######## mult32x32_fsm_flat ########
==> config.mk <==
export PLATFORM = sky130hd
export DESIGN_NAME = mult32x32_fsm_flat
export DESIGN_NICKNAME = d
export VERILOG_FILES = /design/src/rtl/mult32x32_fsm_if.sv /design/src/rtl/mult32x32_fsm.sv /design/src/flat_wrapper.sv
export SDC_FILE = /design/constraint.sdc
export NUM_CORES = 1
export LEC_CHECK = 0
export ABC_AREA = 1
export CORE_AREA = 2 2 39 41
export DETAILED_ROUTE_END_ITERATION = 7
export DIE_AREA = 0 0 41 43
export PLACE_DENSITY = 0.36
export SYNTH_ARGS = -nofsm -noshare
export SYNTH_HDL_FRONTEND = slang
export SYNTH_SLANG_ARGS = --single-unit
==> constraint.sdc <==
create_clock -name clk -period 1.2 [get_ports clk]
set_clock_uncertainty 0.05 [all_clocks]
set_input_delay 0.18 -clock clk [delete_from_list [all_inputs] [get_ports clk]]
set_output_delay 0.18 -clock clk [all_outputs]
set_load 0.01 [all_outputs]
==> src/rtl/mult32x32_fsm_if.sv <==
// Control bundle between the 32x32 multiplier sequencer and its datapath.
// Latency: none, wires only.
// Backpressure: none; the datapath always follows the control outputs.
//
// Signals: start (request), busy, a_sel, b_sel, shift_sel[1:0], upd_prod, clr_prod.
// master = sequencer side (drives controls), slave = datapath/requester side.
interface mult32x32_fsm_if;
  logic       start;
  logic       busy;
  logic       a_sel;
  logic       b_sel;
  logic [1:0] shift_sel;
  logic       upd_prod;
  logic       clr_prod;

  modport master (
    input  start,
    output busy, a_sel, b_sel, shift_sel, upd_prod, clr_prod
  );

  modport slave (
    output start,
    input  busy, a_sel, b_sel, shift_sel, upd_prod, clr_prod
  );
endinterface

==> src/rtl/mult32x32_fsm.sv <==
// Sequencer for a 32x32 unsigned multiplier built on one 16x16 multiplier.
// Latency: start sampled at E0, four accumulate cycles, product valid from E4.
// Backpressure: none; start is only accepted in IDLE, ignored otherwise.
//
// Ports: clk (rising edge), reset (async, active low), bus (mult32x32_fsm_if.master):
//   start in; busy, a_sel, b_sel, shift_sel[1:0], upd_prod, clr_prod out.
// Optional: define MULT32X32_FSM_ASSERT_EN to compile in protocol assertions.
module mult32x32_fsm (
  input  logic            clk,
  input  logic            reset,
  mult32x32_fsm_if.master bus
);

  typedef enum logic [2:0] {
    IDLE = 3'd0,
    A0B0 = 3'd1,
    A0B1 = 3'd2,
    A1B0 = 3'd3,
    A1B1 = 3'd4
  } state_t;

  state_t state_q;
  state_t state_d;

  always_ff @(posedge clk or negedge reset) begin
    if (!reset) begin
      state_q <= IDLE;
    end else begin
      state_q <= state_d;
    end
  end

  always_comb begin
    state_d = IDLE;
    case (state_q)
      IDLE:    state_d = bus.start ? A0B0 : IDLE;
      A0B0:    state_d = A0B1;
      A0B1:    state_d = A1B0;
      A1B0:    state_d = A1B1;
      A1B1:    state_d = IDLE;
      // Unused encodings recover to IDLE on the next edge.
      default: state_d = IDLE;
    endcase
  end

  // Moore outputs decode the state register only, so they cannot glitch on start.
  always_comb begin
    bus.busy      = 1'b0;
    bus.a_sel     = 1'b0;
    bus.b_sel     = 1'b0;
    bus.shift_sel = 2'd0;
    bus.upd_prod  = 1'b0;
    case (state_q)
      A0B0: begin
        bus.busy     = 1'b1;
        bus.upd_prod = 1'b1;
      end
      A0B1: begin
        bus.busy      = 1'b1;
        bus.b_sel     = 1'b1;
        bus.shift_sel = 2'd1;
        bus.upd_prod  = 1'b1;
      end
      A1B0: begin
        bus.busy      = 1'b1;
        bus.a_sel     = 1'b1;
        bus.shift_sel = 2'd1;
        bus.upd_prod  = 1'b1;
      end
      A1B1: begin
        bus.busy      = 1'b1;
        bus.a_sel     = 1'b1;
        bus.b_sel     = 1'b1;
        bus.shift_sel = 2'd2;
        bus.upd_prod  = 1'b1;
      end
      default: ;
    endcase
  end

  // Clear is Mealy so the product register is zeroed on the same edge that
  // leaves IDLE; gating with reset keeps it low while reset is asserted.
  assign bus.clr_prod = (state_q == IDLE) & bus.start & reset;

`ifdef MULT32X32_FSM_ASSERT_EN
  property p_busy_four;
    @(posedge clk) disable iff (!reset)
      (state_q == IDLE && bus.start) |=> bus.busy [*4] ##1 !bus.busy;
  endproperty
  a_busy_four: assert property (p_busy_four)
    else $error("busy not high for exactly 4 cycles after start");

  a_clr_upd_excl: assert property (@(posedge clk) disable iff (!reset)
    !(bus.clr_prod && bus.upd_prod))
    else $error("clr_prod and upd_prod both high");

  a_shift_legal: assert property (@(posedge clk) disable iff (!reset)
    bus.shift_sel != 2'd3)
    else $error("shift_sel driven to 3");

  a_state_legal: assert property (@(posedge clk) disable iff (!reset)
    state_q inside {IDLE, A0B0, A0B1, A1B0, A1B1})
    else $error("state register holds unused encoding");
`endif

endmodule

==> src/flat_wrapper.sv <==
// flat-port wrapper written by rule: the top's interface ports become plain ports
module mult32x32_fsm_flat 
  (clk, reset, bus_start, bus_busy, bus_a_sel, bus_b_sel, bus_shift_sel, bus_upd_prod, bus_clr_prod);
  mult32x32_fsm_if bus_i ();
  input  logic clk;
  input  logic reset;
  input wire logic [$bits(bus_i.start)-1:0] bus_start;
  output wire logic [$bits(bus_i.busy)-1:0] bus_busy;
  output wire logic [$bits(bus_i.a_sel)-1:0] bus_a_sel;
  output wire logic [$bits(bus_i.b_sel)-1:0] bus_b_sel;
  output wire logic [$bits(bus_i.shift_sel)-1:0] bus_shift_sel;
  output wire logic [$bits(bus_i.upd_prod)-1:0] bus_upd_prod;
  output wire logic [$bits(bus_i.clr_prod)-1:0] bus_clr_prod;
  assign bus_i.start = bus_start;
  assign bus_busy = bus_i.busy;
  assign bus_a_sel = bus_i.a_sel;
  assign bus_b_sel = bus_i.b_sel;
  assign bus_shift_sel = bus_i.shift_sel;
  assign bus_upd_prod = bus_i.upd_prod;
  assign bus_clr_prod = bus_i.clr_prod;
  mult32x32_fsm u_core (.clk(clk), .reset(reset), .bus(bus_i));
endmodule
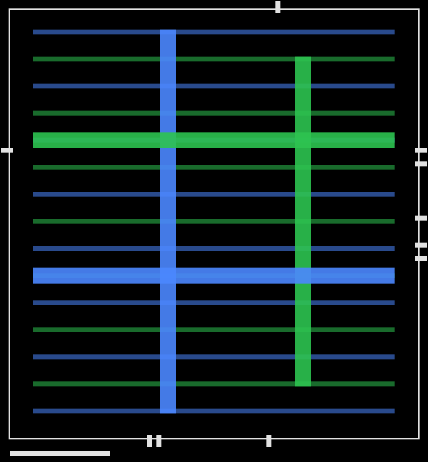
mult32x32_fsm_flat: PDN straps and rails
Bar = 10 um. Pins as bars on the die edge.
[VSS] blue
[VDD] green
signal pins: 10
met4 straps: 2
met1 rails: 15

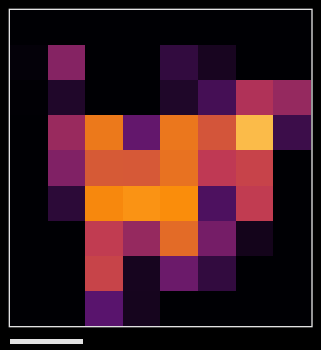
mult32x32_fsm_flat: cell density map
Bar = 10 um. The die is cut into 8 by 9 equal tiles; black is low, pale yellow is high, 0 to 100% covered.
densest ninth of the die: center
tiles over 75% full: 4.2%
mean over tiles: 21%
nearly empty tiles: 47%
fullest tile: 85%

==> GITHUB_STEP_SUMMARY <==
### Flow metrics

| Metric | Value |
|---|---|
| Post-CTS Setup Bufs | `2` |
| Power Dens Cells | `2920 nW/um^2` |
| Initial DRT Pass Iterations | `2` |
| Non-CTS buffers | `19` |
| Cell total in the yosys stat output | `25` |
| Initial detailed-routing violation count | `2` |
| Final setup violation count | `7` |
| Layout cells sized above 1 | `61.7%` |
| Clock Tree Buf Depth | `2` |
| CTS tree | `done` |
| Yosys cell types | `10` |
| Final setup TNS | `-0.869 ns` |
| WL met3 | `31 um` |
| Failing checks | `setup timing` |
| I/O pins | `10` |
| Cell area leaders | `dfrtp_1, nand2_1, inv_1, nor2_1, nand2_2` |
| CP max stage delay | `0.40 ns` |
| Crit-path leading delay family | `flip-flops` |
| Core footprint | `1380 um^2` |
| Global placer's final weighted congestion | `about 0.71` |
| Top reg by flops | `u_core.state_q` |
| Buffers on Ports | `9` |
| Met2 usage | `under 10%` |
| Buf/Inv on CP | `2` |
| Mapped Area | `around 170 um^2` |
| Flop share of the area | `between 10% and 20%` |
| Clk Latency, worst-skew pair | `0.23 ns` |
| YS chip area | `between 150 and 200 um^2` |
| Net switching power figure | `between 0.4 and 0.5 mW` |
| Global Route Usage Sum | `7.25%` |
| Final Hold Slack | `~0.18 ns` |
| Root Driver | `clkbuf_4` |
| Met2 WL post-DR | `245 um` |
| FF-to-FF path depth | `6` |
| Clock power share | `between 10% and 20%` |
| Async S/R FF share, synth | `100%` |
| Largest net degree at the start of global routing | `6` |
| Clock-pin slew on the worst setup and hold paths | `about 0.04 ns` |
| Final cell count without fillers | `approximately 63` |
| Vias in the first global route | `roughly 210` |
| Chip Width | `approximately 41 um` |
| Flop count | `3` |
| Worst R2R End | `u_core.state_q[0]` |
| Slowest CP cell | `dfrtp_1` |
| Via count of the routed design | `215` |
| RR Startpoint | `u_core.state_q[1]` |
| CTS Buf Count | `3` |
| Combinational Power Share | `roughly two thirds` |
| Run status | `finished, violations left` |
| Fillcell total | `around 160` |
| Setup WS post-layout | `-0.171 ns` |
| Dpl cells | `around 56` |
| Number of clock buffers in the layout | `4` |
| Nets | `51` |
| Final Power | `between 1 and 1.5 mW` |
| Hpwl dp | `approximately 340 um` |
## cells in the final DEF, fill, tap and decap left out, types with 2 or more instances in the layout
master and instances:
nand2_2 2, nand2_4 2, buf_4 9, buf_2 5
nor2_1 2, dfrtp_1 3, nor2_2 2, buf_6 3
inv_2 2, nand2_1 4, inv_1 4, clkdlybuf4s50_1 2
clkbuf_4 3
## cell families (layout without fill, tap and decap cells)
family	count (synthesis)	in the layout	share of synthesized area, %
flops	3	3	43.5
buf+inv	7	29	17.4
simple gates	14	14	36.2
compound gates	1	1	2.90

######## multicycle_ctrl ########
<file path="config.mk">
export PLATFORM = sky130hd
export DESIGN_NAME = multicycle_ctrl
export DESIGN_NICKNAME = d
export VERILOG_FILES = /design/src/rtl/multicycle_ctrl.sv
export SDC_FILE = /design/constraint.sdc
export NUM_CORES = 1
export LEC_CHECK = 0
export CAP_MARGIN = 25
export CORE_MARGIN = 3
export CORE_UTILIZATION = 47
export CTS_CLUSTER_SIZE = 12
export DETAILED_ROUTE_END_ITERATION = 7
export PLACE_DENSITY = 0.82
export SLEW_MARGIN = 30
export SYNTH_ARGS = -nofsm -noshare
export SYNTH_HDL_FRONTEND = slang
export SYNTH_SLANG_ARGS = --single-unit
export TNS_END_PERCENT = 50
</file>
<file path="constraint.sdc">
create_clock -name clk -period 2.4 [get_ports clk]
set_input_delay 0.36 -clock clk [delete_from_list [all_inputs] [get_ports clk]]
set_output_delay 0.36 -clock clk [all_outputs]
set_load 0.02 [all_outputs]
</file>
<file path="src/rtl/multicycle_ctrl.sv">
// -----------------------------------------------------------------------------
// multicycle_ctrl
//   Main control FSM for the multicycle RV32I core. One instruction is
//   sequenced over several cycles through a shared ALU, a unified memory port
//   and the register file. funct3/funct7 decode lives in the ALU decoder; this
//   block only produces the 2-bit ALUOp class for it.
//
// Ports
//   clk, rst_n        rising-edge clock, asynchronous active-low reset
//   opcode            instr[6:0] from the instruction register
//   mem_ready         memory completes the pending read/write this cycle
//   branch_taken      branch comparator result (meaningful in BRANCH)
//   pc_write          load PC from the result bus
//   ir_write          latch instruction and old PC
//   adr_src           memory address: 0 = PC, 1 = ALUOut
//   mem_read/write    memory request strobes
//   alu_src_a         00 = PC, 01 = OldPC, 10 = rs1
//   alu_src_b         00 = rs2, 01 = imm, 10 = constant 4
//   alu_op            ALUOp class for the ALU decoder
//   result_src        00 = ALUOut, 01 = memory data, 10 = ALU result
//   reg_write         register file write enable
//   instr_retired     one-cycle pulse when an instruction completes
//   illegal_instr     sticky: unsupported opcode or corrupt state
//   bus_error         sticky: memory wait watchdog expired
//   state_o           current FSM state for debug
//
// Memory handshake: a request (mem_read or mem_write) is held stable, with
// the same address select, in every cycle of a wait state until the memory
// answers with mem_ready=1; the access completes in that same cycle and the
// FSM moves on at the next clock edge. mem_ready is ignored in all other
// states.
// -----------------------------------------------------------------------------

`ifndef ALUOP_LOAD_STORE
`define ALUOP_LOAD_STORE   2'b00
`endif
`ifndef ALUOP_LUI
`define ALUOP_LUI          2'b01
`endif
`ifndef ALUOP_RTYPE_BRANCH
`define ALUOP_RTYPE_BRANCH 2'b10
`endif
`ifndef ALUOP_ITYPE
`define ALUOP_ITYPE        2'b11
`endif

module multicycle_ctrl #(
    parameter int unsigned WAIT_LIMIT = 16,
    parameter int unsigned CNT_W      = 5
) (
    input  logic       clk,
    input  logic       rst_n,
    input  logic [6:0] opcode,
    input  logic       mem_ready,
    input  logic       branch_taken,
    output logic       pc_write,
    output logic       ir_write,
    output logic       adr_src,
    output logic       mem_read,
    output logic       mem_write,
    output logic [1:0] alu_src_a,
    output logic [1:0] alu_src_b,
    output logic [1:0] alu_op,
    output logic [1:0] result_src,
    output logic       reg_write,
    output logic       instr_retired,
    output logic       illegal_instr,
    output logic       bus_error,
    output logic [3:0] state_o
);

    typedef enum logic [3:0] {
        S_FETCH    = 4'd0,
        S_DECODE   = 4'd1,
        S_MEMADR   = 4'd2,
        S_MEMREAD  = 4'd3,
        S_MEMWB    = 4'd4,
        S_MEMWRITE = 4'd5,
        S_EXEC_R   = 4'd6,
        S_EXEC_I   = 4'd7,
        S_ALUWB    = 4'd8,
        S_BRANCH   = 4'd9,
        S_JAL      = 4'd10,
        S_JALR     = 4'd11,
        S_LUI      = 4'd12,
        S_TRAP     = 4'd15
    } state_t;

    localparam logic [6:0] OP_LOAD  = 7'b0000011;
    localparam logic [6:0] OP_STORE = 7'b0100011;
    localparam logic [6:0] OP_R     = 7'b0110011;
    localparam logic [6:0] OP_I     = 7'b0010011;
    localparam logic [6:0] OP_BR    = 7'b1100011;
    localparam logic [6:0] OP_JAL   = 7'b1101111;
    localparam logic [6:0] OP_JALR  = 7'b1100111;
    localparam logic [6:0] OP_LUI   = 7'b0110111;

    localparam logic [1:0] ALUOP_LS    = `ALUOP_LOAD_STORE;
    localparam logic [1:0] ALUOP_LUI_C = `ALUOP_LUI;
    localparam logic [1:0] ALUOP_RB    = `ALUOP_RTYPE_BRANCH;
    localparam logic [1:0] ALUOP_I     = `ALUOP_ITYPE;

    // The watchdog fires on the WAIT_LIMIT-th consecutive stalled cycle, i.e.
    // when the counter already holds WAIT_LIMIT-1 and mem_ready is still low.
    localparam logic [CNT_W-1:0] LIMIT_M1 =
        CNT_W'((WAIT_LIMIT == 0) ? 0 : WAIT_LIMIT - 1);

    state_t           state_q, state_d;
    logic [CNT_W-1:0] cnt_q, cnt_d;
    logic             illegal_q, illegal_d;
    logic             bus_err_q, bus_err_d;
    logic             wait_st;
    logic             expire;

    always_ff @(posedge clk or negedge rst_n) begin
        if (!rst_n) begin
            state_q   <= S_FETCH;
            cnt_q     <= '0;
            illegal_q <= 1'b0;
            bus_err_q <= 1'b0;
        end else begin
            state_q   <= state_d;
            cnt_q     <= cnt_d;
            illegal_q <= illegal_d;
            bus_err_q <= bus_err_d;
        end
    end

    always_comb begin
        state_d       = state_q;
        cnt_d         = '0;
        illegal_d     = illegal_q;
        bus_err_d     = bus_err_q;
        pc_write      = 1'b0;
        ir_write      = 1'b0;
        adr_src       = 1'b0;
        mem_read      = 1'b0;
        mem_write     = 1'b0;
        alu_src_a     = 2'b00;
        alu_src_b     = 2'b00;
        alu_op        = ALUOP_LS;
        result_src    = 2'b00;
        reg_write     = 1'b0;
        instr_retired = 1'b0;

        wait_st = (state_q == S_FETCH) || (state_q == S_MEMREAD) ||
                  (state_q == S_MEMWRITE);
        // A mem_ready arriving on the limit cycle wins over the trap.
        expire  = wait_st && !mem_ready && (WAIT_LIMIT != 0) &&
                  (cnt_q == LIMIT_M1);
        if (wait_st && !mem_ready && !expire) begin
            cnt_d = cnt_q + 1'b1;
        end

        // Outputs are held at zero while reset is asserted, even though the
        // state register already reads FETCH.
        if (rst_n) begin
            unique case (state_q)
                S_FETCH: begin
                    mem_read   = 1'b1;
                    alu_src_b  = 2'b10;
                    result_src = 2'b10;
                    if (mem_ready) begin
                        ir_write = 1'b1;
                        pc_write = 1'b1;
                        state_d  = S_DECODE;
                    end else if (expire) begin
                        state_d   = S_TRAP;
                        bus_err_d = 1'b1;
                    end
                end
                S_DECODE: begin
                    alu_src_a = 2'b01;
                    alu_src_b = 2'b01;
                    case (opcode)
                        OP_LOAD, OP_STORE: state_d = S_MEMADR;
                        OP_R:              state_d = S_EXEC_R;
                        OP_I:              state_d = S_EXEC_I;
                        OP_BR:             state_d = S_BRANCH;
                        OP_JAL:            state_d = S_JAL;
                        OP_JALR:           state_d = S_JALR;
                        OP_LUI:            state_d = S_LUI;
                        default: begin
                            state_d   = S_TRAP;
                            illegal_d = 1'b1;
                        end
                    endcase
                end
                S_MEMADR: begin
                    alu_src_a = 2'b10;
                    alu_src_b = 2'b01;
                    // opcode[5] separates store (0100011) from load (0000011).
                    state_d   = opcode[5] ? S_MEMWRITE : S_MEMREAD;
                end
                S_MEMREAD: begin
                    adr_src  = 1'b1;
                    mem_read = 1'b1;
                    if (mem_ready) begin
                        state_d = S_MEMWB;
                    end else if (expire) begin
                        state_d   = S_TRAP;
                        bus_err_d = 1'b1;
                    end
                end
                S_MEMWB: begin
                    result_src    = 2'b01;
                    reg_write     = 1'b1;
                    instr_retired = 1'b1;
                    state_d       = S_FETCH;
                end
                S_MEMWRITE: begin
                    adr_src   = 1'b1;
                    mem_write = 1'b1;
                    if (mem_ready) begin
                        instr_retired = 1'b1;
                        state_d       = S_FETCH;
                    end else if (expire) begin
                        state_d   = S_TRAP;
                        bus_err_d = 1'b1;
                    end
                end
                S_EXEC_R: begin
                    alu_src_a = 2'b10;
                    alu_src_b = 2'b00;
                    alu_op    = ALUOP_RB;
                    state_d   = S_ALUWB;
                end
                S_EXEC_I: begin
                    alu_src_a = 2'b10;
                    alu_src_b = 2'b01;
                    alu_op    = ALUOP_I;
                    state_d   = S_ALUWB;
                end
                S_LUI: begin
                    alu_src_b = 2'b01;
                    alu_op    = ALUOP_LUI_C;
                    state_d   = S_ALUWB;
                end
                S_ALUWB: begin
                    reg_write     = 1'b1;
                    instr_retired = 1'b1;
                    state_d       = S_FETCH;
                end
                S_BRANCH: begin
                    // Not-taken needs no write: PC already holds PC+4.
                    pc_write      = branch_taken;
                    instr_retired = 1'b1;
                    state_d       = S_FETCH;
                end
                S_JALR: begin
                    alu_src_a = 2'b10;
                    alu_src_b = 2'b01;
                    state_d   = S_JAL;
                end
                S_JAL: begin
                    // PC takes the target from ALUOut while the ALU forms
                    // OldPC+4 for the link write in ALUWB.
                    pc_write  = 1'b1;
                    alu_src_a = 2'b01;
                    alu_src_b = 2'b10;
                    state_d   = S_ALUWB;
                end
                S_TRAP: begin
                    state_d = S_TRAP;
                end
                default: begin
                    state_d   = S_TRAP;
                    illegal_d = 1'b1;
                end
            endcase
        end
    end

    assign illegal_instr = illegal_q;
    assign bus_error     = bus_err_q;
    assign state_o       = state_q;

endmodule

</file>
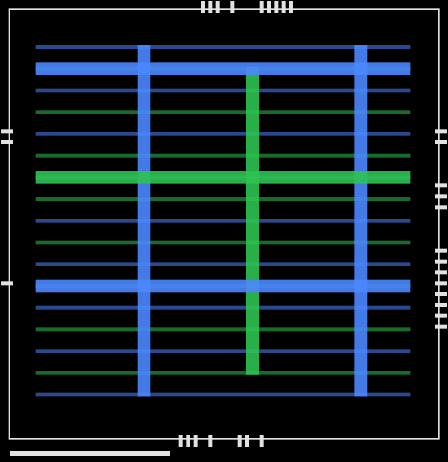
multicycle_ctrl: PDN straps and rails
Bar = 20 um. Pins as bars on the die edge.
[VDD] green
[VSS] blue
met4 straps: 3
signal pins: 32
rows: 16
met1 rails: 17
met5 straps: 3

==> GITHUB_STEP_SUMMARY <==
### Flow metrics

| Metric | Value |
|---|---|
| Vias in the first global route | `987` |
| Run status | `completed` |
| Cell with the most instances after synthesis | `nor2_1` |
| Flop share of the area | `18.5%` |
| Max FFs per register | `5` |
| Buffers on Ports | `31` |
| Fillcell total | `164` |
| Logic area | `~730 um^2` |
| FF-to-FF path depth | `8` |
| DRT antenna net count | `0` |
| Non-CTS buffers | `44` |
| HP Class | `primary input to asynchronous set/reset pin` |
| DP Worst Slack | `around 0.06 ns` |
| Core footprint | `about 2000 um^2` |
| Global placer's final weighted congestion | `0.822` |
| Die Y | `roughly 54 um` |
| Top cells by count, synth | `nor2_1, a21oi_1, nand2_1` |
| Clock-pin slew on the worst setup and hold paths | `around 0.080 ns` |
| Worst EP arrival | `1.97 ns` |
| WL met3 | `177 um` |
| Dominant cell area share | `about a quarter` |
| Met1 GRT Util | `about 29%` |
| # clock sinks | `11` |
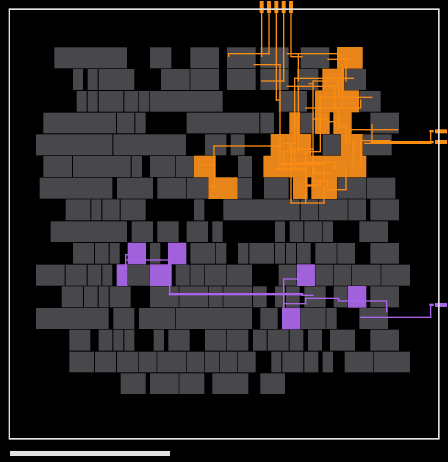
multicycle_ctrl: nets reached from selected ports
Bar = 20 um.
[mem_ready] purple | bits: 1 | direction: input | edge: right | end cells: 7 | wire: 65.4 um
[opcode] orange | bits: 7 | direction: input | edge: 5 top, 2 right | end cells: 21 | wire: 281 um

[cell families after synthesis]
logic type                 share of synthesized area [%]
and+or+nand+nor                                     33.8
AOI/OAI and AO/OA                                   24.9
buffers and inverters                               6.23
DFF                                                 25.9
xor gates and xnor gates                            4.94
adders and majority gates                           3.29
muxes                                              0.940
[power breakdown]
part / switching, mW / internal [mW] / leakage, nW
logic: 0.575 / 0.526 / 0.540
registers: 0.115 / 0.243 / 0.133
clock network: 0.0711 / 0.0646 / 0.0150
[timing repair]
action	CTS	global route
hold endpoints to repair	0	0
buffers inserted	0	1
resized	5	5
endpoints found under the setup margin	6	5

######## dmem_mmio_bridge_flat ########
dmem_mmio_bridge_flat, track usage over the die:
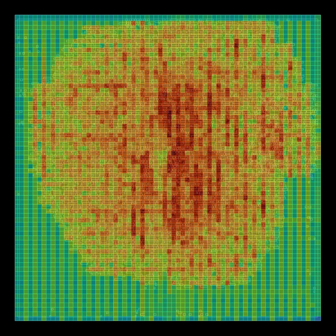
dmem_mmio_bridge_flat, cell density map:
Bar = 100 um. The die is cut into 24 by 24 equal tiles; black is low, pale yellow is high, 0 to 100% covered.
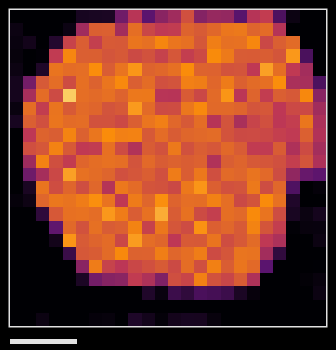
$ cat src/rtl/dmem_mmio_bridge_if.sv
// Data-memory bus between the memory stage and the MMIO bridge.
// Ports: addr/wd/we driven by the stage; rd returned combinationally.
interface dmem_mmio_bridge_if;
   logic [31:0] addr;
   logic [31:0] wd;
   logic        we;
   logic [31:0] rd;

   modport master (
      output addr,
      output wd,
      output we,
      input  rd
   );

   modport slave (
      input  addr,
      input  wd,
      input  we,
      output rd
   );
endinterface

$ cat src/rtl/dmem_mmio_bridge.sv
// Data RAM + MMIO (LED, switches, cycle counter, compare timer) bridge.
// Ports: clock, reset (async low), bus (slave), switches, leds, irq.
module dmem_mmio_bridge #(
   parameter int unsigned RAM_DEPTH = 64,
   parameter logic [31:0] MMIO_BASE = 32'h0000_0800,
   parameter int unsigned LED_WIDTH = 16,
   parameter int unsigned SW_WIDTH  = 16
) (
   input  logic                 clock,
   input  logic                 reset,
   dmem_mmio_bridge_if.slave    bus,
   input  logic [SW_WIDTH-1:0]  switches,
   output logic [LED_WIDTH-1:0] leds,
   output logic                 irq
);
   localparam int unsigned IDX_W     = $clog2(RAM_DEPTH);
   localparam logic [31:0] RAM_BYTES = 32'(4 * RAM_DEPTH);

   localparam logic [2:0] R_LED    = 3'd0;
   localparam logic [2:0] R_SW     = 3'd1;
   localparam logic [2:0] R_CYCLE  = 3'd2;
   localparam logic [2:0] R_CMP    = 3'd3;
   localparam logic [2:0] R_STATUS = 3'd4;
   localparam logic [2:0] R_TIMER  = 3'd5;

   logic             ram_hit;
   logic             mmio_hit;
   logic [IDX_W-1:0] ram_idx;
   logic [2:0]       reg_sel;
   logic             ram_we;
   logic             mmio_we;
   logic             match;
   logic [31:0]      rd_mmio;

   logic [31:0] mem_q [RAM_DEPTH];

   logic [LED_WIDTH-1:0] leds_q, leds_d;
   logic [SW_WIDTH-1:0]  sw_meta_q, sw_meta_d;
   logic [SW_WIDTH-1:0]  sw_sync_q, sw_sync_d;
   logic [31:0]          cycle_q, cycle_d;
   logic [31:0]          timer_q, timer_d;
   logic [31:0]          cmp_q, cmp_d;
   logic                 en_q, en_d;
   logic                 flag_q, flag_d;

   assign ram_hit  = bus.addr < RAM_BYTES;
   assign mmio_hit = bus.addr[31:5] == MMIO_BASE[31:5];
   assign ram_idx  = bus.addr[IDX_W+1:2];
   assign reg_sel  = bus.addr[4:2];
   // A write landing on an edge while reset is held is dropped.
   assign ram_we   = bus.we & ram_hit & reset;
   assign mmio_we  = bus.we & mmio_hit;
   assign match    = en_q && (timer_q == cmp_q);

   assign leds = leds_q;
   assign irq  = flag_q & en_q;

   always_comb begin
      rd_mmio = '0;
      unique case (reg_sel)
         R_LED:    rd_mmio = 32'(leds_q);
         R_SW:     rd_mmio = 32'(sw_sync_q);
         R_CYCLE:  rd_mmio = cycle_q;
         R_CMP:    rd_mmio = cmp_q;
         R_STATUS: rd_mmio = {30'd0, en_q, flag_q};
         R_TIMER:  rd_mmio = timer_q;
         default:  rd_mmio = '0;
      endcase
   end

   always_comb begin
      bus.rd = '0;
      unique case (1'b1)
         ram_hit:  bus.rd = mem_q[ram_idx];
         mmio_hit: bus.rd = rd_mmio;
         default:  bus.rd = '0;
      endcase
   end

   always_comb begin
      leds_d    = leds_q;
      cmp_d     = cmp_q;
      en_d      = en_q;
      flag_d    = flag_q;
      timer_d   = timer_q;
      sw_meta_d = switches;
      sw_sync_d = sw_meta_q;
      cycle_d   = cycle_q + 32'd1;
      if (en_q) begin
         timer_d = match ? '0 : timer_q + 32'd1;
      end
      // Software writes override the timer's own update.
      if (mmio_we) begin
         unique case (reg_sel)
            R_LED:    leds_d = bus.wd[LED_WIDTH-1:0];
            R_CMP:    cmp_d = bus.wd;
            R_STATUS: begin
               en_d = bus.wd[1];
               if (bus.wd[0]) flag_d = 1'b0;
            end
            R_TIMER:  timer_d = bus.wd;
            default:  ;
         endcase
      end
      // A match sets the flag even against a same-cycle clear.
      if (match) flag_d = 1'b1;
   end

   always_ff @(posedge clock) begin
      if (ram_we) mem_q[ram_idx] <= bus.wd;
   end

   always_ff @(posedge clock or negedge reset) begin
      if (!reset) begin
         leds_q    <= '0;
         sw_meta_q <= '0;
         sw_sync_q <= '0;
         cycle_q   <= '0;
         timer_q   <= '0;
         cmp_q     <= '1;
         en_q      <= 1'b0;
         flag_q    <= 1'b0;
      end else begin
         leds_q    <= leds_d;
         sw_meta_q <= sw_meta_d;
         sw_sync_q <= sw_sync_d;
         cycle_q   <= cycle_d;
         timer_q   <= timer_d;
         cmp_q     <= cmp_d;
         en_q      <= en_d;
         flag_q    <= flag_d;
      end
   end
endmodule

$ cat src/flat_wrapper.sv
// flat-port wrapper written by rule: the top's interface ports become plain ports
module dmem_mmio_bridge_flat 
#(
   parameter int unsigned RAM_DEPTH = 64,
   parameter logic [31:0] MMIO_BASE = 32'h0000_0800,
   parameter int unsigned LED_WIDTH = 16,
   parameter int unsigned SW_WIDTH  = 16
)
  (clock, reset, switches, leds, irq, bus_addr, bus_wd, bus_we, bus_rd);
  dmem_mmio_bridge_if bus_i ();
  input  logic clock;
  input  logic reset;
  input  logic [SW_WIDTH-1:0] switches;
  output logic [LED_WIDTH-1:0] leds;
  output logic irq;
  input wire logic [$bits(bus_i.addr)-1:0] bus_addr;
  input wire logic [$bits(bus_i.wd)-1:0] bus_wd;
  input wire logic [$bits(bus_i.we)-1:0] bus_we;
  output wire logic [$bits(bus_i.rd)-1:0] bus_rd;
  assign bus_i.addr = bus_addr;
  assign bus_i.wd = bus_wd;
  assign bus_i.we = bus_we;
  assign bus_rd = bus_i.rd;
  dmem_mmio_bridge #(.RAM_DEPTH(RAM_DEPTH), .MMIO_BASE(MMIO_BASE), .LED_WIDTH(LED_WIDTH), .SW_WIDTH(SW_WIDTH)) u_core (.clock(clock), .reset(reset), .bus(bus_i), .switches(switches), .leds(leds), .irq(irq));
endmodule
$ cat config.mk
export PLATFORM = sky130hd
export DESIGN_NAME = dmem_mmio_bridge_flat
export DESIGN_NICKNAME = d
export VERILOG_FILES = /design/src/rtl/dmem_mmio_bridge_if.sv /design/src/rtl/dmem_mmio_bridge.sv /design/src/flat_wrapper.sv
export SDC_FILE = /design/constraint.sdc
export NUM_CORES = 2
export LEC_CHECK = 0
export ABC_CLOCK_PERIOD_IN_PS = 9500
export CORE_MARGIN = 4
export CORE_UTILIZATION = 40
export DETAILED_ROUTE_END_ITERATION = 10
export GPL_ROUTABILITY_DRIVEN = 0
export SYNTH_ARGS = -nofsm -noshare
export SYNTH_HDL_FRONTEND = slang
export SYNTH_SLANG_ARGS = --single-unit
$ cat constraint.sdc
create_clock -name clock -period 9.5 [get_ports clock]
set_clock_uncertainty 0.1 [all_clocks]
set_input_delay 1.9 -clock clock [delete_from_list [all_inputs] [get_ports clock]]
set_output_delay 1.9 -clock clock [all_outputs]
set_load 0.03 [all_outputs]
==> GITHUB_STEP_SUMMARY <==
### Flow metrics

| Metric | Value |
|---|---|
| Dominant cell area share | `71.6%` |
| Slew @ Worst Pin | `around 1.3 ns` |
| Largest area contributor in the netlist | `edfxtp_1` |
| Flop area | `between 60000 and 70000 um^2` |
| CTS Buf Count | `216` |
| Routed wire length | `approximately 260 mm` |
| Endpoints failing hold | `0` |
| Initial DRT Pass Iterations | `6` |
| Crit path to | `bus_rd[25]` |
| Max-cap violation count | `0` |
| Non-clock buffers, area share | `just under 3%` |
| Met2 WL post-DR | `121 mm` |
| Cells after Synth | `around 4200` |
| Yosys cell types | `68` |
| CP startpoint kind | `primary input` |
| Internal power | `~15 mW` |
| CP Max Fanout | `20` |
| Cell total in the yosys stat output | `approximately 4200` |
| Setup WS post-layout | `roughly 1.3 ns` |
| Syn avg cell area | `slightly above 20 um^2` |
| Metal-1 WL | `108 mm` |
| Vias in the first global route | `around 45000` |
| Synth-to-Final Area Change | `14.5%` |
| Nets | `4640` |
| Peak VDD IR | `161 uV` |
| Final setup TNS | `0 ns` |
| Initial detailed-routing violation count | `between 7000 and 8000` |
| Simple-Gate Fraction of Synth Area | `2.77%` |
| Die Area | `222000 um^2` |
| Layout cells sized above 1 | `about a quarter` |
| Run status | `completed` |
| ClkCell Share | `just under 7%` |
## Picture notes: 'track usage over the die' of dmem_mmio_bridge_flat
Routed WL per cell: 34.9 um
met1 GRT Util: 34.0%
met3 Usage GRT: 4.75%
Top Usage Layer GRT: met2
Global Route Usage Sum: 23.4%

## Picture notes: 'cell density map' of dmem_mmio_bridge_flat
nearly empty tiles: 22%
mean over tiles: 43%
fullest tile: 89%

## metal layers
metal	GRT usage [%]	up-vias
met5	0	-
met4	7.69	6
met3	4.75	429
met2	35.5	2702
met1	34.0	24900
li1	-	18200
## critical path, stage by stage
cell and delay [ns]:
clkdlybuf4s50_1 0.63, nor4_1 0.27, nand4_1 0.43, or3_2 0.68, buf_4 0.33, a21oi_1 0.19, nand2_1 0.06, o32ai_1 0.83
clkdlybuf4s50_1 0.83

######## cross_bar_slave_arb_flat ########
`src/rtl/cross_bar_pkg.sv`:
```
// Shared cross bar types: address and data widths and their bus typedefs.
package cross_bar_pkg;
  localparam int unsigned ADDR_W = 32;
  localparam int unsigned DATA_W = 32;

  typedef logic [ADDR_W-1:0] addr_t;
  typedef logic [DATA_W-1:0] data_t;
endpackage

```
`src/rtl/cross_bar_slave_arb_if.sv`:
```
// Master-side request/response bundle and slave-side port of one cross bar slave arbiter.
interface cross_bar_slave_arb_if #(
  parameter int unsigned MASTER_N = 4
);
  import cross_bar_pkg::*;

  localparam int unsigned ID_W = $clog2(MASTER_N);

  logic  [MASTER_N-1:0] m_req;
  addr_t [MASTER_N-1:0] m_addr;
  logic  [MASTER_N-1:0] m_cmd;
  data_t [MASTER_N-1:0] m_wdata;
  logic  [MASTER_N-1:0] m_ack;
  data_t [MASTER_N-1:0] m_rdata;
  logic  [MASTER_N-1:0] m_err;

  logic                 slave_req;
  addr_t                slave_addr;
  logic                 slave_cmd;
  data_t                slave_wdata;
  logic                 slave_ack;
  data_t                slave_rdata;

  logic [ID_W-1:0]      grant_id;
  logic                 busy;

  // Arbiter side
  modport slave (
    input  m_req, m_addr, m_cmd, m_wdata, slave_ack, slave_rdata,
    output m_ack, m_rdata, m_err, slave_req, slave_addr, slave_cmd, slave_wdata,
    output grant_id, busy
  );

  // Masters plus the slave device, as seen from outside the arbiter
  modport master (
    output m_req, m_addr, m_cmd, m_wdata, slave_ack, slave_rdata,
    input  m_ack, m_rdata, m_err, slave_req, slave_addr, slave_cmd, slave_wdata,
    input  grant_id, busy
  );
endinterface

```
`src/rtl/cross_bar_slave_arb.sv`:
```
// Round-robin, non-preemptive arbiter sharing one slave port among MASTER_N masters.
// Optional grant timeout with error response is enabled by defining CROSS_BAR_ARB_TIMEOUT_EN.
module cross_bar_slave_arb
  import cross_bar_pkg::*;
#(
  parameter int unsigned MASTER_N = 4
`ifdef CROSS_BAR_ARB_TIMEOUT_EN
  , parameter int unsigned TIMEOUT_CYCLES = 16
`endif
) (
  input  logic                  clk,
  input  logic                  areset,
  cross_bar_slave_arb_if.slave  bus
);

  localparam int unsigned ID_W = $clog2(MASTER_N);

  localparam logic [0:0] ST_IDLE  = 1'b0;
  localparam logic [0:0] ST_GRANT = 1'b1;

  logic [0:0]      state_q, state_d;
  logic [ID_W-1:0] ptr_q, ptr_d;
  logic [ID_W-1:0] grant_id_q, grant_id_d;
  logic [ID_W-1:0] win_id;
  logic [ID_W-1:0] ptr_next;
  logic            scan_found;
  logic            req_g;
  logic            tmo_hit;
  logic            slave_req_c;

  logic  [MASTER_N-1:0] m_ack_c;
  logic  [MASTER_N-1:0] m_err_c;
  data_t [MASTER_N-1:0] m_rdata_c;

`ifdef CROSS_BAR_ARB_TIMEOUT_EN
  localparam int unsigned CNT_W = 8;

  logic [CNT_W-1:0] tmo_cnt_q, tmo_cnt_d;

  // Last permitted GRANT cycle with no ack: abort instead of waiting further
  assign tmo_hit = (state_q == ST_GRANT) && !bus.slave_ack &&
                   (tmo_cnt_q == CNT_W'(TIMEOUT_CYCLES - 1));
`else
  assign tmo_hit = 1'b0;
`endif

  assign req_g       = bus.m_req[grant_id_q];
  assign slave_req_c = (state_q == ST_GRANT) && req_g && !tmo_hit;
  assign ptr_next    = (grant_id_q == ID_W'(MASTER_N - 1)) ? '0 : grant_id_q + ID_W'(1);

  // First requester at or above ptr, wrapping around
  always_comb begin
    win_id     = ptr_q;
    scan_found = 1'b0;
    for (int unsigned i = 0; i < MASTER_N; i++) begin
      if (!scan_found && bus.m_req[ID_W'((32'(ptr_q) + i) % MASTER_N)]) begin
        scan_found = 1'b1;
        win_id     = ID_W'((32'(ptr_q) + i) % MASTER_N);
      end
    end
  end

  always_comb begin
    state_d    = state_q;
    ptr_d      = ptr_q;
    grant_id_d = grant_id_q;
`ifdef CROSS_BAR_ARB_TIMEOUT_EN
    tmo_cnt_d  = tmo_cnt_q;
`endif
    case (state_q)
      ST_IDLE: begin
        if (|bus.m_req) begin
          grant_id_d = win_id;
          state_d    = ST_GRANT;
`ifdef CROSS_BAR_ARB_TIMEOUT_EN
          tmo_cnt_d  = '0;
`endif
        end
      end
      ST_GRANT: begin
        // Leave on completion, on requester abort, or on timeout
        if ((bus.slave_ack && slave_req_c) || !req_g || tmo_hit) begin
          state_d = ST_IDLE;
          ptr_d   = ptr_next;
        end
`ifdef CROSS_BAR_ARB_TIMEOUT_EN
        else if (!bus.slave_ack) begin
          tmo_cnt_d = tmo_cnt_q + CNT_W'(1);
        end
`endif
      end
      default: state_d = ST_IDLE;
    endcase
  end

  // Steering: request fields to the slave, response back to the granted master only
  always_comb begin
    m_ack_c   = '0;
    m_err_c   = '0;
    m_rdata_c = '0;
    bus.slave_addr  = '0;
    bus.slave_cmd   = 1'b0;
    bus.slave_wdata = '0;
    if (state_q == ST_GRANT) begin
      bus.slave_addr  = bus.m_addr[grant_id_q];
      bus.slave_cmd   = bus.m_cmd[grant_id_q];
      bus.slave_wdata = bus.m_wdata[grant_id_q];
      m_ack_c[grant_id_q]   = bus.slave_ack;
      m_rdata_c[grant_id_q] = bus.slave_rdata;
      if (tmo_hit) begin
        m_ack_c[grant_id_q]   = 1'b1;
        m_err_c[grant_id_q]   = 1'b1;
        m_rdata_c[grant_id_q] = '1;
      end
    end
  end

  assign bus.slave_req = slave_req_c;
  assign bus.m_ack     = m_ack_c;
  assign bus.m_err     = m_err_c;
  assign bus.m_rdata   = m_rdata_c;
  assign bus.grant_id  = grant_id_q;
  assign bus.busy      = (state_q == ST_GRANT);

  always_ff @(posedge clk or posedge areset) begin
    if (areset) begin
      state_q    <= ST_IDLE;
      ptr_q      <= '0;
      grant_id_q <= '0;
    end else begin
      state_q    <= state_d;
      ptr_q      <= ptr_d;
      grant_id_q <= grant_id_d;
    end
  end

`ifdef CROSS_BAR_ARB_TIMEOUT_EN
  always_ff @(posedge clk or posedge areset) begin
    if (areset) begin
      tmo_cnt_q <= '0;
    end else begin
      tmo_cnt_q <= tmo_cnt_d;
    end
  end
`endif

endmodule

```
`src/flat_wrapper.sv`:
```
// flat-port wrapper written by rule: the top's interface ports become plain ports
module cross_bar_slave_arb_flat import cross_bar_pkg::*;
#(
  parameter int unsigned MASTER_N = 4

)
  (clk, areset, bus_m_req, bus_m_addr, bus_m_cmd, bus_m_wdata, bus_slave_ack, bus_slave_rdata, bus_m_ack, bus_m_rdata, bus_m_err, bus_slave_req, bus_slave_addr, bus_slave_cmd, bus_slave_wdata, bus_grant_id, bus_busy);
  cross_bar_slave_arb_if #(.MASTER_N(MASTER_N)) bus_i ();
  input  logic clk;
  input  logic areset;
  input wire logic [$bits(bus_i.m_req)-1:0] bus_m_req;
  input wire logic [$bits(bus_i.m_addr)-1:0] bus_m_addr;
  input wire logic [$bits(bus_i.m_cmd)-1:0] bus_m_cmd;
  input wire logic [$bits(bus_i.m_wdata)-1:0] bus_m_wdata;
  input wire logic [$bits(bus_i.slave_ack)-1:0] bus_slave_ack;
  input wire logic [$bits(bus_i.slave_rdata)-1:0] bus_slave_rdata;
  output wire logic [$bits(bus_i.m_ack)-1:0] bus_m_ack;
  output wire logic [$bits(bus_i.m_rdata)-1:0] bus_m_rdata;
  output wire logic [$bits(bus_i.m_err)-1:0] bus_m_err;
  output wire logic [$bits(bus_i.slave_req)-1:0] bus_slave_req;
  output wire logic [$bits(bus_i.slave_addr)-1:0] bus_slave_addr;
  output wire logic [$bits(bus_i.slave_cmd)-1:0] bus_slave_cmd;
  output wire logic [$bits(bus_i.slave_wdata)-1:0] bus_slave_wdata;
  output wire logic [$bits(bus_i.grant_id)-1:0] bus_grant_id;
  output wire logic [$bits(bus_i.busy)-1:0] bus_busy;
  assign bus_i.m_req = bus_m_req;
  assign bus_i.m_addr = bus_m_addr;
  assign bus_i.m_cmd = bus_m_cmd;
  assign bus_i.m_wdata = bus_m_wdata;
  assign bus_i.slave_ack = bus_slave_ack;
  assign bus_i.slave_rdata = bus_slave_rdata;
  assign bus_m_ack = bus_i.m_ack;
  assign bus_m_rdata = bus_i.m_rdata;
  assign bus_m_err = bus_i.m_err;
  assign bus_slave_req = bus_i.slave_req;
  assign bus_slave_addr = bus_i.slave_addr;
  assign bus_slave_cmd = bus_i.slave_cmd;
  assign bus_slave_wdata = bus_i.slave_wdata;
  assign bus_grant_id = bus_i.grant_id;
  assign bus_busy = bus_i.busy;
  cross_bar_slave_arb #(.MASTER_N(MASTER_N)) u_core (.clk(clk), .areset(areset), .bus(bus_i));
endmodule
```
`config.mk`:
```
export PLATFORM = sky130hd
export DESIGN_NAME = cross_bar_slave_arb_flat
export DESIGN_NICKNAME = d
export VERILOG_FILES = /design/src/rtl/cross_bar_pkg.sv /design/src/rtl/cross_bar_slave_arb_if.sv /design/src/rtl/cross_bar_slave_arb.sv /design/src/flat_wrapper.sv
export SDC_FILE = /design/constraint.sdc
export NUM_CORES = 1
export LEC_CHECK = 0
export ABC_CLOCK_PERIOD_IN_PS = 1800
export CAP_MARGIN = 25
export CORE_AREA = 2 2 194 196
export DETAILED_ROUTE_END_ITERATION = 16
export DIE_AREA = 0 0 196 198
export PLACE_DENSITY = 0.46
export SETUP_SLACK_MARGIN = 0.1
export SYNTH_ARGS = -nofsm -noshare
export SYNTH_HDL_FRONTEND = slang
export SYNTH_SLANG_ARGS = --single-unit
```
`constraint.sdc`:
```
create_clock -name clk -period 1.8 [get_ports clk]
set_clock_uncertainty 0.15 [all_clocks]
set_input_delay 0.36 -clock clk [delete_from_list [all_inputs] [get_ports clk]]
set_output_delay 0.36 -clock clk [all_outputs]
set_load 0.02 [all_outputs]
```
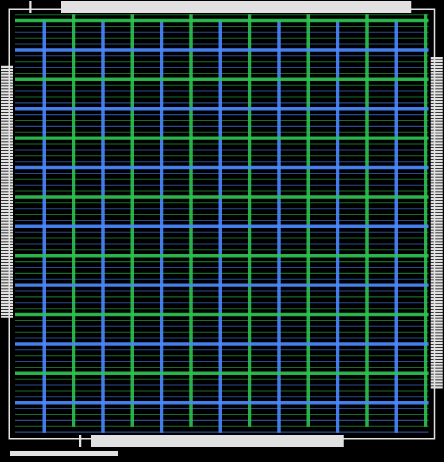
cross_bar_slave_arb_flat: PDN straps and rails
Bar = 50 um. Pins as bars on the die edge.
[VDD] green
[VSS] blue
rows: 71
met4 straps: 14
met1 rails: 72

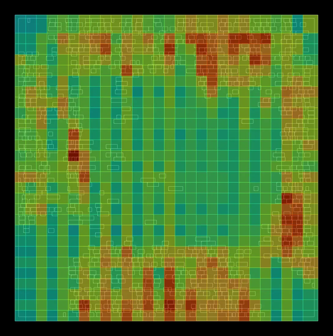
cross_bar_slave_arb_flat: track usage over the die
met3 Usage GRT: 1.81%
Global Route Usage Sum: 12.3%
Routed WL per cell: 20.8 um
final core utilization: 30.4%

==> GITHUB_STEP_SUMMARY <==
### Flow metrics

| Metric | Value |
|---|---|
| Run status | `finished, violations left` |
| Cell total in the yosys stat output | `roughly 360` |
| # clock sinks | `5` |
| YS chip area | `~3500 um^2` |
| Critical-path cell list | `buf_6, clkbuf_16, buf_4, mux4_2, and2_4, buf_6` |
| Core footprint | `between 30000 and 40000 um^2` |
| Mapped Area | `between 3000 and 4000 um^2` |
| Crit-path leading delay family | `buffers and inverters` |
| Root Driver | `clkbuf_16` |
| Vias per inst | `between 3 and 4` |
| CP Max Fanout | `6` |
| Max-cap violation count | `0` |
| Period utilisation layout | `135%` |
| FMAX | `0.411 GHz` |
| Leakage | `between 4 and 5 nW` |
| Logic Gate Count | `between 300 and 400` |
| Post-CTS Resized | `approximately 400` |
| WL met3 | `between 1.5 and 2 mm` |
| RSZ-0062 raised after global routing | `true` |
| Failing checks | `setup timing` |
| CP startpoint kind | `flip-flop` |
| CTS tree | `done` |
| Slowest CP cell | `dfrtp_4` |
| Top FF cell, synth | `dfrtp_1` |
| Met2 WL post-DR | `between 10 and 15 mm` |
| Flop count | `5` |
| Main logic family | `multiplexers` |
| Syn avg cell area | `between 9 and 10 um^2` |
| Setup WS post-layout | `-0.636 ns` |
| Peak VDD IR | `between 500 and 600 uV` |
| Final setup violation count | `~200` |
| Total tool warning count | `32` |
| Endpoints failing hold | `0` |
| Clk Latency, worst-skew pair | `about 0.23 ns` |
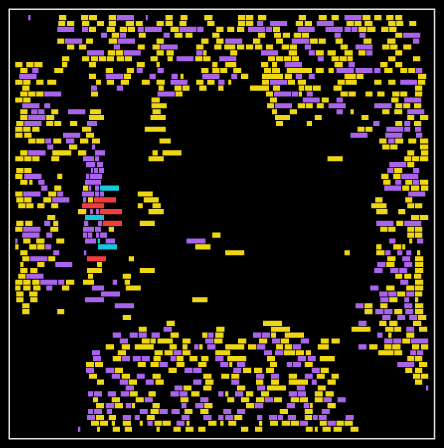
cross_bar_slave_arb_flat: cell classes on the final placement
[remaining buffers and delay cells] yellow | cells: 599 | share of their area: 61%
[clock drivers and dummy loads] cyan | cells: 4 | share of their area: 0.74%
[registers] red | cells: 5 | share of their area: 1.3%
[remaining logic cells] purple | cells: 307 | share of their area: 37%

==> through the flow <==
step           hold WS [ns]  util, %
5_1_grt               0.269     30.4
3_5_place_dp          0.448     27.1
3_3_place_gp          0.436     27.1
6_report              0.233     30.4
4_1_cts               0.259     27.8
2_1_floorplan       -0.0117        -
==> power by group through the flow <==
stage	clock network (mW)	logic (mW)	registers, mW
finish	0.374	15.4	0.381
detailed placement	0	12.8	0.373
CTS	0.371	12.9	0.377
global route	0.384	16.2	0.397
floorplan	0	7.65	0.299
global placement	0	12.8	0.366

######## rtl_handshake_source ########
rtl_handshake_source, PDN straps and rails:
Bar = 20 um. Pins as bars on the die edge.
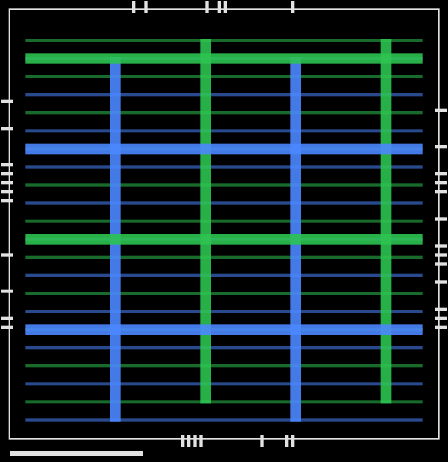
rtl_handshake_source, cell density map:
Bar = 20 um. The die is cut into 6 by 6 equal tiles; black is low, pale yellow is high, 0 to 100% covered.
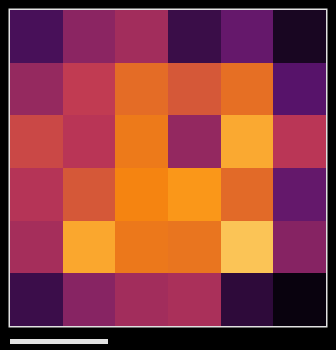
### src/rtl/rtl_handshake_source.sv
// Transmit side of a ready/valid channel: reduces each 4-bit word (|, &, and-of-both)
// and presents it downstream through a 2-entry skid buffer with registered outputs.
module rtl_handshake_source #(
  parameter int WIDTH = 4,
  parameter int CNT_W = 16
) (
  input  logic             CLK,
  input  logic             ASYNCRESETN,
  input  logic             in_valid,
  output logic             in_ready,
  input  logic [WIDTH-1:0] in1,
  input  logic [WIDTH-1:0] in2,
  output logic             handshake_valid,
  input  logic             handshake_ready,
  output logic             out,
  output logic [WIDTH-1:0] out_in2,
  output logic             mon_temp1,
  output logic             mon_temp2,
  output logic [CNT_W-1:0] sent_count
);

  typedef enum logic [1:0] {EMPTY = 2'd0, ONE = 2'd1, FULL = 2'd2} state_t;

  state_t           state_q, state_d;
  logic             in_ready_q, in_ready_d;
  logic [WIDTH-1:0] head_in2_q, head_in2_d, skid_in2_q, skid_in2_d;
  logic             head_t1_q, head_t1_d, head_t2_q, head_t2_d;
  logic             skid_t1_q, skid_t1_d, skid_t2_q, skid_t2_d;
  logic             out_q, out_d;
  logic [CNT_W-1:0] cnt_q, cnt_d;
  logic             push, pop, new_t1, new_t2;
  logic             load_head_new, load_head_skid, load_skid;

  assign new_t1 = |in1;
  assign new_t2 = &in1;
  assign push   = in_valid & in_ready_q;
  assign pop    = handshake_valid & handshake_ready;

  always_ff @(posedge CLK or negedge ASYNCRESETN) begin
    if (!ASYNCRESETN) begin
      state_q    <= EMPTY;
      in_ready_q <= 1'b0;
    end else begin
      state_q    <= state_d;
      in_ready_q <= in_ready_d;
    end
  end

  always_comb begin
    state_d        = state_q;
    load_head_new  = 1'b0;
    load_head_skid = 1'b0;
    load_skid      = 1'b0;
    case (state_q)
      EMPTY: begin
        if (push) begin
          state_d       = ONE;
          load_head_new = 1'b1;
        end
      end
      ONE: begin
        if (push && !pop) begin
          state_d   = FULL;
          load_skid = 1'b1;
        end else if (!push && pop) begin
          state_d = EMPTY;
        end else if (push && pop) begin
          load_head_new = 1'b1;
        end
      end
      FULL: begin
        if (pop) begin
          state_d        = ONE;
          load_head_skid = 1'b1;
        end
      end
      default: state_d = EMPTY;
    endcase
    // Ready reflects the occupancy after this edge, so it never depends on handshake_ready combinationally.
    in_ready_d = (state_d != FULL);
  end

  always_comb begin
    handshake_valid = (state_q != EMPTY);
  end

  always_comb begin
    head_in2_d = head_in2_q;
    head_t1_d  = head_t1_q;
    head_t2_d  = head_t2_q;
    skid_in2_d = skid_in2_q;
    skid_t1_d  = skid_t1_q;
    skid_t2_d  = skid_t2_q;
    if (load_head_new) begin
      head_in2_d = in2;
      head_t1_d  = new_t1;
      head_t2_d  = new_t2;
    end else if (load_head_skid) begin
      head_in2_d = skid_in2_q;
      head_t1_d  = skid_t1_q;
      head_t2_d  = skid_t2_q;
    end
    if (load_skid) begin
      skid_in2_d = in2;
      skid_t1_d  = new_t1;
      skid_t2_d  = new_t2;
    end
    out_d = head_t1_d & head_t2_d;
    cnt_d = cnt_q + CNT_W'(pop);
  end

  always_ff @(posedge CLK or negedge ASYNCRESETN) begin
    if (!ASYNCRESETN) begin
      head_in2_q <= '0;
      head_t1_q  <= 1'b0;
      head_t2_q  <= 1'b0;
      skid_in2_q <= '0;
      skid_t1_q  <= 1'b0;
      skid_t2_q  <= 1'b0;
      out_q      <= 1'b0;
      cnt_q      <= '0;
    end else begin
      head_in2_q <= head_in2_d;
      head_t1_q  <= head_t1_d;
      head_t2_q  <= head_t2_d;
      skid_in2_q <= skid_in2_d;
      skid_t1_q  <= skid_t1_d;
      skid_t2_q  <= skid_t2_d;
      out_q      <= out_d;
      cnt_q      <= cnt_d;
    end
  end

  assign in_ready   = in_ready_q;
  assign out        = out_q;
  assign out_in2    = head_in2_q;
  assign mon_temp1  = head_t1_q;
  assign mon_temp2  = head_t2_q;
  assign sent_count = cnt_q;

endmodule

### config.mk
export PLATFORM = sky130hd
export DESIGN_NAME = rtl_handshake_source
export DESIGN_NICKNAME = d
export VERILOG_FILES = /design/src/rtl/rtl_handshake_source.sv
export SDC_FILE = /design/constraint.sdc
export NUM_CORES = 1
export LEC_CHECK = 0
export ABC_AREA = 1
export CAP_MARGIN = 20
export CORE_MARGIN = 2
export CORE_UTILIZATION = 40
export DETAILED_ROUTE_END_ITERATION = 7
export GPL_ROUTABILITY_DRIVEN = 0
export PLACE_DENSITY = 0.67
export REMOVE_ABC_BUFFERS = 1
export SETUP_SLACK_MARGIN = 0.05
export SYNTH_ARGS = -nofsm -noshare
export SYNTH_HDL_FRONTEND = slang
export SYNTH_SLANG_ARGS = --single-unit
### constraint.sdc
create_clock -name CLK -period 1.79 [get_ports CLK]
set_input_delay 0.2685 -clock CLK [delete_from_list [all_inputs] [get_ports CLK]]
set_output_delay 0.2685 -clock CLK [all_outputs]
set_load 0.01 [all_outputs]
==> GITHUB_STEP_SUMMARY <==
### Flow metrics

| Metric | Value |
|---|---|
| Run status | `completed` |
| Final slew viol count | `0` |
| Async S/R FF share, synth | `100%` |
| Metal-1 WL | `1.07 mm` |
| Inverters, non-clock | `18` |
| Layout Skew | `0.00967 ns` |
| Cell with the most instances after synthesis | `nand2_1` |
| Beginning of the critical path | `sent_count[3]` |
| Fillcell total | `312` |
| Register area share after synthesis | `between 50% and 60%` |
| Nets | `approximately 230` |
| Setup WS post-layout | `0.177 ns` |
| Hpwl dp | `2.27 mm` |
| Period utilisation layout | `about nine tenths` |
| Cell area after layout | `roughly 2000 um^2` |
| DRT antenna net count | `0` |
| Total tool warning count | `25` |
| Top Metal Used | `met4` |
| Non-clock buffers, area share | `between 20% and 30%` |
| Leakage | `approximately 0.99 nW` |
| Met3 Usage GRT | `5.73%` |
| Top FF cell, synth | `dfrtp_1` |
| Worst setup EP type | `output port` |
| Crit-path leading delay family | `buffers and inverters` |
| Logic area | `slightly below 600 um^2` |
| Chip Width | `approximately 64 um` |
| Aoi share | `1.29%` |
| Max-cap violation count | `0` |
| Critical path start-end classification | `flip-flop to output port` |
| RR Startpoint | `state_q[0]` |
| I/O pins | `37` |
| CTS Hold Buffers Added | `0` |
| Flop2flop setup slack | `around 0.23 ns` |
| DP Worst Slack | `-0.241 ns` |
| CTS Buf Count | `5` |
| # clock sinks | `32` |
| Dpl cells | `253` |
| Worst path required time | `between 1.5 and 2 ns` |
| Post-CTS Resized | `1` |
| Cell area leaders | `dfrtp_1, nand2_1, xor2_1, inv_1, nand3_1` |
| Buffers on Ports | `36` |
| Core footprint | `around 3400 um^2` |
| Cell total in the yosys stat output | `about 160` |
| First-pass GRT wire length | `between 5 and 6 mm` |
| Main logic family | `simple AND/OR/NAND/NOR gates` |
| Worst EP arrival | `1.34 ns` |
| Slew @ Worst Pin | `~0.40 ns` |
| Syn avg cell area | `a little under 9 um^2` |
| Top Layout Cells | `nand2_1, clkdlybuf4s50_1, dfrtp_1, inv_1, nor2_1` |
| Final setup TNS | `0 ns` |
| Final cell count without fillers | `about 260` |
| Mapped Area | `approximately 1500 um^2` |
About 'PDN straps and rails' of rtl_handshake_source:
[VSS] blue
[VDD] green
met1 rails: 22
signal pins: 37

About 'cell density map' of rtl_handshake_source:
densest ninth of the die: center
mean over tiles: 47%
tiles over 75% full: 11%
fullest tile: 87%

[flip-flops by register name, summed over array words and instances (netlist names), 2 cells and up]
name        flops
state_q         2
skid_in2_q      4
sent_count     16
out_in2         4
[report_power, final]
group	total [mW]	internal [mW]	switching, mW
Clock	0.413	0.154	0.258
Sequential	1.06	0.916	0.145
Combinational	0.719	0.384	0.334
[worst register-to-register path, cell delays in order, from the launching register on]
cell,delay (ns)
dfrtp_2,0.42
nor2_2,0.05
nor2_1,0.09
ha_1,0.17
ha_1,0.18
nand3_2,0.14
nor2_4,0.15
nand3_1,0.11
xor2_1,0.15

######## serial_pattern_tx ########
serial_pattern_tx, cell density map:
Bar = 10 um. The die is cut into 5 by 7 equal tiles; black is low, pale yellow is high, 0 to 100% covered.
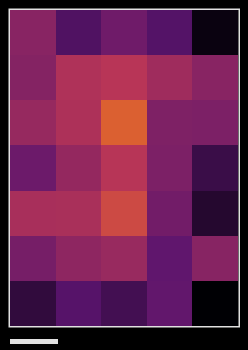
serial_pattern_tx, cell classes on the final placement:
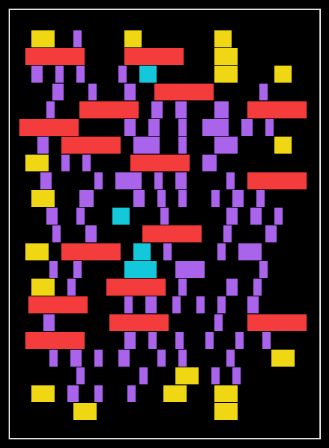
--- src/rtl/serial_pattern_tx.sv ---
// Serial pattern transmitter: shifts a parallel word out on x, MSB first,
// one bit per clock, framed by a start/busy/done handshake.
module serial_pattern_tx #(
    parameter int   WIDTH      = 8,
    parameter logic IDLE_LEVEL = 1'b0,
    localparam int  LW         = $clog2(WIDTH + 1)
) (
    input  logic             clk,
    input  logic             reset,
    input  logic             start,
    input  logic [WIDTH-1:0] data,
    input  logic [LW-1:0]    len,
    output logic             x,
    output logic             x_valid,
    output logic             busy,
    output logic             done
);

    typedef enum logic [1:0] {
        S_IDLE,
        S_SEND,
        S_DONE
    } state_t;

    state_t           state, state_n;
    logic [WIDTH-1:0] shreg, shreg_n;
    logic [LW-1:0]    cnt, cnt_n;
    logic             x_n, x_valid_n, busy_n, done_n;
    logic [LW-1:0]    eff_len;

    // A length of zero or anything beyond the register width means "send everything".
    assign eff_len = ((len == '0) || (len > LW'(WIDTH))) ? LW'(WIDTH) : len;

    // NOTE: every output is registered here so x is glitch-free; the comb block only computes next values.
    always_ff @(posedge clk or negedge reset) begin
        if (!reset) begin
            state   <= S_IDLE;
            shreg   <= '0;
            cnt     <= '0;
            x       <= IDLE_LEVEL;
            x_valid <= 1'b0;
            busy    <= 1'b0;
            done    <= 1'b0;
        end else begin
            // NOTE: non-blocking so all state updates see the same pre-edge values.
            state   <= state_n;
            shreg   <= shreg_n;
            cnt     <= cnt_n;
            x       <= x_n;
            x_valid <= x_valid_n;
            busy    <= busy_n;
            done    <= done_n;
        end
    end

    always_comb begin
        // NOTE: hold-everything defaults first, so no path through the case infers a latch.
        state_n   = state;
        shreg_n   = shreg;
        cnt_n     = cnt;
        x_n       = x;
        x_valid_n = x_valid;
        busy_n    = busy;
        done_n    = done;

        unique case (state)
            S_IDLE: begin
                x_n       = IDLE_LEVEL;
                x_valid_n = 1'b0;
                busy_n    = 1'b0;
                done_n    = 1'b0;
                if (start) begin
                    // First bit goes out on the accept edge; cnt holds the bits still to follow.
                    x_n       = data[WIDTH-1];
                    x_valid_n = 1'b1;
                    busy_n    = 1'b1;
                    shreg_n   = {data[WIDTH-2:0], 1'b0};
                    cnt_n     = eff_len - 1'b1;
                    state_n   = S_SEND;
                end
            end

            S_SEND: begin
                if (cnt == '0) begin
                    x_n       = IDLE_LEVEL;
                    x_valid_n = 1'b0;
                    busy_n    = 1'b0;
                    done_n    = 1'b1;
                    state_n   = S_DONE;
                end else begin
                    x_n     = shreg[WIDTH-1];
                    shreg_n = {shreg[WIDTH-2:0], 1'b0};
                    cnt_n   = cnt - 1'b1;
                end
            end

            S_DONE: begin
                done_n  = 1'b0;
                state_n = S_IDLE;
            end

            default: begin
                state_n   = S_IDLE;
                x_n       = IDLE_LEVEL;
                x_valid_n = 1'b0;
                busy_n    = 1'b0;
                done_n    = 1'b0;
            end
        endcase
    end

endmodule

--- config.mk ---
export PLATFORM = sky130hd
export DESIGN_NAME = serial_pattern_tx
export DESIGN_NICKNAME = d
export VERILOG_FILES = /design/src/rtl/serial_pattern_tx.sv
export SDC_FILE = /design/constraint.sdc
export NUM_CORES = 1
export LEC_CHECK = 0
export ABC_AREA = 1
export CAP_MARGIN = 30
export CELL_PAD_IN_SITES_DETAIL_PLACEMENT = 2
export CELL_PAD_IN_SITES_GLOBAL_PLACEMENT = 2
export CORE_ASPECT_RATIO = 1.4
export CORE_UTILIZATION = 29
export CTS_CLUSTER_SIZE = 25
export DETAILED_ROUTE_END_ITERATION = 6
export HOLD_SLACK_MARGIN = 0.05
export PLACE_DENSITY_LB_ADDON = 0.1
export SYNTH_ARGS = -nofsm -noshare
export SYNTH_HDL_FRONTEND = slang
export SYNTH_SLANG_ARGS = --single-unit
--- constraint.sdc ---
create_clock -name clk -period 3.3 [get_ports clk]
set_clock_uncertainty 0.2 [all_clocks]
set_input_delay 0.825 -clock clk [delete_from_list [all_inputs] [get_ports clk]]
set_output_delay 0.825 -clock clk [all_outputs]
set_load 0.1 [all_outputs]
==> GITHUB_STEP_SUMMARY <==
### Flow metrics

| Metric | Value |
|---|---|
| Post-synth EDFFs | `0` |
| Cell area after layout | `about 1100 um^2` |
| Setup WS post-layout | `1.26 ns` |
| Run status | `completed` |
| Clock Tree Buf Depth | `2` |
| Reg power frac | `29.0%` |
| Placement Cell Area | `1030 um^2` |
| P_seq | `0.344 mW` |
| Levels on crit path | `9` |
| CTS H-tree depth | `1` |
| Initial antenna violation count | `0` |
| Fillcell total | `slightly above 300` |
| Top reg by flops | `shreg` |
| Total tool warning count | `26` |
| Critical-path cell list | `clkdlybuf4s50_1, inv_1, nand2_1, nand2_1, nand2_1, ha_1, inv_1, nand2_1, o21ai_1` |
| Hpwl dp | `~1.6 mm` |
| Final Hold Slack | `0.319 ns` |
| Vias in the first global route | `approximately 870` |
| Synth Net Count | `around 120` |
| Buffers on Ports | `18` |
| Power Dens Cells | `between 1000 and 1500 nW/um^2` |
| Crit path time final | `between 2 and 2.5 ns` |
| CP startpoint kind | `primary input` |
| Worst EP arrival | `around 2.1 ns` |
| CTS Hold Buffers Added | `0` |
| Die Area | `3110 um^2` |
| Final setup violation count | `0` |
| Leakage | `around 0.53 nW` |
| RSZ-0062 raised after global routing | `false` |
| Rows | `22` |
| Top Metal Used | `met4` |
| Combinational Power Share | `between 60% and 70%` |
| WL met3 | `between 50 and 60 um` |
| Top FF cell, synth | `dfrtp_1` |
| Synth warn | `0` |
| Top Usage Layer GRT | `met2` |
| Registers, synthesis | `16` |
| First-pass GRT wire length | `roughly 3.7 mm` |
| Initial DRT Pass Iterations | `3` |
| Dominant logic cell type in the layout | `nand2_1` |
| Final slew viol count | `0` |
| Met2 WL post-DR | `around 1.1 mm` |
| Die Y | `~66 um` |
| DRT antenna net count | `0` |
| Slew @ Worst Pin | `approximately 0.75 ns` |
| Root Driver | `clkbuf_4` |
| Register area share after synthesis | `between 40% and 50%` |
| Slew HR | `between 40% and 50%` |
| Crit path to | `cnt[1]` |
| Slowest CP cell | `clkdlybuf4s50_1` |
| Biggest consumer | `combinational cells` |
| Final cell count without fillers | `162` |
| Switch share | `between 50% and 60%` |
Notes on 'cell density map' of serial_pattern_tx above:
nearly empty tiles: 2.9%
mean over tiles: 33%
fullest tile: 62%
emptiest ninth of the die: lower right
densest ninth of the die: center

Notes on 'cell classes on the final placement' of serial_pattern_tx above:
[remaining buffers and delay cells] yellow | cells: 18 | share of their area: 17%
[clock drivers and dummy loads] cyan | cells: 4 | share of their area: 3.6%
[remaining logic cells] purple | cells: 88 | share of their area: 41%
[registers] red | cells: 16 | share of their area: 39%

cell type report:
cell class	count	area [um^2]	area share [%]
Sequential cell	16	400	37.6
Inverter	16	60.1	5.63
Tap cell	36	45.0	4.23
Clock buffer	4	36.3	3.40
Multi-Input combinational cell	72	354	33.2
Timing Repair Buffer	18	170	16.0
logic make-up (layout without fill, tap and decap cells):
kind of cell             after synthesis  in the layout  synth area share [%]
AND/OR/NAND/NOR                       54             54                  30.4
buffers and inverters                 19             38                  10.0
AND-OR/OR-AND                         17             17                  10.3
flip-flops                            16             16                  47.8
adder cells (fa/ha/maj)                1              1                  1.49

######## jt7759_feeder ########
jt7759_feeder, track usage over the die:
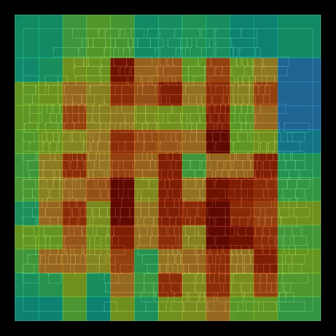
**config.mk**
```make
export PLATFORM = sky130hd
export DESIGN_NAME = jt7759_feeder
export DESIGN_NICKNAME = d
export VERILOG_FILES = /design/src/rtl/jt7759_pkg.sv /design/src/rtl/jt7759_feed_strobe.sv /design/src/rtl/jt7759_feeder.sv
export SDC_FILE = /design/constraint.sdc
export NUM_CORES = 1
export LEC_CHECK = 0
export CORE_MARGIN = 2
export CORE_UTILIZATION = 51
export DETAILED_ROUTE_END_ITERATION = 8
export PLACE_DENSITY = 0.9
export SYNTH_ARGS = -nofsm -noshare
export SYNTH_HDL_FRONTEND = slang
export SYNTH_SLANG_ARGS = --single-unit
```
**constraint.sdc**
```tcl
create_clock -name clk -period 2.1 [get_ports clk]
set_input_delay 0.525 -clock clk [delete_from_list [all_inputs] [get_ports clk]]
set_output_delay 0.525 -clock clk [all_outputs]
set_load 0.05 [all_outputs]
```
**src/rtl/jt7759_pkg.sv**
```systemverilog
// Shared definitions for the JT7759 slave-mode sample feeder.
package jt7759_pkg;

  localparam int unsigned ADDR_W        = 17;
  localparam int unsigned WR_CYCLES_DEF = 2;
  localparam int unsigned TICK_W        = 4;

  typedef enum logic [2:0] {
    FEED_IDLE,
    FEED_FETCH,
    FEED_WAIT_DRQ,
    FEED_SETUP,
    FEED_STROBE,
    FEED_HOLD
  } feed_state_t;

endpackage

```
**src/rtl/jt7759_feed_strobe.sv**
```systemverilog
// cen-paced SETUP/STROBE/HOLD write sequencer; ack_c marks the final HOLD tick.
module jt7759_feed_strobe
  import jt7759_pkg::*;
#(
  parameter int unsigned WR_CYCLES = WR_CYCLES_DEF
) (
  input  logic       clk,
  input  logic       rstn,
  input  logic       cen,
  input  logic       go,
  input  logic [7:0] data,
  output logic       cs,
  output logic       wrn,
  output logic [7:0] dout,
  output logic       ack_c
);

  feed_state_t             st, st_nxt;
  logic [TICK_W-1:0]       tick, tick_nxt;
  logic                    cs_nxt, wrn_nxt;
  logic [7:0]              dout_nxt;

  always_ff @(posedge clk) begin
    if (!rstn) begin
      st   <= FEED_IDLE;
      tick <= '0;
      cs   <= 1'b0;
      wrn  <= 1'b1;
      dout <= '0;
    end else begin
      st   <= st_nxt;
      tick <= tick_nxt;
      cs   <= cs_nxt;
      wrn  <= wrn_nxt;
      dout <= dout_nxt;
    end
  end

  always_comb begin
    st_nxt   = st;
    tick_nxt = tick;
    cs_nxt   = cs;
    wrn_nxt  = wrn;
    dout_nxt = dout;
    ack_c    = 1'b0;
    case (st)
      FEED_IDLE: if (go) begin
        st_nxt   = FEED_SETUP;
        cs_nxt   = 1'b1;
        wrn_nxt  = 1'b1;
        dout_nxt = data;
      end
      FEED_SETUP: if (cen) begin
        st_nxt   = FEED_STROBE;
        wrn_nxt  = 1'b0;
        tick_nxt = TICK_W'(WR_CYCLES - 1);
      end
      // wrn stays low for WR_CYCLES cen ticks
      FEED_STROBE: if (cen) begin
        if (tick == '0) begin
          st_nxt  = FEED_HOLD;
          wrn_nxt = 1'b1;
        end else begin
          tick_nxt = tick - TICK_W'(1);
        end
      end
      FEED_HOLD: if (cen) begin
        st_nxt = FEED_IDLE;
        cs_nxt = 1'b0;
        ack_c  = 1'b1;
      end
      default: begin
        st_nxt  = FEED_IDLE;
        cs_nxt  = 1'b0;
        wrn_nxt = 1'b1;
      end
    endcase
  end

endmodule

```
**src/rtl/jt7759_feeder.sv**
```systemverilog
// Streams sample bytes from ROM into a slave-mode JT7759 following its drqn handshake.
module jt7759_feeder
  import jt7759_pkg::*;
#(
  parameter int unsigned WR_CYCLES = WR_CYCLES_DEF
) (
  input  logic              clk,
  input  logic              rstn,
  input  logic              cen,
  input  logic              start,
  input  logic [ADDR_W-1:0] start_addr,
  input  logic [ADDR_W-1:0] length,
  input  logic              abort,
  output logic              busy,
  output logic              done,
  output logic              rom_cs,
  output logic [ADDR_W-1:0] rom_addr,
  input  logic [7:0]        rom_data,
  input  logic              rom_ok,
  input  logic              drqn,
  output logic              cs,
  output logic              wrn,
  output logic [7:0]        dout
);

  feed_state_t       state, state_nxt;
  logic [ADDR_W-1:0] cnt, cnt_nxt, addr_nxt;
  logic [7:0]        byte_buf, buf_nxt;
  logic              drq_l, abort_pend, abort_nxt;
  logic              busy_nxt, done_nxt, rom_cs_nxt;
  logic              go_c, ack_c;

  always_ff @(posedge clk) begin
    if (!rstn) drq_l <= 1'b1;
    else       drq_l <= drqn;
  end

  always_ff @(posedge clk) begin
    if (!rstn) begin
      state      <= FEED_IDLE;
      cnt        <= '0;
      rom_addr   <= '0;
      byte_buf   <= '0;
      abort_pend <= 1'b0;
      busy       <= 1'b0;
      done       <= 1'b0;
      rom_cs     <= 1'b0;
    end else begin
      state      <= state_nxt;
      cnt        <= cnt_nxt;
      rom_addr   <= addr_nxt;
      byte_buf   <= buf_nxt;
      abort_pend <= abort_nxt;
      busy       <= busy_nxt;
      done       <= done_nxt;
      rom_cs     <= rom_cs_nxt;
    end
  end

  // FEED_SETUP spans the whole write; the strobe sequencer walks its phases
  always_comb begin
    state_nxt  = state;
    cnt_nxt    = cnt;
    addr_nxt   = rom_addr;
    buf_nxt    = byte_buf;
    abort_nxt  = abort_pend;
    busy_nxt   = busy;
    done_nxt   = 1'b0;
    rom_cs_nxt = rom_cs;
    go_c       = 1'b0;
    case (state)
      FEED_IDLE: if (start && !abort) begin
        addr_nxt  = start_addr;
        cnt_nxt   = length;
        abort_nxt = 1'b0;
        if (length != '0) begin
          state_nxt  = FEED_FETCH;
          rom_cs_nxt = 1'b1;
          busy_nxt   = 1'b1;
        end else begin
          done_nxt = 1'b1;
        end
      end
      FEED_FETCH: begin
        if (abort) begin
          state_nxt  = FEED_IDLE;
          rom_cs_nxt = 1'b0;
          busy_nxt   = 1'b0;
          done_nxt   = 1'b1;
        end else if (rom_cs && rom_ok) begin
          state_nxt  = FEED_WAIT_DRQ;
          buf_nxt    = rom_data;
          addr_nxt   = rom_addr + ADDR_W'(1);
          rom_cs_nxt = 1'b0;
        end
      end
      FEED_WAIT_DRQ: begin
        if (abort) begin
          state_nxt = FEED_IDLE;
          busy_nxt  = 1'b0;
          done_nxt  = 1'b1;
        end else if (cen && !drq_l) begin
          state_nxt = FEED_SETUP;
          go_c      = 1'b1;
        end
      end
      FEED_SETUP: begin
        // an abort here lets the current write finish before stopping
        abort_nxt = abort_pend | abort;
        if (ack_c) begin
          cnt_nxt = cnt - ADDR_W'(1);
          if (cnt == ADDR_W'(1) || abort_pend || abort) begin
            state_nxt = FEED_IDLE;
            busy_nxt  = 1'b0;
            done_nxt  = 1'b1;
            abort_nxt = 1'b0;
          end else begin
            state_nxt  = FEED_FETCH;
            rom_cs_nxt = 1'b1;
          end
        end
      end
      default: begin
        state_nxt  = FEED_IDLE;
        busy_nxt   = 1'b0;
        rom_cs_nxt = 1'b0;
      end
    endcase
  end

  jt7759_feed_strobe #(
    .WR_CYCLES (WR_CYCLES)
  ) u_strobe (
    .clk   (clk),
    .rstn  (rstn),
    .cen   (cen),
    .go    (go_c),
    .data  (byte_buf),
    .cs    (cs),
    .wrn   (wrn),
    .dout  (dout),
    .ack_c (ack_c)
  );

endmodule

```
==> GITHUB_STEP_SUMMARY <==
### Flow metrics

| Metric | Value |
|---|---|
| Aoi share | `between 20% and 30%` |
| Failing checks | `setup timing` |
| Syn avg cell area | `~7.6 um^2` |
| Setup WS post-layout | `-0.0292 ns` |
| Beginning of the critical path | `length[13]` |
| Simple-Gate Fraction of Synth Area | `between 20% and 30%` |
| Cells after Synth | `approximately 480` |
| YS chip area | `roughly 3600 um^2` |
| Run status | `finished, violations left` |
| Power Dens Cells | `1210 nW/um^2` |
| Clock power share | `between 20% and 30%` |
| Dominant logic cell type in the layout | `dfxtp_1` |
| Top cells by count, synth | `dfxtp_1, a21oi_1, nor2_1` |
| Top FF cell, synth | `dfxtp_1` |
| Period utilisation layout | `101%` |
| Clock Tree Buf Depth | `2` |
| N_diodes | `0` |
| CP max stage delay | `0.52 ns` |
| Dpl cells | `between 600 and 700` |
| Final setup violation count | `2` |
| CTS H-tree depth | `3` |
| Switch share | `between 40% and 50%` |
| Top Registers | `cnt x17, rom_addr x17` |
| RR Startpoint | `state[0]` |
| Slew HR | `63.2%` |
About 'track usage over the die' of jt7759_feeder:
met2 usage: 48.2%
met3 Usage GRT: 4.66%
Top Usage Layer GRT: met2

-- cell type report --
cell class / count / area, um^2
Clock inverter: 6 / 113
Tap cell: 96 / 120
Timing Repair Buffer: 130 / 1170
Sequential cell: 66 / 1320
Multi-Input combinational cell: 363 / 2170
Fill cell: 504 / 1730
Clock buffer: 10 / 138
Inverter: 18 / 67.6
-- metal layers --
layer | vias up | global-route usage [%] | part of all wire (%)
met3 | 36 | 4.66 | 7.1
met1 | 1933 | 33.5 | 40
met5 | - | 0 | 0
met2 | 216 | 48.2 | 50
met4 | 0 | 14.0 | 3.2
li1 | 1963 | - | -

######## bcd_scan_mux ########
bcd_scan_mux, PDN straps and rails:
Bar = 20 um. Pins as bars on the die edge.
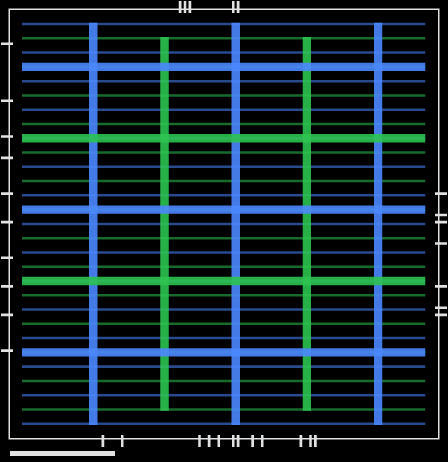
[src/rtl/bcd_scan_pkg.sv]
// Shared types, constants and the leading-zero helper for the BCD scan driver.
package bcd_scan_pkg;

  localparam logic [3:0] BLANK_CODE = 4'hF;
  localparam int MAX_DIGITS = 8;

  typedef enum logic {
    BLANK = 1'b0,
    ON    = 1'b1
  } slot_state_e;

  // Walks from the most significant digit down; a digit is suppressed while every
  // digit from it upward is zero with no decimal point. Digit 0 always shows.
  function automatic logic [MAX_DIGITS-1:0] lzb_mask(
    input logic [4*MAX_DIGITS-1:0] digits,
    input logic [MAX_DIGITS-1:0]   dp,
    input int                      n,
    input logic                    lzb_en
  );
    logic                  run;
    logic [MAX_DIGITS-1:0] mask;
    run  = 1'b1;
    mask = '0;
    for (int i = MAX_DIGITS - 1; i >= 0; i--) begin
      if (i < n) begin
        run     = run & (digits[4*i +: 4] == 4'h0) & ~dp[i];
        mask[i] = run & lzb_en & (i != 0);
      end else begin
        mask[i] = 1'b0;
      end
    end
    return mask;
  endfunction

endpackage

[src/rtl/bcd_lzb_mask.sv]
// Combinational leading-zero suppress mask for the displayed frame.
module bcd_lzb_mask
  import bcd_scan_pkg::*;
#(
  parameter int DIGITS = 4
) (
  input  logic [4*DIGITS-1:0] digits,
  input  logic [DIGITS-1:0]   dp,
  input  logic                lzb_en,
  output logic [DIGITS-1:0]   mask
);

  logic [4*MAX_DIGITS-1:0] digits_pad_s;
  logic [MAX_DIGITS-1:0]   dp_pad_s;
  logic [MAX_DIGITS-1:0]   mask_full_s;
  logic                    lzb_unused_s;

  // Pad to the helper's fixed width; upper digits are absent and never block suppression.
  always_comb begin
    digits_pad_s                = '0;
    dp_pad_s                    = '0;
    digits_pad_s[4*DIGITS-1:0]  = digits;
    dp_pad_s[DIGITS-1:0]        = dp;
    mask_full_s                 = lzb_mask(digits_pad_s, dp_pad_s, DIGITS, lzb_en);
  end

  assign mask         = mask_full_s[DIGITS-1:0];
  assign lzb_unused_s = ^mask_full_s;

endmodule

[src/rtl/bcd_scan_mux.sv]
// Multiplexed common-anode 7-segment scan driver with anti-ghost blanking,
// leading-zero suppression and frame-synchronous (tear-free) updates.
module bcd_scan_mux
  import bcd_scan_pkg::*;
#(
  parameter int DIGITS       = 4,
  parameter int SCAN_DIV     = 50000,
  parameter int BLANK_CYCLES = 1000
) (
  input  logic                clk,
  input  logic                rst_n,
  input  logic [4*DIGITS-1:0] digits_in,
  input  logic [DIGITS-1:0]   dp_in,
  input  logic                load,
  input  logic                lzb_en,
  output logic [3:0]          bcd,
  output logic [DIGITS-1:0]   an,
  output logic                dp_n,
  output logic                load_ack
);

  localparam int IW = $clog2(DIGITS);
  localparam int CW = $clog2(SCAN_DIV);
  localparam logic [IW-1:0] LAST_IDX   = IW'(DIGITS - 1);
  localparam logic [CW-1:0] LAST_CNT   = CW'(SCAN_DIV - 1);
  localparam logic [CW-1:0] BLANK_LAST = CW'(BLANK_CYCLES - 1);

  logic [CW-1:0]       slot_cnt_r;
  logic [IW-1:0]       idx_r;
  slot_state_e         state_r, state_nxt_s;
  logic [4*DIGITS-1:0] stg_digits_r, act_digits_r;
  logic [DIGITS-1:0]   stg_dp_r, act_dp_r;
  logic                pending_r;
  logic [DIGITS-1:0]   mask_s;
  logic                boundary_s;
  logic [DIGITS-1:0]   an_nxt_s, an_r;
  logic [3:0]          bcd_nxt_s, bcd_r;
  logic                dp_n_nxt_s, dp_n_r, load_ack_r;

  assign boundary_s = (slot_cnt_r == LAST_CNT) && (idx_r == LAST_IDX);

  bcd_lzb_mask #(.DIGITS(DIGITS)) u_lzb (
    .digits (act_digits_r),
    .dp     (act_dp_r),
    .lzb_en (lzb_en),
    .mask   (mask_s)
  );

  // Slot counter and digit index.
  always_ff @(posedge clk) begin
    if (!rst_n) begin
      slot_cnt_r <= '0;
      idx_r      <= '0;
    end else if (slot_cnt_r == LAST_CNT) begin
      slot_cnt_r <= '0;
      idx_r      <= (idx_r == LAST_IDX) ? '0 : idx_r + IW'(1);
    end else begin
      slot_cnt_r <= slot_cnt_r + CW'(1);
    end
  end

  // Slot state register.
  always_ff @(posedge clk) begin
    if (!rst_n) state_r <= BLANK;
    else        state_r <= state_nxt_s;
  end

  // Slot state transitions, aligned so state tracks slot_cnt < BLANK_CYCLES.
  always_comb begin
    state_nxt_s = state_r;
    case (state_r)
      BLANK:   state_nxt_s = (slot_cnt_r == BLANK_LAST) ? ON : BLANK;
      ON:      state_nxt_s = (slot_cnt_r == LAST_CNT) ? BLANK : ON;
      default: state_nxt_s = BLANK;
    endcase
  end

  // Staging/active frame registers; a boundary-cycle load bypasses staging.
  always_ff @(posedge clk) begin
    if (!rst_n) begin
      stg_digits_r <= {DIGITS{BLANK_CODE}};
      stg_dp_r     <= '0;
      act_digits_r <= {DIGITS{BLANK_CODE}};
      act_dp_r     <= '0;
      pending_r    <= 1'b0;
      load_ack_r   <= 1'b0;
    end else begin
      if (load) begin
        stg_digits_r <= digits_in;
        stg_dp_r     <= dp_in;
      end
      if (boundary_s) begin
        if (load) begin
          act_digits_r <= digits_in;
          act_dp_r     <= dp_in;
        end else if (pending_r) begin
          act_digits_r <= stg_digits_r;
          act_dp_r     <= stg_dp_r;
        end
        pending_r  <= 1'b0;
        load_ack_r <= load | pending_r;
      end else begin
        if (load) pending_r <= 1'b1;
        load_ack_r <= 1'b0;
      end
    end
  end

  // Next output values from the current slot.
  always_comb begin
    an_nxt_s   = '1;
    bcd_nxt_s  = BLANK_CODE;
    dp_n_nxt_s = 1'b1;
    if (state_r == ON) begin
      an_nxt_s   = ~(DIGITS'(1) << idx_r);
      bcd_nxt_s  = mask_s[idx_r] ? BLANK_CODE : act_digits_r[{idx_r, 2'b00} +: 4];
      dp_n_nxt_s = ~act_dp_r[idx_r];
    end else begin
      an_nxt_s   = '1;
      bcd_nxt_s  = BLANK_CODE;
      dp_n_nxt_s = 1'b1;
    end
  end

  // Output registers.
  always_ff @(posedge clk) begin
    if (!rst_n) begin
      an_r   <= '1;
      bcd_r  <= BLANK_CODE;
      dp_n_r <= 1'b1;
    end else begin
      an_r   <= an_nxt_s;
      bcd_r  <= bcd_nxt_s;
      dp_n_r <= dp_n_nxt_s;
    end
  end

  assign an       = an_r;
  assign bcd      = bcd_r;
  assign dp_n     = dp_n_r;
  assign load_ack = load_ack_r;

endmodule
[config.mk]
export PLATFORM = sky130hd
export DESIGN_NAME = bcd_scan_mux
export DESIGN_NICKNAME = d
export VERILOG_FILES = /design/src/rtl/bcd_scan_pkg.sv /design/src/rtl/bcd_lzb_mask.sv /design/src/rtl/bcd_scan_mux.sv
export SDC_FILE = /design/constraint.sdc
export NUM_CORES = 1
export LEC_CHECK = 0
export CORE_MARGIN = 2
export CORE_UTILIZATION = 50
export DETAILED_ROUTE_END_ITERATION = 6
export PLACE_DENSITY_LB_ADDON = 0.2
export SKIP_CTS_REPAIR_TIMING = 1
export SLEW_MARGIN = 20
export SYNTH_ARGS = -nofsm -noshare
export SYNTH_HDL_FRONTEND = slang
export SYNTH_SLANG_ARGS = --single-unit
[constraint.sdc]
create_clock -name clk -period 2.1 [get_ports clk]
set_clock_uncertainty 0.1 [all_clocks]
set_input_delay 0.315 -clock clk [delete_from_list [all_inputs] [get_ports clk]]
set_output_delay 0.315 -clock clk [all_outputs]
set_load 0.02 [all_outputs]
==> GITHUB_STEP_SUMMARY <==
### Flow metrics

| Metric | Value |
|---|---|
| Post-synth EDFFs | `0` |
| Inverters, non-clock | `7` |
| Largest net degree at the start of global routing | `just under 50` |
| CP startpoint kind | `flip-flop` |
| Non-clock buffers, area share | `around an eighth` |
| Flop share of the area | `slightly below 40%` |
| Vias in the first global route | `between 1500 and 2000` |
| Worst path required time | `between 2 and 2.5 ns` |
| MUX area fraction | `21.0%` |
| Final cell count without fillers | `approximately 400` |
| Mapped Area | `between 3000 and 4000 um^2` |
| DRC | `0` |
| Top Usage Layer GRT | `met2` |
| Top Registers | `act_digits_r x16, slot_cnt_r x16, stg_digits_r x16` |
| Fillcell total | `492` |
| Taps Inserted | `75` |
| Dominant cell area share | `a little under half` |
| Async S/R FF share, synth | `0%` |
| Top Metal Used | `met4` |
| WL met3 | `approximately 220 um` |
| Critical-path cell list | `or4_4, nor4_4, and2_4, buf_12, mux2_4` |
| Final slew viol count | `0` |
| Run status | `completed` |
| Slowest CP cell | `or4_4` |
| Worst R2R End | `act_digits_r[1]` |
| Slew @ Worst Pin | `approximately 0.58 ns` |
| Setup WS post-layout | `between 0.1 and 0.15 ns` |
| CTS H-tree depth | `3` |
| Layout cells sized above 1 | `between 10% and 20%` |
| Cell area after layout | `approximately 3600 um^2` |
| Fp_density | `approximately half` |
| DP Worst Slack | `approximately 0.11 ns` |
| Synth-to-Final Area Change | `19.9%` |
| Number of clock buffers in the layout | `13` |
| Hold Path Origin | `slot_cnt_r[0]` |
| Critical path start-end classification | `flip-flop to flip-flop` |
| Placement Cell Area | `3430 um^2` |
| Worst EP arrival | `around 2.1 ns` |
| CTS Buf Count | `9` |
| Final Power | `between 2 and 2.5 mW` |
| Final global-route overflow total | `0` |
| Final setup TNS | `0 ns` |
| Clock-pin slew on the worst setup and hold paths | `around 0.07 ns` |
| Beginning of the critical path | `slot_cnt_r[4]` |
| Met2 WL post-DR | `~2.5 mm` |
| Top cells by count, synth | `dfxtp_1, nand2_1, nor2_1` |
| Leakage | `between 1 and 1.5 nW` |
| Flop area | `roughly 1400 um^2` |
| Yosys xor share | `~3.8%` |
| # clock sinks | `about 70` |
| Cell total in the yosys stat output | `279` |
| Final Hold Slack | `0.358 ns` |
| Routed WL per cell | `13.7 um` |
| Global placer's final weighted congestion | `0.879` |
| Initial antenna violation count | `0` |
| Crit path to | `act_digits_r[1]` |
| Final core utilization | `61.7%` |
| Cell area leaders | `dfxtp_1, mux2_4, mux2i_1, mux4_2, nand2_1` |
| Hpwl dp | `3.74 mm` |
| FMAX | `approximately 0.50 GHz` |
| Largest area contributor in the netlist | `dfxtp_1` |
| Flop count | `approximately 70` |
| HP Class | `flip-flop to flip-flop` |
Notes on 'PDN straps and rails' of bcd_scan_mux above:
[VDD] green
[VSS] blue
met1 rails: 29
rows: 28
met5 straps: 5
met4 straps: 5
signal pins: 34

==> power by group <==
part	leakage, nW	switching (mW)	internal (mW)
logic	0.675	0.0587	0.0748
registers	0.570	0.0104	1.36
clock network	0.0914	0.470	0.511
==> logic make-up after synthesis <==
family	count (synthesis)
DFF	70
and+or+nand+nor	116
adders and majority gates	5
buffers and inverters	20
muxes	47
xor gates and xnor gates	13
AOI/OAI and AO/OA	8
==> critical path, delay by kind of cell, from the launching register on <==
family | cells | cell delay [ns]
buffers and inverters | 1 | 0.18
DFF | 1 | 0.36
muxes | 1 | 0.31
and+or+nand+nor | 3 | 0.90

######## seq_detect_scheduler ########
## config.mk

```make
export PLATFORM = sky130hd
export DESIGN_NAME = seq_detect_scheduler
export DESIGN_NICKNAME = d
export VERILOG_FILES = /design/src/rtl/seq_detect_scheduler.sv
export SDC_FILE = /design/constraint.sdc
export NUM_CORES = 1
export LEC_CHECK = 0
export CAP_MARGIN = 20
export CORE_AREA = 8 8 79 81
export DETAILED_ROUTE_END_ITERATION = 12
export DIE_AREA = 0 0 87 89
export GPL_ROUTABILITY_DRIVEN = 0
export HOLD_SLACK_MARGIN = 0.15
export PLACE_DENSITY = 0.84
export REMOVE_ABC_BUFFERS = 1
export SLEW_MARGIN = 20
export SYNTH_ARGS = -nofsm -noshare
export SYNTH_HDL_FRONTEND = slang
export SYNTH_SLANG_ARGS = --single-unit
```

## constraint.sdc

```tcl
create_clock -name clk -period 3.3 [get_ports clk]
set_clock_uncertainty 0.05 [all_clocks]
set_input_delay 0.495 -clock clk [delete_from_list [all_inputs] [get_ports clk]]
set_output_delay 0.495 -clock clk [all_outputs]
set_load 0.02 [all_outputs]
```

## src/rtl/seq_detect_scheduler.sv

```systemverilog
// Front-end scheduler for an external 010110 sequence detector: serialises a word
// MSB-first, drives the detector mode/clear lines, and gathers the match map and count.
module seq_detect_scheduler #(
    parameter int WORD_W = 16,
    parameter int CNT_W  = 5
) (
    input  logic              clk,
    input  logic              reset,
    input  logic              in_valid,
    output logic              in_ready,
    input  logic [WORD_W-1:0] in_word,
    input  logic              in_mode,
    output logic              det_reset,
    output logic              det_x,
    output logic              det_m,
    input  logic              det_z,
    output logic              out_valid,
    input  logic              out_ready,
    output logic [CNT_W-1:0]  match_cnt,
    output logic [WORD_W-1:0] match_map,
    output logic              busy
);

    localparam int IDX_W = (WORD_W > 1) ? $clog2(WORD_W) : 1;
    localparam logic [IDX_W-1:0] IDX_LAST = IDX_W'(WORD_W - 1);
    localparam logic [CNT_W-1:0] CNT_MAX  = {CNT_W{1'b1}};

    typedef enum logic [2:0] {
        ST_IDLE,
        ST_CLR,
        ST_SHIFT,
        ST_DRAIN,
        ST_DONE
    } state_t;

    state_t              state_reg, state_next;
    logic [IDX_W-1:0]    idx_reg, idx_next;
    logic [WORD_W-1:0]   word_reg, word_next;
    logic                mode_reg, mode_next;
    logic                det_reset_reg, det_reset_next;
    logic                det_x_reg, det_x_next;
    logic                det_m_reg, det_m_next;
    logic [CNT_W-1:0]    cnt_reg, cnt_next;
    logic [WORD_W-1:0]   map_reg, map_next;

    logic                credit_en;
    logic [IDX_W-1:0]    credit_k;
    logic [IDX_W-1:0]    credit_pos;
    logic                credit_hit;
    logic                clear_res;
    logic [WORD_W-1:0]   hit_vec;

    always_ff @(posedge clk or posedge reset) begin
        if (reset) begin
            state_reg     <= ST_IDLE;
            idx_reg       <= '0;
            word_reg      <= '0;
            mode_reg      <= 1'b0;
            det_reset_reg <= 1'b0;
            det_x_reg     <= 1'b0;
            det_m_reg     <= 1'b0;
            cnt_reg       <= '0;
            map_reg       <= '0;
        end else begin
            state_reg     <= state_next;
            idx_reg       <= idx_next;
            word_reg      <= word_next;
            mode_reg      <= mode_next;
            det_reset_reg <= det_reset_next;
            det_x_reg     <= det_x_next;
            det_m_reg     <= det_m_next;
            cnt_reg       <= cnt_next;
            map_reg       <= map_next;
        end
    end

    // word_reg is consumed as a shift register: its MSB is always the next stream bit.
    always_comb begin
        state_next     = state_reg;
        idx_next       = idx_reg;
        word_next      = word_reg;
        mode_next      = mode_reg;
        det_reset_next = 1'b0;
        det_x_next     = 1'b0;
        det_m_next     = det_m_reg;
        credit_en      = 1'b0;
        credit_k       = idx_reg;
        clear_res      = 1'b0;
        case (state_reg)
            ST_IDLE: begin
                if (in_valid) begin
                    state_next     = ST_CLR;
                    word_next      = in_word;
                    mode_next      = in_mode;
                    det_reset_next = 1'b1;
                    det_m_next     = in_mode;
                end
            end
            ST_CLR: begin
                state_next = ST_SHIFT;
                idx_next   = '0;
                clear_res  = 1'b1;
                det_x_next = word_reg[WORD_W-1];
                word_next  = word_reg << 1;
            end
            ST_SHIFT: begin
                // Moore output lags the input by one clock, so its credit trails by one bit.
                credit_en = mode_reg | (idx_reg != '0);
                credit_k  = mode_reg ? idx_reg : idx_reg - 1'b1;
                if (idx_reg == IDX_LAST) begin
                    state_next = mode_reg ? ST_DONE : ST_DRAIN;
                end else begin
                    idx_next   = idx_reg + 1'b1;
                    det_x_next = word_reg[WORD_W-1];
                    word_next  = word_reg << 1;
                end
            end
            ST_DRAIN: begin
                credit_en  = 1'b1;
                credit_k   = IDX_LAST;
                state_next = ST_DONE;
            end
            ST_DONE: begin
                if (out_ready) begin
                    state_next = ST_IDLE;
                end
            end
            default: begin
                state_next = ST_IDLE;
            end
        endcase
    end

    assign credit_hit = credit_en & det_z;
    assign credit_pos = IDX_LAST - credit_k;

    generate
        for (genvar gi = 0; gi < WORD_W; gi++) begin : g_hit
            assign hit_vec[gi] = credit_hit && (credit_pos == IDX_W'(gi));
        end
    endgenerate

    always_comb begin
        map_next = map_reg | hit_vec;
        cnt_next = cnt_reg;
        if (credit_hit && (cnt_reg != CNT_MAX)) begin
            cnt_next = cnt_reg + 1'b1;
        end
        if (clear_res) begin
            map_next = '0;
            cnt_next = '0;
        end
    end

    assign in_ready  = (state_reg == ST_IDLE);
    assign busy      = (state_reg != ST_IDLE);
    assign out_valid = (state_reg == ST_DONE);
    assign det_reset = det_reset_reg;
    assign det_x     = det_x_reg;
    assign det_m     = det_m_reg;
    assign match_cnt = cnt_reg;
    assign match_map = map_reg;

endmodule

```

==> GITHUB_STEP_SUMMARY <==
### Flow metrics

| Metric | Value |
|---|---|
| Cells after Synth | `about 220` |
| Max-cap violation count | `0` |
| Switch share | `40.7%` |
| Cell area after layout | `approximately 3200 um^2` |
| Hold Path Origin | `match_map[6]` |
| Final slew viol count | `0` |
| Power Dens Cells | `roughly 960 nW/um^2` |
| Largest net degree at the start of global routing | `between 40 and 50` |
| Slew HR | `between 50 and 60%` |
| CP Max Fanout | `19` |
| Logic power comb | `1.64 mW` |
| Chip Width | `between 80 and 90 um` |
| Metal-1 WL | `approximately 2.4 mm` |
| RSZ-0062 raised after global routing | `false` |
| Dominant cell area share | `between 40% and 50%` |
| Layout cells sized above 1 | `21.1%` |
| Yosys cell types | `~54` |
| HP Class | `flip-flop to flip-flop` |
| Flop area | `1180 um^2` |
| Clock power share | `roughly 11%` |
| Reg power frac | `34.7%` |
| Syn avg cell area | `roughly 12 um^2` |
| Leakage | `roughly 1.4 nW` |
| Fillcell total | `~410` |
| Top Layout Cells | `clkdlybuf4s50_1, dfrtp_1, mux2_2, nand2_1` |
| Async S/R FF share, synth | `100%` |
| Flop count | `47` |
| Endpoints failing hold | `0` |
| Largest area contributor in the netlist | `dfrtp_1` |
| Hold depth | `2` |
| Clock-pin slew on the worst setup and hold paths | `0.08 ns` |
| Mapped Area | `between 2000 and 3000 um^2` |
| Rows | `26` |
| Worst EP arrival | `2.06 ns` |
| FF-to-FF path depth | `6` |
| Largest cell class | `logic gates` |
| P_seq | `approximately 1.1 mW` |
| Post-synth EDFFs | `0` |
| Registers, synthesis | `between 40 and 50` |
| ClkCell Share | `under 10%` |
| Routed WL per cell | `~15 um` |
| Dpl cells | `approximately 330` |
| Internal power | `1.80 mW` |
| Peak VDD IR | `roughly 580 uV` |
| Run status | `completed` |
| Vias per inst | `roughly 5.3` |
| Clock Tree Buf Depth | `2` |
| Cell area leaders | `dfrtp_1, mux2_2, mux2_4, o31ai_1, a22o_1` |
| Placement Cell Area | `3030 um^2` |
| Initial antenna violation count | `0` |
| Root Driver | `clkbuf_8` |
| Total tool warning count | `27` |
| CTS Buf Count | `5` |
| Top Metal Used | `met4` |
| Flop share of the area | `between 30% and 40%` |
| Inverters, non-clock | `9` |
| Beginning of the critical path | `state_reg[2]` |
| Setup WS post-layout | `0.697 ns` |
| Cell total in the yosys stat output | `220` |
| Worst path required time | `~2.8 ns` |
| Aoi share | `a little over an eighth` |
| Flop2flop setup slack | `~1.1 ns` |
| WHS Endpoint | `match_map[6]` |
| Hpwl dp | `3.78 mm` |
| Nets | `roughly 290` |
| Main logic family | `simple AND/OR/NAND/NOR gates` |
| Post-CTS Resized | `0` |
| Final Hold Slack | `roughly 0.44 ns` |
## critical path, cell delays in order (launching register included)
cell             delay (ns)
dfrtp_1                0.78
nor3b_1                0.32
clkdlybuf4s50_1        0.66
## Yosys cell counts, types with 5 or more instances
cell     number
a21oi_1       6
a22o_1        8
dfrtp_1      47
ha_1          5
inv_1         9
mux2_2       23
mux2_4        8
nand2_1      13
nand3_1      10
nor2_1        6
o21ai_0       6
o31ai_1      10
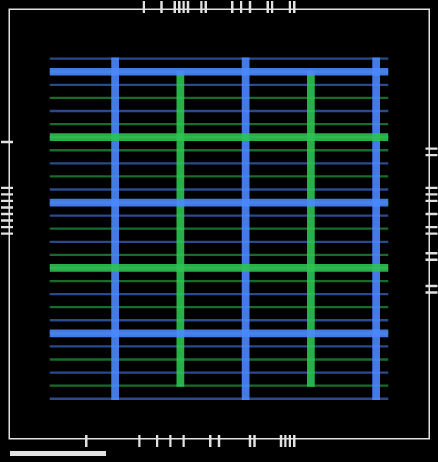
seq_detect_scheduler: PDN straps and rails
Bar = 20 um. Pins as bars on the die edge.
[VDD] green
[VSS] blue
met5 straps: 5
met4 straps: 5

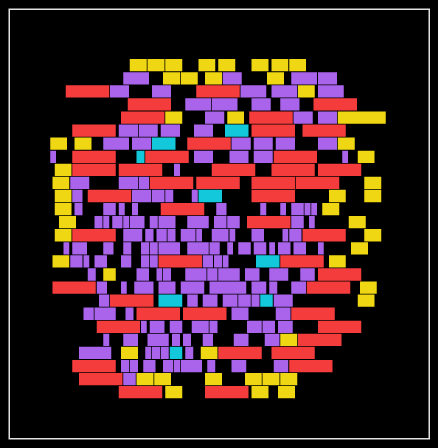
seq_detect_scheduler: cell classes on the final placement
[remaining buffers and delay cells] yellow | cells: 50 | share of their area: 17%
[clock drivers and dummy loads] cyan | cells: 8 | share of their area: 2.9%
[registers] red | cells: 47 | share of their area: 38%
[remaining logic cells] purple | cells: 160 | share of their area: 42%


######## out_fm_tile_scheduler ########
<file path="config.mk">
export PLATFORM = sky130hd
export DESIGN_NAME = out_fm_tile_scheduler
export DESIGN_NICKNAME = d
export VERILOG_FILES = /design/src/rtl/cnn_accel_pkg.sv /design/src/rtl/out_fm_tile_scheduler_tile_base_gen.sv /design/src/rtl/out_fm_tile_scheduler.sv
export SDC_FILE = /design/constraint.sdc
export NUM_CORES = 1
export LEC_CHECK = 0
export CORE_ASPECT_RATIO = 0.75
export CORE_MARGIN = 2
export CORE_UTILIZATION = 56
export DETAILED_ROUTE_END_ITERATION = 8
export PLACE_DENSITY = 0.95
export SETUP_SLACK_MARGIN = 0.5
export SLEW_MARGIN = 20
export SYNTH_ARGS = -nofsm -noshare
export SYNTH_HDL_FRONTEND = slang
export SYNTH_SLANG_ARGS = --single-unit
</file>
<file path="constraint.sdc">
create_clock -name clk -period 5.86 [get_ports clk]
set_clock_uncertainty 0.2 [all_clocks]
set_input_delay 1.758 -clock clk [delete_from_list [all_inputs] [get_ports clk]]
set_output_delay 1.758 -clock clk [all_outputs]
set_load 0.02 [all_outputs]
</file>
<file path="src/rtl/cnn_accel_pkg.sv">
// Shared definitions for the CNN accelerator: tile scheduler state encoding
// and the K/S-trimmed step helper shared with the out_fm store engine.
package cnn_accel_pkg;

    localparam logic [2:0] ST_IDLE        = 3'd0;
    localparam logic [2:0] ST_COMP_ISSUE  = 3'd1;
    localparam logic [2:0] ST_COMP_WAIT   = 3'd2;
    localparam logic [2:0] ST_STORE_ISSUE = 3'd3;
    localparam logic [2:0] ST_STORE_WAIT  = 3'd4;
    localparam logic [2:0] ST_ADVANCE     = 3'd5;
    localparam logic [2:0] ST_FINISH      = 3'd6;

    // Largest multiple of S that still leaves room for a full K window in span.
    function automatic int step_len(input int span, input int k, input int s);
        return ((span + s - k) / s) * s;
    endfunction

endpackage

</file>
<file path="src/rtl/out_fm_tile_scheduler_tile_base_gen.sv">
// Tile base registers (n, row, col) with col-innermost walk order and the
// combinational last_tile flag.
module tile_base_gen
    import cnn_accel_pkg::*;
#(
    parameter int AW = 16,
    parameter int N  = 32,
    parameter int R  = 64,
    parameter int C  = 32,
    parameter int K  = 3,
    parameter int S  = 1,
    parameter int Tn = 8,
    parameter int Tr = 16,
    parameter int Tc = 8
) (
    input  logic          clk,
    input  logic          rst,
    input  logic          clear,
    input  logic          advance,
    output logic [AW-1:0] base_n,
    output logic [AW-1:0] base_row,
    output logic [AW-1:0] base_col,
    output logic          last_tile
);

    localparam logic [AW:0] ROW_INC = (AW+1)'(step_len(Tr, K, S));
    localparam logic [AW:0] COL_INC = (AW+1)'(step_len(Tc, K, S));
    localparam logic [AW:0] ROW_LIM = (AW+1)'(step_len(R, K, S));
    localparam logic [AW:0] COL_LIM = (AW+1)'(step_len(C, K, S));
    localparam logic [AW:0] N_INC   = (AW+1)'(Tn);
    localparam logic [AW:0] N_LIM   = (AW+1)'(N);

    // One extra bit keeps the wrap comparison exact near the top of the AW range.
    logic [AW:0] col_nxt, row_nxt, n_nxt;
    logic        col_wrap, row_wrap, n_wrap;

    assign col_nxt  = {1'b0, base_col} + COL_INC;
    assign row_nxt  = {1'b0, base_row} + ROW_INC;
    assign n_nxt    = {1'b0, base_n}   + N_INC;
    assign col_wrap = (col_nxt >= COL_LIM);
    assign row_wrap = (row_nxt >= ROW_LIM);
    assign n_wrap   = (n_nxt >= N_LIM);

    assign last_tile = col_wrap && row_wrap && n_wrap;

    always_ff @(posedge clk or posedge rst) begin
        if (rst) begin
            base_n   <= '0;
            base_row <= '0;
            base_col <= '0;
        end else if (clear) begin
            base_n   <= '0;
            base_row <= '0;
            base_col <= '0;
        end else if (advance) begin
            if (col_wrap) begin
                base_col <= '0;
                if (row_wrap) begin
                    base_row <= '0;
                    base_n   <= n_nxt[AW-1:0];
                end else begin
                    base_row <= row_nxt[AW-1:0];
                end
            end else begin
                base_col <= col_nxt[AW-1:0];
            end
        end
    end

endmodule

</file>
<file path="src/rtl/out_fm_tile_scheduler.sv">
// Output-feature-map tile sequencer: compute then store each tile, pulse done at the end.
// Optional TILE_SCHED_PERF_EN adds cyc_comp / cyc_store / tile_cnt performance counters.
module out_fm_tile_scheduler
    import cnn_accel_pkg::*;
#(
    parameter int AW = 16,
    parameter int N  = 32,
    parameter int R  = 64,
    parameter int C  = 32,
    parameter int K  = 3,
    parameter int S  = 1,
    parameter int Tn = 8,
    parameter int Tr = 16,
    parameter int Tc = 8
) (
    input  logic          clk,
    input  logic          rst,
    input  logic          start,
    output logic          done,
    output logic          busy,
    output logic          comp_start,
    input  logic          comp_done,
    output logic          store_start,
    input  logic          store_done,
    output logic [AW-1:0] tile_base_n,
    output logic [AW-1:0] tile_base_row,
    output logic [AW-1:0] tile_base_col,
    output logic          last_tile
`ifdef TILE_SCHED_PERF_EN
    ,
    output logic [31:0]   cyc_comp,
    output logic [31:0]   cyc_store,
    output logic [15:0]   tile_cnt
`endif
);

    logic [2:0] state, state_nxt;
    logic       start_acc;

    assign start_acc = (state == ST_IDLE) && start;

    always_comb begin
        state_nxt = state;
        case (state)
            ST_IDLE:        if (start) state_nxt = ST_COMP_ISSUE;
            ST_COMP_ISSUE:  state_nxt = ST_COMP_WAIT;
            ST_COMP_WAIT:   if (comp_done) state_nxt = ST_STORE_ISSUE;
            ST_STORE_ISSUE: state_nxt = ST_STORE_WAIT;
            ST_STORE_WAIT:  if (store_done) state_nxt = last_tile ? ST_FINISH : ST_ADVANCE;
            ST_ADVANCE:     state_nxt = ST_COMP_ISSUE;
            ST_FINISH:      state_nxt = ST_IDLE;
            default:        state_nxt = ST_IDLE;
        endcase
    end

    always_ff @(posedge clk or posedge rst) begin
        if (rst) state <= ST_IDLE;
        else     state <= state_nxt;
    end

    // Pulses decode straight from the registered state, so each lasts exactly one cycle.
    assign comp_start  = (state == ST_COMP_ISSUE);
    assign store_start = (state == ST_STORE_ISSUE);
    assign done        = (state == ST_FINISH);
    assign busy        = (state != ST_IDLE);

    tile_base_gen #(
        .AW(AW), .N(N), .R(R), .C(C), .K(K), .S(S), .Tn(Tn), .Tr(Tr), .Tc(Tc)
    ) u_base_gen (
        .clk      (clk),
        .rst      (rst),
        .clear    (start_acc),
        .advance  (state == ST_ADVANCE),
        .base_n   (tile_base_n),
        .base_row (tile_base_row),
        .base_col (tile_base_col),
        .last_tile(last_tile)
    );

`ifdef TILE_SCHED_PERF_EN
    always_ff @(posedge clk or posedge rst) begin
        if (rst) begin
            cyc_comp  <= '0;
            cyc_store <= '0;
            tile_cnt  <= '0;
        end else if (start_acc) begin
            cyc_comp  <= '0;
            cyc_store <= '0;
            tile_cnt  <= '0;
        end else begin
            if ((state == ST_COMP_WAIT) && !(&cyc_comp))
                cyc_comp <= cyc_comp + 32'd1;
            if ((state == ST_STORE_WAIT) && !(&cyc_store))
                cyc_store <= cyc_store + 32'd1;
            if ((state == ST_STORE_WAIT) && store_done && !(&tile_cnt))
                tile_cnt <= tile_cnt + 16'd1;
        end
    end
`endif

endmodule

</file>
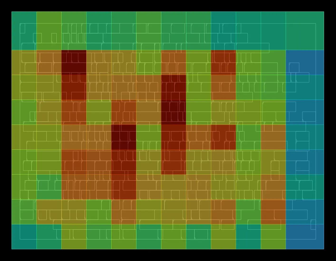
out_fm_tile_scheduler: track usage over the die
met1 GRT Util: 37.6%
met3 Usage GRT: 5.37%
met2 usage: 39.2%

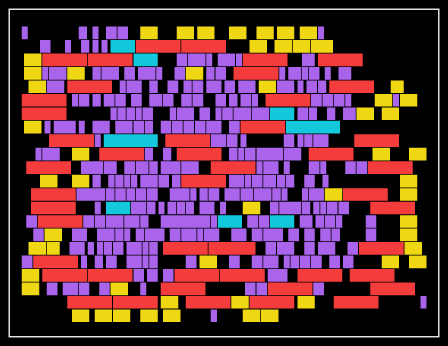
out_fm_tile_scheduler: cell classes on the final placement
[remaining logic cells] purple | cells: 253 | share of their area: 47%
[clock drivers and dummy loads] cyan | cells: 8 | share of their area: 4.1%
[remaining buffers and delay cells] yellow | cells: 54 | share of their area: 16%
[registers] red | cells: 46 | share of their area: 33%

[critical path, cell delays in order, from the launching register on]
cell            delay [ns]
dfrtp_2               0.45
inv_1                 0.11
ha_2                  0.24
and2b_4               0.23
o211ai_2              0.07
a31oi_1               0.06
or3_1                 0.42
or4_4                 0.65
o211a_1               0.21
dlymetal6s2s_1        0.22
[per-layer routing]
layer	track usage [%]	part of all wire (%)	vias to the layer above
met4	8.40	1.8	0
li1	-	-	1238
met2	39.2	46	117
met1	37.6	46	1242
met3	5.37	6.8	14
met5	0	0	-
==> GITHUB_STEP_SUMMARY <==
### Flow metrics

| Metric | Value |
|---|---|
| Flop area | `around 1200 um^2` |
| Nets | `about 370` |
| Vias per inst | `between 6 and 7` |
| Dominant logic cell type in the layout | `clkdlybuf4s50_1` |
| Cell area leaders | `dfrtp_1, and3_1, mux2i_1, nand4_1, nand2_1` |
| Net switching power figure | `0.423 mW` |
| Top FF cell, synth | `dfrtp_1` |
| Flop count | `46` |
| Top Layout Cells | `clkdlybuf4s50_1, dfrtp_1, and3_1, nand2_1, nor2_1` |
| Run status | `completed` |
| Combinational Power Share | `a little under two fifths` |
| MUX area fraction | `under 10%` |
| Post-CTS Setup Bufs | `0` |
| Peak VDD IR | `191 uV` |
| Setup WS post-layout | `0.927 ns` |
| HP Class | `flip-flop to flip-flop` |
| Clock-pin slew on the worst setup and hold paths | `around 0.090 ns` |
| Dpl cells | `~410` |

######## mc_control_fsm ########
mc_control_fsm, cell classes on the final placement:
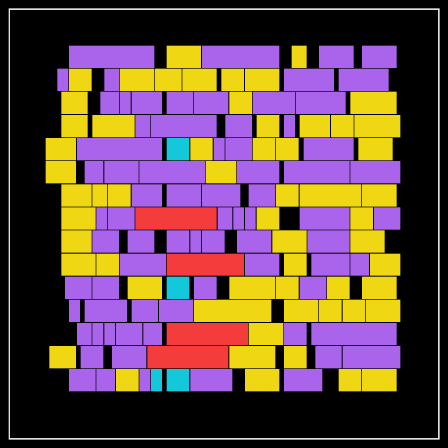
mc_control_fsm, track usage over the die:
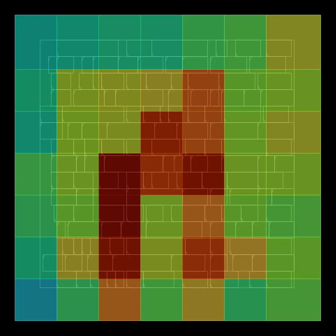
mc_control_fsm, nets reached from selected ports:
Bar = 20 um.
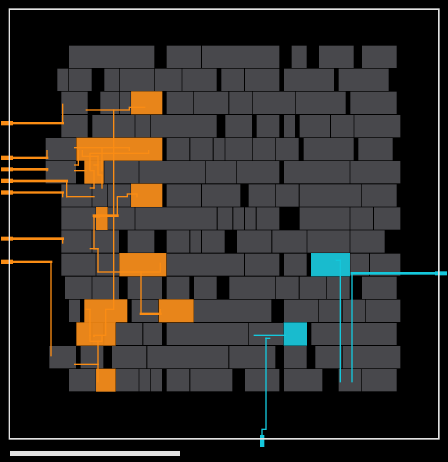
$ cat src/rtl/mc_pkg.sv
// Shared encodings for the RV32I multicycle controller, operand muxes and ALU.
// Purely declarative: no logic, no latency.
// MC_CTRL_UPPER_EN adds the LUI/AUIPC states and opcodes to the decode space.
package mc_pkg;

    // FSM states; LUI/AUIPC only exist when upper-immediate support is built in
    typedef enum logic [3:0] {
        S_FETCH,
        S_DECODE,
        S_MEMADR,
        S_MEMREAD,
        S_MEMWB,
        S_MEMWRITE,
        S_EXECUTER,
        S_EXECUTEI,
        S_ALUWB,
        S_JAL,
        S_BEQ
`ifdef MC_CTRL_UPPER_EN
        , S_LUI
        , S_AUIPC
`endif
    } state_t;

    // Major opcodes (instr[6:0])
    localparam logic [6:0] OP_LOAD   = 7'b0000011;
    localparam logic [6:0] OP_STORE  = 7'b0100011;
    localparam logic [6:0] OP_RTYPE  = 7'b0110011;
    localparam logic [6:0] OP_ITYPE  = 7'b0010011;
    localparam logic [6:0] OP_JAL    = 7'b1101111;
    localparam logic [6:0] OP_BRANCH = 7'b1100011;
    localparam logic [6:0] OP_LUI    = 7'b0110111;
    localparam logic [6:0] OP_AUIPC  = 7'b0010111;

    // ALU operation codes seen by the ALU
    localparam logic [3:0] ALU_ADD    = 4'b0000;
    localparam logic [3:0] ALU_SUB    = 4'b0001;
    localparam logic [3:0] ALU_AND    = 4'b0010;
    localparam logic [3:0] ALU_OR     = 4'b0011;
    localparam logic [3:0] ALU_XOR    = 4'b0100;
    localparam logic [3:0] ALU_SLT    = 4'b0101;
    localparam logic [3:0] ALU_SLL    = 4'b0110;
    localparam logic [3:0] ALU_SRL    = 4'b0111;
    localparam logic [3:0] ALU_SRA    = 4'b1000;
    localparam logic [3:0] ALU_SLTU   = 4'b1001;
    localparam logic [3:0] ALU_PASS_B = 4'b1010;

    // Coarse ALU class from the FSM to the ALU decoder
    localparam logic [1:0] ALUOP_ADD   = 2'b00;
    localparam logic [1:0] ALUOP_SUB   = 2'b01;
    localparam logic [1:0] ALUOP_FUNCT = 2'b10;
    localparam logic [1:0] ALUOP_PASSB = 2'b11;

    // Immediate formats
    localparam logic [2:0] IMM_I = 3'b000;
    localparam logic [2:0] IMM_S = 3'b001;
    localparam logic [2:0] IMM_B = 3'b010;
    localparam logic [2:0] IMM_J = 3'b011;
    localparam logic [2:0] IMM_U = 3'b100;

    // Result mux selects
    localparam logic [1:0] RES_ALUOUT = 2'b00;
    localparam logic [1:0] RES_RDATA  = 2'b01;
    localparam logic [1:0] RES_ALURES = 2'b10;

    // ALU operand A selects
    localparam logic [1:0] SRCA_PC    = 2'b00;
    localparam logic [1:0] SRCA_OLDPC = 2'b01;
    localparam logic [1:0] SRCA_RS1   = 2'b10;

    // ALU operand B selects
    localparam logic [1:0] SRCB_RS2  = 2'b00;
    localparam logic [1:0] SRCB_IMM  = 2'b01;
    localparam logic [1:0] SRCB_FOUR = 2'b10;

    // Immediate format is a pure function of the opcode
    function automatic logic [2:0] imm_src_of(input logic [6:0] op);
        logic [2:0] f;
        f = IMM_I;
        case (op)
            OP_STORE:  f = IMM_S;
            OP_BRANCH: f = IMM_B;
            OP_JAL:    f = IMM_J;
`ifdef MC_CTRL_UPPER_EN
            OP_LUI,
            OP_AUIPC:  f = IMM_U;
`endif
            default:   f = IMM_I;
        endcase
        return f;
    endfunction

endpackage

$ cat src/rtl/mc_alu_decoder.sv
// Maps the FSM's coarse ALU class plus funct fields onto a concrete ALU operation.
// Latency: purely combinational.
// Backpressure: none.
module mc_alu_decoder
    import mc_pkg::*;
(
    input  logic [1:0] i_alu_op,
    input  logic [2:0] i_funct3,
    input  logic       i_funct7b5,
    input  logic [6:0] i_opcode,
    output logic [3:0] o_alu_control
);

    // SUB only for register-register ops; ADDI reuses bit 30 as immediate data
    logic w_rtype_sub;
    assign w_rtype_sub = i_opcode[5] & i_funct7b5;

    // Select the ALU operation from the class and the funct fields
    always_comb begin
        o_alu_control = ALU_ADD;
        case (i_alu_op)
            ALUOP_ADD:   o_alu_control = ALU_ADD;
            ALUOP_SUB:   o_alu_control = ALU_SUB;
            ALUOP_PASSB: o_alu_control = ALU_PASS_B;
            default: begin
                case (i_funct3)
                    3'b000:  o_alu_control = w_rtype_sub ? ALU_SUB : ALU_ADD;
                    3'b001:  o_alu_control = ALU_SLL;
                    3'b010:  o_alu_control = ALU_SLT;
                    3'b011:  o_alu_control = ALU_SLTU;
                    3'b100:  o_alu_control = ALU_XOR;
                    3'b101:  o_alu_control = i_funct7b5 ? ALU_SRA : ALU_SRL;
                    3'b110:  o_alu_control = ALU_OR;
                    default: o_alu_control = ALU_AND;
                endcase
            end
        endcase
    end

endmodule

$ cat src/rtl/mc_control_fsm.sv
// RV32I multicycle control: Moore FSM driving datapath enables and mux selects.
// Latency: beq/bne 3, R/I-ALU 4, sw 4, jal 4, lw 5, illegal 2 cycles (LUI/AUIPC 4).
// Backpressure: none; advances one datapath step per clock. Macro: MC_CTRL_UPPER_EN.
module mc_control_fsm
    import mc_pkg::*;
(
    input  logic       clk,
    input  logic       reset,
    input  logic [6:0] opcode,
    input  logic [2:0] funct3,
    input  logic       funct7b5,
    input  logic       zero,
    output logic       pc_write,
    output logic       adr_src,
    output logic       mem_write,
    output logic       ir_write,
    output logic       reg_write,
    output logic [1:0] result_src,
    output logic [1:0] alu_src_a,
    output logic [1:0] alu_src_b,
    output logic [2:0] imm_src,
    output logic [3:0] alu_control,
    output logic       illegal
);

    state_t     r_state;
    state_t     w_next;
    logic       w_pc_update;
    logic       w_branch;
    logic       w_mem_write;
    logic       w_ir_write;
    logic       w_reg_write;
    logic       w_illegal;
    logic       w_taken;
    logic [1:0] w_alu_op;

    // State register; reset drops straight back to FETCH
    always_ff @(posedge clk or posedge reset) begin
        if (reset) begin
            r_state <= S_FETCH;
        end else begin
            r_state <= w_next;
        end
    end

    // Next-state and Moore outputs per state
    always_comb begin
        w_next      = S_FETCH;
        w_pc_update = 1'b0;
        w_branch    = 1'b0;
        w_mem_write = 1'b0;
        w_ir_write  = 1'b0;
        w_reg_write = 1'b0;
        w_illegal   = 1'b0;
        w_alu_op    = ALUOP_ADD;
        adr_src     = 1'b0;
        result_src  = RES_ALUOUT;
        alu_src_a   = SRCA_PC;
        alu_src_b   = SRCB_RS2;
        case (r_state)
            S_FETCH: begin
                w_ir_write  = 1'b1;
                w_pc_update = 1'b1;
                alu_src_b   = SRCB_FOUR;
                result_src  = RES_ALURES;
                w_next      = S_DECODE;
            end
            S_DECODE: begin
                // Precompute OldPC + imm so branches/jumps find their target in ALUOut
                alu_src_a = SRCA_OLDPC;
                alu_src_b = SRCB_IMM;
                case (opcode)
                    OP_LOAD,
                    OP_STORE:  w_next = S_MEMADR;
                    OP_RTYPE:  w_next = S_EXECUTER;
                    OP_ITYPE:  w_next = S_EXECUTEI;
                    OP_JAL:    w_next = S_JAL;
                    OP_BRANCH: begin
                        // Only beq/bne are implemented
                        if (funct3[2:1] == 2'b00) begin
                            w_next = S_BEQ;
                        end else begin
                            w_illegal = 1'b1;
                            w_next    = S_FETCH;
                        end
                    end
`ifdef MC_CTRL_UPPER_EN
                    OP_LUI:    w_next = S_LUI;
                    OP_AUIPC:  w_next = S_AUIPC;
`endif
                    default: begin
                        w_illegal = 1'b1;
                        w_next    = S_FETCH;
                    end
                endcase
            end
            S_MEMADR: begin
                alu_src_a = SRCA_RS1;
                alu_src_b = SRCB_IMM;
                w_next    = (opcode == OP_LOAD) ? S_MEMREAD : S_MEMWRITE;
            end
            S_MEMREAD: begin
                adr_src = 1'b1;
                w_next  = S_MEMWB;
            end
            S_MEMWB: begin
                result_src  = RES_RDATA;
                w_reg_write = 1'b1;
                w_next      = S_FETCH;
            end
            S_MEMWRITE: begin
                adr_src     = 1'b1;
                w_mem_write = 1'b1;
                w_next      = S_FETCH;
            end
            S_EXECUTER: begin
                alu_src_a = SRCA_RS1;
                alu_src_b = SRCB_RS2;
                w_alu_op  = ALUOP_FUNCT;
                w_next    = S_ALUWB;
            end
            S_EXECUTEI: begin
                alu_src_a = SRCA_RS1;
                alu_src_b = SRCB_IMM;
                w_alu_op  = ALUOP_FUNCT;
                w_next    = S_ALUWB;
            end
            S_ALUWB: begin
                w_reg_write = 1'b1;
                w_next      = S_FETCH;
            end
            S_JAL: begin
                // PC takes the target from ALUOut while the ALU forms OldPC + 4 for rd
                alu_src_a   = SRCA_OLDPC;
                alu_src_b   = SRCB_FOUR;
                w_pc_update = 1'b1;
                w_next      = S_ALUWB;
            end
            S_BEQ: begin
                alu_src_a = SRCA_RS1;
                alu_src_b = SRCB_RS2;
                w_alu_op  = ALUOP_SUB;
                w_branch  = 1'b1;
                w_next    = S_FETCH;
            end
`ifdef MC_CTRL_UPPER_EN
            S_LUI: begin
                alu_src_b = SRCB_IMM;
                w_alu_op  = ALUOP_PASSB;
                w_next    = S_ALUWB;
            end
            S_AUIPC: begin
                alu_src_a = SRCA_OLDPC;
                alu_src_b = SRCB_IMM;
                w_next    = S_ALUWB;
            end
`endif
            default: begin
                w_next = S_FETCH;
            end
        endcase
    end

    // bne is the only branch with funct3[0] set
    assign w_taken = funct3[0] ? ~zero : zero;

    // Write enables are held off for as long as reset is asserted
    assign pc_write  = ~reset & (w_pc_update | (w_branch & w_taken));
    assign ir_write  = ~reset & w_ir_write;
    assign mem_write = ~reset & w_mem_write;
    assign reg_write = ~reset & w_reg_write;
    assign illegal   = ~reset & w_illegal;
    assign imm_src   = imm_src_of(opcode);

    mc_alu_decoder u_alu_dec (
        .i_alu_op      (w_alu_op),
        .i_funct3      (funct3),
        .i_funct7b5    (funct7b5),
        .i_opcode      (opcode),
        .o_alu_control (alu_control)
    );

endmodule

$ cat config.mk
export PLATFORM = sky130hd
export DESIGN_NAME = mc_control_fsm
export DESIGN_NICKNAME = d
export VERILOG_FILES = /design/src/rtl/mc_pkg.sv /design/src/rtl/mc_alu_decoder.sv /design/src/rtl/mc_control_fsm.sv
export SDC_FILE = /design/constraint.sdc
export NUM_CORES = 1
export LEC_CHECK = 0
export CAP_MARGIN = 10
export CORE_MARGIN = 4
export CORE_UTILIZATION = 34
export CTS_CLUSTER_SIZE = 12
export DETAILED_ROUTE_END_ITERATION = 8
export GPL_TIMING_DRIVEN = 0
export MAX_ROUTING_LAYER = met4
export PLACE_DENSITY = 0.74
export SYNTH_ARGS = -nofsm -noshare
export SYNTH_HDL_FRONTEND = slang
export SYNTH_HIERARCHICAL = 1
export SYNTH_SLANG_ARGS = --single-unit
export TNS_END_PERCENT = 50
$ cat constraint.sdc
create_clock -name clk -period 1.73 [get_ports clk]
set_input_delay 0.346 -clock clk [delete_from_list [all_inputs] [get_ports clk]]
set_output_delay 0.346 -clock clk [all_outputs]
set_load 0.05 [all_outputs]
==> GITHUB_STEP_SUMMARY <==
### Flow metrics

| Metric | Value |
|---|---|
| Dominant logic cell type in the layout | `buf_4` |
| Initial antenna violation count | `0` |
| Inverters, non-clock | `4` |
| Reg power frac | `around 14%` |
| CTS Buf Count | `3` |
| Buffers on Ports | `31` |
| Buf/Inv on CP | `3` |
| Die Y | `between 50 and 60 um` |
| Worst path required time | `approximately 1.4 ns` |
| YS chip area | `a little over 600 um^2` |
| Initial DRT Pass Iterations | `4` |
| Combinational share of cell area | `about half` |
| Failing checks | `setup timing` |
| Flop share of the area | `under 10%` |
| Number of clock buffers in the layout | `4` |
| Slowest CP cell | `dfrtp_1` |
| FF-to-FF path depth | `4` |
| Period utilisation layout | `118%` |
| Routed wire length | `around 2.8 mm` |
| Run status | `finished, violations left` |
| Final setup violation count | `14` |
| Core footprint | `between 1500 and 2000 um^2` |
| Max FFs per register | `4` |
| Mapped Area | `approximately 600 um^2` |
| First-pass GRT wire length | `4.15 mm` |
| Syn avg cell area | `between 7 and 8 um^2` |
| CP Max Fanout | `4` |
| Post-synth EDFFs | `0` |
| Registers, synthesis | `4` |
| Simple-Gate Fraction of Synth Area | `a little over two fifths` |
| Flop2flop setup slack | `-0.05 ns` |
| Initial detailed-routing violation count | `6` |
| Leakage | `approximately 0.6 nW` |
| Clock power share | `roughly 16%` |
| CTS tree | `done` |
| Main logic family | `simple AND/OR/NAND/NOR gates` |
| Final global-route overflow total | `0` |
| Taps Inserted | `25` |
| Switch share | `49.8%` |
| Hpwl dp | `around 1.5 mm` |
| Routed WL per cell | `about 17 um` |
| Peak VDD IR | `around 570 uV` |
| RR Startpoint | `r_state[1]` |
| Largest cell class | `logic gates` |
| Max-cap violation count | `0` |
| Cell with the most instances after synthesis | `nor2_1` |
| Setup WS post-layout | `-0.310 ns` |
About 'cell classes on the final placement' of mc_control_fsm:
[remaining logic cells] purple | cells: 75 | share of their area: 53%
[clock drivers and dummy loads] cyan | cells: 4 | share of their area: 1.7%
[remaining buffers and delay cells] yellow | cells: 58 | share of their area: 39%
[registers] red | cells: 4 | share of their area: 6.9%

About 'track usage over the die' of mc_control_fsm:
met3 Usage GRT: 3.86%
met2 usage: 39.1%
Global Route Usage Sum: 22.3%
met1 GRT Util: 23.0%

About 'nets reached from selected ports' of mc_control_fsm:
[alu_src_a] cyan | bits: 2 | direction: output | edge: 1 right, 1 bottom | end cells: 2 | wire: 53.4 um
[opcode] orange | bits: 7 | direction: input | edge: left | end cells: 12 | wire: 171 um

[worst max path at each step]
stage	start	to	slack [ns]
3_5_place_dp	opcode[2]	imm_src[0]	-1.14
5_1_grt	r_state[0]	alu_control[0]	-0.36
6_report	r_state[3]	alu_control[2]	-0.31
3_3_place_gp	opcode[2]	imm_src[0]	-1.13
2_1_floorplan	r_state[1]	alu_control[2]	-0.24
4_1_cts	r_state[0]	alu_control[0]	-0.27
[worst reg2reg max path: cells and delay by family, from the launching register on]
kind	cells	cell delay [ns]
AND/OR/NAND/NOR	3	0.97
flip-flops	1	0.44
AND-OR/OR-AND	1	0.27

######## txts_queue_ctrl ########
`config.mk`:
```
export PLATFORM = sky130hd
export DESIGN_NAME = txts_queue_ctrl
export DESIGN_NICKNAME = d
export VERILOG_FILES = /design/src/rtl/ptpv2_pkg.sv /design/src/rtl/txts_fifo.sv /design/src/rtl/txts_queue_ctrl.sv
export SDC_FILE = /design/constraint.sdc
export NUM_CORES = 1
export LEC_CHECK = 0
export CORE_ASPECT_RATIO = 0.6
export CORE_UTILIZATION = 54
export CTS_CLUSTER_SIZE = 10
export DETAILED_ROUTE_END_ITERATION = 10
export PLACE_DENSITY_LB_ADDON = 0.15
export SYNTH_ARGS = -nofsm -noshare
export SYNTH_HDL_FRONTEND = slang
export SYNTH_SLANG_ARGS = --single-unit
```
`constraint.sdc`:
```
create_clock -name rtc_clk -period 11.77 [get_ports rtc_clk]
set_input_delay 3.531 -clock rtc_clk [delete_from_list [all_inputs] [get_ports rtc_clk]]
set_output_delay 3.531 -clock rtc_clk [all_outputs]
set_load 0.01 [all_outputs]
```
`src/rtl/ptpv2_pkg.sv`:
```
// Shared PTPv2 TX timestamp record layout and queue controller state encoding.
package ptpv2_pkg;

    localparam int unsigned TS_W  = 80;
    localparam int unsigned SEQ_W = 16;
    localparam int unsigned MSG_W = 4;
    localparam int unsigned SDO_W = 4;
    localparam int unsigned REC_W = TS_W + SEQ_W + MSG_W + SDO_W;
    localparam int unsigned TMR_W = 8;
    localparam int unsigned ERR_W = 8;

    typedef struct packed {
        logic [TS_W-1:0]  ts;
        logic [SEQ_W-1:0] seq_id;
        logic [MSG_W-1:0] msg_type;
        logic [SDO_W-1:0] sdo_id;
    } txts_rec_t;

    typedef enum logic {
        ST_IDLE  = 1'b0,
        ST_ARMED = 1'b1
    } txts_state_e;

endpackage

```
`src/rtl/txts_fifo.sv`:
```
// Record FIFO for TX timestamps with registered head, level and full flag.
// TXTS_OVERWRITE_EN: a push at full replaces the oldest record instead of being dropped.
module txts_fifo
    import ptpv2_pkg::*;
#(
    parameter int unsigned DEPTH = 4
) (
    input  logic                   clk_i,
    input  logic                   rst_i,
    input  logic                   push_i,
    input  txts_rec_t              push_data_i,
    input  logic                   pop_i,
    output txts_rec_t              head_o,
    output logic [$clog2(DEPTH):0] level_o,
    output logic                   full_o
);

    localparam int unsigned AW = $clog2(DEPTH);
    localparam int unsigned LW = AW + 1;

    txts_rec_t     mem_q [DEPTH];
    logic [AW-1:0] wr_ptr_q, wr_ptr_d;
    logic [AW-1:0] rd_ptr_q, rd_ptr_d;
    logic [LW-1:0] level_q, level_d;
    logic          full_q, full_d;
    txts_rec_t     head_q, head_d;
    logic          do_pop, do_write, rd_adv;

    // Pop is applied before push, so a same-cycle pop at full frees a slot.
    always_comb begin
        do_pop   = pop_i && (level_q != '0);
`ifdef TXTS_OVERWRITE_EN
        do_write = push_i;
        rd_adv   = do_pop || (push_i && full_q);
`else
        do_write = push_i && (!full_q || do_pop);
        rd_adv   = do_pop;
`endif
        wr_ptr_d = do_write ? wr_ptr_q + AW'(1) : wr_ptr_q;
        rd_ptr_d = rd_adv ? rd_ptr_q + AW'(1) : rd_ptr_q;
        level_d  = level_q + LW'(do_write) - LW'(rd_adv);
        full_d   = (level_d == LW'(DEPTH));
        if (level_d == '0) begin
            head_d = '0;
        end else if (do_write && (wr_ptr_q == rd_ptr_d)) begin
            head_d = push_data_i;
        end else begin
            head_d = mem_q[rd_ptr_d];
        end
    end

    always_ff @(posedge clk_i) begin
        if (do_write) begin
            mem_q[wr_ptr_q] <= push_data_i;
        end
    end

    always_ff @(posedge clk_i or posedge rst_i) begin
        if (rst_i) begin
            wr_ptr_q <= '0;
            rd_ptr_q <= '0;
            level_q  <= '0;
            full_q   <= 1'b0;
            head_q   <= '0;
        end else begin
            wr_ptr_q <= wr_ptr_d;
            rd_ptr_q <= rd_ptr_d;
            level_q  <= level_d;
            full_q   <= full_d;
            head_q   <= head_d;
        end
    end

    assign head_o  = head_q;
    assign level_o = level_q;
    assign full_o  = full_q;

endmodule

```
`src/rtl/txts_queue_ctrl.sv`:
```
// PTP TX timestamp capture: pairs SFD triggers with frame metadata and queues records.
// TXTS_OVERWRITE_EN (in txts_fifo) selects overwrite-oldest instead of drop at full.
module txts_queue_ctrl
    import ptpv2_pkg::*;
#(
    parameter int unsigned DEPTH   = 4,
    parameter int unsigned TMO_CYC = 255
) (
    input  logic                   rtc_clk,
    input  logic                   rtc_rst,
    input  logic [TS_W-1:0]        rtc_time_i,
    input  logic                   txts_trig_i,
    input  logic                   txts_valid_i,
    input  logic [SEQ_W-1:0]       tx_seqId_i,
    input  logic [MSG_W-1:0]       tx_messageType_i,
    input  logic [SDO_W-1:0]       tx_majorSdoId_i,
    input  logic                   int_en_i,
    input  logic                   pop_i,
    output logic [REC_W-1:0]       head_o,
    output logic [$clog2(DEPTH):0] level_o,
    output logic [ERR_W-1:0]       err_cnt_o,
    output logic                   int_tx_ptp_o
);

    localparam int unsigned LW = $clog2(DEPTH) + 1;

    txts_state_e      state_q, state_d;
    logic [TS_W-1:0]  ts_hold_q, ts_hold_d;
    logic [TMR_W-1:0] timer_q, timer_d;
    logic [ERR_W-1:0] err_q, err_d;
    logic             int_q, int_d;
    logic             push, err_evt, err_inc;
    txts_rec_t        push_rec, head;
    logic [LW-1:0]    level;
    logic             fifo_full;

    // Trigger/valid pairing; only one error source can fire in a given cycle.
    always_comb begin
        state_d           = state_q;
        ts_hold_d         = ts_hold_q;
        timer_d           = timer_q;
        push              = 1'b0;
        err_evt           = 1'b0;
        push_rec.ts       = ts_hold_q;
        push_rec.seq_id   = tx_seqId_i;
        push_rec.msg_type = tx_messageType_i;
        push_rec.sdo_id   = tx_majorSdoId_i;
        case (state_q)
            ST_IDLE: begin
                if (txts_trig_i && txts_valid_i) begin
                    push        = 1'b1;
                    push_rec.ts = rtc_time_i;
                end else if (txts_trig_i) begin
                    ts_hold_d = rtc_time_i;
                    timer_d   = '0;
                    state_d   = ST_ARMED;
                end else if (txts_valid_i) begin
                    err_evt = 1'b1;
                end
            end
            ST_ARMED: begin
                if (txts_valid_i) begin
                    push = 1'b1;
                    if (txts_trig_i) begin
                        ts_hold_d = rtc_time_i;
                        timer_d   = '0;
                    end else begin
                        state_d = ST_IDLE;
                    end
                end else if (txts_trig_i) begin
                    ts_hold_d = rtc_time_i;
                    timer_d   = '0;
                    err_evt   = 1'b1;
                end else if (timer_q == TMR_W'(TMO_CYC - 1)) begin
                    timer_d = '0;
                    state_d = ST_IDLE;
                    err_evt = 1'b1;
                end else begin
                    timer_d = timer_q + TMR_W'(1);
                end
            end
            default: state_d = ST_IDLE;
        endcase
        err_inc = err_evt || (push && fifo_full && !pop_i);
        err_d   = (err_inc && (err_q != '1)) ? err_q + ERR_W'(1) : err_q;
        int_d   = (level != '0) && int_en_i;
    end

    always_ff @(posedge rtc_clk or posedge rtc_rst) begin
        if (rtc_rst) begin
            state_q   <= ST_IDLE;
            ts_hold_q <= '0;
            timer_q   <= '0;
            err_q     <= '0;
            int_q     <= 1'b0;
        end else begin
            state_q   <= state_d;
            ts_hold_q <= ts_hold_d;
            timer_q   <= timer_d;
            err_q     <= err_d;
            int_q     <= int_d;
        end
    end

    txts_fifo #(
        .DEPTH(DEPTH)
    ) u_fifo (
        .clk_i      (rtc_clk),
        .rst_i      (rtc_rst),
        .push_i     (push),
        .push_data_i(push_rec),
        .pop_i      (pop_i),
        .head_o     (head),
        .level_o    (level),
        .full_o     (fifo_full)
    );

    assign head_o       = head;
    assign level_o      = level;
    assign err_cnt_o    = err_q;
    assign int_tx_ptp_o = int_q;

endmodule

```
==> GITHUB_STEP_SUMMARY <==
### Flow metrics

| Metric | Value |
|---|---|
| Run status | `completed` |
| Final Hold Slack | `0.500 ns` |
| Cell area after layout | `between 30000 and 40000 um^2` |
| Vias per inst | `~6.6` |
| Nets | `approximately 2500` |
| Final global-route overflow total | `0` |
| CP startpoint kind | `primary input` |
| Hold depth | `1` |
| Syn avg cell area | `12.6 um^2` |
| CTS tree | `done` |
| Non-clock buffers, area share | `7.51%` |
| Synth-to-Final Area Change | `16.4%` |
| Dominant cell area share | `around 44%` |
| Worst setup EP type | `flip-flop` |
| Global placer's final weighted congestion | `~0.76` |
| Power Dens Cells | `between 200 and 300 nW/um^2` |
| Hold Path Origin | `ts_hold_q[10]` |
| Dominant logic cell type in the layout | `nor3_1` |
| DP Worst Slack | `about 4.4 ns` |
| Root Driver | `clkbuf_16` |
| Die Area | `53700 um^2` |
| Worst path required time | `roughly 12 ns` |
| DRC | `0` |
| Non-CTS buffers | `approximately 250` |
| CTS Hold Buffers Added | `0` |
| Placement Cell Area | `31100 um^2` |
| Crit-path leading delay family | `buffers and inverters` |
| DRT antenna net count | `0` |
| Final slew viol count | `0` |
| Clock Tree Buf Depth | `3` |
| Logic area | `between 9000 and 10000 um^2` |
| Total tool warning count | `36` |
| Taps Inserted | `693` |
| Endpoints failing hold | `0` |
| Clk Latency, worst-skew pair | `around 0.59 ns` |
| HP Class | `flip-flop to flip-flop` |
| ClkCell Share | `under 10%` |
| Post-synth EDFFs | `between 400 and 500` |
| MUX area fraction | `between 10% and 20%` |
| Final core utilization | `between 60% and 70%` |
| # clock sinks | `626` |
| Largest cell class | `sequential cells` |
| Crit path time final | `6.88 ns` |
| Rows | `64` |
| RSZ-0062 raised after global routing | `false` |
| CP Max Fanout | `about 86` |
| Combinational share of cell area | `around 30%` |
| Largest net degree at the start of global routing | `between 200 and 250` |
| Via count of the routed design | `slightly above 20000` |
| Buf/Inv on CP | `4` |
| RR Startpoint | `u_fifo.level_o[1]` |
| CTS H-tree depth | `3` |
| Worst R2R End | `u_fifo.head_o[74]` |
| Final setup violation count | `0` |
| Yosys xor share | `less than 1%` |
| FMAX | `around 0.15 GHz` |
| Top cells by count, synth | `nor3_1, edfxtp_1, mux2_2` |
| Register area share after synthesis | `between 60% and 70%` |
| Flop share of the area | `53.5%` |
==> routing by layer <==
layer / global-route usage, % / share of wire [%] / vias up
li1: - / - / 9032
met1: 37.8 / 41 / 10400
met2: 43.2 / 48 / 973
met3: 4.62 / 7.7 / 159
met4: 12.0 / 3.2 / 0
met5: 0 / 0 / -
==> where the power goes <==
part	internal, mW	switching [mW]
Sequential	2.94	0.273
Combinational	1.49	2.31
Clock	1.20	0.857
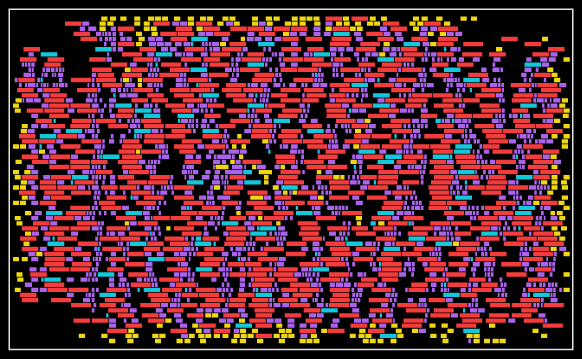
txts_queue_ctrl: cell classes on the final placement
[registers] red | cells: 626 | share of their area: 55%
[clock drivers and dummy loads] cyan | cells: 132 | share of their area: 6.5%
[remaining logic cells] purple | cells: 1419 | share of their area: 31%
[remaining buffers and delay cells] yellow | cells: 252 | share of their area: 7.7%

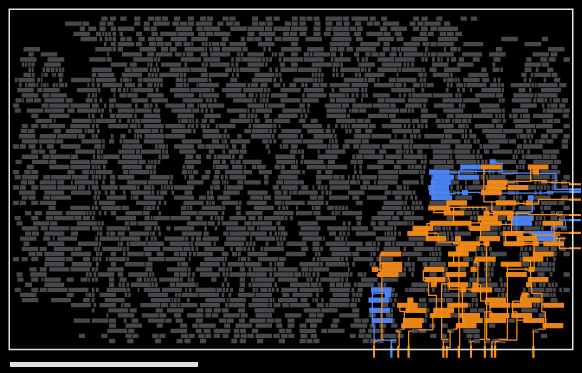
txts_queue_ctrl: nets reached from selected ports
Bar = 100 um.
[tx_seqId_i] orange | bits: 16 | direction: input | edge: 11 bottom, 5 right | end cells: 80 | wire: 1200 um
[tx_messageType_i] blue | bits: 4 | direction: input | edge: 3 right, 1 bottom | end cells: 20 | wire: 342 um


######## cbd_sampler ########
## src/rtl/cbd_sampler.sv

```systemverilog
// Centered binomial distribution sampler: turns a 128-bit LSB-first random
// stream into signed coefficients (eta 2 or 3) over a valid/ready output.
module cbd_sampler #(
    parameter int unsigned POLY_LENGTH         = 256,
    parameter int unsigned COEFF_COUNTER_WIDTH = 16
) (
    input  logic                           clk,
    input  logic                           rst_n,
    input  logic                           start,
    input  logic [COEFF_COUNTER_WIDTH-1:0] n_coeffs,
    input  logic [3:0]                     eta,
    input  logic [127:0]                   random_in,
    input  logic                           random_valid,
    output logic                           random_ready,
    input  logic                           coeff_ready,
    output logic                           coeff_valid,
    output logic signed [3:0]              coeff_data,
    output logic                           coeff_last
);

    localparam int unsigned CW     = COEFF_COUNTER_WIDTH;
    localparam int unsigned BUF_W  = 134;
    localparam int unsigned FILL_W = 8;
    localparam int unsigned NEED_W = CW + 3;

    typedef enum logic {
        S_IDLE,
        S_BUSY
    } state_t;

    state_t             state_q, state_d;
    logic               eta3_q, eta3_d;
    logic [CW-1:0]      count_q, count_d;
    logic [CW-1:0]      emitted_q, emitted_d;
    logic [NEED_W-1:0]  words_q, words_d;
    logic [BUF_W-1:0]   buf_q, buf_d;
    logic [FILL_W-1:0]  fill_q, fill_d;
    logic               coeff_valid_q, coeff_valid_d;
    logic signed [3:0]  coeff_data_q, coeff_data_d;
    logic               coeff_last_q, coeff_last_d;

    logic               busy;
    logic [FILL_W-1:0]  chunk;
    logic [FILL_W-1:0]  fill_rem;
    logic [NEED_W-1:0]  bits_needed;
    logic [NEED_W-1:0]  words_needed;
    logic               can_take;
    logic               take_word;
    logic               load;
    logic               last_accept;
    logic [1:0]         pop_a;
    logic [1:0]         pop_b;
    logic signed [3:0]  coeff_new;
    logic [BUF_W-1:0]   buf_shift;
    logic [BUF_W-1:0]   word_ext;

    always_comb begin
        busy  = (state_q == S_BUSY);
        chunk = eta3_q ? FILL_W'(6) : FILL_W'(4);

        // words to request: ceil(count * 2*eta / 128)
        bits_needed  = (NEED_W'(count_q) << 2)
                     + (eta3_q ? (NEED_W'(count_q) << 1) : '0)
                     + NEED_W'(127);
        words_needed = bits_needed >> 7;

        pop_a = {1'b0, buf_q[0]} + {1'b0, buf_q[1]}
              + (eta3_q ? {1'b0, buf_q[2]} : 2'b00);
        pop_b = eta3_q ? ({1'b0, buf_q[3]} + {1'b0, buf_q[4]} + {1'b0, buf_q[5]})
                       : ({1'b0, buf_q[2]} + {1'b0, buf_q[3]});
        coeff_new = $signed({2'b00, pop_a}) - $signed({2'b00, pop_b});

        // ready acts as a request: it drops while a word is on the bus, and the
        // offered word is taken whenever the request conditions still hold.
        can_take     = busy && (fill_q < chunk) && (words_q < words_needed);
        random_ready = can_take && !random_valid;
        take_word    = can_take && random_valid;

        load        = busy && (fill_q >= chunk) && (emitted_q < count_q)
                   && (!coeff_valid_q || coeff_ready);
        last_accept = coeff_valid_q && coeff_ready && coeff_last_q;

        buf_shift = load ? (buf_q >> chunk) : buf_q;
        fill_rem  = load ? (fill_q - chunk) : fill_q;
        word_ext  = {{(BUF_W-128){1'b0}}, random_in};
    end

    always_comb begin
        state_d       = state_q;
        eta3_d        = eta3_q;
        count_d       = count_q;
        emitted_d     = emitted_q;
        words_d       = words_q;
        buf_d         = buf_q;
        fill_d        = fill_q;
        coeff_valid_d = coeff_valid_q;
        coeff_data_d  = coeff_data_q;
        coeff_last_d  = coeff_last_q;

        case (state_q)
            S_IDLE: begin
                if (start) begin
                    eta3_d    = (eta == 4'd3);
                    count_d   = (n_coeffs > CW'(POLY_LENGTH)) ? CW'(POLY_LENGTH) : n_coeffs;
                    emitted_d = '0;
                    words_d   = '0;
                    buf_d     = '0;
                    fill_d    = '0;
                    state_d   = S_BUSY;
                end
            end
            S_BUSY: begin
                if (count_q == '0) begin
                    state_d = S_IDLE;
                end

                buf_d   = buf_shift | (take_word ? (word_ext << fill_rem) : '0);
                fill_d  = fill_rem + (take_word ? FILL_W'(128) : '0);
                words_d = words_q + (take_word ? NEED_W'(1) : '0);

                if (load) begin
                    coeff_valid_d = 1'b1;
                    coeff_data_d  = coeff_new;
                    coeff_last_d  = (emitted_q == count_q - CW'(1));
                    emitted_d     = emitted_q + CW'(1);
                end else if (coeff_valid_q && coeff_ready) begin
                    coeff_valid_d = 1'b0;
                    coeff_data_d  = '0;
                    coeff_last_d  = 1'b0;
                end

                if (last_accept) begin
                    state_d = S_IDLE;
                    buf_d   = '0;
                    fill_d  = '0;
                end
            end
        endcase
    end

    always_ff @(posedge clk) begin
        if (rst_n) begin
            state_q       <= S_IDLE;
            eta3_q        <= 1'b0;
            count_q       <= '0;
            emitted_q     <= '0;
            words_q       <= '0;
            buf_q         <= '0;
            fill_q        <= '0;
            coeff_valid_q <= 1'b0;
            coeff_data_q  <= '0;
            coeff_last_q  <= 1'b0;
        end else begin
            state_q       <= state_d;
            eta3_q        <= eta3_d;
            count_q       <= count_d;
            emitted_q     <= emitted_d;
            words_q       <= words_d;
            buf_q         <= buf_d;
            fill_q        <= fill_d;
            coeff_valid_q <= coeff_valid_d;
            coeff_data_q  <= coeff_data_d;
            coeff_last_q  <= coeff_last_d;
        end
    end

    assign coeff_valid = coeff_valid_q;
    assign coeff_data  = coeff_data_q;
    assign coeff_last  = coeff_last_q;

endmodule

```

## config.mk

```make
export PLATFORM = sky130hd
export DESIGN_NAME = cbd_sampler
export DESIGN_NICKNAME = d
export VERILOG_FILES = /design/src/rtl/cbd_sampler.sv
export SDC_FILE = /design/constraint.sdc
export NUM_CORES = 1
export LEC_CHECK = 0
export ABC_AREA = 1
export CELL_PAD_IN_SITES_DETAIL_PLACEMENT = 0
export CELL_PAD_IN_SITES_GLOBAL_PLACEMENT = 2
export CORE_MARGIN = 2
export CORE_UTILIZATION = 34
export DETAILED_ROUTE_END_ITERATION = 8
export PLACE_DENSITY_LB_ADDON = 0.1
export SLEW_MARGIN = 0
export SYNTH_ARGS = -nofsm -noshare
export SYNTH_HDL_FRONTEND = slang
export SYNTH_SLANG_ARGS = --single-unit
```

## constraint.sdc

```tcl
create_clock -name clk -period 9.6 [get_ports clk]
set_input_delay 1.92 -clock clk [delete_from_list [all_inputs] [get_ports clk]]
set_output_delay 1.92 -clock clk [all_outputs]
set_load 0.1 [all_outputs]
```

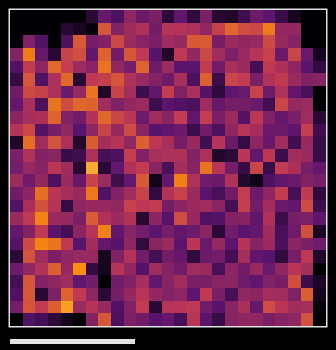
cbd_sampler: cell density map
Bar = 100 um. The die is cut into 25 by 25 equal tiles; black is low, pale yellow is high, 0 to 100% covered.
fullest tile: 81%
mean over tiles: 35%
nearly empty tiles: 4.2%
tiles over 75% full: 0.50%

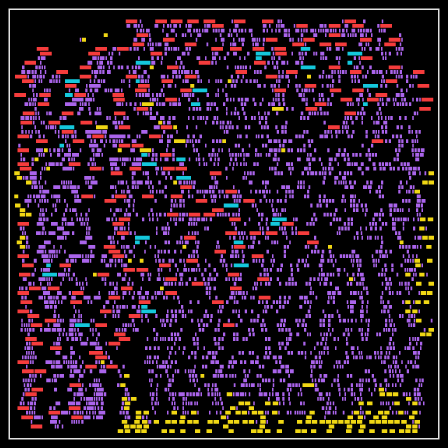
cbd_sampler: cell classes on the final placement
[remaining logic cells] purple | cells: 3181 | share of their area: 71%
[clock drivers and dummy loads] cyan | cells: 32 | share of their area: 2.7%
[remaining buffers and delay cells] yellow | cells: 190 | share of their area: 8.5%
[registers] red | cells: 199 | share of their area: 18%

## metal layers
| layer | wire length, um | vias to the layer above |
|---|---|---|
| met5 | 0 | - |
| met4 | 5110 | 0 |
| met3 | 4800 | 156 |
| met2 | 46300 | 820 |
| li1 | - | 12400 |
| met1 | 41200 | 11900 |
## critical path: cells and delay by family, from the launching register on
family,cells,cell delay (ns)
buffers and inverters,4,1.38
AND-OR/OR-AND,3,0.47
AND/OR/NAND/NOR,23,2.04
adder cells (fa/ha/maj),3,0.87
flip-flops,1,0.45
XOR/XNOR,1,0.15
==> GITHUB_STEP_SUMMARY <==
### Flow metrics

| Metric | Value |
|---|---|
| Run status | `completed` |
| CTS tree | `done` |
| RSZ-0062 raised after global routing | `false` |
| Aoi share | `between 20 and 25%` |
| Post-CTS Resized | `0` |
| Register area share after synthesis | `18.9%` |
| HP Class | `flip-flop to flip-flop` |
| Crit path to | `random_ready` |
| CTS Buf Count | `17` |
| Cell with the most instances after synthesis | `nand2_1` |
| Final global-route overflow total | `0` |
| Cell area leaders | `nand3_1, dfxtp_1, nand2_1, o211ai_1, o21ai_0` |
| First-pass GRT wire length | `approximately 150 mm` |
| Syn avg cell area | `around 5.8 um^2` |
| Critical path start-end classification | `flip-flop to output port` |
| Initial detailed-routing violation count | `between 2000 and 2500` |
| Worst path required time | `between 7 and 8 ns` |
| Final core utilization | `a little under two fifths` |
| Post-synth EDFFs | `0` |
| Final setup TNS | `0 ns` |
| Slew @ Worst Pin | `roughly 1.2 ns` |
| CTS H-tree depth | `4` |
| Synth warn | `0` |
| Met3 Usage GRT | `about 3.2%` |
| Nets | `3812` |
| Top Usage Layer GRT | `met2` |
| Yosys cell types | `between 50 and 60` |
| Combinational Power Share | `between 10% and 20%` |
| CP max stage delay | `1.16 ns` |

######## move_input_ctrl_flat ########
move_input_ctrl_flat, cell density map:
Bar = 20 um. The die is cut into 7 by 7 equal tiles; black is low, pale yellow is high, 0 to 100% covered.
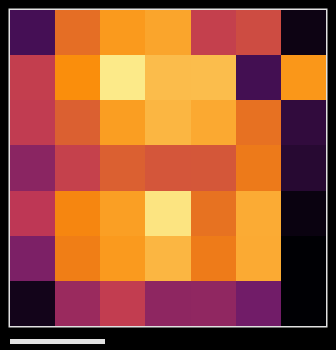
move_input_ctrl_flat, nets reached from selected ports:
Bar = 20 um.
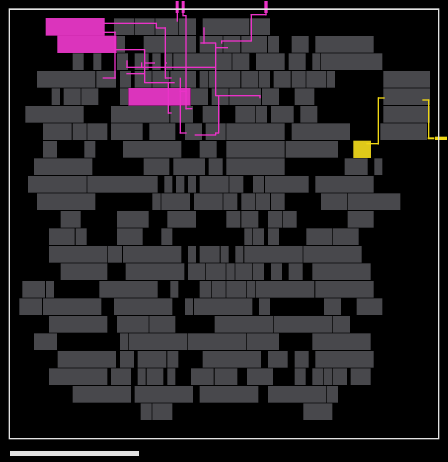
[src/rtl/move_input_ctrl_if.sv]
// Command handshake between the button front end (master) and the piece mover (slave).
// One-hot left/right/rotate qualified by cmd_valid; cmd_ack pops the presented command.
interface move_input_ctrl_if;
    logic cmd_valid;
    logic cmd_ack;
    logic left;
    logic right;
    logic rotate;

    modport master (
        output cmd_valid,
        output left,
        output right,
        output rotate,
        input  cmd_ack
    );

    modport slave (
        input  cmd_valid,
        input  left,
        input  right,
        input  rotate,
        output cmd_ack
    );
endinterface

[src/rtl/move_input_ctrl.sv]
// Button front end: sync + debounce + press detect per button, priority enqueue into a small command FIFO.
// Latency raw edge -> cmd_valid is DEBOUNCE_CYCLES+4 cycles; full FIFO holds presses pending, a repeat press while pending sets overflow.
module move_input_ctrl #(
    parameter int DEBOUNCE_CYCLES = 4,
    parameter int FIFO_DEPTH      = 4
) (
    input  logic                clka,
    input  logic                reset,
    input  logic                btn_left,
    input  logic                btn_right,
    input  logic                btn_rotate,
    input  logic [2:0]          game_state,
    move_input_ctrl_if.master   cmd,
    output logic [2:0]          fifo_count,
    output logic                overflow
);

    localparam int DW = 4;
    localparam int PW = (FIFO_DEPTH > 1) ? $clog2(FIFO_DEPTH) : 1;
    localparam int CW = $clog2(FIFO_DEPTH + 1);

    localparam logic [2:0] ST_MOVE     = 3'b001;
    localparam logic [2:0] ST_NEWBOARD = 3'b100;

    localparam logic [1:0] CODE_LEFT   = 2'b01;
    localparam logic [1:0] CODE_RIGHT  = 2'b10;
    localparam logic [1:0] CODE_ROTATE = 2'b11;

    // Bit 0 = left, 1 = right, 2 = rotate throughout.
    logic [2:0]    raw;
    logic [2:0]    sync1;
    logic [2:0]    sync2;
    logic [2:0]    stable;
    logic [2:0]    stable_d;
    logic [DW-1:0] db_cnt [3];
    logic [2:0]    press;

    logic [2:0]    pending;
    logic [2:0]    enq_clr;
    logic [1:0]    enq_code;
    logic          push;
    logic          pop;
    logic          newboard;
    logic          in_move;
    logic          lost;

    logic [1:0]    mem [FIFO_DEPTH];
    logic [PW-1:0] wr_ptr;
    logic [PW-1:0] rd_ptr;
    logic [CW-1:0] cnt;
    logic [1:0]    head;

    assign raw = {btn_rotate, btn_right, btn_left};

    always_ff @(posedge clka or posedge reset) begin
        if (reset) begin
            sync1    <= '0;
            sync2    <= '0;
            stable   <= '0;
            stable_d <= '0;
            for (int i = 0; i < 3; i++) begin
                db_cnt[i] <= '0;
            end
        end else begin
            sync1    <= raw;
            sync2    <= sync1;
            stable_d <= stable;
            for (int i = 0; i < 3; i++) begin
                if (sync2[i] == stable[i]) begin
                    db_cnt[i] <= '0;
                end else if (db_cnt[i] == DW'(DEBOUNCE_CYCLES - 1)) begin
                    // This cycle is the DEBOUNCE_CYCLES-th consecutive mismatch.
                    stable[i] <= ~stable[i];
                    db_cnt[i] <= '0;
                end else begin
                    db_cnt[i] <= db_cnt[i] + 1'b1;
                end
            end
        end
    end

    assign press = stable & ~stable_d;

    assign newboard = (game_state == ST_NEWBOARD);
    assign in_move  = (game_state == ST_MOVE);
    assign head     = mem[rd_ptr];

    always_comb begin
        cmd.cmd_valid = (cnt != '0) && in_move;
        cmd.left      = cmd.cmd_valid && (head == CODE_LEFT);
        cmd.right     = cmd.cmd_valid && (head == CODE_RIGHT);
        cmd.rotate    = cmd.cmd_valid && (head == CODE_ROTATE);
    end

    assign pop = cmd.cmd_valid && cmd.cmd_ack;

    always_comb begin
        enq_clr  = 3'b000;
        enq_code = CODE_LEFT;
        push     = 1'b0;
        if (!newboard && (pending != 3'b000) &&
            ((cnt < CW'(FIFO_DEPTH)) || pop)) begin
            push = 1'b1;
            if (pending[0]) begin
                enq_clr  = 3'b001;
                enq_code = CODE_LEFT;
            end else if (pending[1]) begin
                enq_clr  = 3'b010;
                enq_code = CODE_RIGHT;
            end else begin
                enq_clr  = 3'b100;
                enq_code = CODE_ROTATE;
            end
        end
    end

    // A press only counts as lost if its pending bit survives this cycle.
    assign lost = |(press & pending & ~enq_clr);

    always_ff @(posedge clka or posedge reset) begin
        if (reset) begin
            pending  <= '0;
            overflow <= 1'b0;
        end else if (newboard) begin
            pending  <= '0;
            overflow <= 1'b0;
        end else begin
            pending <= (pending & ~enq_clr) | press;
            if (lost) begin
                overflow <= 1'b1;
            end
        end
    end

    always_ff @(posedge clka or posedge reset) begin
        if (reset) begin
            wr_ptr <= '0;
            rd_ptr <= '0;
            cnt    <= '0;
            for (int i = 0; i < FIFO_DEPTH; i++) begin
                mem[i] <= '0;
            end
        end else if (newboard) begin
            wr_ptr <= '0;
            rd_ptr <= '0;
            cnt    <= '0;
        end else begin
            if (push) begin
                mem[wr_ptr] <= enq_code;
                wr_ptr      <= wr_ptr + 1'b1;
            end
            if (pop) begin
                rd_ptr <= rd_ptr + 1'b1;
            end
            if (push && !pop) begin
                cnt <= cnt + 1'b1;
            end else if (pop && !push) begin
                cnt <= cnt - 1'b1;
            end
        end
    end

    // An 8-deep queue reports a full count as 7 on the 3-bit output.
    if (CW > 3) begin : g_count_sat
        assign fifo_count = (cnt > CW'(7)) ? 3'd7 : cnt[2:0];
    end else begin : g_count_direct
        assign fifo_count = 3'(cnt);
    end

`ifndef SYNTHESIS
    a_onehot : assert property (@(posedge clka) disable iff (reset)
        cmd.cmd_valid |-> $onehot({cmd.left, cmd.right, cmd.rotate}));
    a_count_range : assert property (@(posedge clka) disable iff (reset)
        cnt <= CW'(FIFO_DEPTH));
    a_no_pop_empty : assert property (@(posedge clka) disable iff (reset)
        pop |-> (cnt != '0));
`endif

endmodule
[src/flat_wrapper.sv]
// flat-port wrapper written by rule: the top's interface ports become plain ports
module move_input_ctrl_flat 
#(
    parameter int DEBOUNCE_CYCLES = 4,
    parameter int FIFO_DEPTH      = 4
)
  (clka, reset, btn_left, btn_right, btn_rotate, game_state, fifo_count, overflow, cmd_cmd_valid, cmd_left, cmd_right, cmd_rotate, cmd_cmd_ack);
  move_input_ctrl_if cmd_i ();
  input  logic clka;
  input  logic reset;
  input  logic btn_left;
  input  logic btn_right;
  input  logic btn_rotate;
  input  logic [2:0] game_state;
  output logic [2:0] fifo_count;
  output logic overflow;
  output wire logic [$bits(cmd_i.cmd_valid)-1:0] cmd_cmd_valid;
  output wire logic [$bits(cmd_i.left)-1:0] cmd_left;
  output wire logic [$bits(cmd_i.right)-1:0] cmd_right;
  output wire logic [$bits(cmd_i.rotate)-1:0] cmd_rotate;
  input wire logic [$bits(cmd_i.cmd_ack)-1:0] cmd_cmd_ack;
  assign cmd_cmd_valid = cmd_i.cmd_valid;
  assign cmd_left = cmd_i.left;
  assign cmd_right = cmd_i.right;
  assign cmd_rotate = cmd_i.rotate;
  assign cmd_i.cmd_ack = cmd_cmd_ack;
  move_input_ctrl #(.DEBOUNCE_CYCLES(DEBOUNCE_CYCLES), .FIFO_DEPTH(FIFO_DEPTH)) u_core (.clka(clka), .reset(reset), .btn_left(btn_left), .btn_right(btn_right), .btn_rotate(btn_rotate), .game_state(game_state), .cmd(cmd_i), .fifo_count(fifo_count), .overflow(overflow));
endmodule
[config.mk]
export PLATFORM = sky130hd
export DESIGN_NAME = move_input_ctrl_flat
export DESIGN_NICKNAME = d
export VERILOG_FILES = /design/src/rtl/move_input_ctrl_if.sv /design/src/rtl/move_input_ctrl.sv /design/src/flat_wrapper.sv
export SDC_FILE = /design/constraint.sdc
export NUM_CORES = 1
export LEC_CHECK = 0
export CAP_MARGIN = 20
export CORE_UTILIZATION = 47
export DETAILED_ROUTE_END_ITERATION = 16
export PLACE_DENSITY = 0.67
export SKIP_LAST_GASP = 1
export SYNTH_ARGS = -nofsm -noshare
export SYNTH_HDL_FRONTEND = slang
export SYNTH_SLANG_ARGS = --single-unit
[constraint.sdc]
create_clock -name clka -period 2.3 [get_ports clka]
set_clock_uncertainty 0.05 [all_clocks]
set_input_delay 0.46 -clock clka [delete_from_list [all_inputs] [get_ports clka]]
set_output_delay 0.46 -clock clka [all_outputs]
set_load 0.05 [all_outputs]
==> GITHUB_STEP_SUMMARY <==
### Flow metrics

| Metric | Value |
|---|---|
| CTS tree | `done` |
| Max FFs per register | `12` |
| YS chip area | `1960 um^2` |
| N_diodes | `0` |
| Cells after Synth | `around 160` |
| Flop2flop setup slack | `about 0.14 ns` |
| Simple-Gate Fraction of Synth Area | `14.9%` |
| DRT antenna net count | `0` |
| Top FF cell, synth | `dfrtp_1` |
| Async S/R FF share, synth | `100%` |
| Power Dens Cells | `between 1000 and 1500 nW/um^2` |
| CTS Buf Count | `5` |
| Logic Gate Count | `109` |
| Switch share | `roughly 36%` |
| CP Max Fanout | `4` |
| Number of clock buffers in the layout | `6` |
| Adder share | `under 10%` |
| Run status | `completed` |
| Fp_density | `roughly half` |
| RSZ-0062 raised after global routing | `false` |
| Top cells by count, synth | `dfrtp_1, nor2_1, a31oi_1, inv_1` |
| Levels on crit path | `4` |
| Final cell count without fillers | `around 250` |
| CTS H-tree depth | `2` |
## Picture notes: 'cell density map' of move_input_ctrl_flat
emptiest ninth of the die: lower right
tiles over 75% full: 33%
mean over tiles: 55%
fullest tile: 95%

## Picture notes: 'nets reached from selected ports' of move_input_ctrl_flat
[fifo_count] magenta | bits: 3 | direction: output | edge: top | end cells: 3 | wire: 141 um
[cmd_rotate] yellow | bits: 1 | direction: output | edge: right | end cells: 1 | wire: 17.5 um

[per-stage QoR]
stage | setup slack (ns) | util [%]
after floorplan | 0.00433 | -
after global placement | -0.357 | 58.3
after detailed placement | -0.512 | 58.3
after CTS | 0.0231 | 62.3
after global routing | 0.00413 | 62.7
final | 0.0659 | 62.7
[routing by layer]
metal  GRT usage [%]  share of wire (%)  vias up
met3            4.11                2.2        7
li1                -                  -      647
met2            33.5                 55       17
met1            21.1                 41      677
met5               0                  0        -
met4            7.71                1.5        0

######## load_diffusion_errors ########
load_diffusion_errors, cell density map:
Bar = 20 um. The die is cut into 10 by 10 equal tiles; black is low, pale yellow is high, 0 to 100% covered.
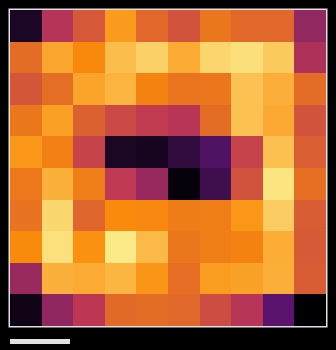
### config.mk
export PLATFORM = sky130hd
export DESIGN_NAME = load_diffusion_errors
export DESIGN_NICKNAME = d
export VERILOG_FILES = /design/src/rtl/load_diffusion_errors_pkg.sv /design/src/rtl/load_diffusion_errors_derr_fwd_snoop.sv /design/src/rtl/load_diffusion_errors.sv
export SDC_FILE = /design/constraint.sdc
export NUM_CORES = 1
export LEC_CHECK = 0
export CAP_MARGIN = 15
export CORE_UTILIZATION = 46
export CTS_CLUSTER_SIZE = 20
export DETAILED_ROUTE_END_ITERATION = 8
export PLACE_DENSITY = 0.86
export SKIP_LAST_GASP = 1
export SLEW_MARGIN = 20
export SYNTH_ARGS = -nofsm -noshare
export SYNTH_HDL_FRONTEND = slang
export SYNTH_HIERARCHICAL = 1
export SYNTH_SLANG_ARGS = --single-unit
### constraint.sdc
create_clock -name clk -period 2.87 [get_ports clk]
set_clock_uncertainty 0.15 [all_clocks]
set_input_delay 0.287 -clock clk [delete_from_list [all_inputs] [get_ports clk]]
set_output_delay 0.287 -clock clk [all_outputs]
set_load 0.01 [all_outputs]
### src/rtl/load_diffusion_errors_pkg.sv
// rtl/load_diffusion_errors_pkg.sv - shared diffusion-error packing constants and FSM states
package load_diffusion_errors_pkg;

  // Packed chroma DC error word: four signed bytes, U0 U1 V0 V1 from the LSB up.
  localparam int DERR_W      = 32;
  localparam int DERR_ELEM_W = 8;

  // Byte-lane index of each element inside the packed word.
  localparam int DERR_LANE_U0 = 0;
  localparam int DERR_LANE_U1 = 1;
  localparam int DERR_LANE_V0 = 2;
  localparam int DERR_LANE_V1 = 3;

  typedef enum logic [1:0] {
    S_IDLE,
    S_READ,
    S_WAIT,
    S_OUT
  } lde_state_t;

endpackage

### src/rtl/load_diffusion_errors_derr_fwd_snoop.sv
// rtl/load_diffusion_errors_derr_fwd_snoop.sv - snoops top-error RAM writes that race the context read
module derr_fwd_snoop
  import load_diffusion_errors_pkg::*;
#(
  parameter int XW = 10
) (
  input  logic              clk,
  input  logic              rst_n,
  input  logic              clear,
  input  logic              active,
  input  logic [XW-1:0]     match_addr,
  input  logic              wr_en,
  input  logic [XW-1:0]     wr_addr,
  input  logic [DERR_W-1:0] wr_data,
  output logic              hit,
  output logic [DERR_W-1:0] data
);

  logic              hit_q;
  logic [DERR_W-1:0] data_q;
  logic              hit_now;

  // A write landing on the capture edge itself must still win, so the live
  // match bypasses the held copy.
  always_comb begin
    hit_now = active && wr_en && (wr_addr == match_addr);
    hit     = hit_now || hit_q;
    data    = hit_now ? wr_data : data_q;
  end

  // Hold the most recent matching write for the duration of the load.
  always_ff @(posedge clk or negedge rst_n) begin
    if (!rst_n) begin
      hit_q  <= 1'b0;
      data_q <= '0;
    end else if (clear) begin
      hit_q  <= 1'b0;
    end else if (hit_now) begin
      hit_q  <= 1'b1;
      data_q <= wr_data;
    end
  end

endmodule

### src/rtl/load_diffusion_errors.sv
// rtl/load_diffusion_errors.sv - loads chroma DC top/left diffusion-error context (option LDE_WR_FORWARD_EN)
module load_diffusion_errors
  import load_diffusion_errors_pkg::*;
#(
  parameter int XW = 10
) (
  input  logic              clk,
  input  logic              rst_n,
  input  logic              start,
  input  logic [XW-1:0]     x,
  input  logic [XW-1:0]     y,
  input  logic [DERR_W-1:0] left_derr_in,
  output logic              top_rd_en,
  output logic [XW-1:0]     top_rd_addr,
  input  logic [DERR_W-1:0] top_rd_data,
  input  logic              top_wr_en,
  input  logic [XW-1:0]     top_wr_addr,
  input  logic [DERR_W-1:0] top_wr_data,
  output logic [DERR_W-1:0] top_out,
  output logic [DERR_W-1:0] left_out,
  output logic              busy,
  output logic              done
);

  lde_state_t        state;
  logic [XW-1:0]     x_q;
  logic [XW-1:0]     y_q;
  logic [DERR_W-1:0] left_q;
  logic [DERR_W-1:0] fetched;
  logic              accept;

  assign accept = (state == S_IDLE) && start;

`ifdef LDE_WR_FORWARD_EN
  logic              fwd_hit;
  logic [DERR_W-1:0] fwd_data;
  logic              snoop_active;

  // Only writes seen after x is latched and up to the capture edge can be stale in the RAM read.
  assign snoop_active = (state == S_READ) || (state == S_WAIT);

  derr_fwd_snoop #(.XW(XW)) u_snoop (
    .clk        (clk),
    .rst_n      (rst_n),
    .clear      (accept),
    .active     (snoop_active),
    .match_addr (x_q),
    .wr_en      (top_wr_en),
    .wr_addr    (top_wr_addr),
    .wr_data    (top_wr_data),
    .hit        (fwd_hit),
    .data       (fwd_data)
  );

  assign fetched = fwd_hit ? fwd_data : top_rd_data;
`else
  logic unused_snoop;
  assign unused_snoop = ^{top_wr_en, top_wr_addr, top_wr_data};
  assign fetched      = top_rd_data;
`endif

  // Fixed four-cycle load: issue the read unconditionally, capture, then pulse done.
  always_ff @(posedge clk or negedge rst_n) begin
    if (!rst_n) begin
      state       <= S_IDLE;
      x_q         <= '0;
      y_q         <= '0;
      left_q      <= '0;
      top_rd_en   <= 1'b0;
      top_rd_addr <= '0;
      top_out     <= '0;
      left_out    <= '0;
      busy        <= 1'b0;
      done        <= 1'b0;
    end else begin
      case (state)
        S_IDLE: begin
          done <= 1'b0;
          if (start) begin
            x_q         <= x;
            y_q         <= y;
            left_q      <= left_derr_in;
            top_rd_en   <= 1'b1;
            top_rd_addr <= x;
            busy        <= 1'b1;
            state       <= S_READ;
          end
        end
        S_READ: begin
          top_rd_en <= 1'b0;
          state     <= S_WAIT;
        end
        S_WAIT: begin
          top_out  <= (y_q == '0) ? '0 : fetched;
          left_out <= (x_q == '0) ? '0 : left_q;
          done     <= 1'b1;
          state    <= S_OUT;
        end
        S_OUT: begin
          done  <= 1'b0;
          busy  <= 1'b0;
          state <= S_IDLE;
        end
        default: state <= S_IDLE;
      endcase
    end
  end

endmodule
==> GITHUB_STEP_SUMMARY <==
### Flow metrics

| Metric | Value |
|---|---|
| Clk Latency, worst-skew pair | `around 0.52 ns` |
| Critical path start-end classification | `flip-flop to flip-flop` |
| RSZ-0062 raised after global routing | `false` |
| Top Usage Layer GRT | `met2` |
| Buffers on Ports | `between 150 and 200` |
| Routed wire length | `11.1 mm` |
| Power Dens Cells | `1200 nW/um^2` |
| Adder share | `approximately 1.5%` |
| Run status | `completed` |
| Nets | `around 650` |
| Die Y | `roughly 100 um` |
| Placement Cell Area | `roughly 6600 um^2` |
| Clock-pin slew on the worst setup and hold paths | `0.06 ns` |
| Global Route Usage Sum | `between 20 and 25%` |
| Endpoints failing hold | `0` |
| FF-to-FF path depth | `6` |
| Cell area after layout | `about 7200 um^2` |
| CP Max Fanout | `32` |
| Levels on crit path | `6` |
| Final setup TNS | `0 ns` |
| Combinational Power Share | `a little under two fifths` |
| Setup WS post-layout | `0.576 ns` |
| Flop share of the area | `around two fifths` |
| Critical-path cell list | `inv_1, ha_4, nor4b_1, and3_1, buf_4, nor2_1` |
| N_diodes | `0` |
| DP Worst Slack | `0.595 ns` |
| Clock Tree Buf Depth | `2` |
| Period utilisation layout | `about four fifths` |
| Registers, synthesis | `121` |
| Logic Gate Count | `just over 200` |
| CTS Buf Count | `17` |
| WHS Endpoint | `left_q[8]` |
| Yosys cell types | `20` |
| Worst EP arrival | `around 2.5 ns` |
| Clock power share | `between 20% and 30%` |
| Dominant logic cell type in the layout | `clkdlybuf4s50_1` |
| Synth Net Count | `roughly 490` |
| Synth warn | `6` |
| CTS tree | `done` |
| Flop count | `121` |
| Slowest CP cell | `dfrtp_1` |
| Top Registers | `left_out x32, left_q x32, top_out x32` |
| Logic power comb | `roughly 3.3 mW` |
| Via count of the routed design | `around 3300` |
| Flop2flop setup slack | `between 0.5 and 0.6 ns` |
| DRC | `0` |
| Beginning of the critical path | `state[0]` |
| Aoi share | `0.487%` |
| Dominant cell area share | `between 60% and 70%` |
| Final cell count without fillers | `around 670` |
| Initial antenna violation count | `0` |
| Initial detailed-routing violation count | `roughly 110` |
| Simple-Gate Fraction of Synth Area | `~6.4%` |
| Final core utilization | `between 70 and 80%` |
| Hold Path Origin | `left_derr_in[8]` |
| Mapped Area | `~4900 um^2` |
| Number of clock buffers in the layout | `25` |
| MUX area fraction | `between 20 and 30%` |
| Total tool warning count | `about 74` |
| DRT antenna net count | `0` |
| Met3 Usage GRT | `just under 9%` |
| CTS Hold Buffers Added | `1` |
| Reg power frac | `a little over a third` |
| Hpwl dp | `between 7 and 8 mm` |
| Fillcell total | `between 700 and 800` |
| Non-clock buffers, area share | `a little under a quarter` |
| RR Startpoint | `state[0]` |
Notes on 'cell density map' of load_diffusion_errors above:
emptiest ninth of the die: center
fullest tile: 95%
mean over tiles: 64%

## synthesized netlist by cell type
library cell,number
o21ai_1,1
mux2i_1,65
inv_1,3
nor3_1,2
buf_6,7
dfrtp_1,121
buf_4,10
buf_2,3
nor4b_1,1
nand2_1,1
nor2b_1,1
mux2_1,54
and3_1,2
o2bb2ai_1,1
nor2_1,64
nand2_2,1
a21oi_1,2
nor3b_1,1
ha_1,6
nor4_1,3
## worst reg2reg max path, cell delays in order (launching register included)
cell and delay [ns]:
dfrtp_1 0.43, inv_1 0.18, ha_4 0.41, nor4b_1 0.33
and3_1 0.20, buf_4 0.34, nor2_1 0.11

######## optical_flow_sequencer_flat ########
optical_flow_sequencer_flat, track usage over the die:
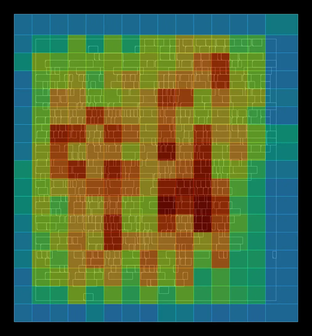
optical_flow_sequencer_flat, cell classes on the final placement:
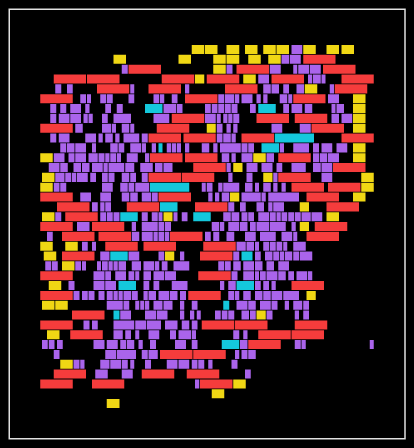
optical_flow_sequencer_flat, nets reached from selected ports:
Bar = 20 um.
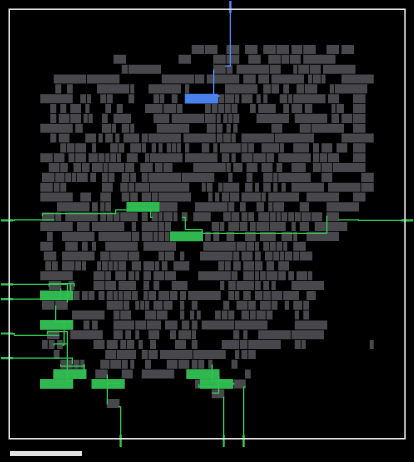
--- config.mk ---
export PLATFORM = sky130hd
export DESIGN_NAME = optical_flow_sequencer_flat
export DESIGN_NICKNAME = d
export VERILOG_FILES = /design/src/rtl/optical_flow_sequencer_if.sv /design/src/rtl/optical_flow_sequencer.sv /design/src/flat_wrapper.sv
export SDC_FILE = /design/constraint.sdc
export NUM_CORES = 1
export LEC_CHECK = 0
export CORE_ASPECT_RATIO = 1.1
export CORE_MARGIN = 8
export CORE_UTILIZATION = 50
export CTS_CLUSTER_SIZE = 10
export DETAILED_ROUTE_END_ITERATION = 10
export GPL_ROUTABILITY_DRIVEN = 0
export PLACE_DENSITY = 0.77
export SKIP_CTS_REPAIR_TIMING = 1
export SYNTH_ARGS = -nofsm -noshare
export SYNTH_HDL_FRONTEND = slang
export SYNTH_SLANG_ARGS = --single-unit
--- constraint.sdc ---
create_clock -name clk -period 4 [get_ports clk]
set_input_delay 0.4 -clock clk [delete_from_list [all_inputs] [get_ports clk]]
set_output_delay 0.4 -clock clk [all_outputs]
set_load 0.02 [all_outputs]
--- src/rtl/optical_flow_sequencer_if.sv ---
// Control/status bundle between the flow pipeline top level and its frame sequencer.
// master drives the requests, slave is the sequencer side.
interface optical_flow_sequencer_if #(
   parameter int FRAME_CNT_WIDTH = 16
);
   logic                       start;
   logic                       abort;
   logic                       fb_frame_done;
   logic                       flow_valid_in;
   logic                       fb_start;
   logic                       busy;
   logic                       done;
   logic [9:0]                 flow_x;
   logic [8:0]                 flow_y;
   logic                       coord_valid;
   logic [FRAME_CNT_WIDTH-1:0] frame_count;
   logic                       error_overrun;
   logic                       error_timeout;

   modport master (
      output start, abort, fb_frame_done, flow_valid_in,
      input  fb_start, busy, done, flow_x, flow_y, coord_valid,
      input  frame_count, error_overrun, error_timeout
   );

   modport slave (
      input  start, abort, fb_frame_done, flow_valid_in,
      output fb_start, busy, done, flow_x, flow_y, coord_valid,
      output frame_count, error_overrun, error_timeout
   );
endinterface

--- src/rtl/optical_flow_sequencer.sv ---
// Frame-level Lucas-Kanade sequencer: launch, beat-to-coordinate mapping, drain, done.
// Define FLOW_SEQ_TIMEOUT_EN to build the drain watchdog (error_timeout).
module optical_flow_sequencer #(
   parameter int IMAGE_WIDTH     = 320,
   parameter int IMAGE_HEIGHT    = 240,
   parameter int BORDER          = 3,
   parameter int DRAIN_TIMEOUT   = 4096,
   parameter int FRAME_CNT_WIDTH = 16
) (
   input  logic                      clk,
   input  logic                      rst,
   optical_flow_sequencer_if.slave   bus
);
   localparam int OUT_W    = IMAGE_WIDTH - 2*BORDER;
   localparam int OUT_H    = IMAGE_HEIGHT - 2*BORDER;
   localparam int EXPECTED = OUT_W * OUT_H;
   localparam int BW       = $clog2(EXPECTED + 1);
   localparam logic [9:0] BX = 10'(BORDER);
   localparam logic [8:0] BY = 9'(BORDER);

   typedef enum logic [2:0] {
      S_IDLE,
      S_LAUNCH,
      S_STREAM,
      S_DRAIN,
      S_DONE
   } state_t;

   state_t                     state;
   logic                       fb_start_r;
   logic                       busy_r;
   logic                       done_r;
   logic                       ovr_r;
   logic [9:0]                 col;
   logic [8:0]                 row;
   logic [9:0]                 flow_x_r;
   logic [8:0]                 flow_y_r;
   logic [BW-1:0]              beat_cnt;
   logic                       fb_done_flag;
   logic [FRAME_CNT_WIDTH-1:0] frame_cnt;

   logic          counting;
   logic          full;
   logic          take;
   logic          fd_seen;
   logic          launch;
   logic          wd_fire;
   logic [BW-1:0] beat_next;
   logic [9:0]    col_nx;
   logic [8:0]    row_nx;

   assign counting  = (state == S_STREAM) || (state == S_DRAIN);
   assign full      = (beat_cnt == BW'(EXPECTED));
   assign take      = counting && bus.flow_valid_in && !full;
   assign beat_next = beat_cnt + BW'(take);
   assign fd_seen   = fb_done_flag || bus.fb_frame_done;
   assign launch    = (state == S_IDLE) && bus.start && !bus.abort;

   // Raster walk over the output grid; parks on the last pixel.
   always_comb begin
      col_nx = col;
      row_nx = row;
      if (col == 10'(OUT_W - 1)) begin
         if (row != 9'(OUT_H - 1)) begin
            col_nx = '0;
            row_nx = row + 9'd1;
         end
      end else begin
         col_nx = col + 10'd1;
      end
   end

`ifdef FLOW_SEQ_TIMEOUT_EN
   localparam int WW = $clog2(DRAIN_TIMEOUT + 1);

   logic [WW-1:0] wd;
   logic          tmo_r;

   assign wd_fire = (state == S_DRAIN) && !bus.flow_valid_in &&
                    (wd == WW'(DRAIN_TIMEOUT - 1));

   // wd is held at zero outside DRAIN, so entry always starts a fresh count.
   always_ff @(posedge clk or posedge rst) begin
      if (rst) begin
         wd    <= '0;
         tmo_r <= 1'b0;
      end else begin
         if (launch)
            tmo_r <= 1'b0;
         else if (wd_fire && !bus.abort)
            tmo_r <= 1'b1;
         if (state != S_DRAIN || bus.flow_valid_in)
            wd <= '0;
         else
            wd <= wd + WW'(1);
      end
   end

   assign bus.error_timeout = tmo_r;
`else
   assign wd_fire           = 1'b0;
   assign bus.error_timeout = 1'b0;
`endif

   always_ff @(posedge clk or posedge rst) begin
      if (rst) begin
         state        <= S_IDLE;
         fb_start_r   <= 1'b0;
         busy_r       <= 1'b0;
         done_r       <= 1'b0;
         ovr_r        <= 1'b0;
         col          <= '0;
         row          <= '0;
         flow_x_r     <= '0;
         flow_y_r     <= '0;
         beat_cnt     <= '0;
         fb_done_flag <= 1'b0;
         frame_cnt    <= '0;
      end else begin
         fb_start_r <= 1'b0;
         done_r     <= 1'b0;
         unique case (state)
            S_IDLE: begin
               if (launch) begin
                  state        <= S_LAUNCH;
                  fb_start_r   <= 1'b1;
                  busy_r       <= 1'b1;
                  ovr_r        <= 1'b0;
                  col          <= '0;
                  row          <= '0;
                  flow_x_r     <= BX;
                  flow_y_r     <= BY;
                  beat_cnt     <= '0;
                  fb_done_flag <= 1'b0;
               end
            end
            S_LAUNCH: begin
               if (bus.abort) begin
                  state  <= S_IDLE;
                  busy_r <= 1'b0;
               end else begin
                  state <= S_STREAM;
               end
            end
            S_STREAM, S_DRAIN: begin
               if (bus.flow_valid_in && full)
                  ovr_r <= 1'b1;
               if (take) begin
                  beat_cnt <= beat_next;
                  col      <= col_nx;
                  row      <= row_nx;
                  flow_x_r <= BX + col_nx;
                  flow_y_r <= BY + row_nx;
               end
               if (bus.fb_frame_done)
                  fb_done_flag <= 1'b1;
               if (bus.abort) begin
                  state  <= S_IDLE;
                  busy_r <= 1'b0;
               end else if ((fd_seen && beat_next == BW'(EXPECTED)) || wd_fire) begin
                  state     <= S_DONE;
                  busy_r    <= 1'b0;
                  done_r    <= 1'b1;
                  frame_cnt <= frame_cnt + FRAME_CNT_WIDTH'(1);
               end else if (state == S_STREAM && bus.fb_frame_done) begin
                  state <= S_DRAIN;
               end
            end
            S_DONE: state <= S_IDLE;
            default: begin
               state  <= S_IDLE;
               busy_r <= 1'b0;
            end
         endcase
      end
   end

   assign bus.fb_start      = fb_start_r;
   assign bus.busy          = busy_r;
   assign bus.done          = done_r;
   assign bus.flow_x        = flow_x_r;
   assign bus.flow_y        = flow_y_r;
   assign bus.coord_valid   = counting && bus.flow_valid_in;
   assign bus.frame_count   = frame_cnt;
   assign bus.error_overrun = ovr_r;
endmodule
--- src/flat_wrapper.sv ---
// flat-port wrapper written by rule: the top's interface ports become plain ports
module optical_flow_sequencer_flat 
#(
   parameter int IMAGE_WIDTH     = 320,
   parameter int IMAGE_HEIGHT    = 240,
   parameter int BORDER          = 3,
   parameter int DRAIN_TIMEOUT   = 4096,
   parameter int FRAME_CNT_WIDTH = 16
)
  (clk, rst, bus_start, bus_abort, bus_fb_frame_done, bus_flow_valid_in, bus_fb_start, bus_busy, bus_done, bus_flow_x, bus_flow_y, bus_coord_valid, bus_frame_count, bus_error_overrun, bus_error_timeout);
  optical_flow_sequencer_if #(.FRAME_CNT_WIDTH(FRAME_CNT_WIDTH)) bus_i ();
  input  logic clk;
  input  logic rst;
  input wire logic [$bits(bus_i.start)-1:0] bus_start;
  input wire logic [$bits(bus_i.abort)-1:0] bus_abort;
  input wire logic [$bits(bus_i.fb_frame_done)-1:0] bus_fb_frame_done;
  input wire logic [$bits(bus_i.flow_valid_in)-1:0] bus_flow_valid_in;
  output wire logic [$bits(bus_i.fb_start)-1:0] bus_fb_start;
  output wire logic [$bits(bus_i.busy)-1:0] bus_busy;
  output wire logic [$bits(bus_i.done)-1:0] bus_done;
  output wire logic [$bits(bus_i.flow_x)-1:0] bus_flow_x;
  output wire logic [$bits(bus_i.flow_y)-1:0] bus_flow_y;
  output wire logic [$bits(bus_i.coord_valid)-1:0] bus_coord_valid;
  output wire logic [$bits(bus_i.frame_count)-1:0] bus_frame_count;
  output wire logic [$bits(bus_i.error_overrun)-1:0] bus_error_overrun;
  output wire logic [$bits(bus_i.error_timeout)-1:0] bus_error_timeout;
  assign bus_i.start = bus_start;
  assign bus_i.abort = bus_abort;
  assign bus_i.fb_frame_done = bus_fb_frame_done;
  assign bus_i.flow_valid_in = bus_flow_valid_in;
  assign bus_fb_start = bus_i.fb_start;
  assign bus_busy = bus_i.busy;
  assign bus_done = bus_i.done;
  assign bus_flow_x = bus_i.flow_x;
  assign bus_flow_y = bus_i.flow_y;
  assign bus_coord_valid = bus_i.coord_valid;
  assign bus_frame_count = bus_i.frame_count;
  assign bus_error_overrun = bus_i.error_overrun;
  assign bus_error_timeout = bus_i.error_timeout;
  optical_flow_sequencer #(.IMAGE_WIDTH(IMAGE_WIDTH), .IMAGE_HEIGHT(IMAGE_HEIGHT), .BORDER(BORDER), .DRAIN_TIMEOUT(DRAIN_TIMEOUT), .FRAME_CNT_WIDTH(FRAME_CNT_WIDTH)) u_core (.clk(clk), .rst(rst), .bus(bus_i));
endmodule
==> GITHUB_STEP_SUMMARY <==
### Flow metrics

| Metric | Value |
|---|---|
| Nets | `just under 600` |
| Peak VDD IR | `191 uV` |
| Initial antenna violation count | `0` |
| Logic Gate Count | `approximately 420` |
| Run status | `completed` |
| Clock-pin slew on the worst setup and hold paths | `roughly 0.080 ns` |
| Top cells by count, synth | `dfrtp_1, o21ai_0, nand2_1` |
| RR Startpoint | `u_core.beat_cnt[6]` |
| WHS Endpoint | `u_core.bus.frame_count[15]` |
| Routed wire length | `roughly 12 mm` |
| YS chip area | `approximately 4800 um^2` |
| Worst EP arrival | `about 4 ns` |
| Slew HR | `between 30% and 40%` |
| Buf/Inv on CP | `1` |
| Dpl cells | `roughly 680` |
| Vias in the first global route | `approximately 4000` |
Notes on 'track usage over the die' of optical_flow_sequencer_flat above:
met1 GRT Util: 24.0%
Top Usage Layer GRT: met2
met3 Usage GRT: 3.86%
Routed WL per cell: 17.3 um

Notes on 'cell classes on the final placement' of optical_flow_sequencer_flat above:
[clock drivers and dummy loads] cyan | cells: 16 | share of their area: 4.1%
[remaining buffers and delay cells] yellow | cells: 56 | share of their area: 9.9%
[remaining logic cells] purple | cells: 427 | share of their area: 49%
[registers] red | cells: 79 | share of their area: 37%

Notes on 'nets reached from selected ports' of optical_flow_sequencer_flat above:
[bus_error_overrun] blue | bits: 1 | direction: output | edge: top | end cells: 1 | wire: 25.4 um
[bus_flow_y] green | bits: 9 | direction: output | edge: 5 left, 3 bottom, 1 right | end cells: 9 | wire: 317 um

==> routing by layer <==
layer	vias to the layer above	routed length (um)
li1	2027	-
met1	2062	5170
met2	143	5930
met3	21	703
met4	0	221
met5	-	0
==> per-stage QoR <==
step	power, mW	worst slack (ns)
2_1_floorplan	0.991	0.216
3_3_place_gp	1.07	0.277
3_5_place_dp	1.08	0.158
4_1_cts	1.74	0.166
5_1_grt	1.80	0.0743
6_report	1.73	0.323

######## draw_scheduler ########
draw_scheduler, track usage over the die:
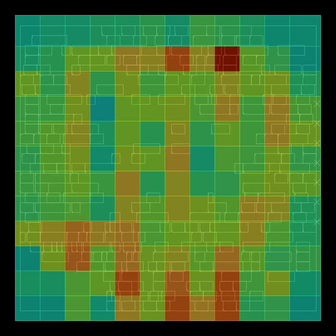
===== src/rtl/draw_scheduler.sv =====
// draw_scheduler: frame-level sequencer and pixel-port arbiter for the VGA
// write path. Each frame tick pulses update_en, then starts every enabled
// drawing client in index order, waiting for each one's done before moving
// on. Only the granted client's pixel stream reaches the VGA write port.
// Optional watchdog: define DRAWSCHED_WATCHDOG_EN to abandon a client that
// stays silent for TIMEOUT cycles in S_WAIT. It sets timeout_err.
module draw_scheduler #(
    parameter logic [3:0] CLIENT_EN = 4'b1111,
    parameter logic [9:0] TIMEOUT   = 10'd1023
) (
    input  logic        clk,
    input  logic        resetn,
    input  logic        frame_tick,
    output logic        update_en,
    output logic [3:0]  draw,
    input  logic [3:0]  done,
    input  logic [39:0] c_x,
    input  logic [39:0] c_y,
    input  logic [11:0] c_colour,
    input  logic [3:0]  c_wren,
    output logic [9:0]  vga_x,
    output logic [9:0]  vga_y,
    output logic [2:0]  vga_colour,
    output logic        vga_wren,
    output logic        busy,
    output logic        overrun,
    output logic        timeout_err
);

    typedef enum logic [1:0] {S_IDLE, S_UPDATE, S_ISSUE, S_WAIT} state_t;

    state_t     state_reg, state_next;
    logic [1:0] grant_reg, grant_next;
    logic       pending_reg, pending_next;
    logic       overrun_reg, overrun_next;

    logic [3:0] above_mask;
    logic [1:0] first_en;
    logic [1:0] next_en;
    logic       has_next;
    logic       wd_fire;
    logic       advance;

    logic [9:0] x_slice [4];
    logic [9:0] y_slice [4];
    logic [2:0] col_slice [4];

    genvar gi;
    generate
        for (gi = 0; gi < 4; gi++) begin : g_client
            // Enabled clients strictly above the current grant.
            assign above_mask[gi] = CLIENT_EN[gi] && (2'(gi) > grant_reg);
            assign x_slice[gi]    = c_x[10*gi +: 10];
            assign y_slice[gi]    = c_y[10*gi +: 10];
            assign col_slice[gi]  = c_colour[3*gi +: 3];
        end
    endgenerate

    // Lowest enabled client overall, and lowest enabled client above the grant.
    always_comb begin
        first_en = 2'd0;
        next_en  = 2'd0;
        has_next = 1'b0;
        for (int k = 3; k >= 0; k--) begin
            if (CLIENT_EN[k]) begin
                first_en = 2'(k);
            end
            if (above_mask[k]) begin
                next_en  = 2'(k);
                has_next = 1'b1;
            end
        end
    end

`ifdef DRAWSCHED_WATCHDOG_EN
    logic [9:0] wd_cnt_reg;
    logic       timeout_reg;

    assign wd_fire     = (state_reg == S_WAIT) && (wd_cnt_reg == TIMEOUT) && !done[grant_reg];
    assign timeout_err = timeout_reg;

    // Watchdog: cleared on each start pulse, saturating count while waiting.
    always_ff @(posedge clk) begin
        if (!resetn) begin
            wd_cnt_reg  <= 10'd0;
            timeout_reg <= 1'b0;
        end else begin
            if (state_reg == S_ISSUE) begin
                wd_cnt_reg <= 10'd0;
            end else if (state_reg == S_WAIT && wd_cnt_reg != 10'h3FF) begin
                wd_cnt_reg <= wd_cnt_reg + 10'd1;
            end
            if (wd_fire) begin
                timeout_reg <= 1'b1;
            end
        end
    end
`else
    assign wd_fire     = 1'b0;
    assign timeout_err = 1'b0;
`endif

    assign advance = (state_reg == S_WAIT) && (done[grant_reg] || wd_fire);
    assign busy    = (state_reg != S_IDLE);
    assign overrun = overrun_reg;

    // Sequencer next-state, start pulses and frame-tick bookkeeping.
    always_comb begin
        state_next   = state_reg;
        grant_next   = grant_reg;
        pending_next = pending_reg;
        overrun_next = overrun_reg;
        update_en    = 1'b0;
        draw         = 4'b0000;
        case (state_reg)
            S_IDLE: begin
                if (frame_tick || pending_reg) begin
                    pending_next = 1'b0;
                    state_next   = S_UPDATE;
                end
            end
            S_UPDATE: begin
                update_en = 1'b1;
                if (CLIENT_EN == 4'b0000) begin
                    state_next = S_IDLE;
                end else begin
                    grant_next = first_en;
                    state_next = S_ISSUE;
                end
            end
            S_ISSUE: begin
                draw       = 4'b0001 << grant_reg;
                state_next = S_WAIT;
            end
            S_WAIT: begin
                if (advance) begin
                    if (has_next) begin
                        grant_next = next_en;
                        state_next = S_ISSUE;
                    end else begin
                        state_next = S_IDLE;
                    end
                end
            end
            default: state_next = S_IDLE;
        endcase
        // One tick may be queued while busy; a second one is lost.
        if (state_reg != S_IDLE && frame_tick) begin
            if (pending_reg) begin
                overrun_next = 1'b1;
            end else begin
                pending_next = 1'b1;
            end
        end
    end

    // Sequencer state registers.
    always_ff @(posedge clk) begin
        if (!resetn) begin
            state_reg   <= S_IDLE;
            grant_reg   <= 2'd0;
            pending_reg <= 1'b0;
            overrun_reg <= 1'b0;
        end else begin
            state_reg   <= state_next;
            grant_reg   <= grant_next;
            pending_reg <= pending_next;
            overrun_reg <= overrun_next;
        end
    end

    // Registered pixel mux; write strobe only passes while a client holds the grant.
    always_ff @(posedge clk) begin
        if (!resetn) begin
            vga_x      <= 10'd0;
            vga_y      <= 10'd0;
            vga_colour <= 3'd0;
            vga_wren   <= 1'b0;
        end else begin
            vga_x      <= x_slice[grant_reg];
            vga_y      <= y_slice[grant_reg];
            vga_colour <= col_slice[grant_reg];
            vga_wren   <= c_wren[grant_reg] && (state_reg == S_ISSUE || state_reg == S_WAIT);
        end
    end

endmodule


===== config.mk =====
export PLATFORM = sky130hd
export DESIGN_NAME = draw_scheduler
export DESIGN_NICKNAME = d
export VERILOG_FILES = /design/src/rtl/draw_scheduler.sv
export SDC_FILE = /design/constraint.sdc
export NUM_CORES = 1
export LEC_CHECK = 0
export CAP_MARGIN = 20
export CORE_UTILIZATION = 25
export DETAILED_ROUTE_END_ITERATION = 12
export PLACE_DENSITY = 0.73
export SKIP_LAST_GASP = 1
export SYNTH_ARGS = -nofsm -noshare
export SYNTH_HDL_FRONTEND = slang
export SYNTH_SLANG_ARGS = --single-unit
export TNS_END_PERCENT = 1

===== constraint.sdc =====
create_clock -name clk -period 2.2 [get_ports clk]
set_clock_uncertainty 0.15 [all_clocks]
set_input_delay 0.33 -clock clk [delete_from_list [all_inputs] [get_ports clk]]
set_output_delay 0.33 -clock clk [all_outputs]
set_load 0.01 [all_outputs]

==> GITHUB_STEP_SUMMARY <==
### Flow metrics

| Metric | Value |
|---|---|
| Final Hold Slack | `about 0.33 ns` |
| Dpl cells | `335` |
| Final Power | `about 1.4 mW` |
| Placement Cell Area | `approximately 3100 um^2` |
| Inverters, non-clock | `5` |
| Cell area leaders | `dfxtp_1, mux4_2, mux4_1, and2_1, ha_1` |
| Routed wire length | `about 4.8 mm` |
| Initial detailed-routing violation count | `between 40 and 50` |
| Rows | `29` |
| RR Startpoint | `grant_reg[1]` |
| HP Class | `flip-flop to flip-flop` |
| Largest net degree at the start of global routing | `28` |
| Run status | `finished, violations left` |
| Power Dens Cells | `about 440 nW/um^2` |
| Final core utilization | `49.1%` |
| CP Max Fanout | `6` |
| Period utilisation layout | `a little over nine tenths` |
| Crit path time final | `2.09 ns` |
| Power Clock | `roughly 0.41 mW` |
| Combinational Power Share | `roughly 28%` |
| Worst R2R End | `grant_reg[1]` |
| Clock Tree Buf Depth | `2` |
| # clock sinks | `30` |
| Registers, synthesis | `30` |
| Root Driver | `clkbuf_8` |
| Flop share of the area | `19.0%` |
| Dominant cell area share | `between 30% and 40%` |
| N_diodes | `0` |
| DP Worst Slack | `roughly 0.36 ns` |
| Chip Width | `84.5 um` |
| Largest cell class | `buffers` |
| MUX area fraction | `between 30 and 40%` |
| Buffers on Ports | `133` |
| Logic Gate Count | `between 80 and 90` |
| Aoi share | `3.24%` |
| Total tool warning count | `31` |
| Post-CTS Resized | `0` |
| CTS H-tree depth | `2` |
| WL met3 | `between 400 and 500 um` |
| Core footprint | `6460 um^2` |
| Clock power share | `29.2%` |
| Failing checks | `DRC` |
| Top Layout Cells | `clkdlybuf4s50_1, dfxtp_1, and2_1, mux4_2, mux4_1` |
| Synth-to-Final Area Change | `86.5%` |
| Setup WS post-layout | `0.112 ns` |
| Number of clock buffers in the layout | `7` |
| Crit path to | `draw[0]` |
| Peak VDD IR | `approximately 220 uV` |
| Post-CTS Setup Bufs | `0` |
| ClkCell Share | `under 10%` |
| Endpoints failing hold | `0` |
| Flop2flop setup slack | `between 0.3 and 0.4 ns` |
| Met1 GRT Util | `about 15%` |
| Via count of the routed design | `about 1600` |
| Synth Net Count | `about 240` |
| Final global-route overflow total | `0` |
| Adder share | `about 4.4%` |
| Layout cells sized above 1 | `about 11%` |
| First-pass GRT wire length | `roughly 7.7 mm` |
| Vias per inst | `roughly 4.6` |
| Slowest CP cell | `clkdlybuf4s50_1` |
| Nets | `between 300 and 400` |
| DRC | `7` |
Notes on 'track usage over the die' of draw_scheduler above:
Global Route Usage Sum: 13.8%
met3 Usage GRT: 4.82%
met2 usage: 25.4%

Yosys cell counts, types with 3 or more instances:
| library cell | instances |
|---|---|
| inv_1 | 5 |
| and2_1 | 27 |
| buf_2 | 4 |
| mux2i_1 | 3 |
| mux4_1 | 8 |
| nor2_1 | 4 |
| mux4_2 | 17 |
| nand2_1 | 3 |
| ha_1 | 6 |
| dfxtp_1 | 30 |
worst min path at each step:
stage                               to  cells past startpoint          from
after floorplan           state_reg[1]                      1  state_reg[1]
after CTS                      overrun                      2       overrun
after detailed placement       overrun                      2       overrun
final                          overrun                      2       overrun
after global routing           overrun                      2       overrun
after global placement         overrun                      2       overrun

######## flash_adc_conv_ctrl ########
[config.mk]
export PLATFORM = sky130hd
export DESIGN_NAME = flash_adc_conv_ctrl
export DESIGN_NICKNAME = d
export VERILOG_FILES = /design/src/rtl/flash_adc_conv_ctrl.sv
export SDC_FILE = /design/constraint.sdc
export NUM_CORES = 1
export LEC_CHECK = 0
export CORE_MARGIN = 2
export CORE_UTILIZATION = 55
export CTS_CLUSTER_DIAMETER = 50
export DETAILED_ROUTE_END_ITERATION = 6
export PLACE_DENSITY = 0.79
export RECOVER_POWER = 50
export SYNTH_ARGS = -nofsm -noshare
export SYNTH_HDL_FRONTEND = slang
export SYNTH_SLANG_ARGS = --single-unit
[constraint.sdc]
create_clock -name clk -period 15.55 [get_ports clk]
set_input_delay 3.8875 -clock clk [delete_from_list [all_inputs] [get_ports clk]]
set_output_delay 3.8875 -clock clk [all_outputs]
set_load 0.005 [all_outputs]
[src/rtl/flash_adc_conv_ctrl.sv]
// rtl/flash_adc_conv_ctrl.sv - flash ADC conversion sequencer with bubble correction and 2^k averaging
module flash_adc_conv_ctrl #(
    parameter int N_CMP        = 256,
    parameter int OUT_W        = 8,
    parameter int SETTLE_CYC   = 2,
    parameter int MAX_AVG_LOG2 = 4
) (
    input  logic             clk,
    input  logic             rst,
    input  logic             start,
    input  logic             abort,
    input  logic [2:0]       avg_log2,
    input  logic [N_CMP-1:0] cmp_in,
    output logic             cmp_strobe,
    output logic             busy,
    output logic [OUT_W-1:0] code_out,
    output logic             code_valid,
    input  logic             code_ready,
    output logic             bubble_err,
    output logic             overrange
);

    localparam int ACC_W = OUT_W + MAX_AVG_LOG2;
    localparam int CNT_W = MAX_AVG_LOG2 + 1;
    localparam int SET_W = (SETTLE_CYC > 1) ? $clog2(SETTLE_CYC + 1) : 1;

    typedef enum logic [2:0] {
        S_IDLE,
        S_STROBE,
        S_SETTLE,
        S_CAPTURE,
        S_ENCODE,
        S_DONE
    } state_t;

    state_t             state;
    logic [2:0]         k_reg;
    logic [CNT_W-1:0]   sample_cnt;
    logic [SET_W-1:0]   settle_cnt;
    logic [N_CMP-1:0]   cap_reg;
    logic [ACC_W-1:0]   acc;
    logic               bub_acc;
    logic               ovr_acc;

    logic [N_CMP+1:0]   ext;
    logic [N_CMP-1:0]   corr;
    logic [OUT_W-1:0]   code;
    logic [ACC_W-1:0]   acc_next;
    logic [OUT_W-1:0]   code_shift;
    logic [CNT_W-1:0]   last_idx;
    logic [2:0]         k_clamp;
    logic               begin_conv;
    logic               bub_next;
    logic               ovr_next;

    // Pad the captured code with a virtual 1 below bit 0 and a virtual 0 above the top bit
    always_comb begin
        ext = {1'b0, cap_reg, 1'b1};
        corr = '0;
        for (int i = 0; i < N_CMP; i++) begin
            corr[i] = (ext[i] & ext[i+1]) | (ext[i] & ext[i+2]) | (ext[i+1] & ext[i+2]);
        end
    end

    always_comb begin
        code = '0;
        for (int i = 0; i < N_CMP; i++) begin
            if (corr[i]) begin
                code = OUT_W'(i);
            end
        end
    end

    always_comb begin
        acc_next   = acc + ACC_W'(code);
        code_shift = OUT_W'(acc_next >> k_reg);
        last_idx   = CNT_W'((32'd1 << k_reg) - 32'd1);
        k_clamp    = (avg_log2 > 3'(MAX_AVG_LOG2)) ? 3'(MAX_AVG_LOG2) : avg_log2;
        bub_next   = bub_acc | (corr != cap_reg);
        ovr_next   = ovr_acc | corr[N_CMP-1];
        begin_conv = start && ((state == S_IDLE) || (state == S_DONE && code_ready));
    end

    always_ff @(posedge clk) begin
        if (rst) begin
            state      <= S_IDLE;
            k_reg      <= '0;
            sample_cnt <= '0;
            settle_cnt <= '0;
            cap_reg    <= '0;
            acc        <= '0;
            bub_acc    <= 1'b0;
            ovr_acc    <= 1'b0;
            cmp_strobe <= 1'b0;
            busy       <= 1'b0;
            code_out   <= '0;
            code_valid <= 1'b0;
            bubble_err <= 1'b0;
            overrange  <= 1'b0;
        end else if (abort && state != S_IDLE) begin
            state      <= S_IDLE;
            sample_cnt <= '0;
            acc        <= '0;
            bub_acc    <= 1'b0;
            ovr_acc    <= 1'b0;
            cmp_strobe <= 1'b0;
            busy       <= 1'b0;
            code_out   <= '0;
            code_valid <= 1'b0;
            bubble_err <= 1'b0;
            overrange  <= 1'b0;
        end else if (begin_conv) begin
            // Fresh start from IDLE, or back-to-back restart on the DONE handshake
            state      <= S_STROBE;
            k_reg      <= k_clamp;
            sample_cnt <= '0;
            acc        <= '0;
            bub_acc    <= 1'b0;
            ovr_acc    <= 1'b0;
            cmp_strobe <= 1'b1;
            busy       <= 1'b1;
            code_out   <= '0;
            code_valid <= 1'b0;
            bubble_err <= 1'b0;
            overrange  <= 1'b0;
        end else begin
            case (state)
                S_IDLE: begin
                    busy <= 1'b0;
                end
                S_STROBE: begin
                    cmp_strobe <= 1'b0;
                    settle_cnt <= SET_W'(SETTLE_CYC - 1);
                    state      <= S_SETTLE;
                end
                S_SETTLE: begin
                    if (settle_cnt == '0) begin
                        state <= S_CAPTURE;
                    end else begin
                        settle_cnt <= settle_cnt - 1'b1;
                    end
                end
                S_CAPTURE: begin
                    cap_reg <= cmp_in;
                    state   <= S_ENCODE;
                end
                S_ENCODE: begin
                    acc     <= acc_next;
                    bub_acc <= bub_next;
                    ovr_acc <= ovr_next;
                    if (sample_cnt == last_idx) begin
                        state      <= S_DONE;
                        code_valid <= 1'b1;
                        code_out   <= code_shift;
                        bubble_err <= bub_next;
                        overrange  <= ovr_next;
                    end else begin
                        sample_cnt <= sample_cnt + 1'b1;
                        cmp_strobe <= 1'b1;
                        state      <= S_STROBE;
                    end
                end
                S_DONE: begin
                    if (code_ready) begin
                        state      <= S_IDLE;
                        busy       <= 1'b0;
                        acc        <= '0;
                        bub_acc    <= 1'b0;
                        ovr_acc    <= 1'b0;
                        code_valid <= 1'b0;
                        code_out   <= '0;
                        bubble_err <= 1'b0;
                        overrange  <= 1'b0;
                    end
                end
                default: begin
                    state <= S_IDLE;
                    busy  <= 1'b0;
                end
            endcase
        end
    end

endmodule

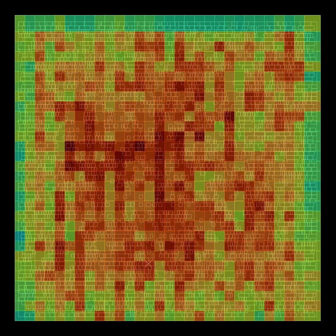
flash_adc_conv_ctrl: track usage over the die
Top Usage Layer GRT: met2
met3 Usage GRT: 9.81%

==> GITHUB_STEP_SUMMARY <==
### Flow metrics

| Metric | Value |
|---|---|
| Run status | `finished, violations left` |
| Layout cells sized above 1 | `3.35%` |
| Levels on crit path | `6` |
| Endpoints failing hold | `0` |
| CTS Hold Buffers Added | `0` |
| Final slew viol count | `between 200 and 300` |
| Met1 GRT Util | `approximately 50%` |
| Dominant logic cell type in the layout | `nand2_1` |
| Adder share | `1.47%` |
| Metal-1 WL | `about 36 mm` |
| Cells after Synth | `between 3000 and 4000` |
| Combinational Power Share | `a little under an eighth` |
| Yosys xor share | `1.97%` |
| Worst path required time | `roughly 16 ns` |
| Fillcell total | `3810` |
| Initial antenna violation count | `3` |
| Vias in the first global route | `about 24000` |
| Final setup TNS | `0 ns` |
| Dominant cell area share | `between 20% and 30%` |
| Final Hold Slack | `~0.45 ns` |
| WL met3 | `~10 mm` |
| Max-cap violation count | `3` |
| Async S/R FF share, synth | `0%` |
| Top cells by count, synth | `nand2_1, a21oi_1, clkbuf_1` |
| Failing checks | `DRC, capacitance limit, slew limit` |
| P_seq | `roughly 0.81 mW` |
| DRC | `3` |
| DP Worst Slack | `9.00 ns` |
| Crit-path leading delay family | `buffers and inverters` |
| Main logic family | `AND-OR/OR-AND gates` |
| Critical-path cell list | `dlygate4sd3_1, inv_1, nand3_1, clkbuf_1, nand2_1, a21oi_1` |
| Post-CTS Setup Bufs | `0` |
| Flop2flop setup slack | `about 8.6 ns` |
| Synth Net Count | `slightly below 4000` |
| Largest area contributor in the netlist | `dfxtp_1` |
| Synth warn | `0` |
| Clock power share | `between 40% and 50%` |
| Layout Skew | `0.0223 ns` |
| Hold Path Origin | `code_valid` |
| Largest net degree at the start of global routing | `100` |
| Logic power comb | `0.220 mW` |
| Reg power frac | `about 42%` |
| Post-CTS Resized | `0` |
| Final Power | `1.91 mW` |
| Global placer's final weighted congestion | `1.11` |
| Rows | `75` |
| Met2 usage | `about three fifths` |
| Initial detailed-routing violation count | `3694` |
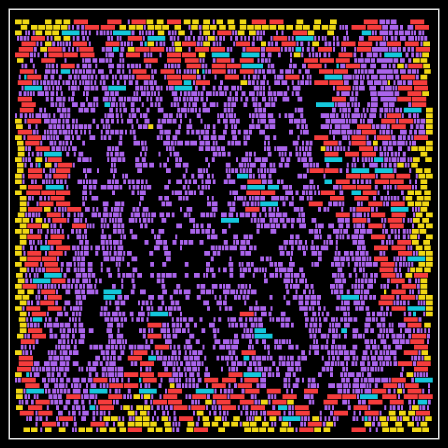
flash_adc_conv_ctrl: cell classes on the final placement
[remaining logic cells] purple | cells: 2990 | share of their area: 62%
[clock drivers and dummy loads] cyan | cells: 69 | share of their area: 4.9%
[remaining buffers and delay cells] yellow | cells: 286 | share of their area: 11%
[registers] red | cells: 296 | share of their area: 23%

[through the flow]
stage,instance area [um^2],instances
6_report,27000,4181
5_1_grt,27000,4180
4_1_cts,27000,4180
3_5_place_dp,25700,4111
3_3_place_gp,25700,4111
2_1_floorplan,23600,3652
[layout make-up]
cell class / count / area (um^2) / area share (%)
multi-input combinational: 2822 / 15600 / 57.9
sequential: 296 / 5930 / 22.0
timing repair buffer: 286 / 2830 / 10.5
clock buffer: 52 / 1080 / 4.02
tap: 539 / 674 / 2.50
inverter: 168 / 634 / 2.35
clock inverter: 17 / 196 / 0.728
antenna: 1 / 2.50 / 0.00928

######## shift_add_responder ########
shift_add_responder, nets reached from selected ports:
Bar = 20 um.
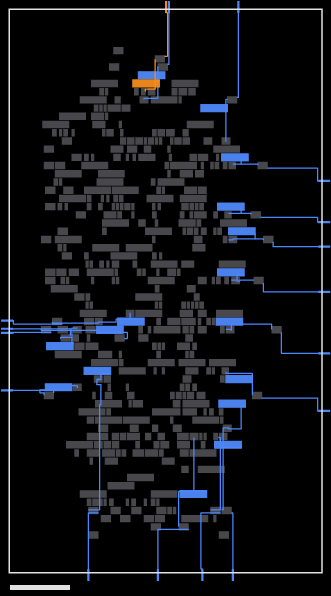
shift_add_responder, track usage over the die:
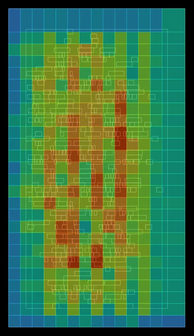
[src/rtl/shift_add_responder.sv]
// Datapath responder for the go/ack/en/done handshake: an unsigned shift-add
// multiply that runs one step per enabled cycle and raises ack when it is done.
module shift_add_responder #(
  parameter int WIDTH = 8
) (
  input  logic                 clk,
  input  logic                 rst,
  input  logic                 go,
  input  logic                 en,
  input  logic [WIDTH-1:0]     a_in,
  input  logic [WIDTH-1:0]     b_in,
  output logic                 ack,
  output logic                 busy,
  output logic [2*WIDTH-1:0]   result
);

  localparam int CW = $clog2(WIDTH + 1);
  localparam logic [CW-1:0] LAST = CW'(WIDTH - 1);

  typedef enum logic [1:0] {IDLE, BUSY, DONE, REARM} state_t;

  state_t               state;
  logic [2*WIDTH-1:0]   mcand;
  logic [2*WIDTH-1:0]   acc;
  logic [2*WIDTH-1:0]   acc_nxt;
  logic [WIDTH-1:0]     mplier;
  logic [CW-1:0]        count;

  assign acc_nxt = mplier[0] ? acc + mcand : acc;

  always_ff @(posedge clk or posedge rst) begin
    if (rst) begin
      state  <= IDLE;
      mcand  <= '0;
      mplier <= '0;
      acc    <= '0;
      count  <= '0;
      ack    <= 1'b0;
      busy   <= 1'b0;
      result <= '0;
    end else begin
      case (state)
        IDLE, REARM: begin
          if (go) begin
            mcand  <= {{WIDTH{1'b0}}, a_in};
            mplier <= b_in;
            acc    <= '0;
            count  <= '0;
            result <= '0;
            ack    <= 1'b0;
            busy   <= 1'b1;
            state  <= BUSY;
          end
        end
        BUSY: begin
          // en low is a stall: every register holds
          if (en) begin
            acc    <= acc_nxt;
            mcand  <= mcand << 1;
            mplier <= mplier >> 1;
            count  <= count + CW'(1);
            if (count == LAST) begin
              result <= acc_nxt;
              busy   <= 1'b0;
              ack    <= 1'b1;
              state  <= DONE;
            end
          end
        end
        DONE: begin
          // a go still held from the previous launch must not relaunch
          if (!go) state <= REARM;
        end
        default: state <= IDLE;
      endcase
    end
  end

endmodule

[config.mk]
export PLATFORM = sky130hd
export DESIGN_NAME = shift_add_responder
export DESIGN_NICKNAME = d
export VERILOG_FILES = /design/src/rtl/shift_add_responder.sv
export SDC_FILE = /design/constraint.sdc
export NUM_CORES = 1
export LEC_CHECK = 0
export CORE_ASPECT_RATIO = 2
export CORE_MARGIN = 10
export CORE_UTILIZATION = 25
export DETAILED_ROUTE_END_ITERATION = 7
export PLACE_DENSITY = 0.42
export SLEW_MARGIN = 30
export SYNTH_ARGS = -nofsm -noshare
export SYNTH_HDL_FRONTEND = slang
export SYNTH_SLANG_ARGS = --single-unit
[constraint.sdc]
create_clock -name clk -period 3.57 [get_ports clk]
set_input_delay 0.8925 -clock clk [delete_from_list [all_inputs] [get_ports clk]]
set_output_delay 0.8925 -clock clk [all_outputs]
set_load 0.01 [all_outputs]
==> GITHUB_STEP_SUMMARY <==
### Flow metrics

| Metric | Value |
|---|---|
| FF-to-FF path depth | `9` |
| Slew HR | `between 30% and 40%` |
| Beginning of the critical path | `mcand[0]` |
| Largest area contributor in the netlist | `dfrtp_1` |
| Total tool warning count | `28` |
| Final global-route overflow total | `0` |
| Logic power comb | `between 1 and 1.5 mW` |
| Worst path most repeated cell | `o21ai_0` |
| Cells after Synth | `about 350` |
| # clock sinks | `about 64` |
| Met3 Usage GRT | `2.88%` |
| Cell with the most instances after synthesis | `nand2_1` |
| Global placer's final weighted congestion | `just under 0.8` |
| Switch share | `41.5%` |
| Clk Latency, worst-skew pair | `0.33 ns` |
| Yosys cell types | `50` |
| HP Class | `flip-flop to flip-flop` |
| Top FF cell, synth | `dfrtp_1` |
| DRT antenna net count | `0` |
| Fp_density | `about a quarter` |
| First-pass GRT wire length | `roughly 16 mm` |
| Max-cap violation count | `0` |
| Clock-pin slew on the worst setup and hold paths | `0.05 ns` |
| Met2 WL post-DR | `roughly 5.4 mm` |
| Top Usage Layer GRT | `met2` |
| Layout cells sized above 1 | `a little under a tenth` |
| Logic area | `1780 um^2` |
| Setup WS post-layout | `just over 0.8 ns` |
| Top Metal Used | `met4` |
| Inverters, non-clock | `7` |
| Vias in the first global route | `2945` |
| Flop share of the area | `between 30% and 40%` |
| Crit path to | `acc[14]` |
| Cell total in the yosys stat output | `354` |
| WL met3 | `approximately 380 um` |
| RR Startpoint | `mcand[0]` |
| Number of clock buffers in the layout | `13` |
| Core footprint | `between 10000 and 15000 um^2` |
| Worst path required time | `roughly 3.8 ns` |
| Metal-1 WL | `3.58 mm` |
| Hold Path Origin | `mplier[4]` |
| Run status | `completed` |
| Taps Inserted | `roughly 160` |
| RSZ-0062 raised after global routing | `false` |
| Endpoints failing hold | `0` |
| Final slew viol count | `0` |
| Layout Skew | `about 0.004 ns` |
| I/O pins | `38` |
| Non-CTS buffers | `around 46` |
| Routed wire length | `between 9 and 10 mm` |
| ClkCell Share | `roughly 6.6%` |
| Non-clock buffers, area share | `roughly 10%` |
| Critical-path cell list | `ha_1, fa_1, a21o_1, nand4_1, a21oi_1, o41ai_1, o21ai_0, xnor2_1, o21ai_0` |
| Crit path time final | `approximately 2.8 ns` |
| Mapped Area | `roughly 3500 um^2` |
| Cell area leaders | `dfrtp_1, nand2_1, ha_1, o21ai_0, mux2i_1` |
| Post-synth EDFFs | `0` |
| Synth-to-Final Area Change | `25.2%` |
| Final Power | `~3.3 mW` |
| Dominant logic cell type in the layout | `nand2_1` |
| Period utilisation layout | `roughly 77%` |
| CP startpoint kind | `flip-flop` |
| Largest cell class | `logic gates` |
| Clock Tree Buf Depth | `2` |
| Final setup violation count | `0` |
| CTS Buf Count | `9` |
| YS chip area | `around 3500 um^2` |
Notes on 'nets reached from selected ports' of shift_add_responder above:
[result] blue | bits: 16 | direction: output | edge: 6 right, 4 left, 4 bottom, 2 top | end cells: 16 | wire: 714 um
[busy] orange | bits: 1 | direction: output | edge: top | end cells: 1 | wire: 31.8 um

Notes on 'track usage over the die' of shift_add_responder above:
Global Route Usage Sum: 10.8%
Routed WL per cell: 17.1 um

## worst min-delay path, cell delays in order, from the launching register on
cell and delay [ns]:
dfrtp_1 0.34, nand2_1 0.05, o21ai_0 0.06
## logic make-up after synthesis
family	share of synthesized area, %
XOR/XNOR	3.30
flip-flops	46.4
adder cells (fa/ha/maj)	7.47
buffers and inverters	2.17
multiplexers	5.26
AND-OR/OR-AND	20.5
AND/OR/NAND/NOR	14.9
## state kept, by name, summed over array words and instances, names as in the netlist
signal  count
count       4
result     16
mplier      8
ack         1
busy        1
acc        16
mcand      16
state       2

######## pdcch_offset_angle_repeater ########
## config.mk

```make
export PLATFORM = sky130hd
export DESIGN_NAME = pdcch_offset_angle_repeater
export DESIGN_NICKNAME = d
export VERILOG_FILES = /design/src/rtl/pdcch_rx_pkg.sv /design/src/rtl/pdcch_offset_angle_repeater.sv
export SDC_FILE = /design/constraint.sdc
export NUM_CORES = 1
export LEC_CHECK = 0
export ABC_AREA = 1
export CAP_MARGIN = 20
export CORE_MARGIN = 3
export CORE_UTILIZATION = 55
export CTS_BUF_LIST = sky130_fd_sc_hd__clkbuf_4
export DETAILED_ROUTE_END_ITERATION = 12
export PLACE_DENSITY = 0.81
export SLEW_MARGIN = 20
export SYNTH_ARGS = -nofsm -noshare
export SYNTH_HDL_FRONTEND = slang
export SYNTH_SLANG_ARGS = --single-unit
```

## constraint.sdc

```tcl
create_clock -name clk -period 5 [get_ports clk]
set_clock_uncertainty 0.1 [all_clocks]
set_input_delay 0.5 -clock clk [delete_from_list [all_inputs] [get_ports clk]]
set_output_delay 0.5 -clock clk [all_outputs]
set_load 0.02 [all_outputs]
```

## src/rtl/pdcch_rx_pkg.sv

```systemverilog
// Shared types for the PDCCH receive chain: complex angle sample, repeater
// config word, repeater FSM states and a saturating negate helper.
package pdcch_rx_pkg;

    localparam int DW = 24;

    typedef struct packed {
        logic signed [DW-1:0] re;
        logic signed [DW-1:0] im;
    } cplx_t;

    typedef struct packed {
        logic       conj_en;
        logic [5:0] rep_cnt;
        logic [1:0] ant_m1;
    } cfg_t;

    typedef enum logic [1:0] {
        IDLE,
        LOAD,
        PLAY
    } state_t;

    // Two's complement negate that maps the most negative value to the most positive one.
    function automatic logic signed [DW-1:0] sat_neg(input logic signed [DW-1:0] x);
        logic signed [DW-1:0] r;
        if (x == {1'b1, {(DW-1){1'b0}}}) begin
            r = {1'b0, {(DW-1){1'b1}}};
        end else begin
            r = -x;
        end
        return r;
    endfunction

endpackage

```

## src/rtl/pdcch_offset_angle_repeater.sv

```systemverilog
// Captures one angle sample per active antenna per config, replays the set rep_cnt times (imag optionally conjugated).
// Latency: first output beat valid the cycle after the last input beat is accepted; 1 beat/clk while data_out_tready=1.
// Backpressure: registered output holds while stalled; config/data tready low outside IDLE/LOAD, nothing is dropped.
module pdcch_offset_angle_repeater
    import pdcch_rx_pkg::*;
#(
    parameter int nRx = 2,
    parameter int DW  = pdcch_rx_pkg::DW
) (
    input  logic            clk,
    input  logic            rstn,
    input  logic [8:0]      config_in_tdata,
    input  logic            config_in_tvalid,
    output logic            config_in_tready,
    input  logic [2*DW-1:0] data_in_tdata,
    input  logic            data_in_tvalid,
    output logic            data_in_tready,
    input  logic            data_in_tlast,
    output logic [2*DW-1:0] data_out_tdata,
    output logic            data_out_tvalid,
    input  logic            data_out_tready,
    output logic            data_out_tlast
);

    localparam int KW = (nRx > 1) ? $clog2(nRx) : 1;

    state_t          state;
    state_t          state_nxt;

    logic            cfg_rdy;
    logic            din_rdy;
    logic            conj_en;
    logic [6:0]      rep_tot;
    logic [KW-1:0]   ant_last;
    logic [KW-1:0]   wr_idx;
    logic [KW-1:0]   rd_k;
    logic [5:0]      rd_r;
    logic            issue_done;
    cplx_t           sbuf [nRx];

    cplx_t           out_dat;
    logic            out_vld;
    logic            out_lst;

    cfg_t            cfg_w;
    cplx_t           din_w;
    logic            cfg_acc;
    logic            din_acc;
    logic            dout_acc;
    logic            load_last;
    logic            out_free;
    logic [KW-1:0]   cfg_last;
    int              ant_n;

    logic            ld_en;
    logic            ld_lst;
    cplx_t           ld_src;
    cplx_t           ld_dat;
    logic [KW-1:0]   ld_k;
    logic [5:0]      ld_r;
    logic [KW-1:0]   ld_alast;
    logic [KW-1:0]   nxt_k;
    logic [5:0]      nxt_r;

    assign cfg_w     = cfg_t'(config_in_tdata);
    assign din_w     = {data_in_tdata[DW-1:0], data_in_tdata[2*DW-1:DW]};
    assign cfg_acc   = config_in_tvalid && cfg_rdy;
    assign din_acc   = data_in_tvalid && din_rdy;
    assign dout_acc  = out_vld && data_out_tready;
    assign load_last = din_acc && ((wr_idx == ant_last) || data_in_tlast);
    assign out_free  = !out_vld || data_out_tready;

    assign config_in_tready = cfg_rdy;
    assign data_in_tready   = din_rdy;
    assign data_out_tvalid  = out_vld;
    assign data_out_tlast   = out_lst;
    assign data_out_tdata   = {out_dat.im, out_dat.re};

    always_comb begin
        ant_n = int'(cfg_w.ant_m1) + 1;
        if (ant_n > nRx) begin
            ant_n = nRx;
        end
        cfg_last = KW'(ant_n - 1);
    end

    always_comb begin
        state_nxt = state;
        case (state)
            IDLE: if (cfg_acc) state_nxt = LOAD;
            LOAD: if (load_last) state_nxt = PLAY;
            PLAY: if (dout_acc && out_lst) state_nxt = IDLE;
            default: state_nxt = IDLE;
        endcase
    end

    // The first beat bypasses the buffer so playback starts the cycle after the final capture.
    always_comb begin
        ld_en    = 1'b0;
        ld_src   = '0;
        ld_k     = '0;
        ld_r     = '0;
        ld_alast = '0;
        if (state == LOAD && load_last) begin
            ld_en    = 1'b1;
            ld_src   = (wr_idx == '0) ? din_w : sbuf[0];
            ld_alast = wr_idx;
        end else if (state == PLAY && out_free && !issue_done) begin
            ld_en    = 1'b1;
            ld_src   = sbuf[rd_k];
            ld_k     = rd_k;
            ld_r     = rd_r;
            ld_alast = ant_last;
        end
        ld_lst = ld_en && (ld_k == ld_alast) && ({1'b0, ld_r} == rep_tot - 7'd1);
        if (ld_k == ld_alast) begin
            nxt_k = '0;
            nxt_r = ld_r + 6'd1;
        end else begin
            nxt_k = ld_k + KW'(1);
            nxt_r = ld_r;
        end
        ld_dat.re = ld_src.re;
        ld_dat.im = conj_en ? sat_neg(ld_src.im) : ld_src.im;
    end

    always_ff @(posedge clk or posedge rstn) begin
        if (rstn) begin
            state      <= IDLE;
            cfg_rdy    <= 1'b0;
            din_rdy    <= 1'b0;
            conj_en    <= 1'b0;
            rep_tot    <= 7'd1;
            ant_last   <= '0;
            wr_idx     <= '0;
            rd_k       <= '0;
            rd_r       <= '0;
            issue_done <= 1'b0;
            out_vld    <= 1'b0;
            out_lst    <= 1'b0;
            out_dat    <= '0;
        end else begin
            state   <= state_nxt;
            cfg_rdy <= (state_nxt == IDLE);
            din_rdy <= (state_nxt == LOAD);
            if (cfg_acc) begin
                conj_en  <= cfg_w.conj_en;
                rep_tot  <= (cfg_w.rep_cnt == 6'd0) ? 7'd64 : {1'b0, cfg_w.rep_cnt};
                ant_last <= cfg_last;
                wr_idx   <= '0;
            end
            if (din_acc) begin
                wr_idx <= wr_idx + KW'(1);
                if (load_last) begin
                    ant_last <= wr_idx;
                end
            end
            if (ld_en) begin
                out_vld    <= 1'b1;
                out_lst    <= ld_lst;
                out_dat    <= ld_dat;
                rd_k       <= nxt_k;
                rd_r       <= nxt_r;
                issue_done <= ld_lst;
            end else if (state == PLAY && out_free) begin
                out_vld <= 1'b0;
                out_lst <= 1'b0;
            end
        end
    end

    // Sample storage carries no reset; it is always written before being read.
    always_ff @(posedge clk) begin
        if (din_acc) begin
            sbuf[wr_idx] <= din_w;
        end
    end

endmodule

```

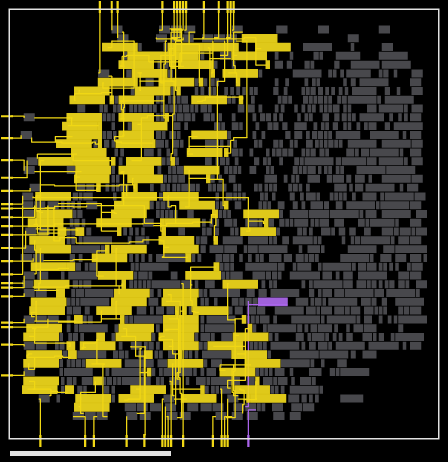
pdcch_offset_angle_repeater: nets reached from selected ports
Bar = 50 um.
[data_in_tready] purple | bits: 1 | direction: output | edge: bottom | end cells: 1 | wire: 56.2 um
[data_in_tdata] yellow | bits: 48 | direction: input | edge: 20 left, 14 bottom, 14 top | end cells: 147 | wire: 2310 um

==> GITHUB_STEP_SUMMARY <==
### Flow metrics

| Metric | Value |
|---|---|
| Run status | `completed` |
| Post-CTS Setup Bufs | `0` |
| Largest cell class | `sequential cells` |
| Switch share | `a little under half` |
| Logic power comb | `~3.4 mW` |
| Final global-route overflow total | `0` |
| Top Layout Cells | `nand2_1, clkdlybuf4s50_1, edfxtp_1, nor2_1, inv_1` |
| HP Class | `primary input to asynchronous set/reset pin` |
| CTS Hold Buffers Added | `0` |
| Core footprint | `15400 um^2` |
| Flop area | `roughly 4700 um^2` |
| Synth-to-Final Area Change | `16.6%` |
| Met2 usage | `approximately 37%` |
| Final setup violation count | `0` |
| Combinational share of cell area | `between 30% and 40%` |
| Top Metal Used | `met4` |
| Register area share after synthesis | `a little over half` |
| Endpoints failing hold | `0` |
| Die Y | `roughly 130 um` |
| Async S/R FF share, synth | `between 40% and 50%` |
| FMAX | `between 0.2 and 0.3 GHz` |
| Top cells by count, synth | `nand2_1, edfxtp_1, nor2_1` |
| Final core utilization | `between 60% and 70%` |
| Buffers on Ports | `114` |
| Post-CTS Resized | `0` |
| Slew @ Worst Pin | `roughly 1.0 ns` |
| Worst EP arrival | `roughly 3.9 ns` |
| Non-CTS buffers | `roughly 120` |
| Internal power | `3.31 mW` |
| Reg power frac | `between 30% and 40%` |
| WL met3 | `between 1.5 and 2 mm` |
| Taps Inserted | `~210` |
| Dominant logic cell type in the layout | `nand2_1` |
| Yosys xor share | `under 10%` |
| Dominant cell area share | `about 33%` |
| Crit path time final | `between 3 and 4 ns` |
| Worst path required time | `around 5.4 ns` |
| Metal-1 WL | `~8.9 mm` |
| Hpwl dp | `14.0 mm` |
| Number of clock buffers in the layout | `18` |
| Slew HR | `roughly 32%` |
| Adder share | `less than 1%` |
| Top reg by flops | `sbuf` |
| CTS H-tree depth | `4` |
| Routed WL per cell | `roughly 16 um` |
| Synth Net Count | `approximately 1100` |
| DRT antenna net count | `0` |
| YS chip area | `a little under 9000 um^2` |
| Largest net degree at the start of global routing | `~70` |
| Biggest consumer | `combinational cells` |
| Flop2flop setup slack | `between 1 and 1.5 ns` |
| Layout cells sized above 1 | `approximately 8.3%` |
| # clock sinks | `168` |
| Critical path start-end classification | `flip-flop to flip-flop` |
| Largest area contributor in the netlist | `edfxtp_1` |
| Dpl cells | `about 1300` |
| Power Dens Cells | `between 600 and 700 nW/um^2` |
| Final cell count without fillers | `1314` |
| Initial detailed-routing violation count | `between 700 and 800` |
| Vias in the first global route | `between 6000 and 7000` |
| Met3 Usage GRT | `under 10%` |
| Nets | `approximately 1200` |
| Global Route Usage Sum | `23.3%` |
| I/O pins | `115` |
| Registers, synthesis | `168` |
| Yosys cell types | `43` |
| RSZ-0062 raised after global routing | `false` |
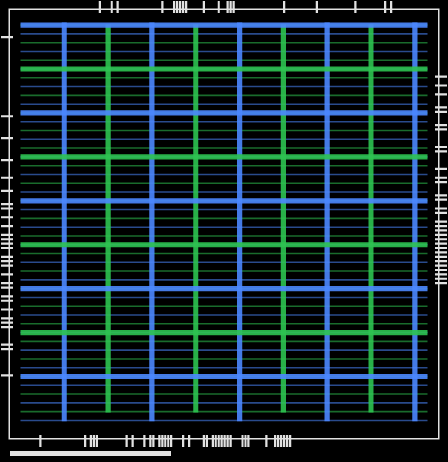
pdcch_offset_angle_repeater: PDN straps and rails
Bar = 50 um. Pins as bars on the die edge.
[VDD] green
[VSS] blue
rows: 45
met1 rails: 46
signal pins: 115

## critical path, stage by stage, from the launching register on
cell and delay, ns:
dfrtp_2 0.41, buf_4 0.57, nand2_1 0.20, nand3_4 0.33, nand3_4 0.34, o21ai_4 0.30, ha_1 0.27, nand3_4 0.11
nor2_4 0.22, nand3_2 0.12, nand2_4 0.13, inv_6 0.12, nand2_1 0.09, nor2_1 0.04, nor2_1 0.08

######## rx_byte_fifo ########
rx_byte_fifo, track usage over the die:
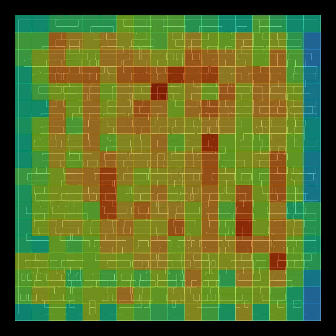
**config.mk**
```make
export PLATFORM = sky130hd
export DESIGN_NAME = rx_byte_fifo
export DESIGN_NICKNAME = d
export VERILOG_FILES = /design/src/rtl/rx_byte_fifo_pkg.sv /design/src/rtl/rx_byte_fifo.sv
export SDC_FILE = /design/constraint.sdc
export NUM_CORES = 1
export LEC_CHECK = 0
export CELL_PAD_IN_SITES_DETAIL_PLACEMENT = 1
export CELL_PAD_IN_SITES_GLOBAL_PLACEMENT = 2
export CORE_UTILIZATION = 45
export DETAILED_ROUTE_END_ITERATION = 12
export DONT_BUFFER_PORTS = 1
export PLACE_DENSITY_LB_ADDON = 0.1
export SYNTH_ARGS = -nofsm -noshare
export SYNTH_HDL_FRONTEND = slang
export SYNTH_SLANG_ARGS = --single-unit
export TNS_END_PERCENT = 1
```
**constraint.sdc**
```tcl
create_clock -name clk -period 6.5 [get_ports clk]
set_input_delay 1.95 -clock clk [delete_from_list [all_inputs] [get_ports clk]]
set_output_delay 1.95 -clock clk [all_outputs]
set_load 0.02 [all_outputs]
```
**src/rtl/rx_byte_fifo_pkg.sv**
```systemverilog
// Shared UART constants: byte width and default RX FIFO depth, used by the
// RX/TX control blocks and the receive byte FIFO.
package rx_byte_fifo_pkg;
  localparam int UART_DATA_W        = 8;
  localparam int RX_FIFO_DEPTH_LOG2 = 4;
endpackage

```
**src/rtl/rx_byte_fifo.sv**
```systemverilog
// Receive-side FWFT byte FIFO: captures RX bytes on rx_done_sig and presents
// them through valid/ready. A sticky flag records any byte dropped while full.
module rx_byte_fifo
  import rx_byte_fifo_pkg::*;
#(
  parameter int DATA_W     = UART_DATA_W,
  parameter int DEPTH_LOG2 = RX_FIFO_DEPTH_LOG2
) (
  input  logic                  clk,
  input  logic                  rst,
  input  logic [DATA_W-1:0]     rx_data,
  input  logic                  rx_done_sig,
  output logic [DATA_W-1:0]     rd_data,
  output logic                  rd_valid,
  input  logic                  rd_ready,
  output logic [DEPTH_LOG2:0]   fifo_count,
  output logic                  fifo_full,
  output logic                  overflow_sig,
  input  logic                  clr_overflow
);
  localparam int                DEPTH     = 1 << DEPTH_LOG2;
  localparam logic [DEPTH_LOG2:0] DEPTH_CNT = (DEPTH_LOG2+1)'(DEPTH);

  logic [DEPTH-1:0][DATA_W-1:0] mem;
  logic [DEPTH_LOG2-1:0]        wr_ptr, rd_ptr;
  logic [DEPTH_LOG2:0]          count;
  logic                         pop, wr_en, reject;

  // A push into a full FIFO still lands when the head leaves in the same cycle.
  assign pop    = rd_valid && rd_ready;
  assign wr_en  = rx_done_sig && (!fifo_full || pop);
  assign reject = rx_done_sig && fifo_full && !pop;

  assign rd_data    = mem[rd_ptr];
  assign rd_valid   = (count != '0);
  assign fifo_full  = (count == DEPTH_CNT);
  assign fifo_count = count;

  always_ff @(posedge clk or posedge rst) begin
    if (rst)        mem <= '0;
    else if (wr_en) mem[wr_ptr] <= rx_data;
  end

  always_ff @(posedge clk or posedge rst) begin
    if (rst) begin
      wr_ptr <= '0;
      rd_ptr <= '0;
    end else begin
      if (wr_en) wr_ptr <= wr_ptr + 1'b1;
      if (pop)   rd_ptr <= rd_ptr + 1'b1;
    end
  end

  always_ff @(posedge clk or posedge rst) begin
    if (rst) count <= '0;
    else begin
      case ({wr_en, pop})
        2'b10:   count <= count + 1'b1;
        2'b01:   count <= count - 1'b1;
        default: count <= count;
      endcase
    end
  end

  // Set has priority over clear so a drop in the clear cycle is not lost.
  always_ff @(posedge clk or posedge rst) begin
    if (rst)               overflow_sig <= 1'b0;
    else if (reject)       overflow_sig <= 1'b1;
    else if (clr_overflow) overflow_sig <= 1'b0;
  end
endmodule
```
==> GITHUB_STEP_SUMMARY <==
### Flow metrics

| Metric | Value |
|---|---|
| Post-synth EDFFs | `0` |
| Hold depth | `1` |
| Register area share after synthesis | `between 50% and 60%` |
| Syn avg cell area | `15.3 um^2` |
| Non-CTS buffers | `3` |
| Rows | `approximately 44` |
| Routed WL per cell | `23.6 um` |
| N_diodes | `0` |
| Placement Cell Area | `slightly below 7000 um^2` |
| HP Class | `flip-flop to flip-flop` |
| FF-to-FF path depth | `10` |
| Aoi share | `2.79%` |
| Post-CTS Setup Bufs | `0` |
| Synth warn | `0` |
| Nets | `~460` |
| Registers, synthesis | `roughly 140` |
| CTS H-tree depth | `4` |
| Top FF cell, synth | `dfrtp_1` |
| Via count of the routed design | `3630` |
| Run status | `completed` |
| Max FFs per register | `128` |
| RR Startpoint | `fifo_count[2]` |
| Final Power | `between 4 and 5 mW` |
| CTS tree | `done` |
| Dominant cell area share | `a little over half` |
| DRT antenna net count | `0` |
| MUX area fraction | `roughly a third` |
| Slew @ Worst Pin | `1.00 ns` |
| Routed wire length | `14.9 mm` |
| Total tool warning count | `32` |
| Die Area | `15500 um^2` |
| CTS Buf Count | `17` |
| ClkCell Share | `under 10%` |
| Clk Latency, worst-skew pair | `between 0.4 and 0.5 ns` |
| Slowest CP cell | `dfrtp_2` |
| Dominant logic cell type in the layout | `dfrtp_1` |
| Adder share | `under 10%` |
| Dpl cells | `about 600` |
| Layout cells sized above 1 | `a little under half` |
| Buffers on Ports | `0` |
| Worst EP arrival | `around 2.7 ns` |
| Chip Width | `between 100 and 150 um` |
| CP max stage delay | `0.86 ns` |
| Clock Tree Buf Depth | `2` |
| Root Driver | `clkbuf_16` |
| Leakage | `a little over 3 nW` |
| Crit path time final | `~4.7 ns` |
| YS chip area | `roughly 6700 um^2` |
| Buf/Inv on CP | `1` |
| Largest area contributor in the netlist | `dfrtp_1` |
| Worst R2R End | `fifo_count[4]` |
| Top Layout Cells | `dfrtp_1, mux2_2, mux4_2, clkbuf_16` |
| Crit path to | `rd_data[2]` |
About 'track usage over the die' of rx_byte_fifo:
Top Usage Layer GRT: met2
final core utilization: 51.0%
Global Route Usage Sum: 21.5%

==> power by group <==
| part | internal (mW) | total (mW) | switching [mW] | leakage (nW) |
|---|---|---|---|---|
| combinational | 0.766 | 1.40 | 0.632 | 1.07 |
| clock | 0.602 | 0.960 | 0.358 | 0.283 |
| sequential | 1.31 | 1.65 | 0.336 | 1.75 |
| total | 2.68 | 4.00 | 1.33 | 3.10 |
==> layer usage <==
layer	up-vias	track usage, %	wire length (um)
li1	1625	-	-
met1	1950	30.3	7210
met2	41	32.7	7130
met3	14	4.98	386
met4	0	7.51	187
met5	-	0	0

######## input_conditioner ########
input_conditioner, cell density map:
Bar = 20 um. The die is cut into 11 by 11 equal tiles; black is low, pale yellow is high, 0 to 100% covered.
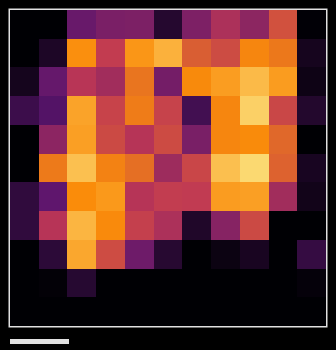
input_conditioner, nets reached from selected ports:
Bar = 20 um.
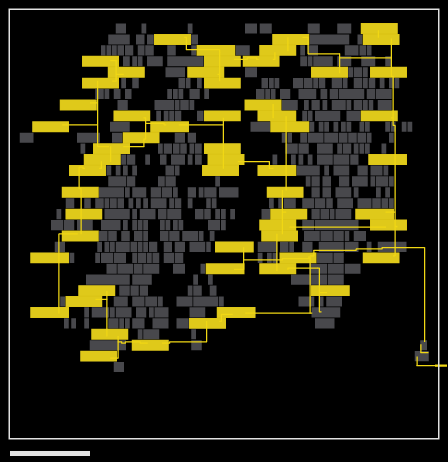
input_conditioner, PDN straps and rails:
Bar = 20 um. Pins as bars on the die edge.
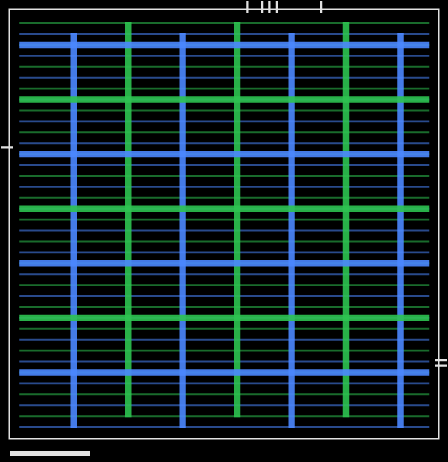
[src/rtl/input_conditioner.sv]
// Board-input front end: synchronizes and debounces the raw button and switch,
// and turns the button into a clean, stretched, active-high processor reset.

module input_conditioner_debounce #(
  parameter int DEBOUNCE_CYCLES = 1000000
) (
  input  logic clk,
  input  logic reset_n,
  input  logic raw,
  output logic stable
);
  localparam int CW = $clog2(DEBOUNCE_CYCLES + 1);

  logic          s1, s2;
  logic [CW-1:0] cnt;

  // Any agreeing cycle clears the count, so only an unbroken run of
  // mismatching samples can move the debounced level.
  always_ff @(posedge clk or negedge reset_n) begin
    if (!reset_n) begin
      s1     <= 1'b0;
      s2     <= 1'b0;
      stable <= 1'b0;
      cnt    <= '0;
    end else begin
      s1 <= raw;
      s2 <= s1;
      if (s2 == stable) begin
        cnt <= '0;
      end else if (cnt == CW'(DEBOUNCE_CYCLES - 1)) begin
        stable <= s2;
        cnt    <= '0;
      end else begin
        cnt <= cnt + 1'b1;
      end
    end
  end
endmodule

module input_conditioner #(
  parameter int DEBOUNCE_CYCLES   = 1000000,
  parameter int RESET_HOLD_CYCLES = 16
) (
  input  logic clk,
  input  logic reset_n,
  input  logic reset_btn,
  input  logic sw_raw,
  output logic cpu_reset,
  output logic cpu_running,
  output logic btn_press,
  output logic sw_clean
);
  localparam int NUM_LANES = 2;
  localparam int HW        = $clog2(RESET_HOLD_CYCLES + 1);

  typedef enum logic [1:0] {ST_RUN, ST_ASSERT, ST_STRETCH} state_t;

  logic [NUM_LANES-1:0] raw, db;
  assign raw = {sw_raw, reset_btn};

  for (genvar i = 0; i < NUM_LANES; i++) begin : g_lane
    input_conditioner_debounce #(.DEBOUNCE_CYCLES(DEBOUNCE_CYCLES)) u_db (
      .clk    (clk),
      .reset_n(reset_n),
      .raw    (raw[i]),
      .stable (db[i])
    );
  end

  assign sw_clean = db[1];

  state_t        state, state_nxt;
  logic [HW-1:0] hold_cnt, hold_nxt;
  logic          btn_prev, rise, fall, press_nxt;

  // Edges of the debounced button level, seen one cycle after it flips.
  assign rise = db[0] & ~btn_prev;
  assign fall = ~db[0] & btn_prev;

  always_comb begin
    state_nxt = state;
    hold_nxt  = hold_cnt;
    press_nxt = 1'b0;
    case (state)
      ST_RUN: begin
        if (rise) begin
          state_nxt = ST_ASSERT;
          press_nxt = 1'b1;
        end
      end
      ST_ASSERT: begin
        if (fall) begin
          state_nxt = ST_STRETCH;
          hold_nxt  = '0;
        end
      end
      ST_STRETCH: begin
        hold_nxt = hold_cnt + 1'b1;
        // A fresh press wins over the end of the stretch window.
        if (rise) begin
          state_nxt = ST_ASSERT;
          press_nxt = 1'b1;
        end else if (hold_cnt == HW'(RESET_HOLD_CYCLES - 1)) begin
          state_nxt = ST_RUN;
        end
      end
      default: state_nxt = ST_STRETCH;
    endcase
  end

  // Outputs are loaded from the next-state decode so they never glitch.
  always_ff @(posedge clk or negedge reset_n) begin
    if (!reset_n) begin
      state       <= ST_STRETCH;
      hold_cnt    <= '0;
      btn_prev    <= 1'b0;
      btn_press   <= 1'b0;
      cpu_reset   <= 1'b1;
      cpu_running <= 1'b0;
    end else begin
      state       <= state_nxt;
      hold_cnt    <= hold_nxt;
      btn_prev    <= db[0];
      btn_press   <= press_nxt;
      cpu_reset   <= (state_nxt != ST_RUN);
      cpu_running <= (state_nxt == ST_RUN);
    end
  end
endmodule

[config.mk]
export PLATFORM = sky130hd
export DESIGN_NAME = input_conditioner
export DESIGN_NICKNAME = d
export VERILOG_FILES = /design/src/rtl/input_conditioner.sv
export SDC_FILE = /design/constraint.sdc
export NUM_CORES = 1
export LEC_CHECK = 0
export ABC_AREA = 1
export CAP_MARGIN = 20
export CORE_MARGIN = 2
export CORE_UTILIZATION = 30
export DETAILED_ROUTE_END_ITERATION = 16
export PLACE_DENSITY = 0.54
export SLEW_MARGIN = 0
export SYNTH_ARGS = -nofsm -noshare
export SYNTH_HDL_FRONTEND = slang
export SYNTH_HIERARCHICAL = 1
export SYNTH_SLANG_ARGS = --single-unit
[constraint.sdc]
create_clock -name clk -period 1.3 [get_ports clk]
set_input_delay 0.13 -clock clk [delete_from_list [all_inputs] [get_ports clk]]
set_output_delay 0.13 -clock clk [all_outputs]
set_load 0.01 [all_outputs]
==> GITHUB_STEP_SUMMARY <==
### Flow metrics

| Metric | Value |
|---|---|
| Final Hold Slack | `0.224 ns` |
| Run status | `finished, violations left` |
| Cells after Synth | `between 300 and 400` |
| Met1 GRT Util | `16.8%` |
| Initial DRT Pass Iterations | `4` |
| Flop area | `around 1400 um^2` |
| Failing checks | `setup timing` |
| FMAX | `0.741 GHz` |
| Setup WS post-layout | `-0.0486 ns` |
| Buffers on Ports | `7` |
| Top FF cell, synth | `dfrtp_1` |
| DP Worst Slack | `-0.0972 ns` |
| Final setup violation count | `18` |
| Top Usage Layer GRT | `met2` |
| Syn avg cell area | `about 8.4 um^2` |
## Picture notes: 'cell density map' of input_conditioner
tiles over 75% full: 15%
nearly empty tiles: 27%
fullest tile: 92%

## Picture notes: 'nets reached from selected ports' of input_conditioner
[reset_n] yellow | bits: 1 | direction: input | edge: right | end cells: 57 | wire: 524 um

## Picture notes: 'PDN straps and rails' of input_conditioner
[VSS] blue
[VDD] green
met1 rails: 38
rows: 37
met5 straps: 7

where the power goes:
part / total [mW] / switching [mW] / internal (mW)
Clock: 1.83 / 0.714 / 1.12
Sequential: 1.82 / 0.0251 / 1.80
Combinational: 0.186 / 0.105 / 0.0812
layout make-up:
| cell class | instances | area share [%] |
|---|---|---|
| Inverter | 39 | 3.55 |
| Multi-Input combinational cell | 280 | 44.5 |
| Sequential cell | 57 | 34.4 |
| Clock buffer | 12 | 3.46 |
| Clock inverter | 3 | 1.55 |
| Timing Repair Buffer | 41 | 8.53 |
| Tap cell | 136 | 4.06 |

######## dsp_simd_unpack_flat ########
dsp_simd_unpack_flat, nets reached from selected ports:
Bar = 20 um.
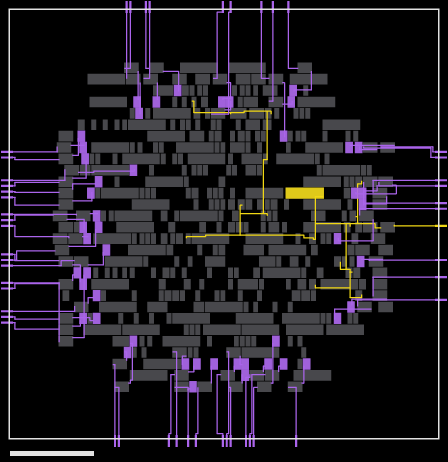
dsp_simd_unpack_flat, track usage over the die:
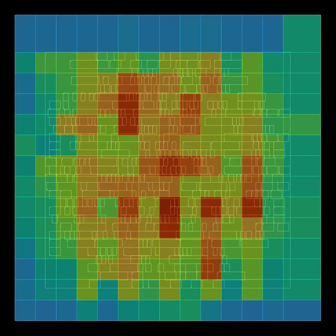
--- src/rtl/dsp_simd_pkg.sv ---
// Constants and state type shared by the SIMD DSP adder-side packer and the
// output-side unpacker.
package dsp_simd_pkg;

  localparam int DSP_P_WIDTH = 48;
  localparam int LANE_STRIDE = 12;
  localparam int MAX_LANES   = 4;

  typedef enum logic {
    IDLE  = 1'b0,
    DRAIN = 1'b1
  } simd_unpack_state_t;

endpackage

--- src/rtl/dsp_simd_unpack_if.sv ---
// Handshake bundle of the SIMD unpacker: packed P word + carries in, one
// tagged lane result per beat out.
interface dsp_simd_unpack_if
  import dsp_simd_pkg::*;
#(
  parameter int DATA_W = 12
);

  logic                   in_valid;
  logic                   in_ready;
  logic [DSP_P_WIDTH-1:0] in_p;
  logic [MAX_LANES-1:0]   in_carry;
  logic                   out_valid;
  logic                   out_ready;
  logic [DATA_W-1:0]      out_data;
  logic [1:0]             out_lane;
  logic                   out_carry;
  logic                   out_last;

  modport master (
    output in_valid, in_p, in_carry, out_ready,
    input  in_ready, out_valid, out_data, out_lane, out_carry, out_last
  );

  modport slave (
    input  in_valid, in_p, in_carry, out_ready,
    output in_ready, out_valid, out_data, out_lane, out_carry, out_last
  );

endinterface

--- src/rtl/dsp_simd_unpack.sv ---
// Serialises one packed SIMD DSP P word into LANES scalar beats, each tagged
// with lane index, lane carry-out and a last-lane flag.
module dsp_simd_unpack
  import dsp_simd_pkg::*;
#(
  parameter int DATA_W = 12,
  parameter int LANES  = 3
) (
  input  logic            clock,
  input  logic            reset,
  dsp_simd_unpack_if.slave bus
);

  if (DATA_W < 1 || DATA_W > LANE_STRIDE) begin : g_bad_width
    $error("dsp_simd_unpack: DATA_W=%0d outside 1..%0d", DATA_W, LANE_STRIDE);
  end
  if (LANES < 1 || LANES > MAX_LANES) begin : g_bad_lanes
    $error("dsp_simd_unpack: LANES=%0d outside 1..%0d", LANES, MAX_LANES);
  end

  localparam logic [1:0]           LAST_LANE  = 2'(LANES - 1);
  localparam logic [MAX_LANES-1:0] CARRY_MASK = MAX_LANES'((1 << LANES) - 1);

  simd_unpack_state_t     state_p1, state_nxt;
  logic [DSP_P_WIDTH-1:0] word_p1;
  logic [MAX_LANES-1:0]   carry_p1;
  logic [1:0]             cnt_p1, cnt_nxt;
  logic                   load;
  logic                   drain;
  logic                   is_last;
  logic [DATA_W-1:0]      lane_data;

  assign drain   = (state_p1 == DRAIN);
  assign is_last = (cnt_p1 == LAST_LANE);

  // A new word is taken when idle, or as the last lane of the held word leaves.
  assign bus.in_ready = !reset && (!drain || (bus.out_ready && is_last));

  always_comb begin
    state_nxt = state_p1;
    cnt_nxt   = cnt_p1;
    load      = 1'b0;
    case (state_p1)
      IDLE: begin
        if (bus.in_valid) begin
          load      = 1'b1;
          cnt_nxt   = 2'd0;
          state_nxt = DRAIN;
        end
      end
      DRAIN: begin
        if (bus.out_ready) begin
          if (!is_last) begin
            cnt_nxt = cnt_p1 + 2'd1;
          end else if (bus.in_valid) begin
            load    = 1'b1;
            cnt_nxt = 2'd0;
          end else begin
            state_nxt = IDLE;
          end
        end
      end
      default: state_nxt = IDLE;
    endcase
  end

  // Stage p1: hold register, lane counter and FSM state.
  always_ff @(posedge clock or posedge reset) begin
    if (reset) begin
      state_p1 <= IDLE;
      cnt_p1   <= 2'd0;
      word_p1  <= '0;
      carry_p1 <= '0;
    end else begin
      state_p1 <= state_nxt;
      cnt_p1   <= cnt_nxt;
      if (load) begin
        word_p1  <= bus.in_p;
        carry_p1 <= bus.in_carry & CARRY_MASK;
      end
    end
  end

  always_comb begin
    lane_data = '0;
    for (int i = 0; i < MAX_LANES; i++) begin
      if (cnt_p1 == 2'(i)) lane_data = word_p1[i*LANE_STRIDE +: DATA_W];
    end
  end

  // Outputs are driven purely from registered state, forced to zero when idle.
  assign bus.out_valid = drain;
  assign bus.out_data  = drain ? lane_data : '0;
  assign bus.out_lane  = drain ? cnt_p1 : 2'd0;
  assign bus.out_carry = drain & carry_p1[cnt_p1];
  assign bus.out_last  = drain & is_last;

endmodule
--- src/flat_wrapper.sv ---
// flat-port wrapper written by rule: the top's interface ports become plain ports
module dsp_simd_unpack_flat import dsp_simd_pkg::*;
#(
  parameter int DATA_W = 12,
  parameter int LANES  = 3
)
  (clock, reset, bus_in_valid, bus_in_p, bus_in_carry, bus_out_ready, bus_in_ready, bus_out_valid, bus_out_data, bus_out_lane, bus_out_carry, bus_out_last);
  dsp_simd_unpack_if #(.DATA_W(DATA_W)) bus_i ();
  input  logic clock;
  input  logic reset;
  input wire logic [$bits(bus_i.in_valid)-1:0] bus_in_valid;
  input wire logic [$bits(bus_i.in_p)-1:0] bus_in_p;
  input wire logic [$bits(bus_i.in_carry)-1:0] bus_in_carry;
  input wire logic [$bits(bus_i.out_ready)-1:0] bus_out_ready;
  output wire logic [$bits(bus_i.in_ready)-1:0] bus_in_ready;
  output wire logic [$bits(bus_i.out_valid)-1:0] bus_out_valid;
  output wire logic [$bits(bus_i.out_data)-1:0] bus_out_data;
  output wire logic [$bits(bus_i.out_lane)-1:0] bus_out_lane;
  output wire logic [$bits(bus_i.out_carry)-1:0] bus_out_carry;
  output wire logic [$bits(bus_i.out_last)-1:0] bus_out_last;
  assign bus_i.in_valid = bus_in_valid;
  assign bus_i.in_p = bus_in_p;
  assign bus_i.in_carry = bus_in_carry;
  assign bus_i.out_ready = bus_out_ready;
  assign bus_in_ready = bus_i.in_ready;
  assign bus_out_valid = bus_i.out_valid;
  assign bus_out_data = bus_i.out_data;
  assign bus_out_lane = bus_i.out_lane;
  assign bus_out_carry = bus_i.out_carry;
  assign bus_out_last = bus_i.out_last;
  dsp_simd_unpack #(.DATA_W(DATA_W), .LANES(LANES)) u_core (.clock(clock), .reset(reset), .bus(bus_i));
endmodule
--- config.mk ---
export PLATFORM = sky130hd
export DESIGN_NAME = dsp_simd_unpack_flat
export DESIGN_NICKNAME = d
export VERILOG_FILES = /design/src/rtl/dsp_simd_pkg.sv /design/src/rtl/dsp_simd_unpack_if.sv /design/src/rtl/dsp_simd_unpack.sv /design/src/flat_wrapper.sv
export SDC_FILE = /design/constraint.sdc
export NUM_CORES = 1
export LEC_CHECK = 0
export ABC_AREA = 1
export CORE_MARGIN = 10
export CORE_UTILIZATION = 40
export DETAILED_ROUTE_END_ITERATION = 10
export PLACE_DENSITY = 0.68
export SYNTH_ARGS = -nofsm -noshare
export SYNTH_HDL_FRONTEND = slang
export SYNTH_SLANG_ARGS = --single-unit
export TNS_END_PERCENT = 100
--- constraint.sdc ---
create_clock -name clock -period 3.78 [get_ports clock]
set_input_delay 0.945 -clock clock [delete_from_list [all_inputs] [get_ports clock]]
set_output_delay 0.945 -clock clock [all_outputs]
set_load 0.02 [all_outputs]
==> GITHUB_STEP_SUMMARY <==
### Flow metrics

| Metric | Value |
|---|---|
| Main logic family | `simple AND/OR/NAND/NOR gates` |
| Flop area | `about 1400 um^2` |
| Cell area leaders | `dfrtp_1, nand2_1, nand3_1, inv_1, o21ai_0` |
| Hold Path Origin | `u_core.word_p1[38]` |
| Period utilisation layout | `a little over 90%` |
| CTS Buf Count | `5` |
| Global placer's final weighted congestion | `0.848` |
| Power Dens Cells | `816 nW/um^2` |
| HP Class | `flip-flop to flip-flop` |
| Simple-Gate Fraction of Synth Area | `between 30% and 40%` |
| Routed wire length | `roughly 7.4 mm` |
| Mapped Area | `roughly 2700 um^2` |
| Yosys xor share | `0%` |
| MUX area fraction | `0%` |
| CTS Hold Buffers Added | `0` |
| Crit path time final | `between 3 and 4 ns` |
| Met3 Usage GRT | `between 4 and 5%` |
| Initial DRT Pass Iterations | `5` |
| Endpoints failing hold | `0` |
| WL met3 | `roughly 500 um` |
| Clock Tree Buf Depth | `2` |
| Worst setup EP type | `output port` |
| Worst EP arrival | `2.52 ns` |
| Slew @ Worst Pin | `approximately 1.1 ns` |
| YS chip area | `2700 um^2` |
| I/O pins | `between 70 and 80` |
| Top Layout Cells | `nand2_1, clkdlybuf4s50_1, nand3_1, dfrtp_1, inv_1` |
| ClkCell Share | `under 10%` |
| Hpwl dp | `5.61 mm` |
| Aoi share | `under 10%` |
| Dominant cell area share | `50.0%` |
| Combinational share of cell area | `roughly 32%` |
| CP startpoint kind | `flip-flop` |
| RR Startpoint | `u_core.cnt_p1[1]` |
| Logic area | `roughly 1100 um^2` |
| Total tool warning count | `27` |
| DP Worst Slack | `approximately 0.45 ns` |
| Largest area contributor in the netlist | `dfrtp_1` |
| CTS tree | `done` |
| Routed WL per cell | `between 15 and 20 um` |
| N_diodes | `0` |
| Run status | `completed` |
| Post-CTS Setup Bufs | `0` |
| Cell with the most instances after synthesis | `nand2_1` |
| Via count of the routed design | `between 2000 and 2500` |
| Buffers on Ports | `~70` |
About 'nets reached from selected ports' of dsp_simd_unpack_flat:
[bus_out_valid] yellow | bits: 1 | direction: output | edge: right | end cells: 1 | wire: 181 um
[bus_in_p] purple | bits: 48 | direction: input | edge: 17 left, 13 bottom, 9 top, 9 right | end cells: 48 | wire: 1070 um

About 'track usage over the die' of dsp_simd_unpack_flat:
Top Usage Layer GRT: met2
met2 usage: 23.9%
Global Route Usage Sum: 15.1%

## flip-flops by register name (all words and copies together) (netlist names)
signal / count
u_core.cnt_p1: 2
u_core.carry_p1: 3
u_core.bus.out_valid: 1
u_core.word_p1: 48
## worst reg2reg max path, cell delays in order (launching register included)
cell and delay [ns]:
dfrtp_1 0.57, inv_2 0.18, nor2_4 0.22, nand2_2 0.11, nand2_4 0.22, nand2_4 0.37, nand2_1 0.18, nand2_1 0.07
## where the power goes
group / total (mW) / internal (mW) / switching (mW)
clock: 0.344 / 0.148 / 0.196
sequential: 1.04 / 0.843 / 0.199
combinational: 1.46 / 0.592 / 0.866

######## seg_scan6 ########
===== src/rtl/clock_pkg.sv =====
// Shared constants for the clock display path.
//   - active-low seven-segment patterns {g,f,e,d,c,b,a}
//   - blink_sel field encodings
//   - digit positions on the 6-digit display (0 = rightmost)
package clock_pkg;

  localparam logic [6:0] SEG_0    = 7'h40;
  localparam logic [6:0] SEG_1    = 7'h79;
  localparam logic [6:0] SEG_2    = 7'h24;
  localparam logic [6:0] SEG_3    = 7'h30;
  localparam logic [6:0] SEG_4    = 7'h19;
  localparam logic [6:0] SEG_5    = 7'h12;
  localparam logic [6:0] SEG_6    = 7'h02;
  localparam logic [6:0] SEG_7    = 7'h78;
  localparam logic [6:0] SEG_8    = 7'h00;
  localparam logic [6:0] SEG_9    = 7'h10;
  localparam logic [6:0] SEG_DASH = 7'h3F;
  localparam logic [6:0] SEG_OFF  = 7'h7F;

  typedef enum logic [1:0] {
    BLINK_NONE = 2'b00,
    BLINK_HOUR = 2'b01,
    BLINK_MIN  = 2'b10,
    BLINK_SEC  = 2'b11
  } blink_sel_e;

  localparam logic [2:0] DIG_SEC_L  = 3'd0;
  localparam logic [2:0] DIG_SEC_H  = 3'd1;
  localparam logic [2:0] DIG_MIN_L  = 3'd2;
  localparam logic [2:0] DIG_MIN_H  = 3'd3;
  localparam logic [2:0] DIG_HOUR_L = 3'd4;
  localparam logic [2:0] DIG_HOUR_H = 3'd5;
  localparam int         NUM_DIGITS = 6;

endpackage


===== src/rtl/bcd_to_seg.sv =====
// Combinational BCD to active-low seven-segment decoder.
//   bcd_i : 4-bit digit; values above 9 render as a dash
//   seg_o : {g,f,e,d,c,b,a}, active low
module bcd_to_seg
  import clock_pkg::*;
(
  input  logic [3:0] bcd_i,
  output logic [6:0] seg_o
);

  always_comb begin
    seg_o = SEG_DASH;
    case (bcd_i)
      4'd0: seg_o = SEG_0;
      4'd1: seg_o = SEG_1;
      4'd2: seg_o = SEG_2;
      4'd3: seg_o = SEG_3;
      4'd4: seg_o = SEG_4;
      4'd5: seg_o = SEG_5;
      4'd6: seg_o = SEG_6;
      4'd7: seg_o = SEG_7;
      4'd8: seg_o = SEG_8;
      4'd9: seg_o = SEG_9;
      default: seg_o = SEG_DASH;
    endcase
  end

endmodule


===== src/rtl/seg_scan6.sv =====
// 6-digit common-anode display scanner for the digital clock.
//   clk, rst          : clock, async active-high reset
//   hour_h..sec_l     : BCD time digits, captured once per frame
//   blink_sel         : field to blink (none/hours/minutes/seconds)
//   an                : digit enables, active low, an[0] = sec_l
//   seg               : segments {g,f,e,d,c,b,a}, active low
//   dp                : decimal point, active low (separators at digits 4, 2)
module seg_scan6
  import clock_pkg::*;
#(
  parameter int SCAN_DIV     = 50000,
  parameter int BLINK_FRAMES = 100
) (
  input  logic       clk,
  input  logic       rst,
  input  logic [3:0] hour_h,
  input  logic [3:0] hour_l,
  input  logic [3:0] min_h,
  input  logic [3:0] min_l,
  input  logic [3:0] sec_h,
  input  logic [3:0] sec_l,
  input  logic [1:0] blink_sel,
  output logic [5:0] an,
  output logic [6:0] seg,
  output logic       dp
);

  localparam int PW = (SCAN_DIV > 1) ? $clog2(SCAN_DIV) : 1;
  localparam int FW = (BLINK_FRAMES > 1) ? $clog2(BLINK_FRAMES) : 1;
  localparam logic [PW-1:0] PRESC_MAX = PW'(SCAN_DIV - 1);
  localparam logic [FW-1:0] FRAME_MAX = FW'(BLINK_FRAMES - 1);

  logic [PW-1:0]      presc_q, presc_d;
  logic [2:0]         idx_q, idx_d;
  logic [FW-1:0]      frame_q, frame_d;
  logic               blink_q, blink_d;
  logic [5:0][3:0]    shadow_q, shadow_d;
  logic [5:0]         an_q, an_d;
  logic [6:0]         seg_q, seg_d;
  logic               dp_q, dp_d;

  logic scan_tick, frame_tick, in_pair, blank;

  assign scan_tick  = (presc_q == PRESC_MAX);
  assign frame_tick = scan_tick && (idx_q == DIG_HOUR_H);

  bcd_to_seg u_dec (
    .bcd_i (shadow_q[idx_q]),
    .seg_o (seg_d)
  );

  always_comb begin
    in_pair = 1'b0;
    case (blink_sel_e'(blink_sel))
      BLINK_HOUR: in_pair = (idx_q == DIG_HOUR_H) || (idx_q == DIG_HOUR_L);
      BLINK_MIN:  in_pair = (idx_q == DIG_MIN_H)  || (idx_q == DIG_MIN_L);
      BLINK_SEC:  in_pair = (idx_q == DIG_SEC_H)  || (idx_q == DIG_SEC_L);
      default:    in_pair = 1'b0;
    endcase
  end

  assign blank = blink_q && in_pair;

  always_comb begin
    presc_d  = scan_tick ? '0 : presc_q + 1'b1;
    idx_d    = idx_q;
    frame_d  = frame_q;
    blink_d  = blink_q;
    shadow_d = shadow_q;
    if (scan_tick) idx_d = (idx_q == DIG_HOUR_H) ? 3'd0 : idx_q + 3'd1;
    // Whole-frame capture keeps a mid-frame input change from tearing the display.
    if (frame_tick) begin
      shadow_d = {hour_h, hour_l, min_h, min_l, sec_h, sec_l};
      if (frame_q == FRAME_MAX) begin
        frame_d = '0;
        blink_d = ~blink_q;
      end else begin
        frame_d = frame_q + 1'b1;
      end
    end
    an_d = blank ? 6'b111111 : ~(6'b000001 << idx_q);
    dp_d = !(((idx_q == DIG_HOUR_L) || (idx_q == DIG_MIN_L)) && !blank);
  end

  always_ff @(posedge clk or posedge rst) begin
    if (rst) begin
      presc_q  <= '0;
      idx_q    <= '0;
      frame_q  <= '0;
      blink_q  <= 1'b0;
      shadow_q <= '0;
      an_q     <= 6'b111111;
      seg_q    <= SEG_OFF;
      dp_q     <= 1'b1;
    end else begin
      presc_q  <= presc_d;
      idx_q    <= idx_d;
      frame_q  <= frame_d;
      blink_q  <= blink_d;
      shadow_q <= shadow_d;
      an_q     <= an_d;
      seg_q    <= seg_d;
      dp_q     <= dp_d;
    end
  end

  assign an  = an_q;
  assign seg = seg_q;
  assign dp  = dp_q;

endmodule


===== config.mk =====
export PLATFORM = sky130hd
export DESIGN_NAME = seg_scan6
export DESIGN_NICKNAME = d
export VERILOG_FILES = /design/src/rtl/clock_pkg.sv /design/src/rtl/bcd_to_seg.sv /design/src/rtl/seg_scan6.sv
export SDC_FILE = /design/constraint.sdc
export NUM_CORES = 1
export LEC_CHECK = 0
export CORE_MARGIN = 1.5
export CORE_UTILIZATION = 50
export DETAILED_ROUTE_END_ITERATION = 10
export GPL_TIMING_DRIVEN = 0
export PLACE_DENSITY = 0.74
export SYNTH_ARGS = -nofsm -noshare
export SYNTH_HDL_FRONTEND = slang
export SYNTH_SLANG_ARGS = --single-unit

===== constraint.sdc =====
create_clock -name clk -period 3.9 [get_ports clk]
set_input_delay 0.585 -clock clk [delete_from_list [all_inputs] [get_ports clk]]
set_output_delay 0.585 -clock clk [all_outputs]
set_load 0.005 [all_outputs]

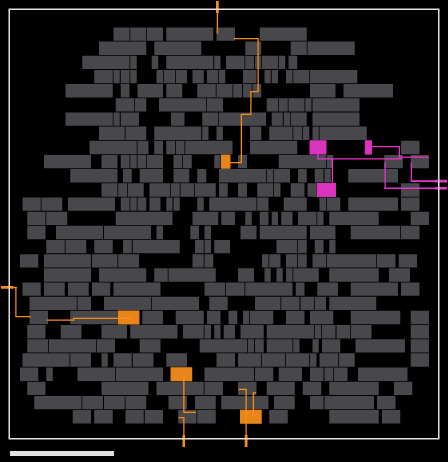
seg_scan6: nets reached from selected ports
Bar = 20 um.
[blink_sel] magenta | bits: 2 | direction: input | edge: right | end cells: 3 | wire: 60.7 um
[hour_l] orange | bits: 4 | direction: input | edge: 2 bottom, 1 left, 1 top | end cells: 4 | wire: 92.9 um

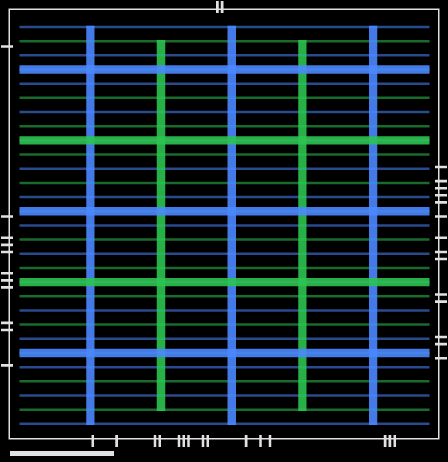
seg_scan6: PDN straps and rails
Bar = 20 um. Pins as bars on the die edge.
[VDD] green
[VSS] blue
met5 straps: 5
rows: 28
met1 rails: 29

-- synthesized netlist by cell type (2+ instances only) --
library cell  instances
a21oi_1               3
a222oi_1              2
a22oi_1               7
and2_1                2
and3_1                4
buf_2                 3
buf_4                 2
clkbuf_1              5
dfrtp_1              51
dfstp_2              14
ha_1                  8
inv_1                11
mux2_1               27
mux2_2                2
mux2_4                2
mux2i_1               9
nand2_1              19
nand3_1              16
nand3b_1              2
nand4_1               2
nor2_1               14
nor2b_1               4
nor3_1                9
nor4bb_1              2
o21ai_0               2
o21ai_1               6
or3_1                 2
xnor2_1              10
xor2_1                6
==> GITHUB_STEP_SUMMARY <==
### Flow metrics

| Metric | Value |
|---|---|
| Run status | `completed` |
| Critical-path cell list | `buf_2, clkbuf_1, a22oi_1, o221ai_1, inv_1, ha_1, and4b_1, a211oi_2` |
| Fp_density | `between 50% and 60%` |
| Setup WS post-layout | `approximately 1.1 ns` |
| Top Layout Cells | `dfrtp_1, clkdlybuf4s50_1, mux2_1, nand2_1, nand3_1` |
| RR Startpoint | `idx_q[1]` |
| CTS tree | `done` |
| Logic power comb | `between 0.04 and 0.05 mW` |
| Met3 Usage GRT | `~5.3%` |
| Net switching power figure | `~0.26 mW` |
| Flop count | `between 60 and 70` |
| Post-synth EDFFs | `0` |
| Biggest consumer | `registers` |
| Levels on crit path | `8` |
| Top FF cell, synth | `dfrtp_1` |
| First-pass GRT wire length | `between 10 and 15 mm` |
| HP Class | `flip-flop to flip-flop` |
| WHS Endpoint | `presc_q[15]` |
| Endpoints failing hold | `0` |
| Peak VDD IR | `238 uV` |
| Yosys xor share | `approximately 4.5%` |
| CP Max Fanout | `10` |


==> layout pictures side by side <==
PDN straps and rails.
panel A
Bar = 20 um. Pins as bars on the die edge.
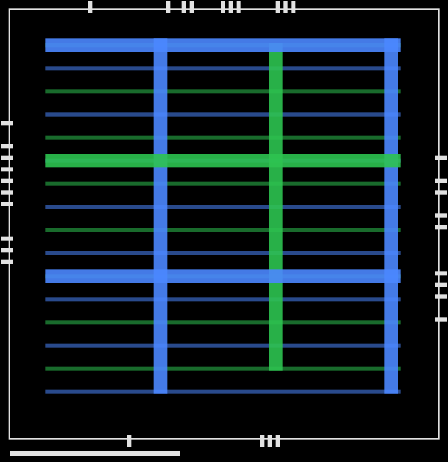
panel B
Bar = 100 um. Pins as bars on the die edge.
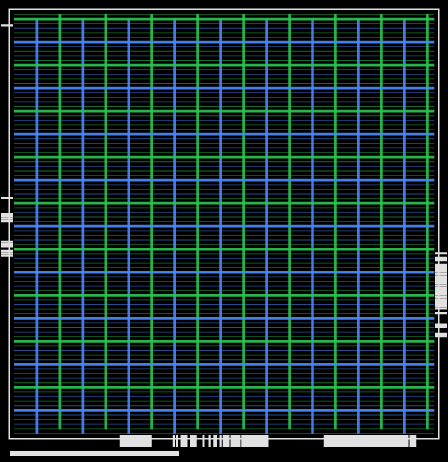
panel C
Bar = 20 um. Pins as bars on the die edge.
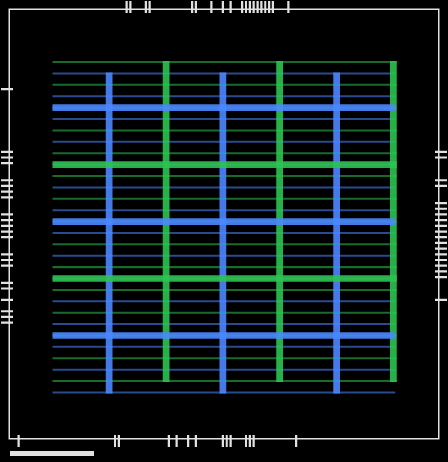
panel D
Bar = 10 um. Pins as bars on the die edge.
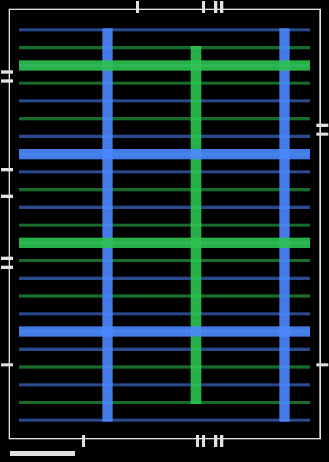
panel E
Bar = 20 um. Pins as bars on the die edge.
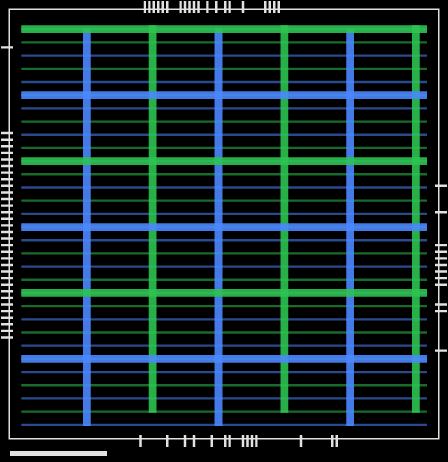
panel F
Bar = 20 um. Pins as bars on the die edge.
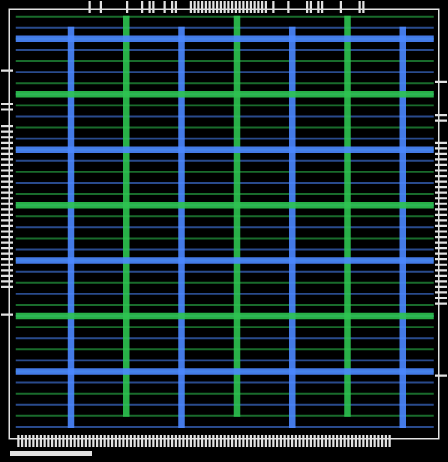
Of these, fewest pins: panel D
panel E: jt7759_feeder
panel F: load_diffusion_errors
panel A: mc_control_fsm
panel D: serial_pattern_tx
panel C: dsp_simd_unpack_flat
panel B: cbd_sampler


## Gallery

Track usage over the die.
(a)
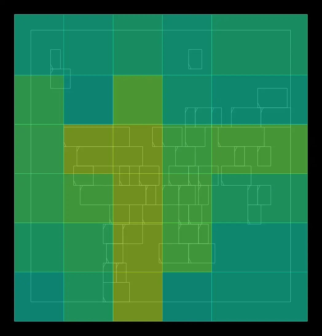
(b)
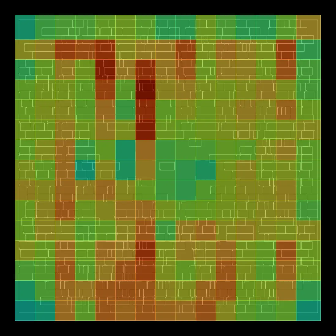
(c)
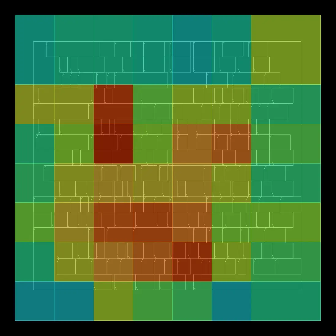
(d)
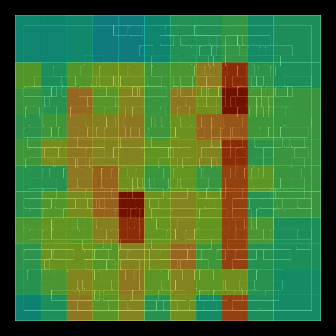
(e)
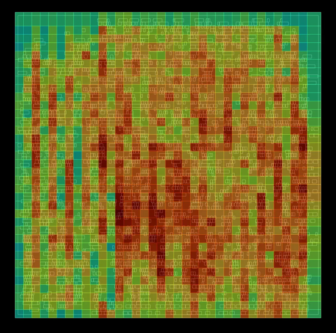
(f)
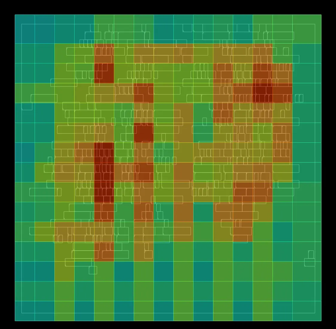
(d) -> bcd_scan_mux
(f) -> input_conditioner
(e) -> cbd_sampler
(c) -> multicycle_ctrl
(b) -> load_diffusion_errors
(a) -> mult32x32_fsm_flat
Of these, lowest utilization: (a)

Power figures rest on the tool's default switching activity, not on a simulated workload.
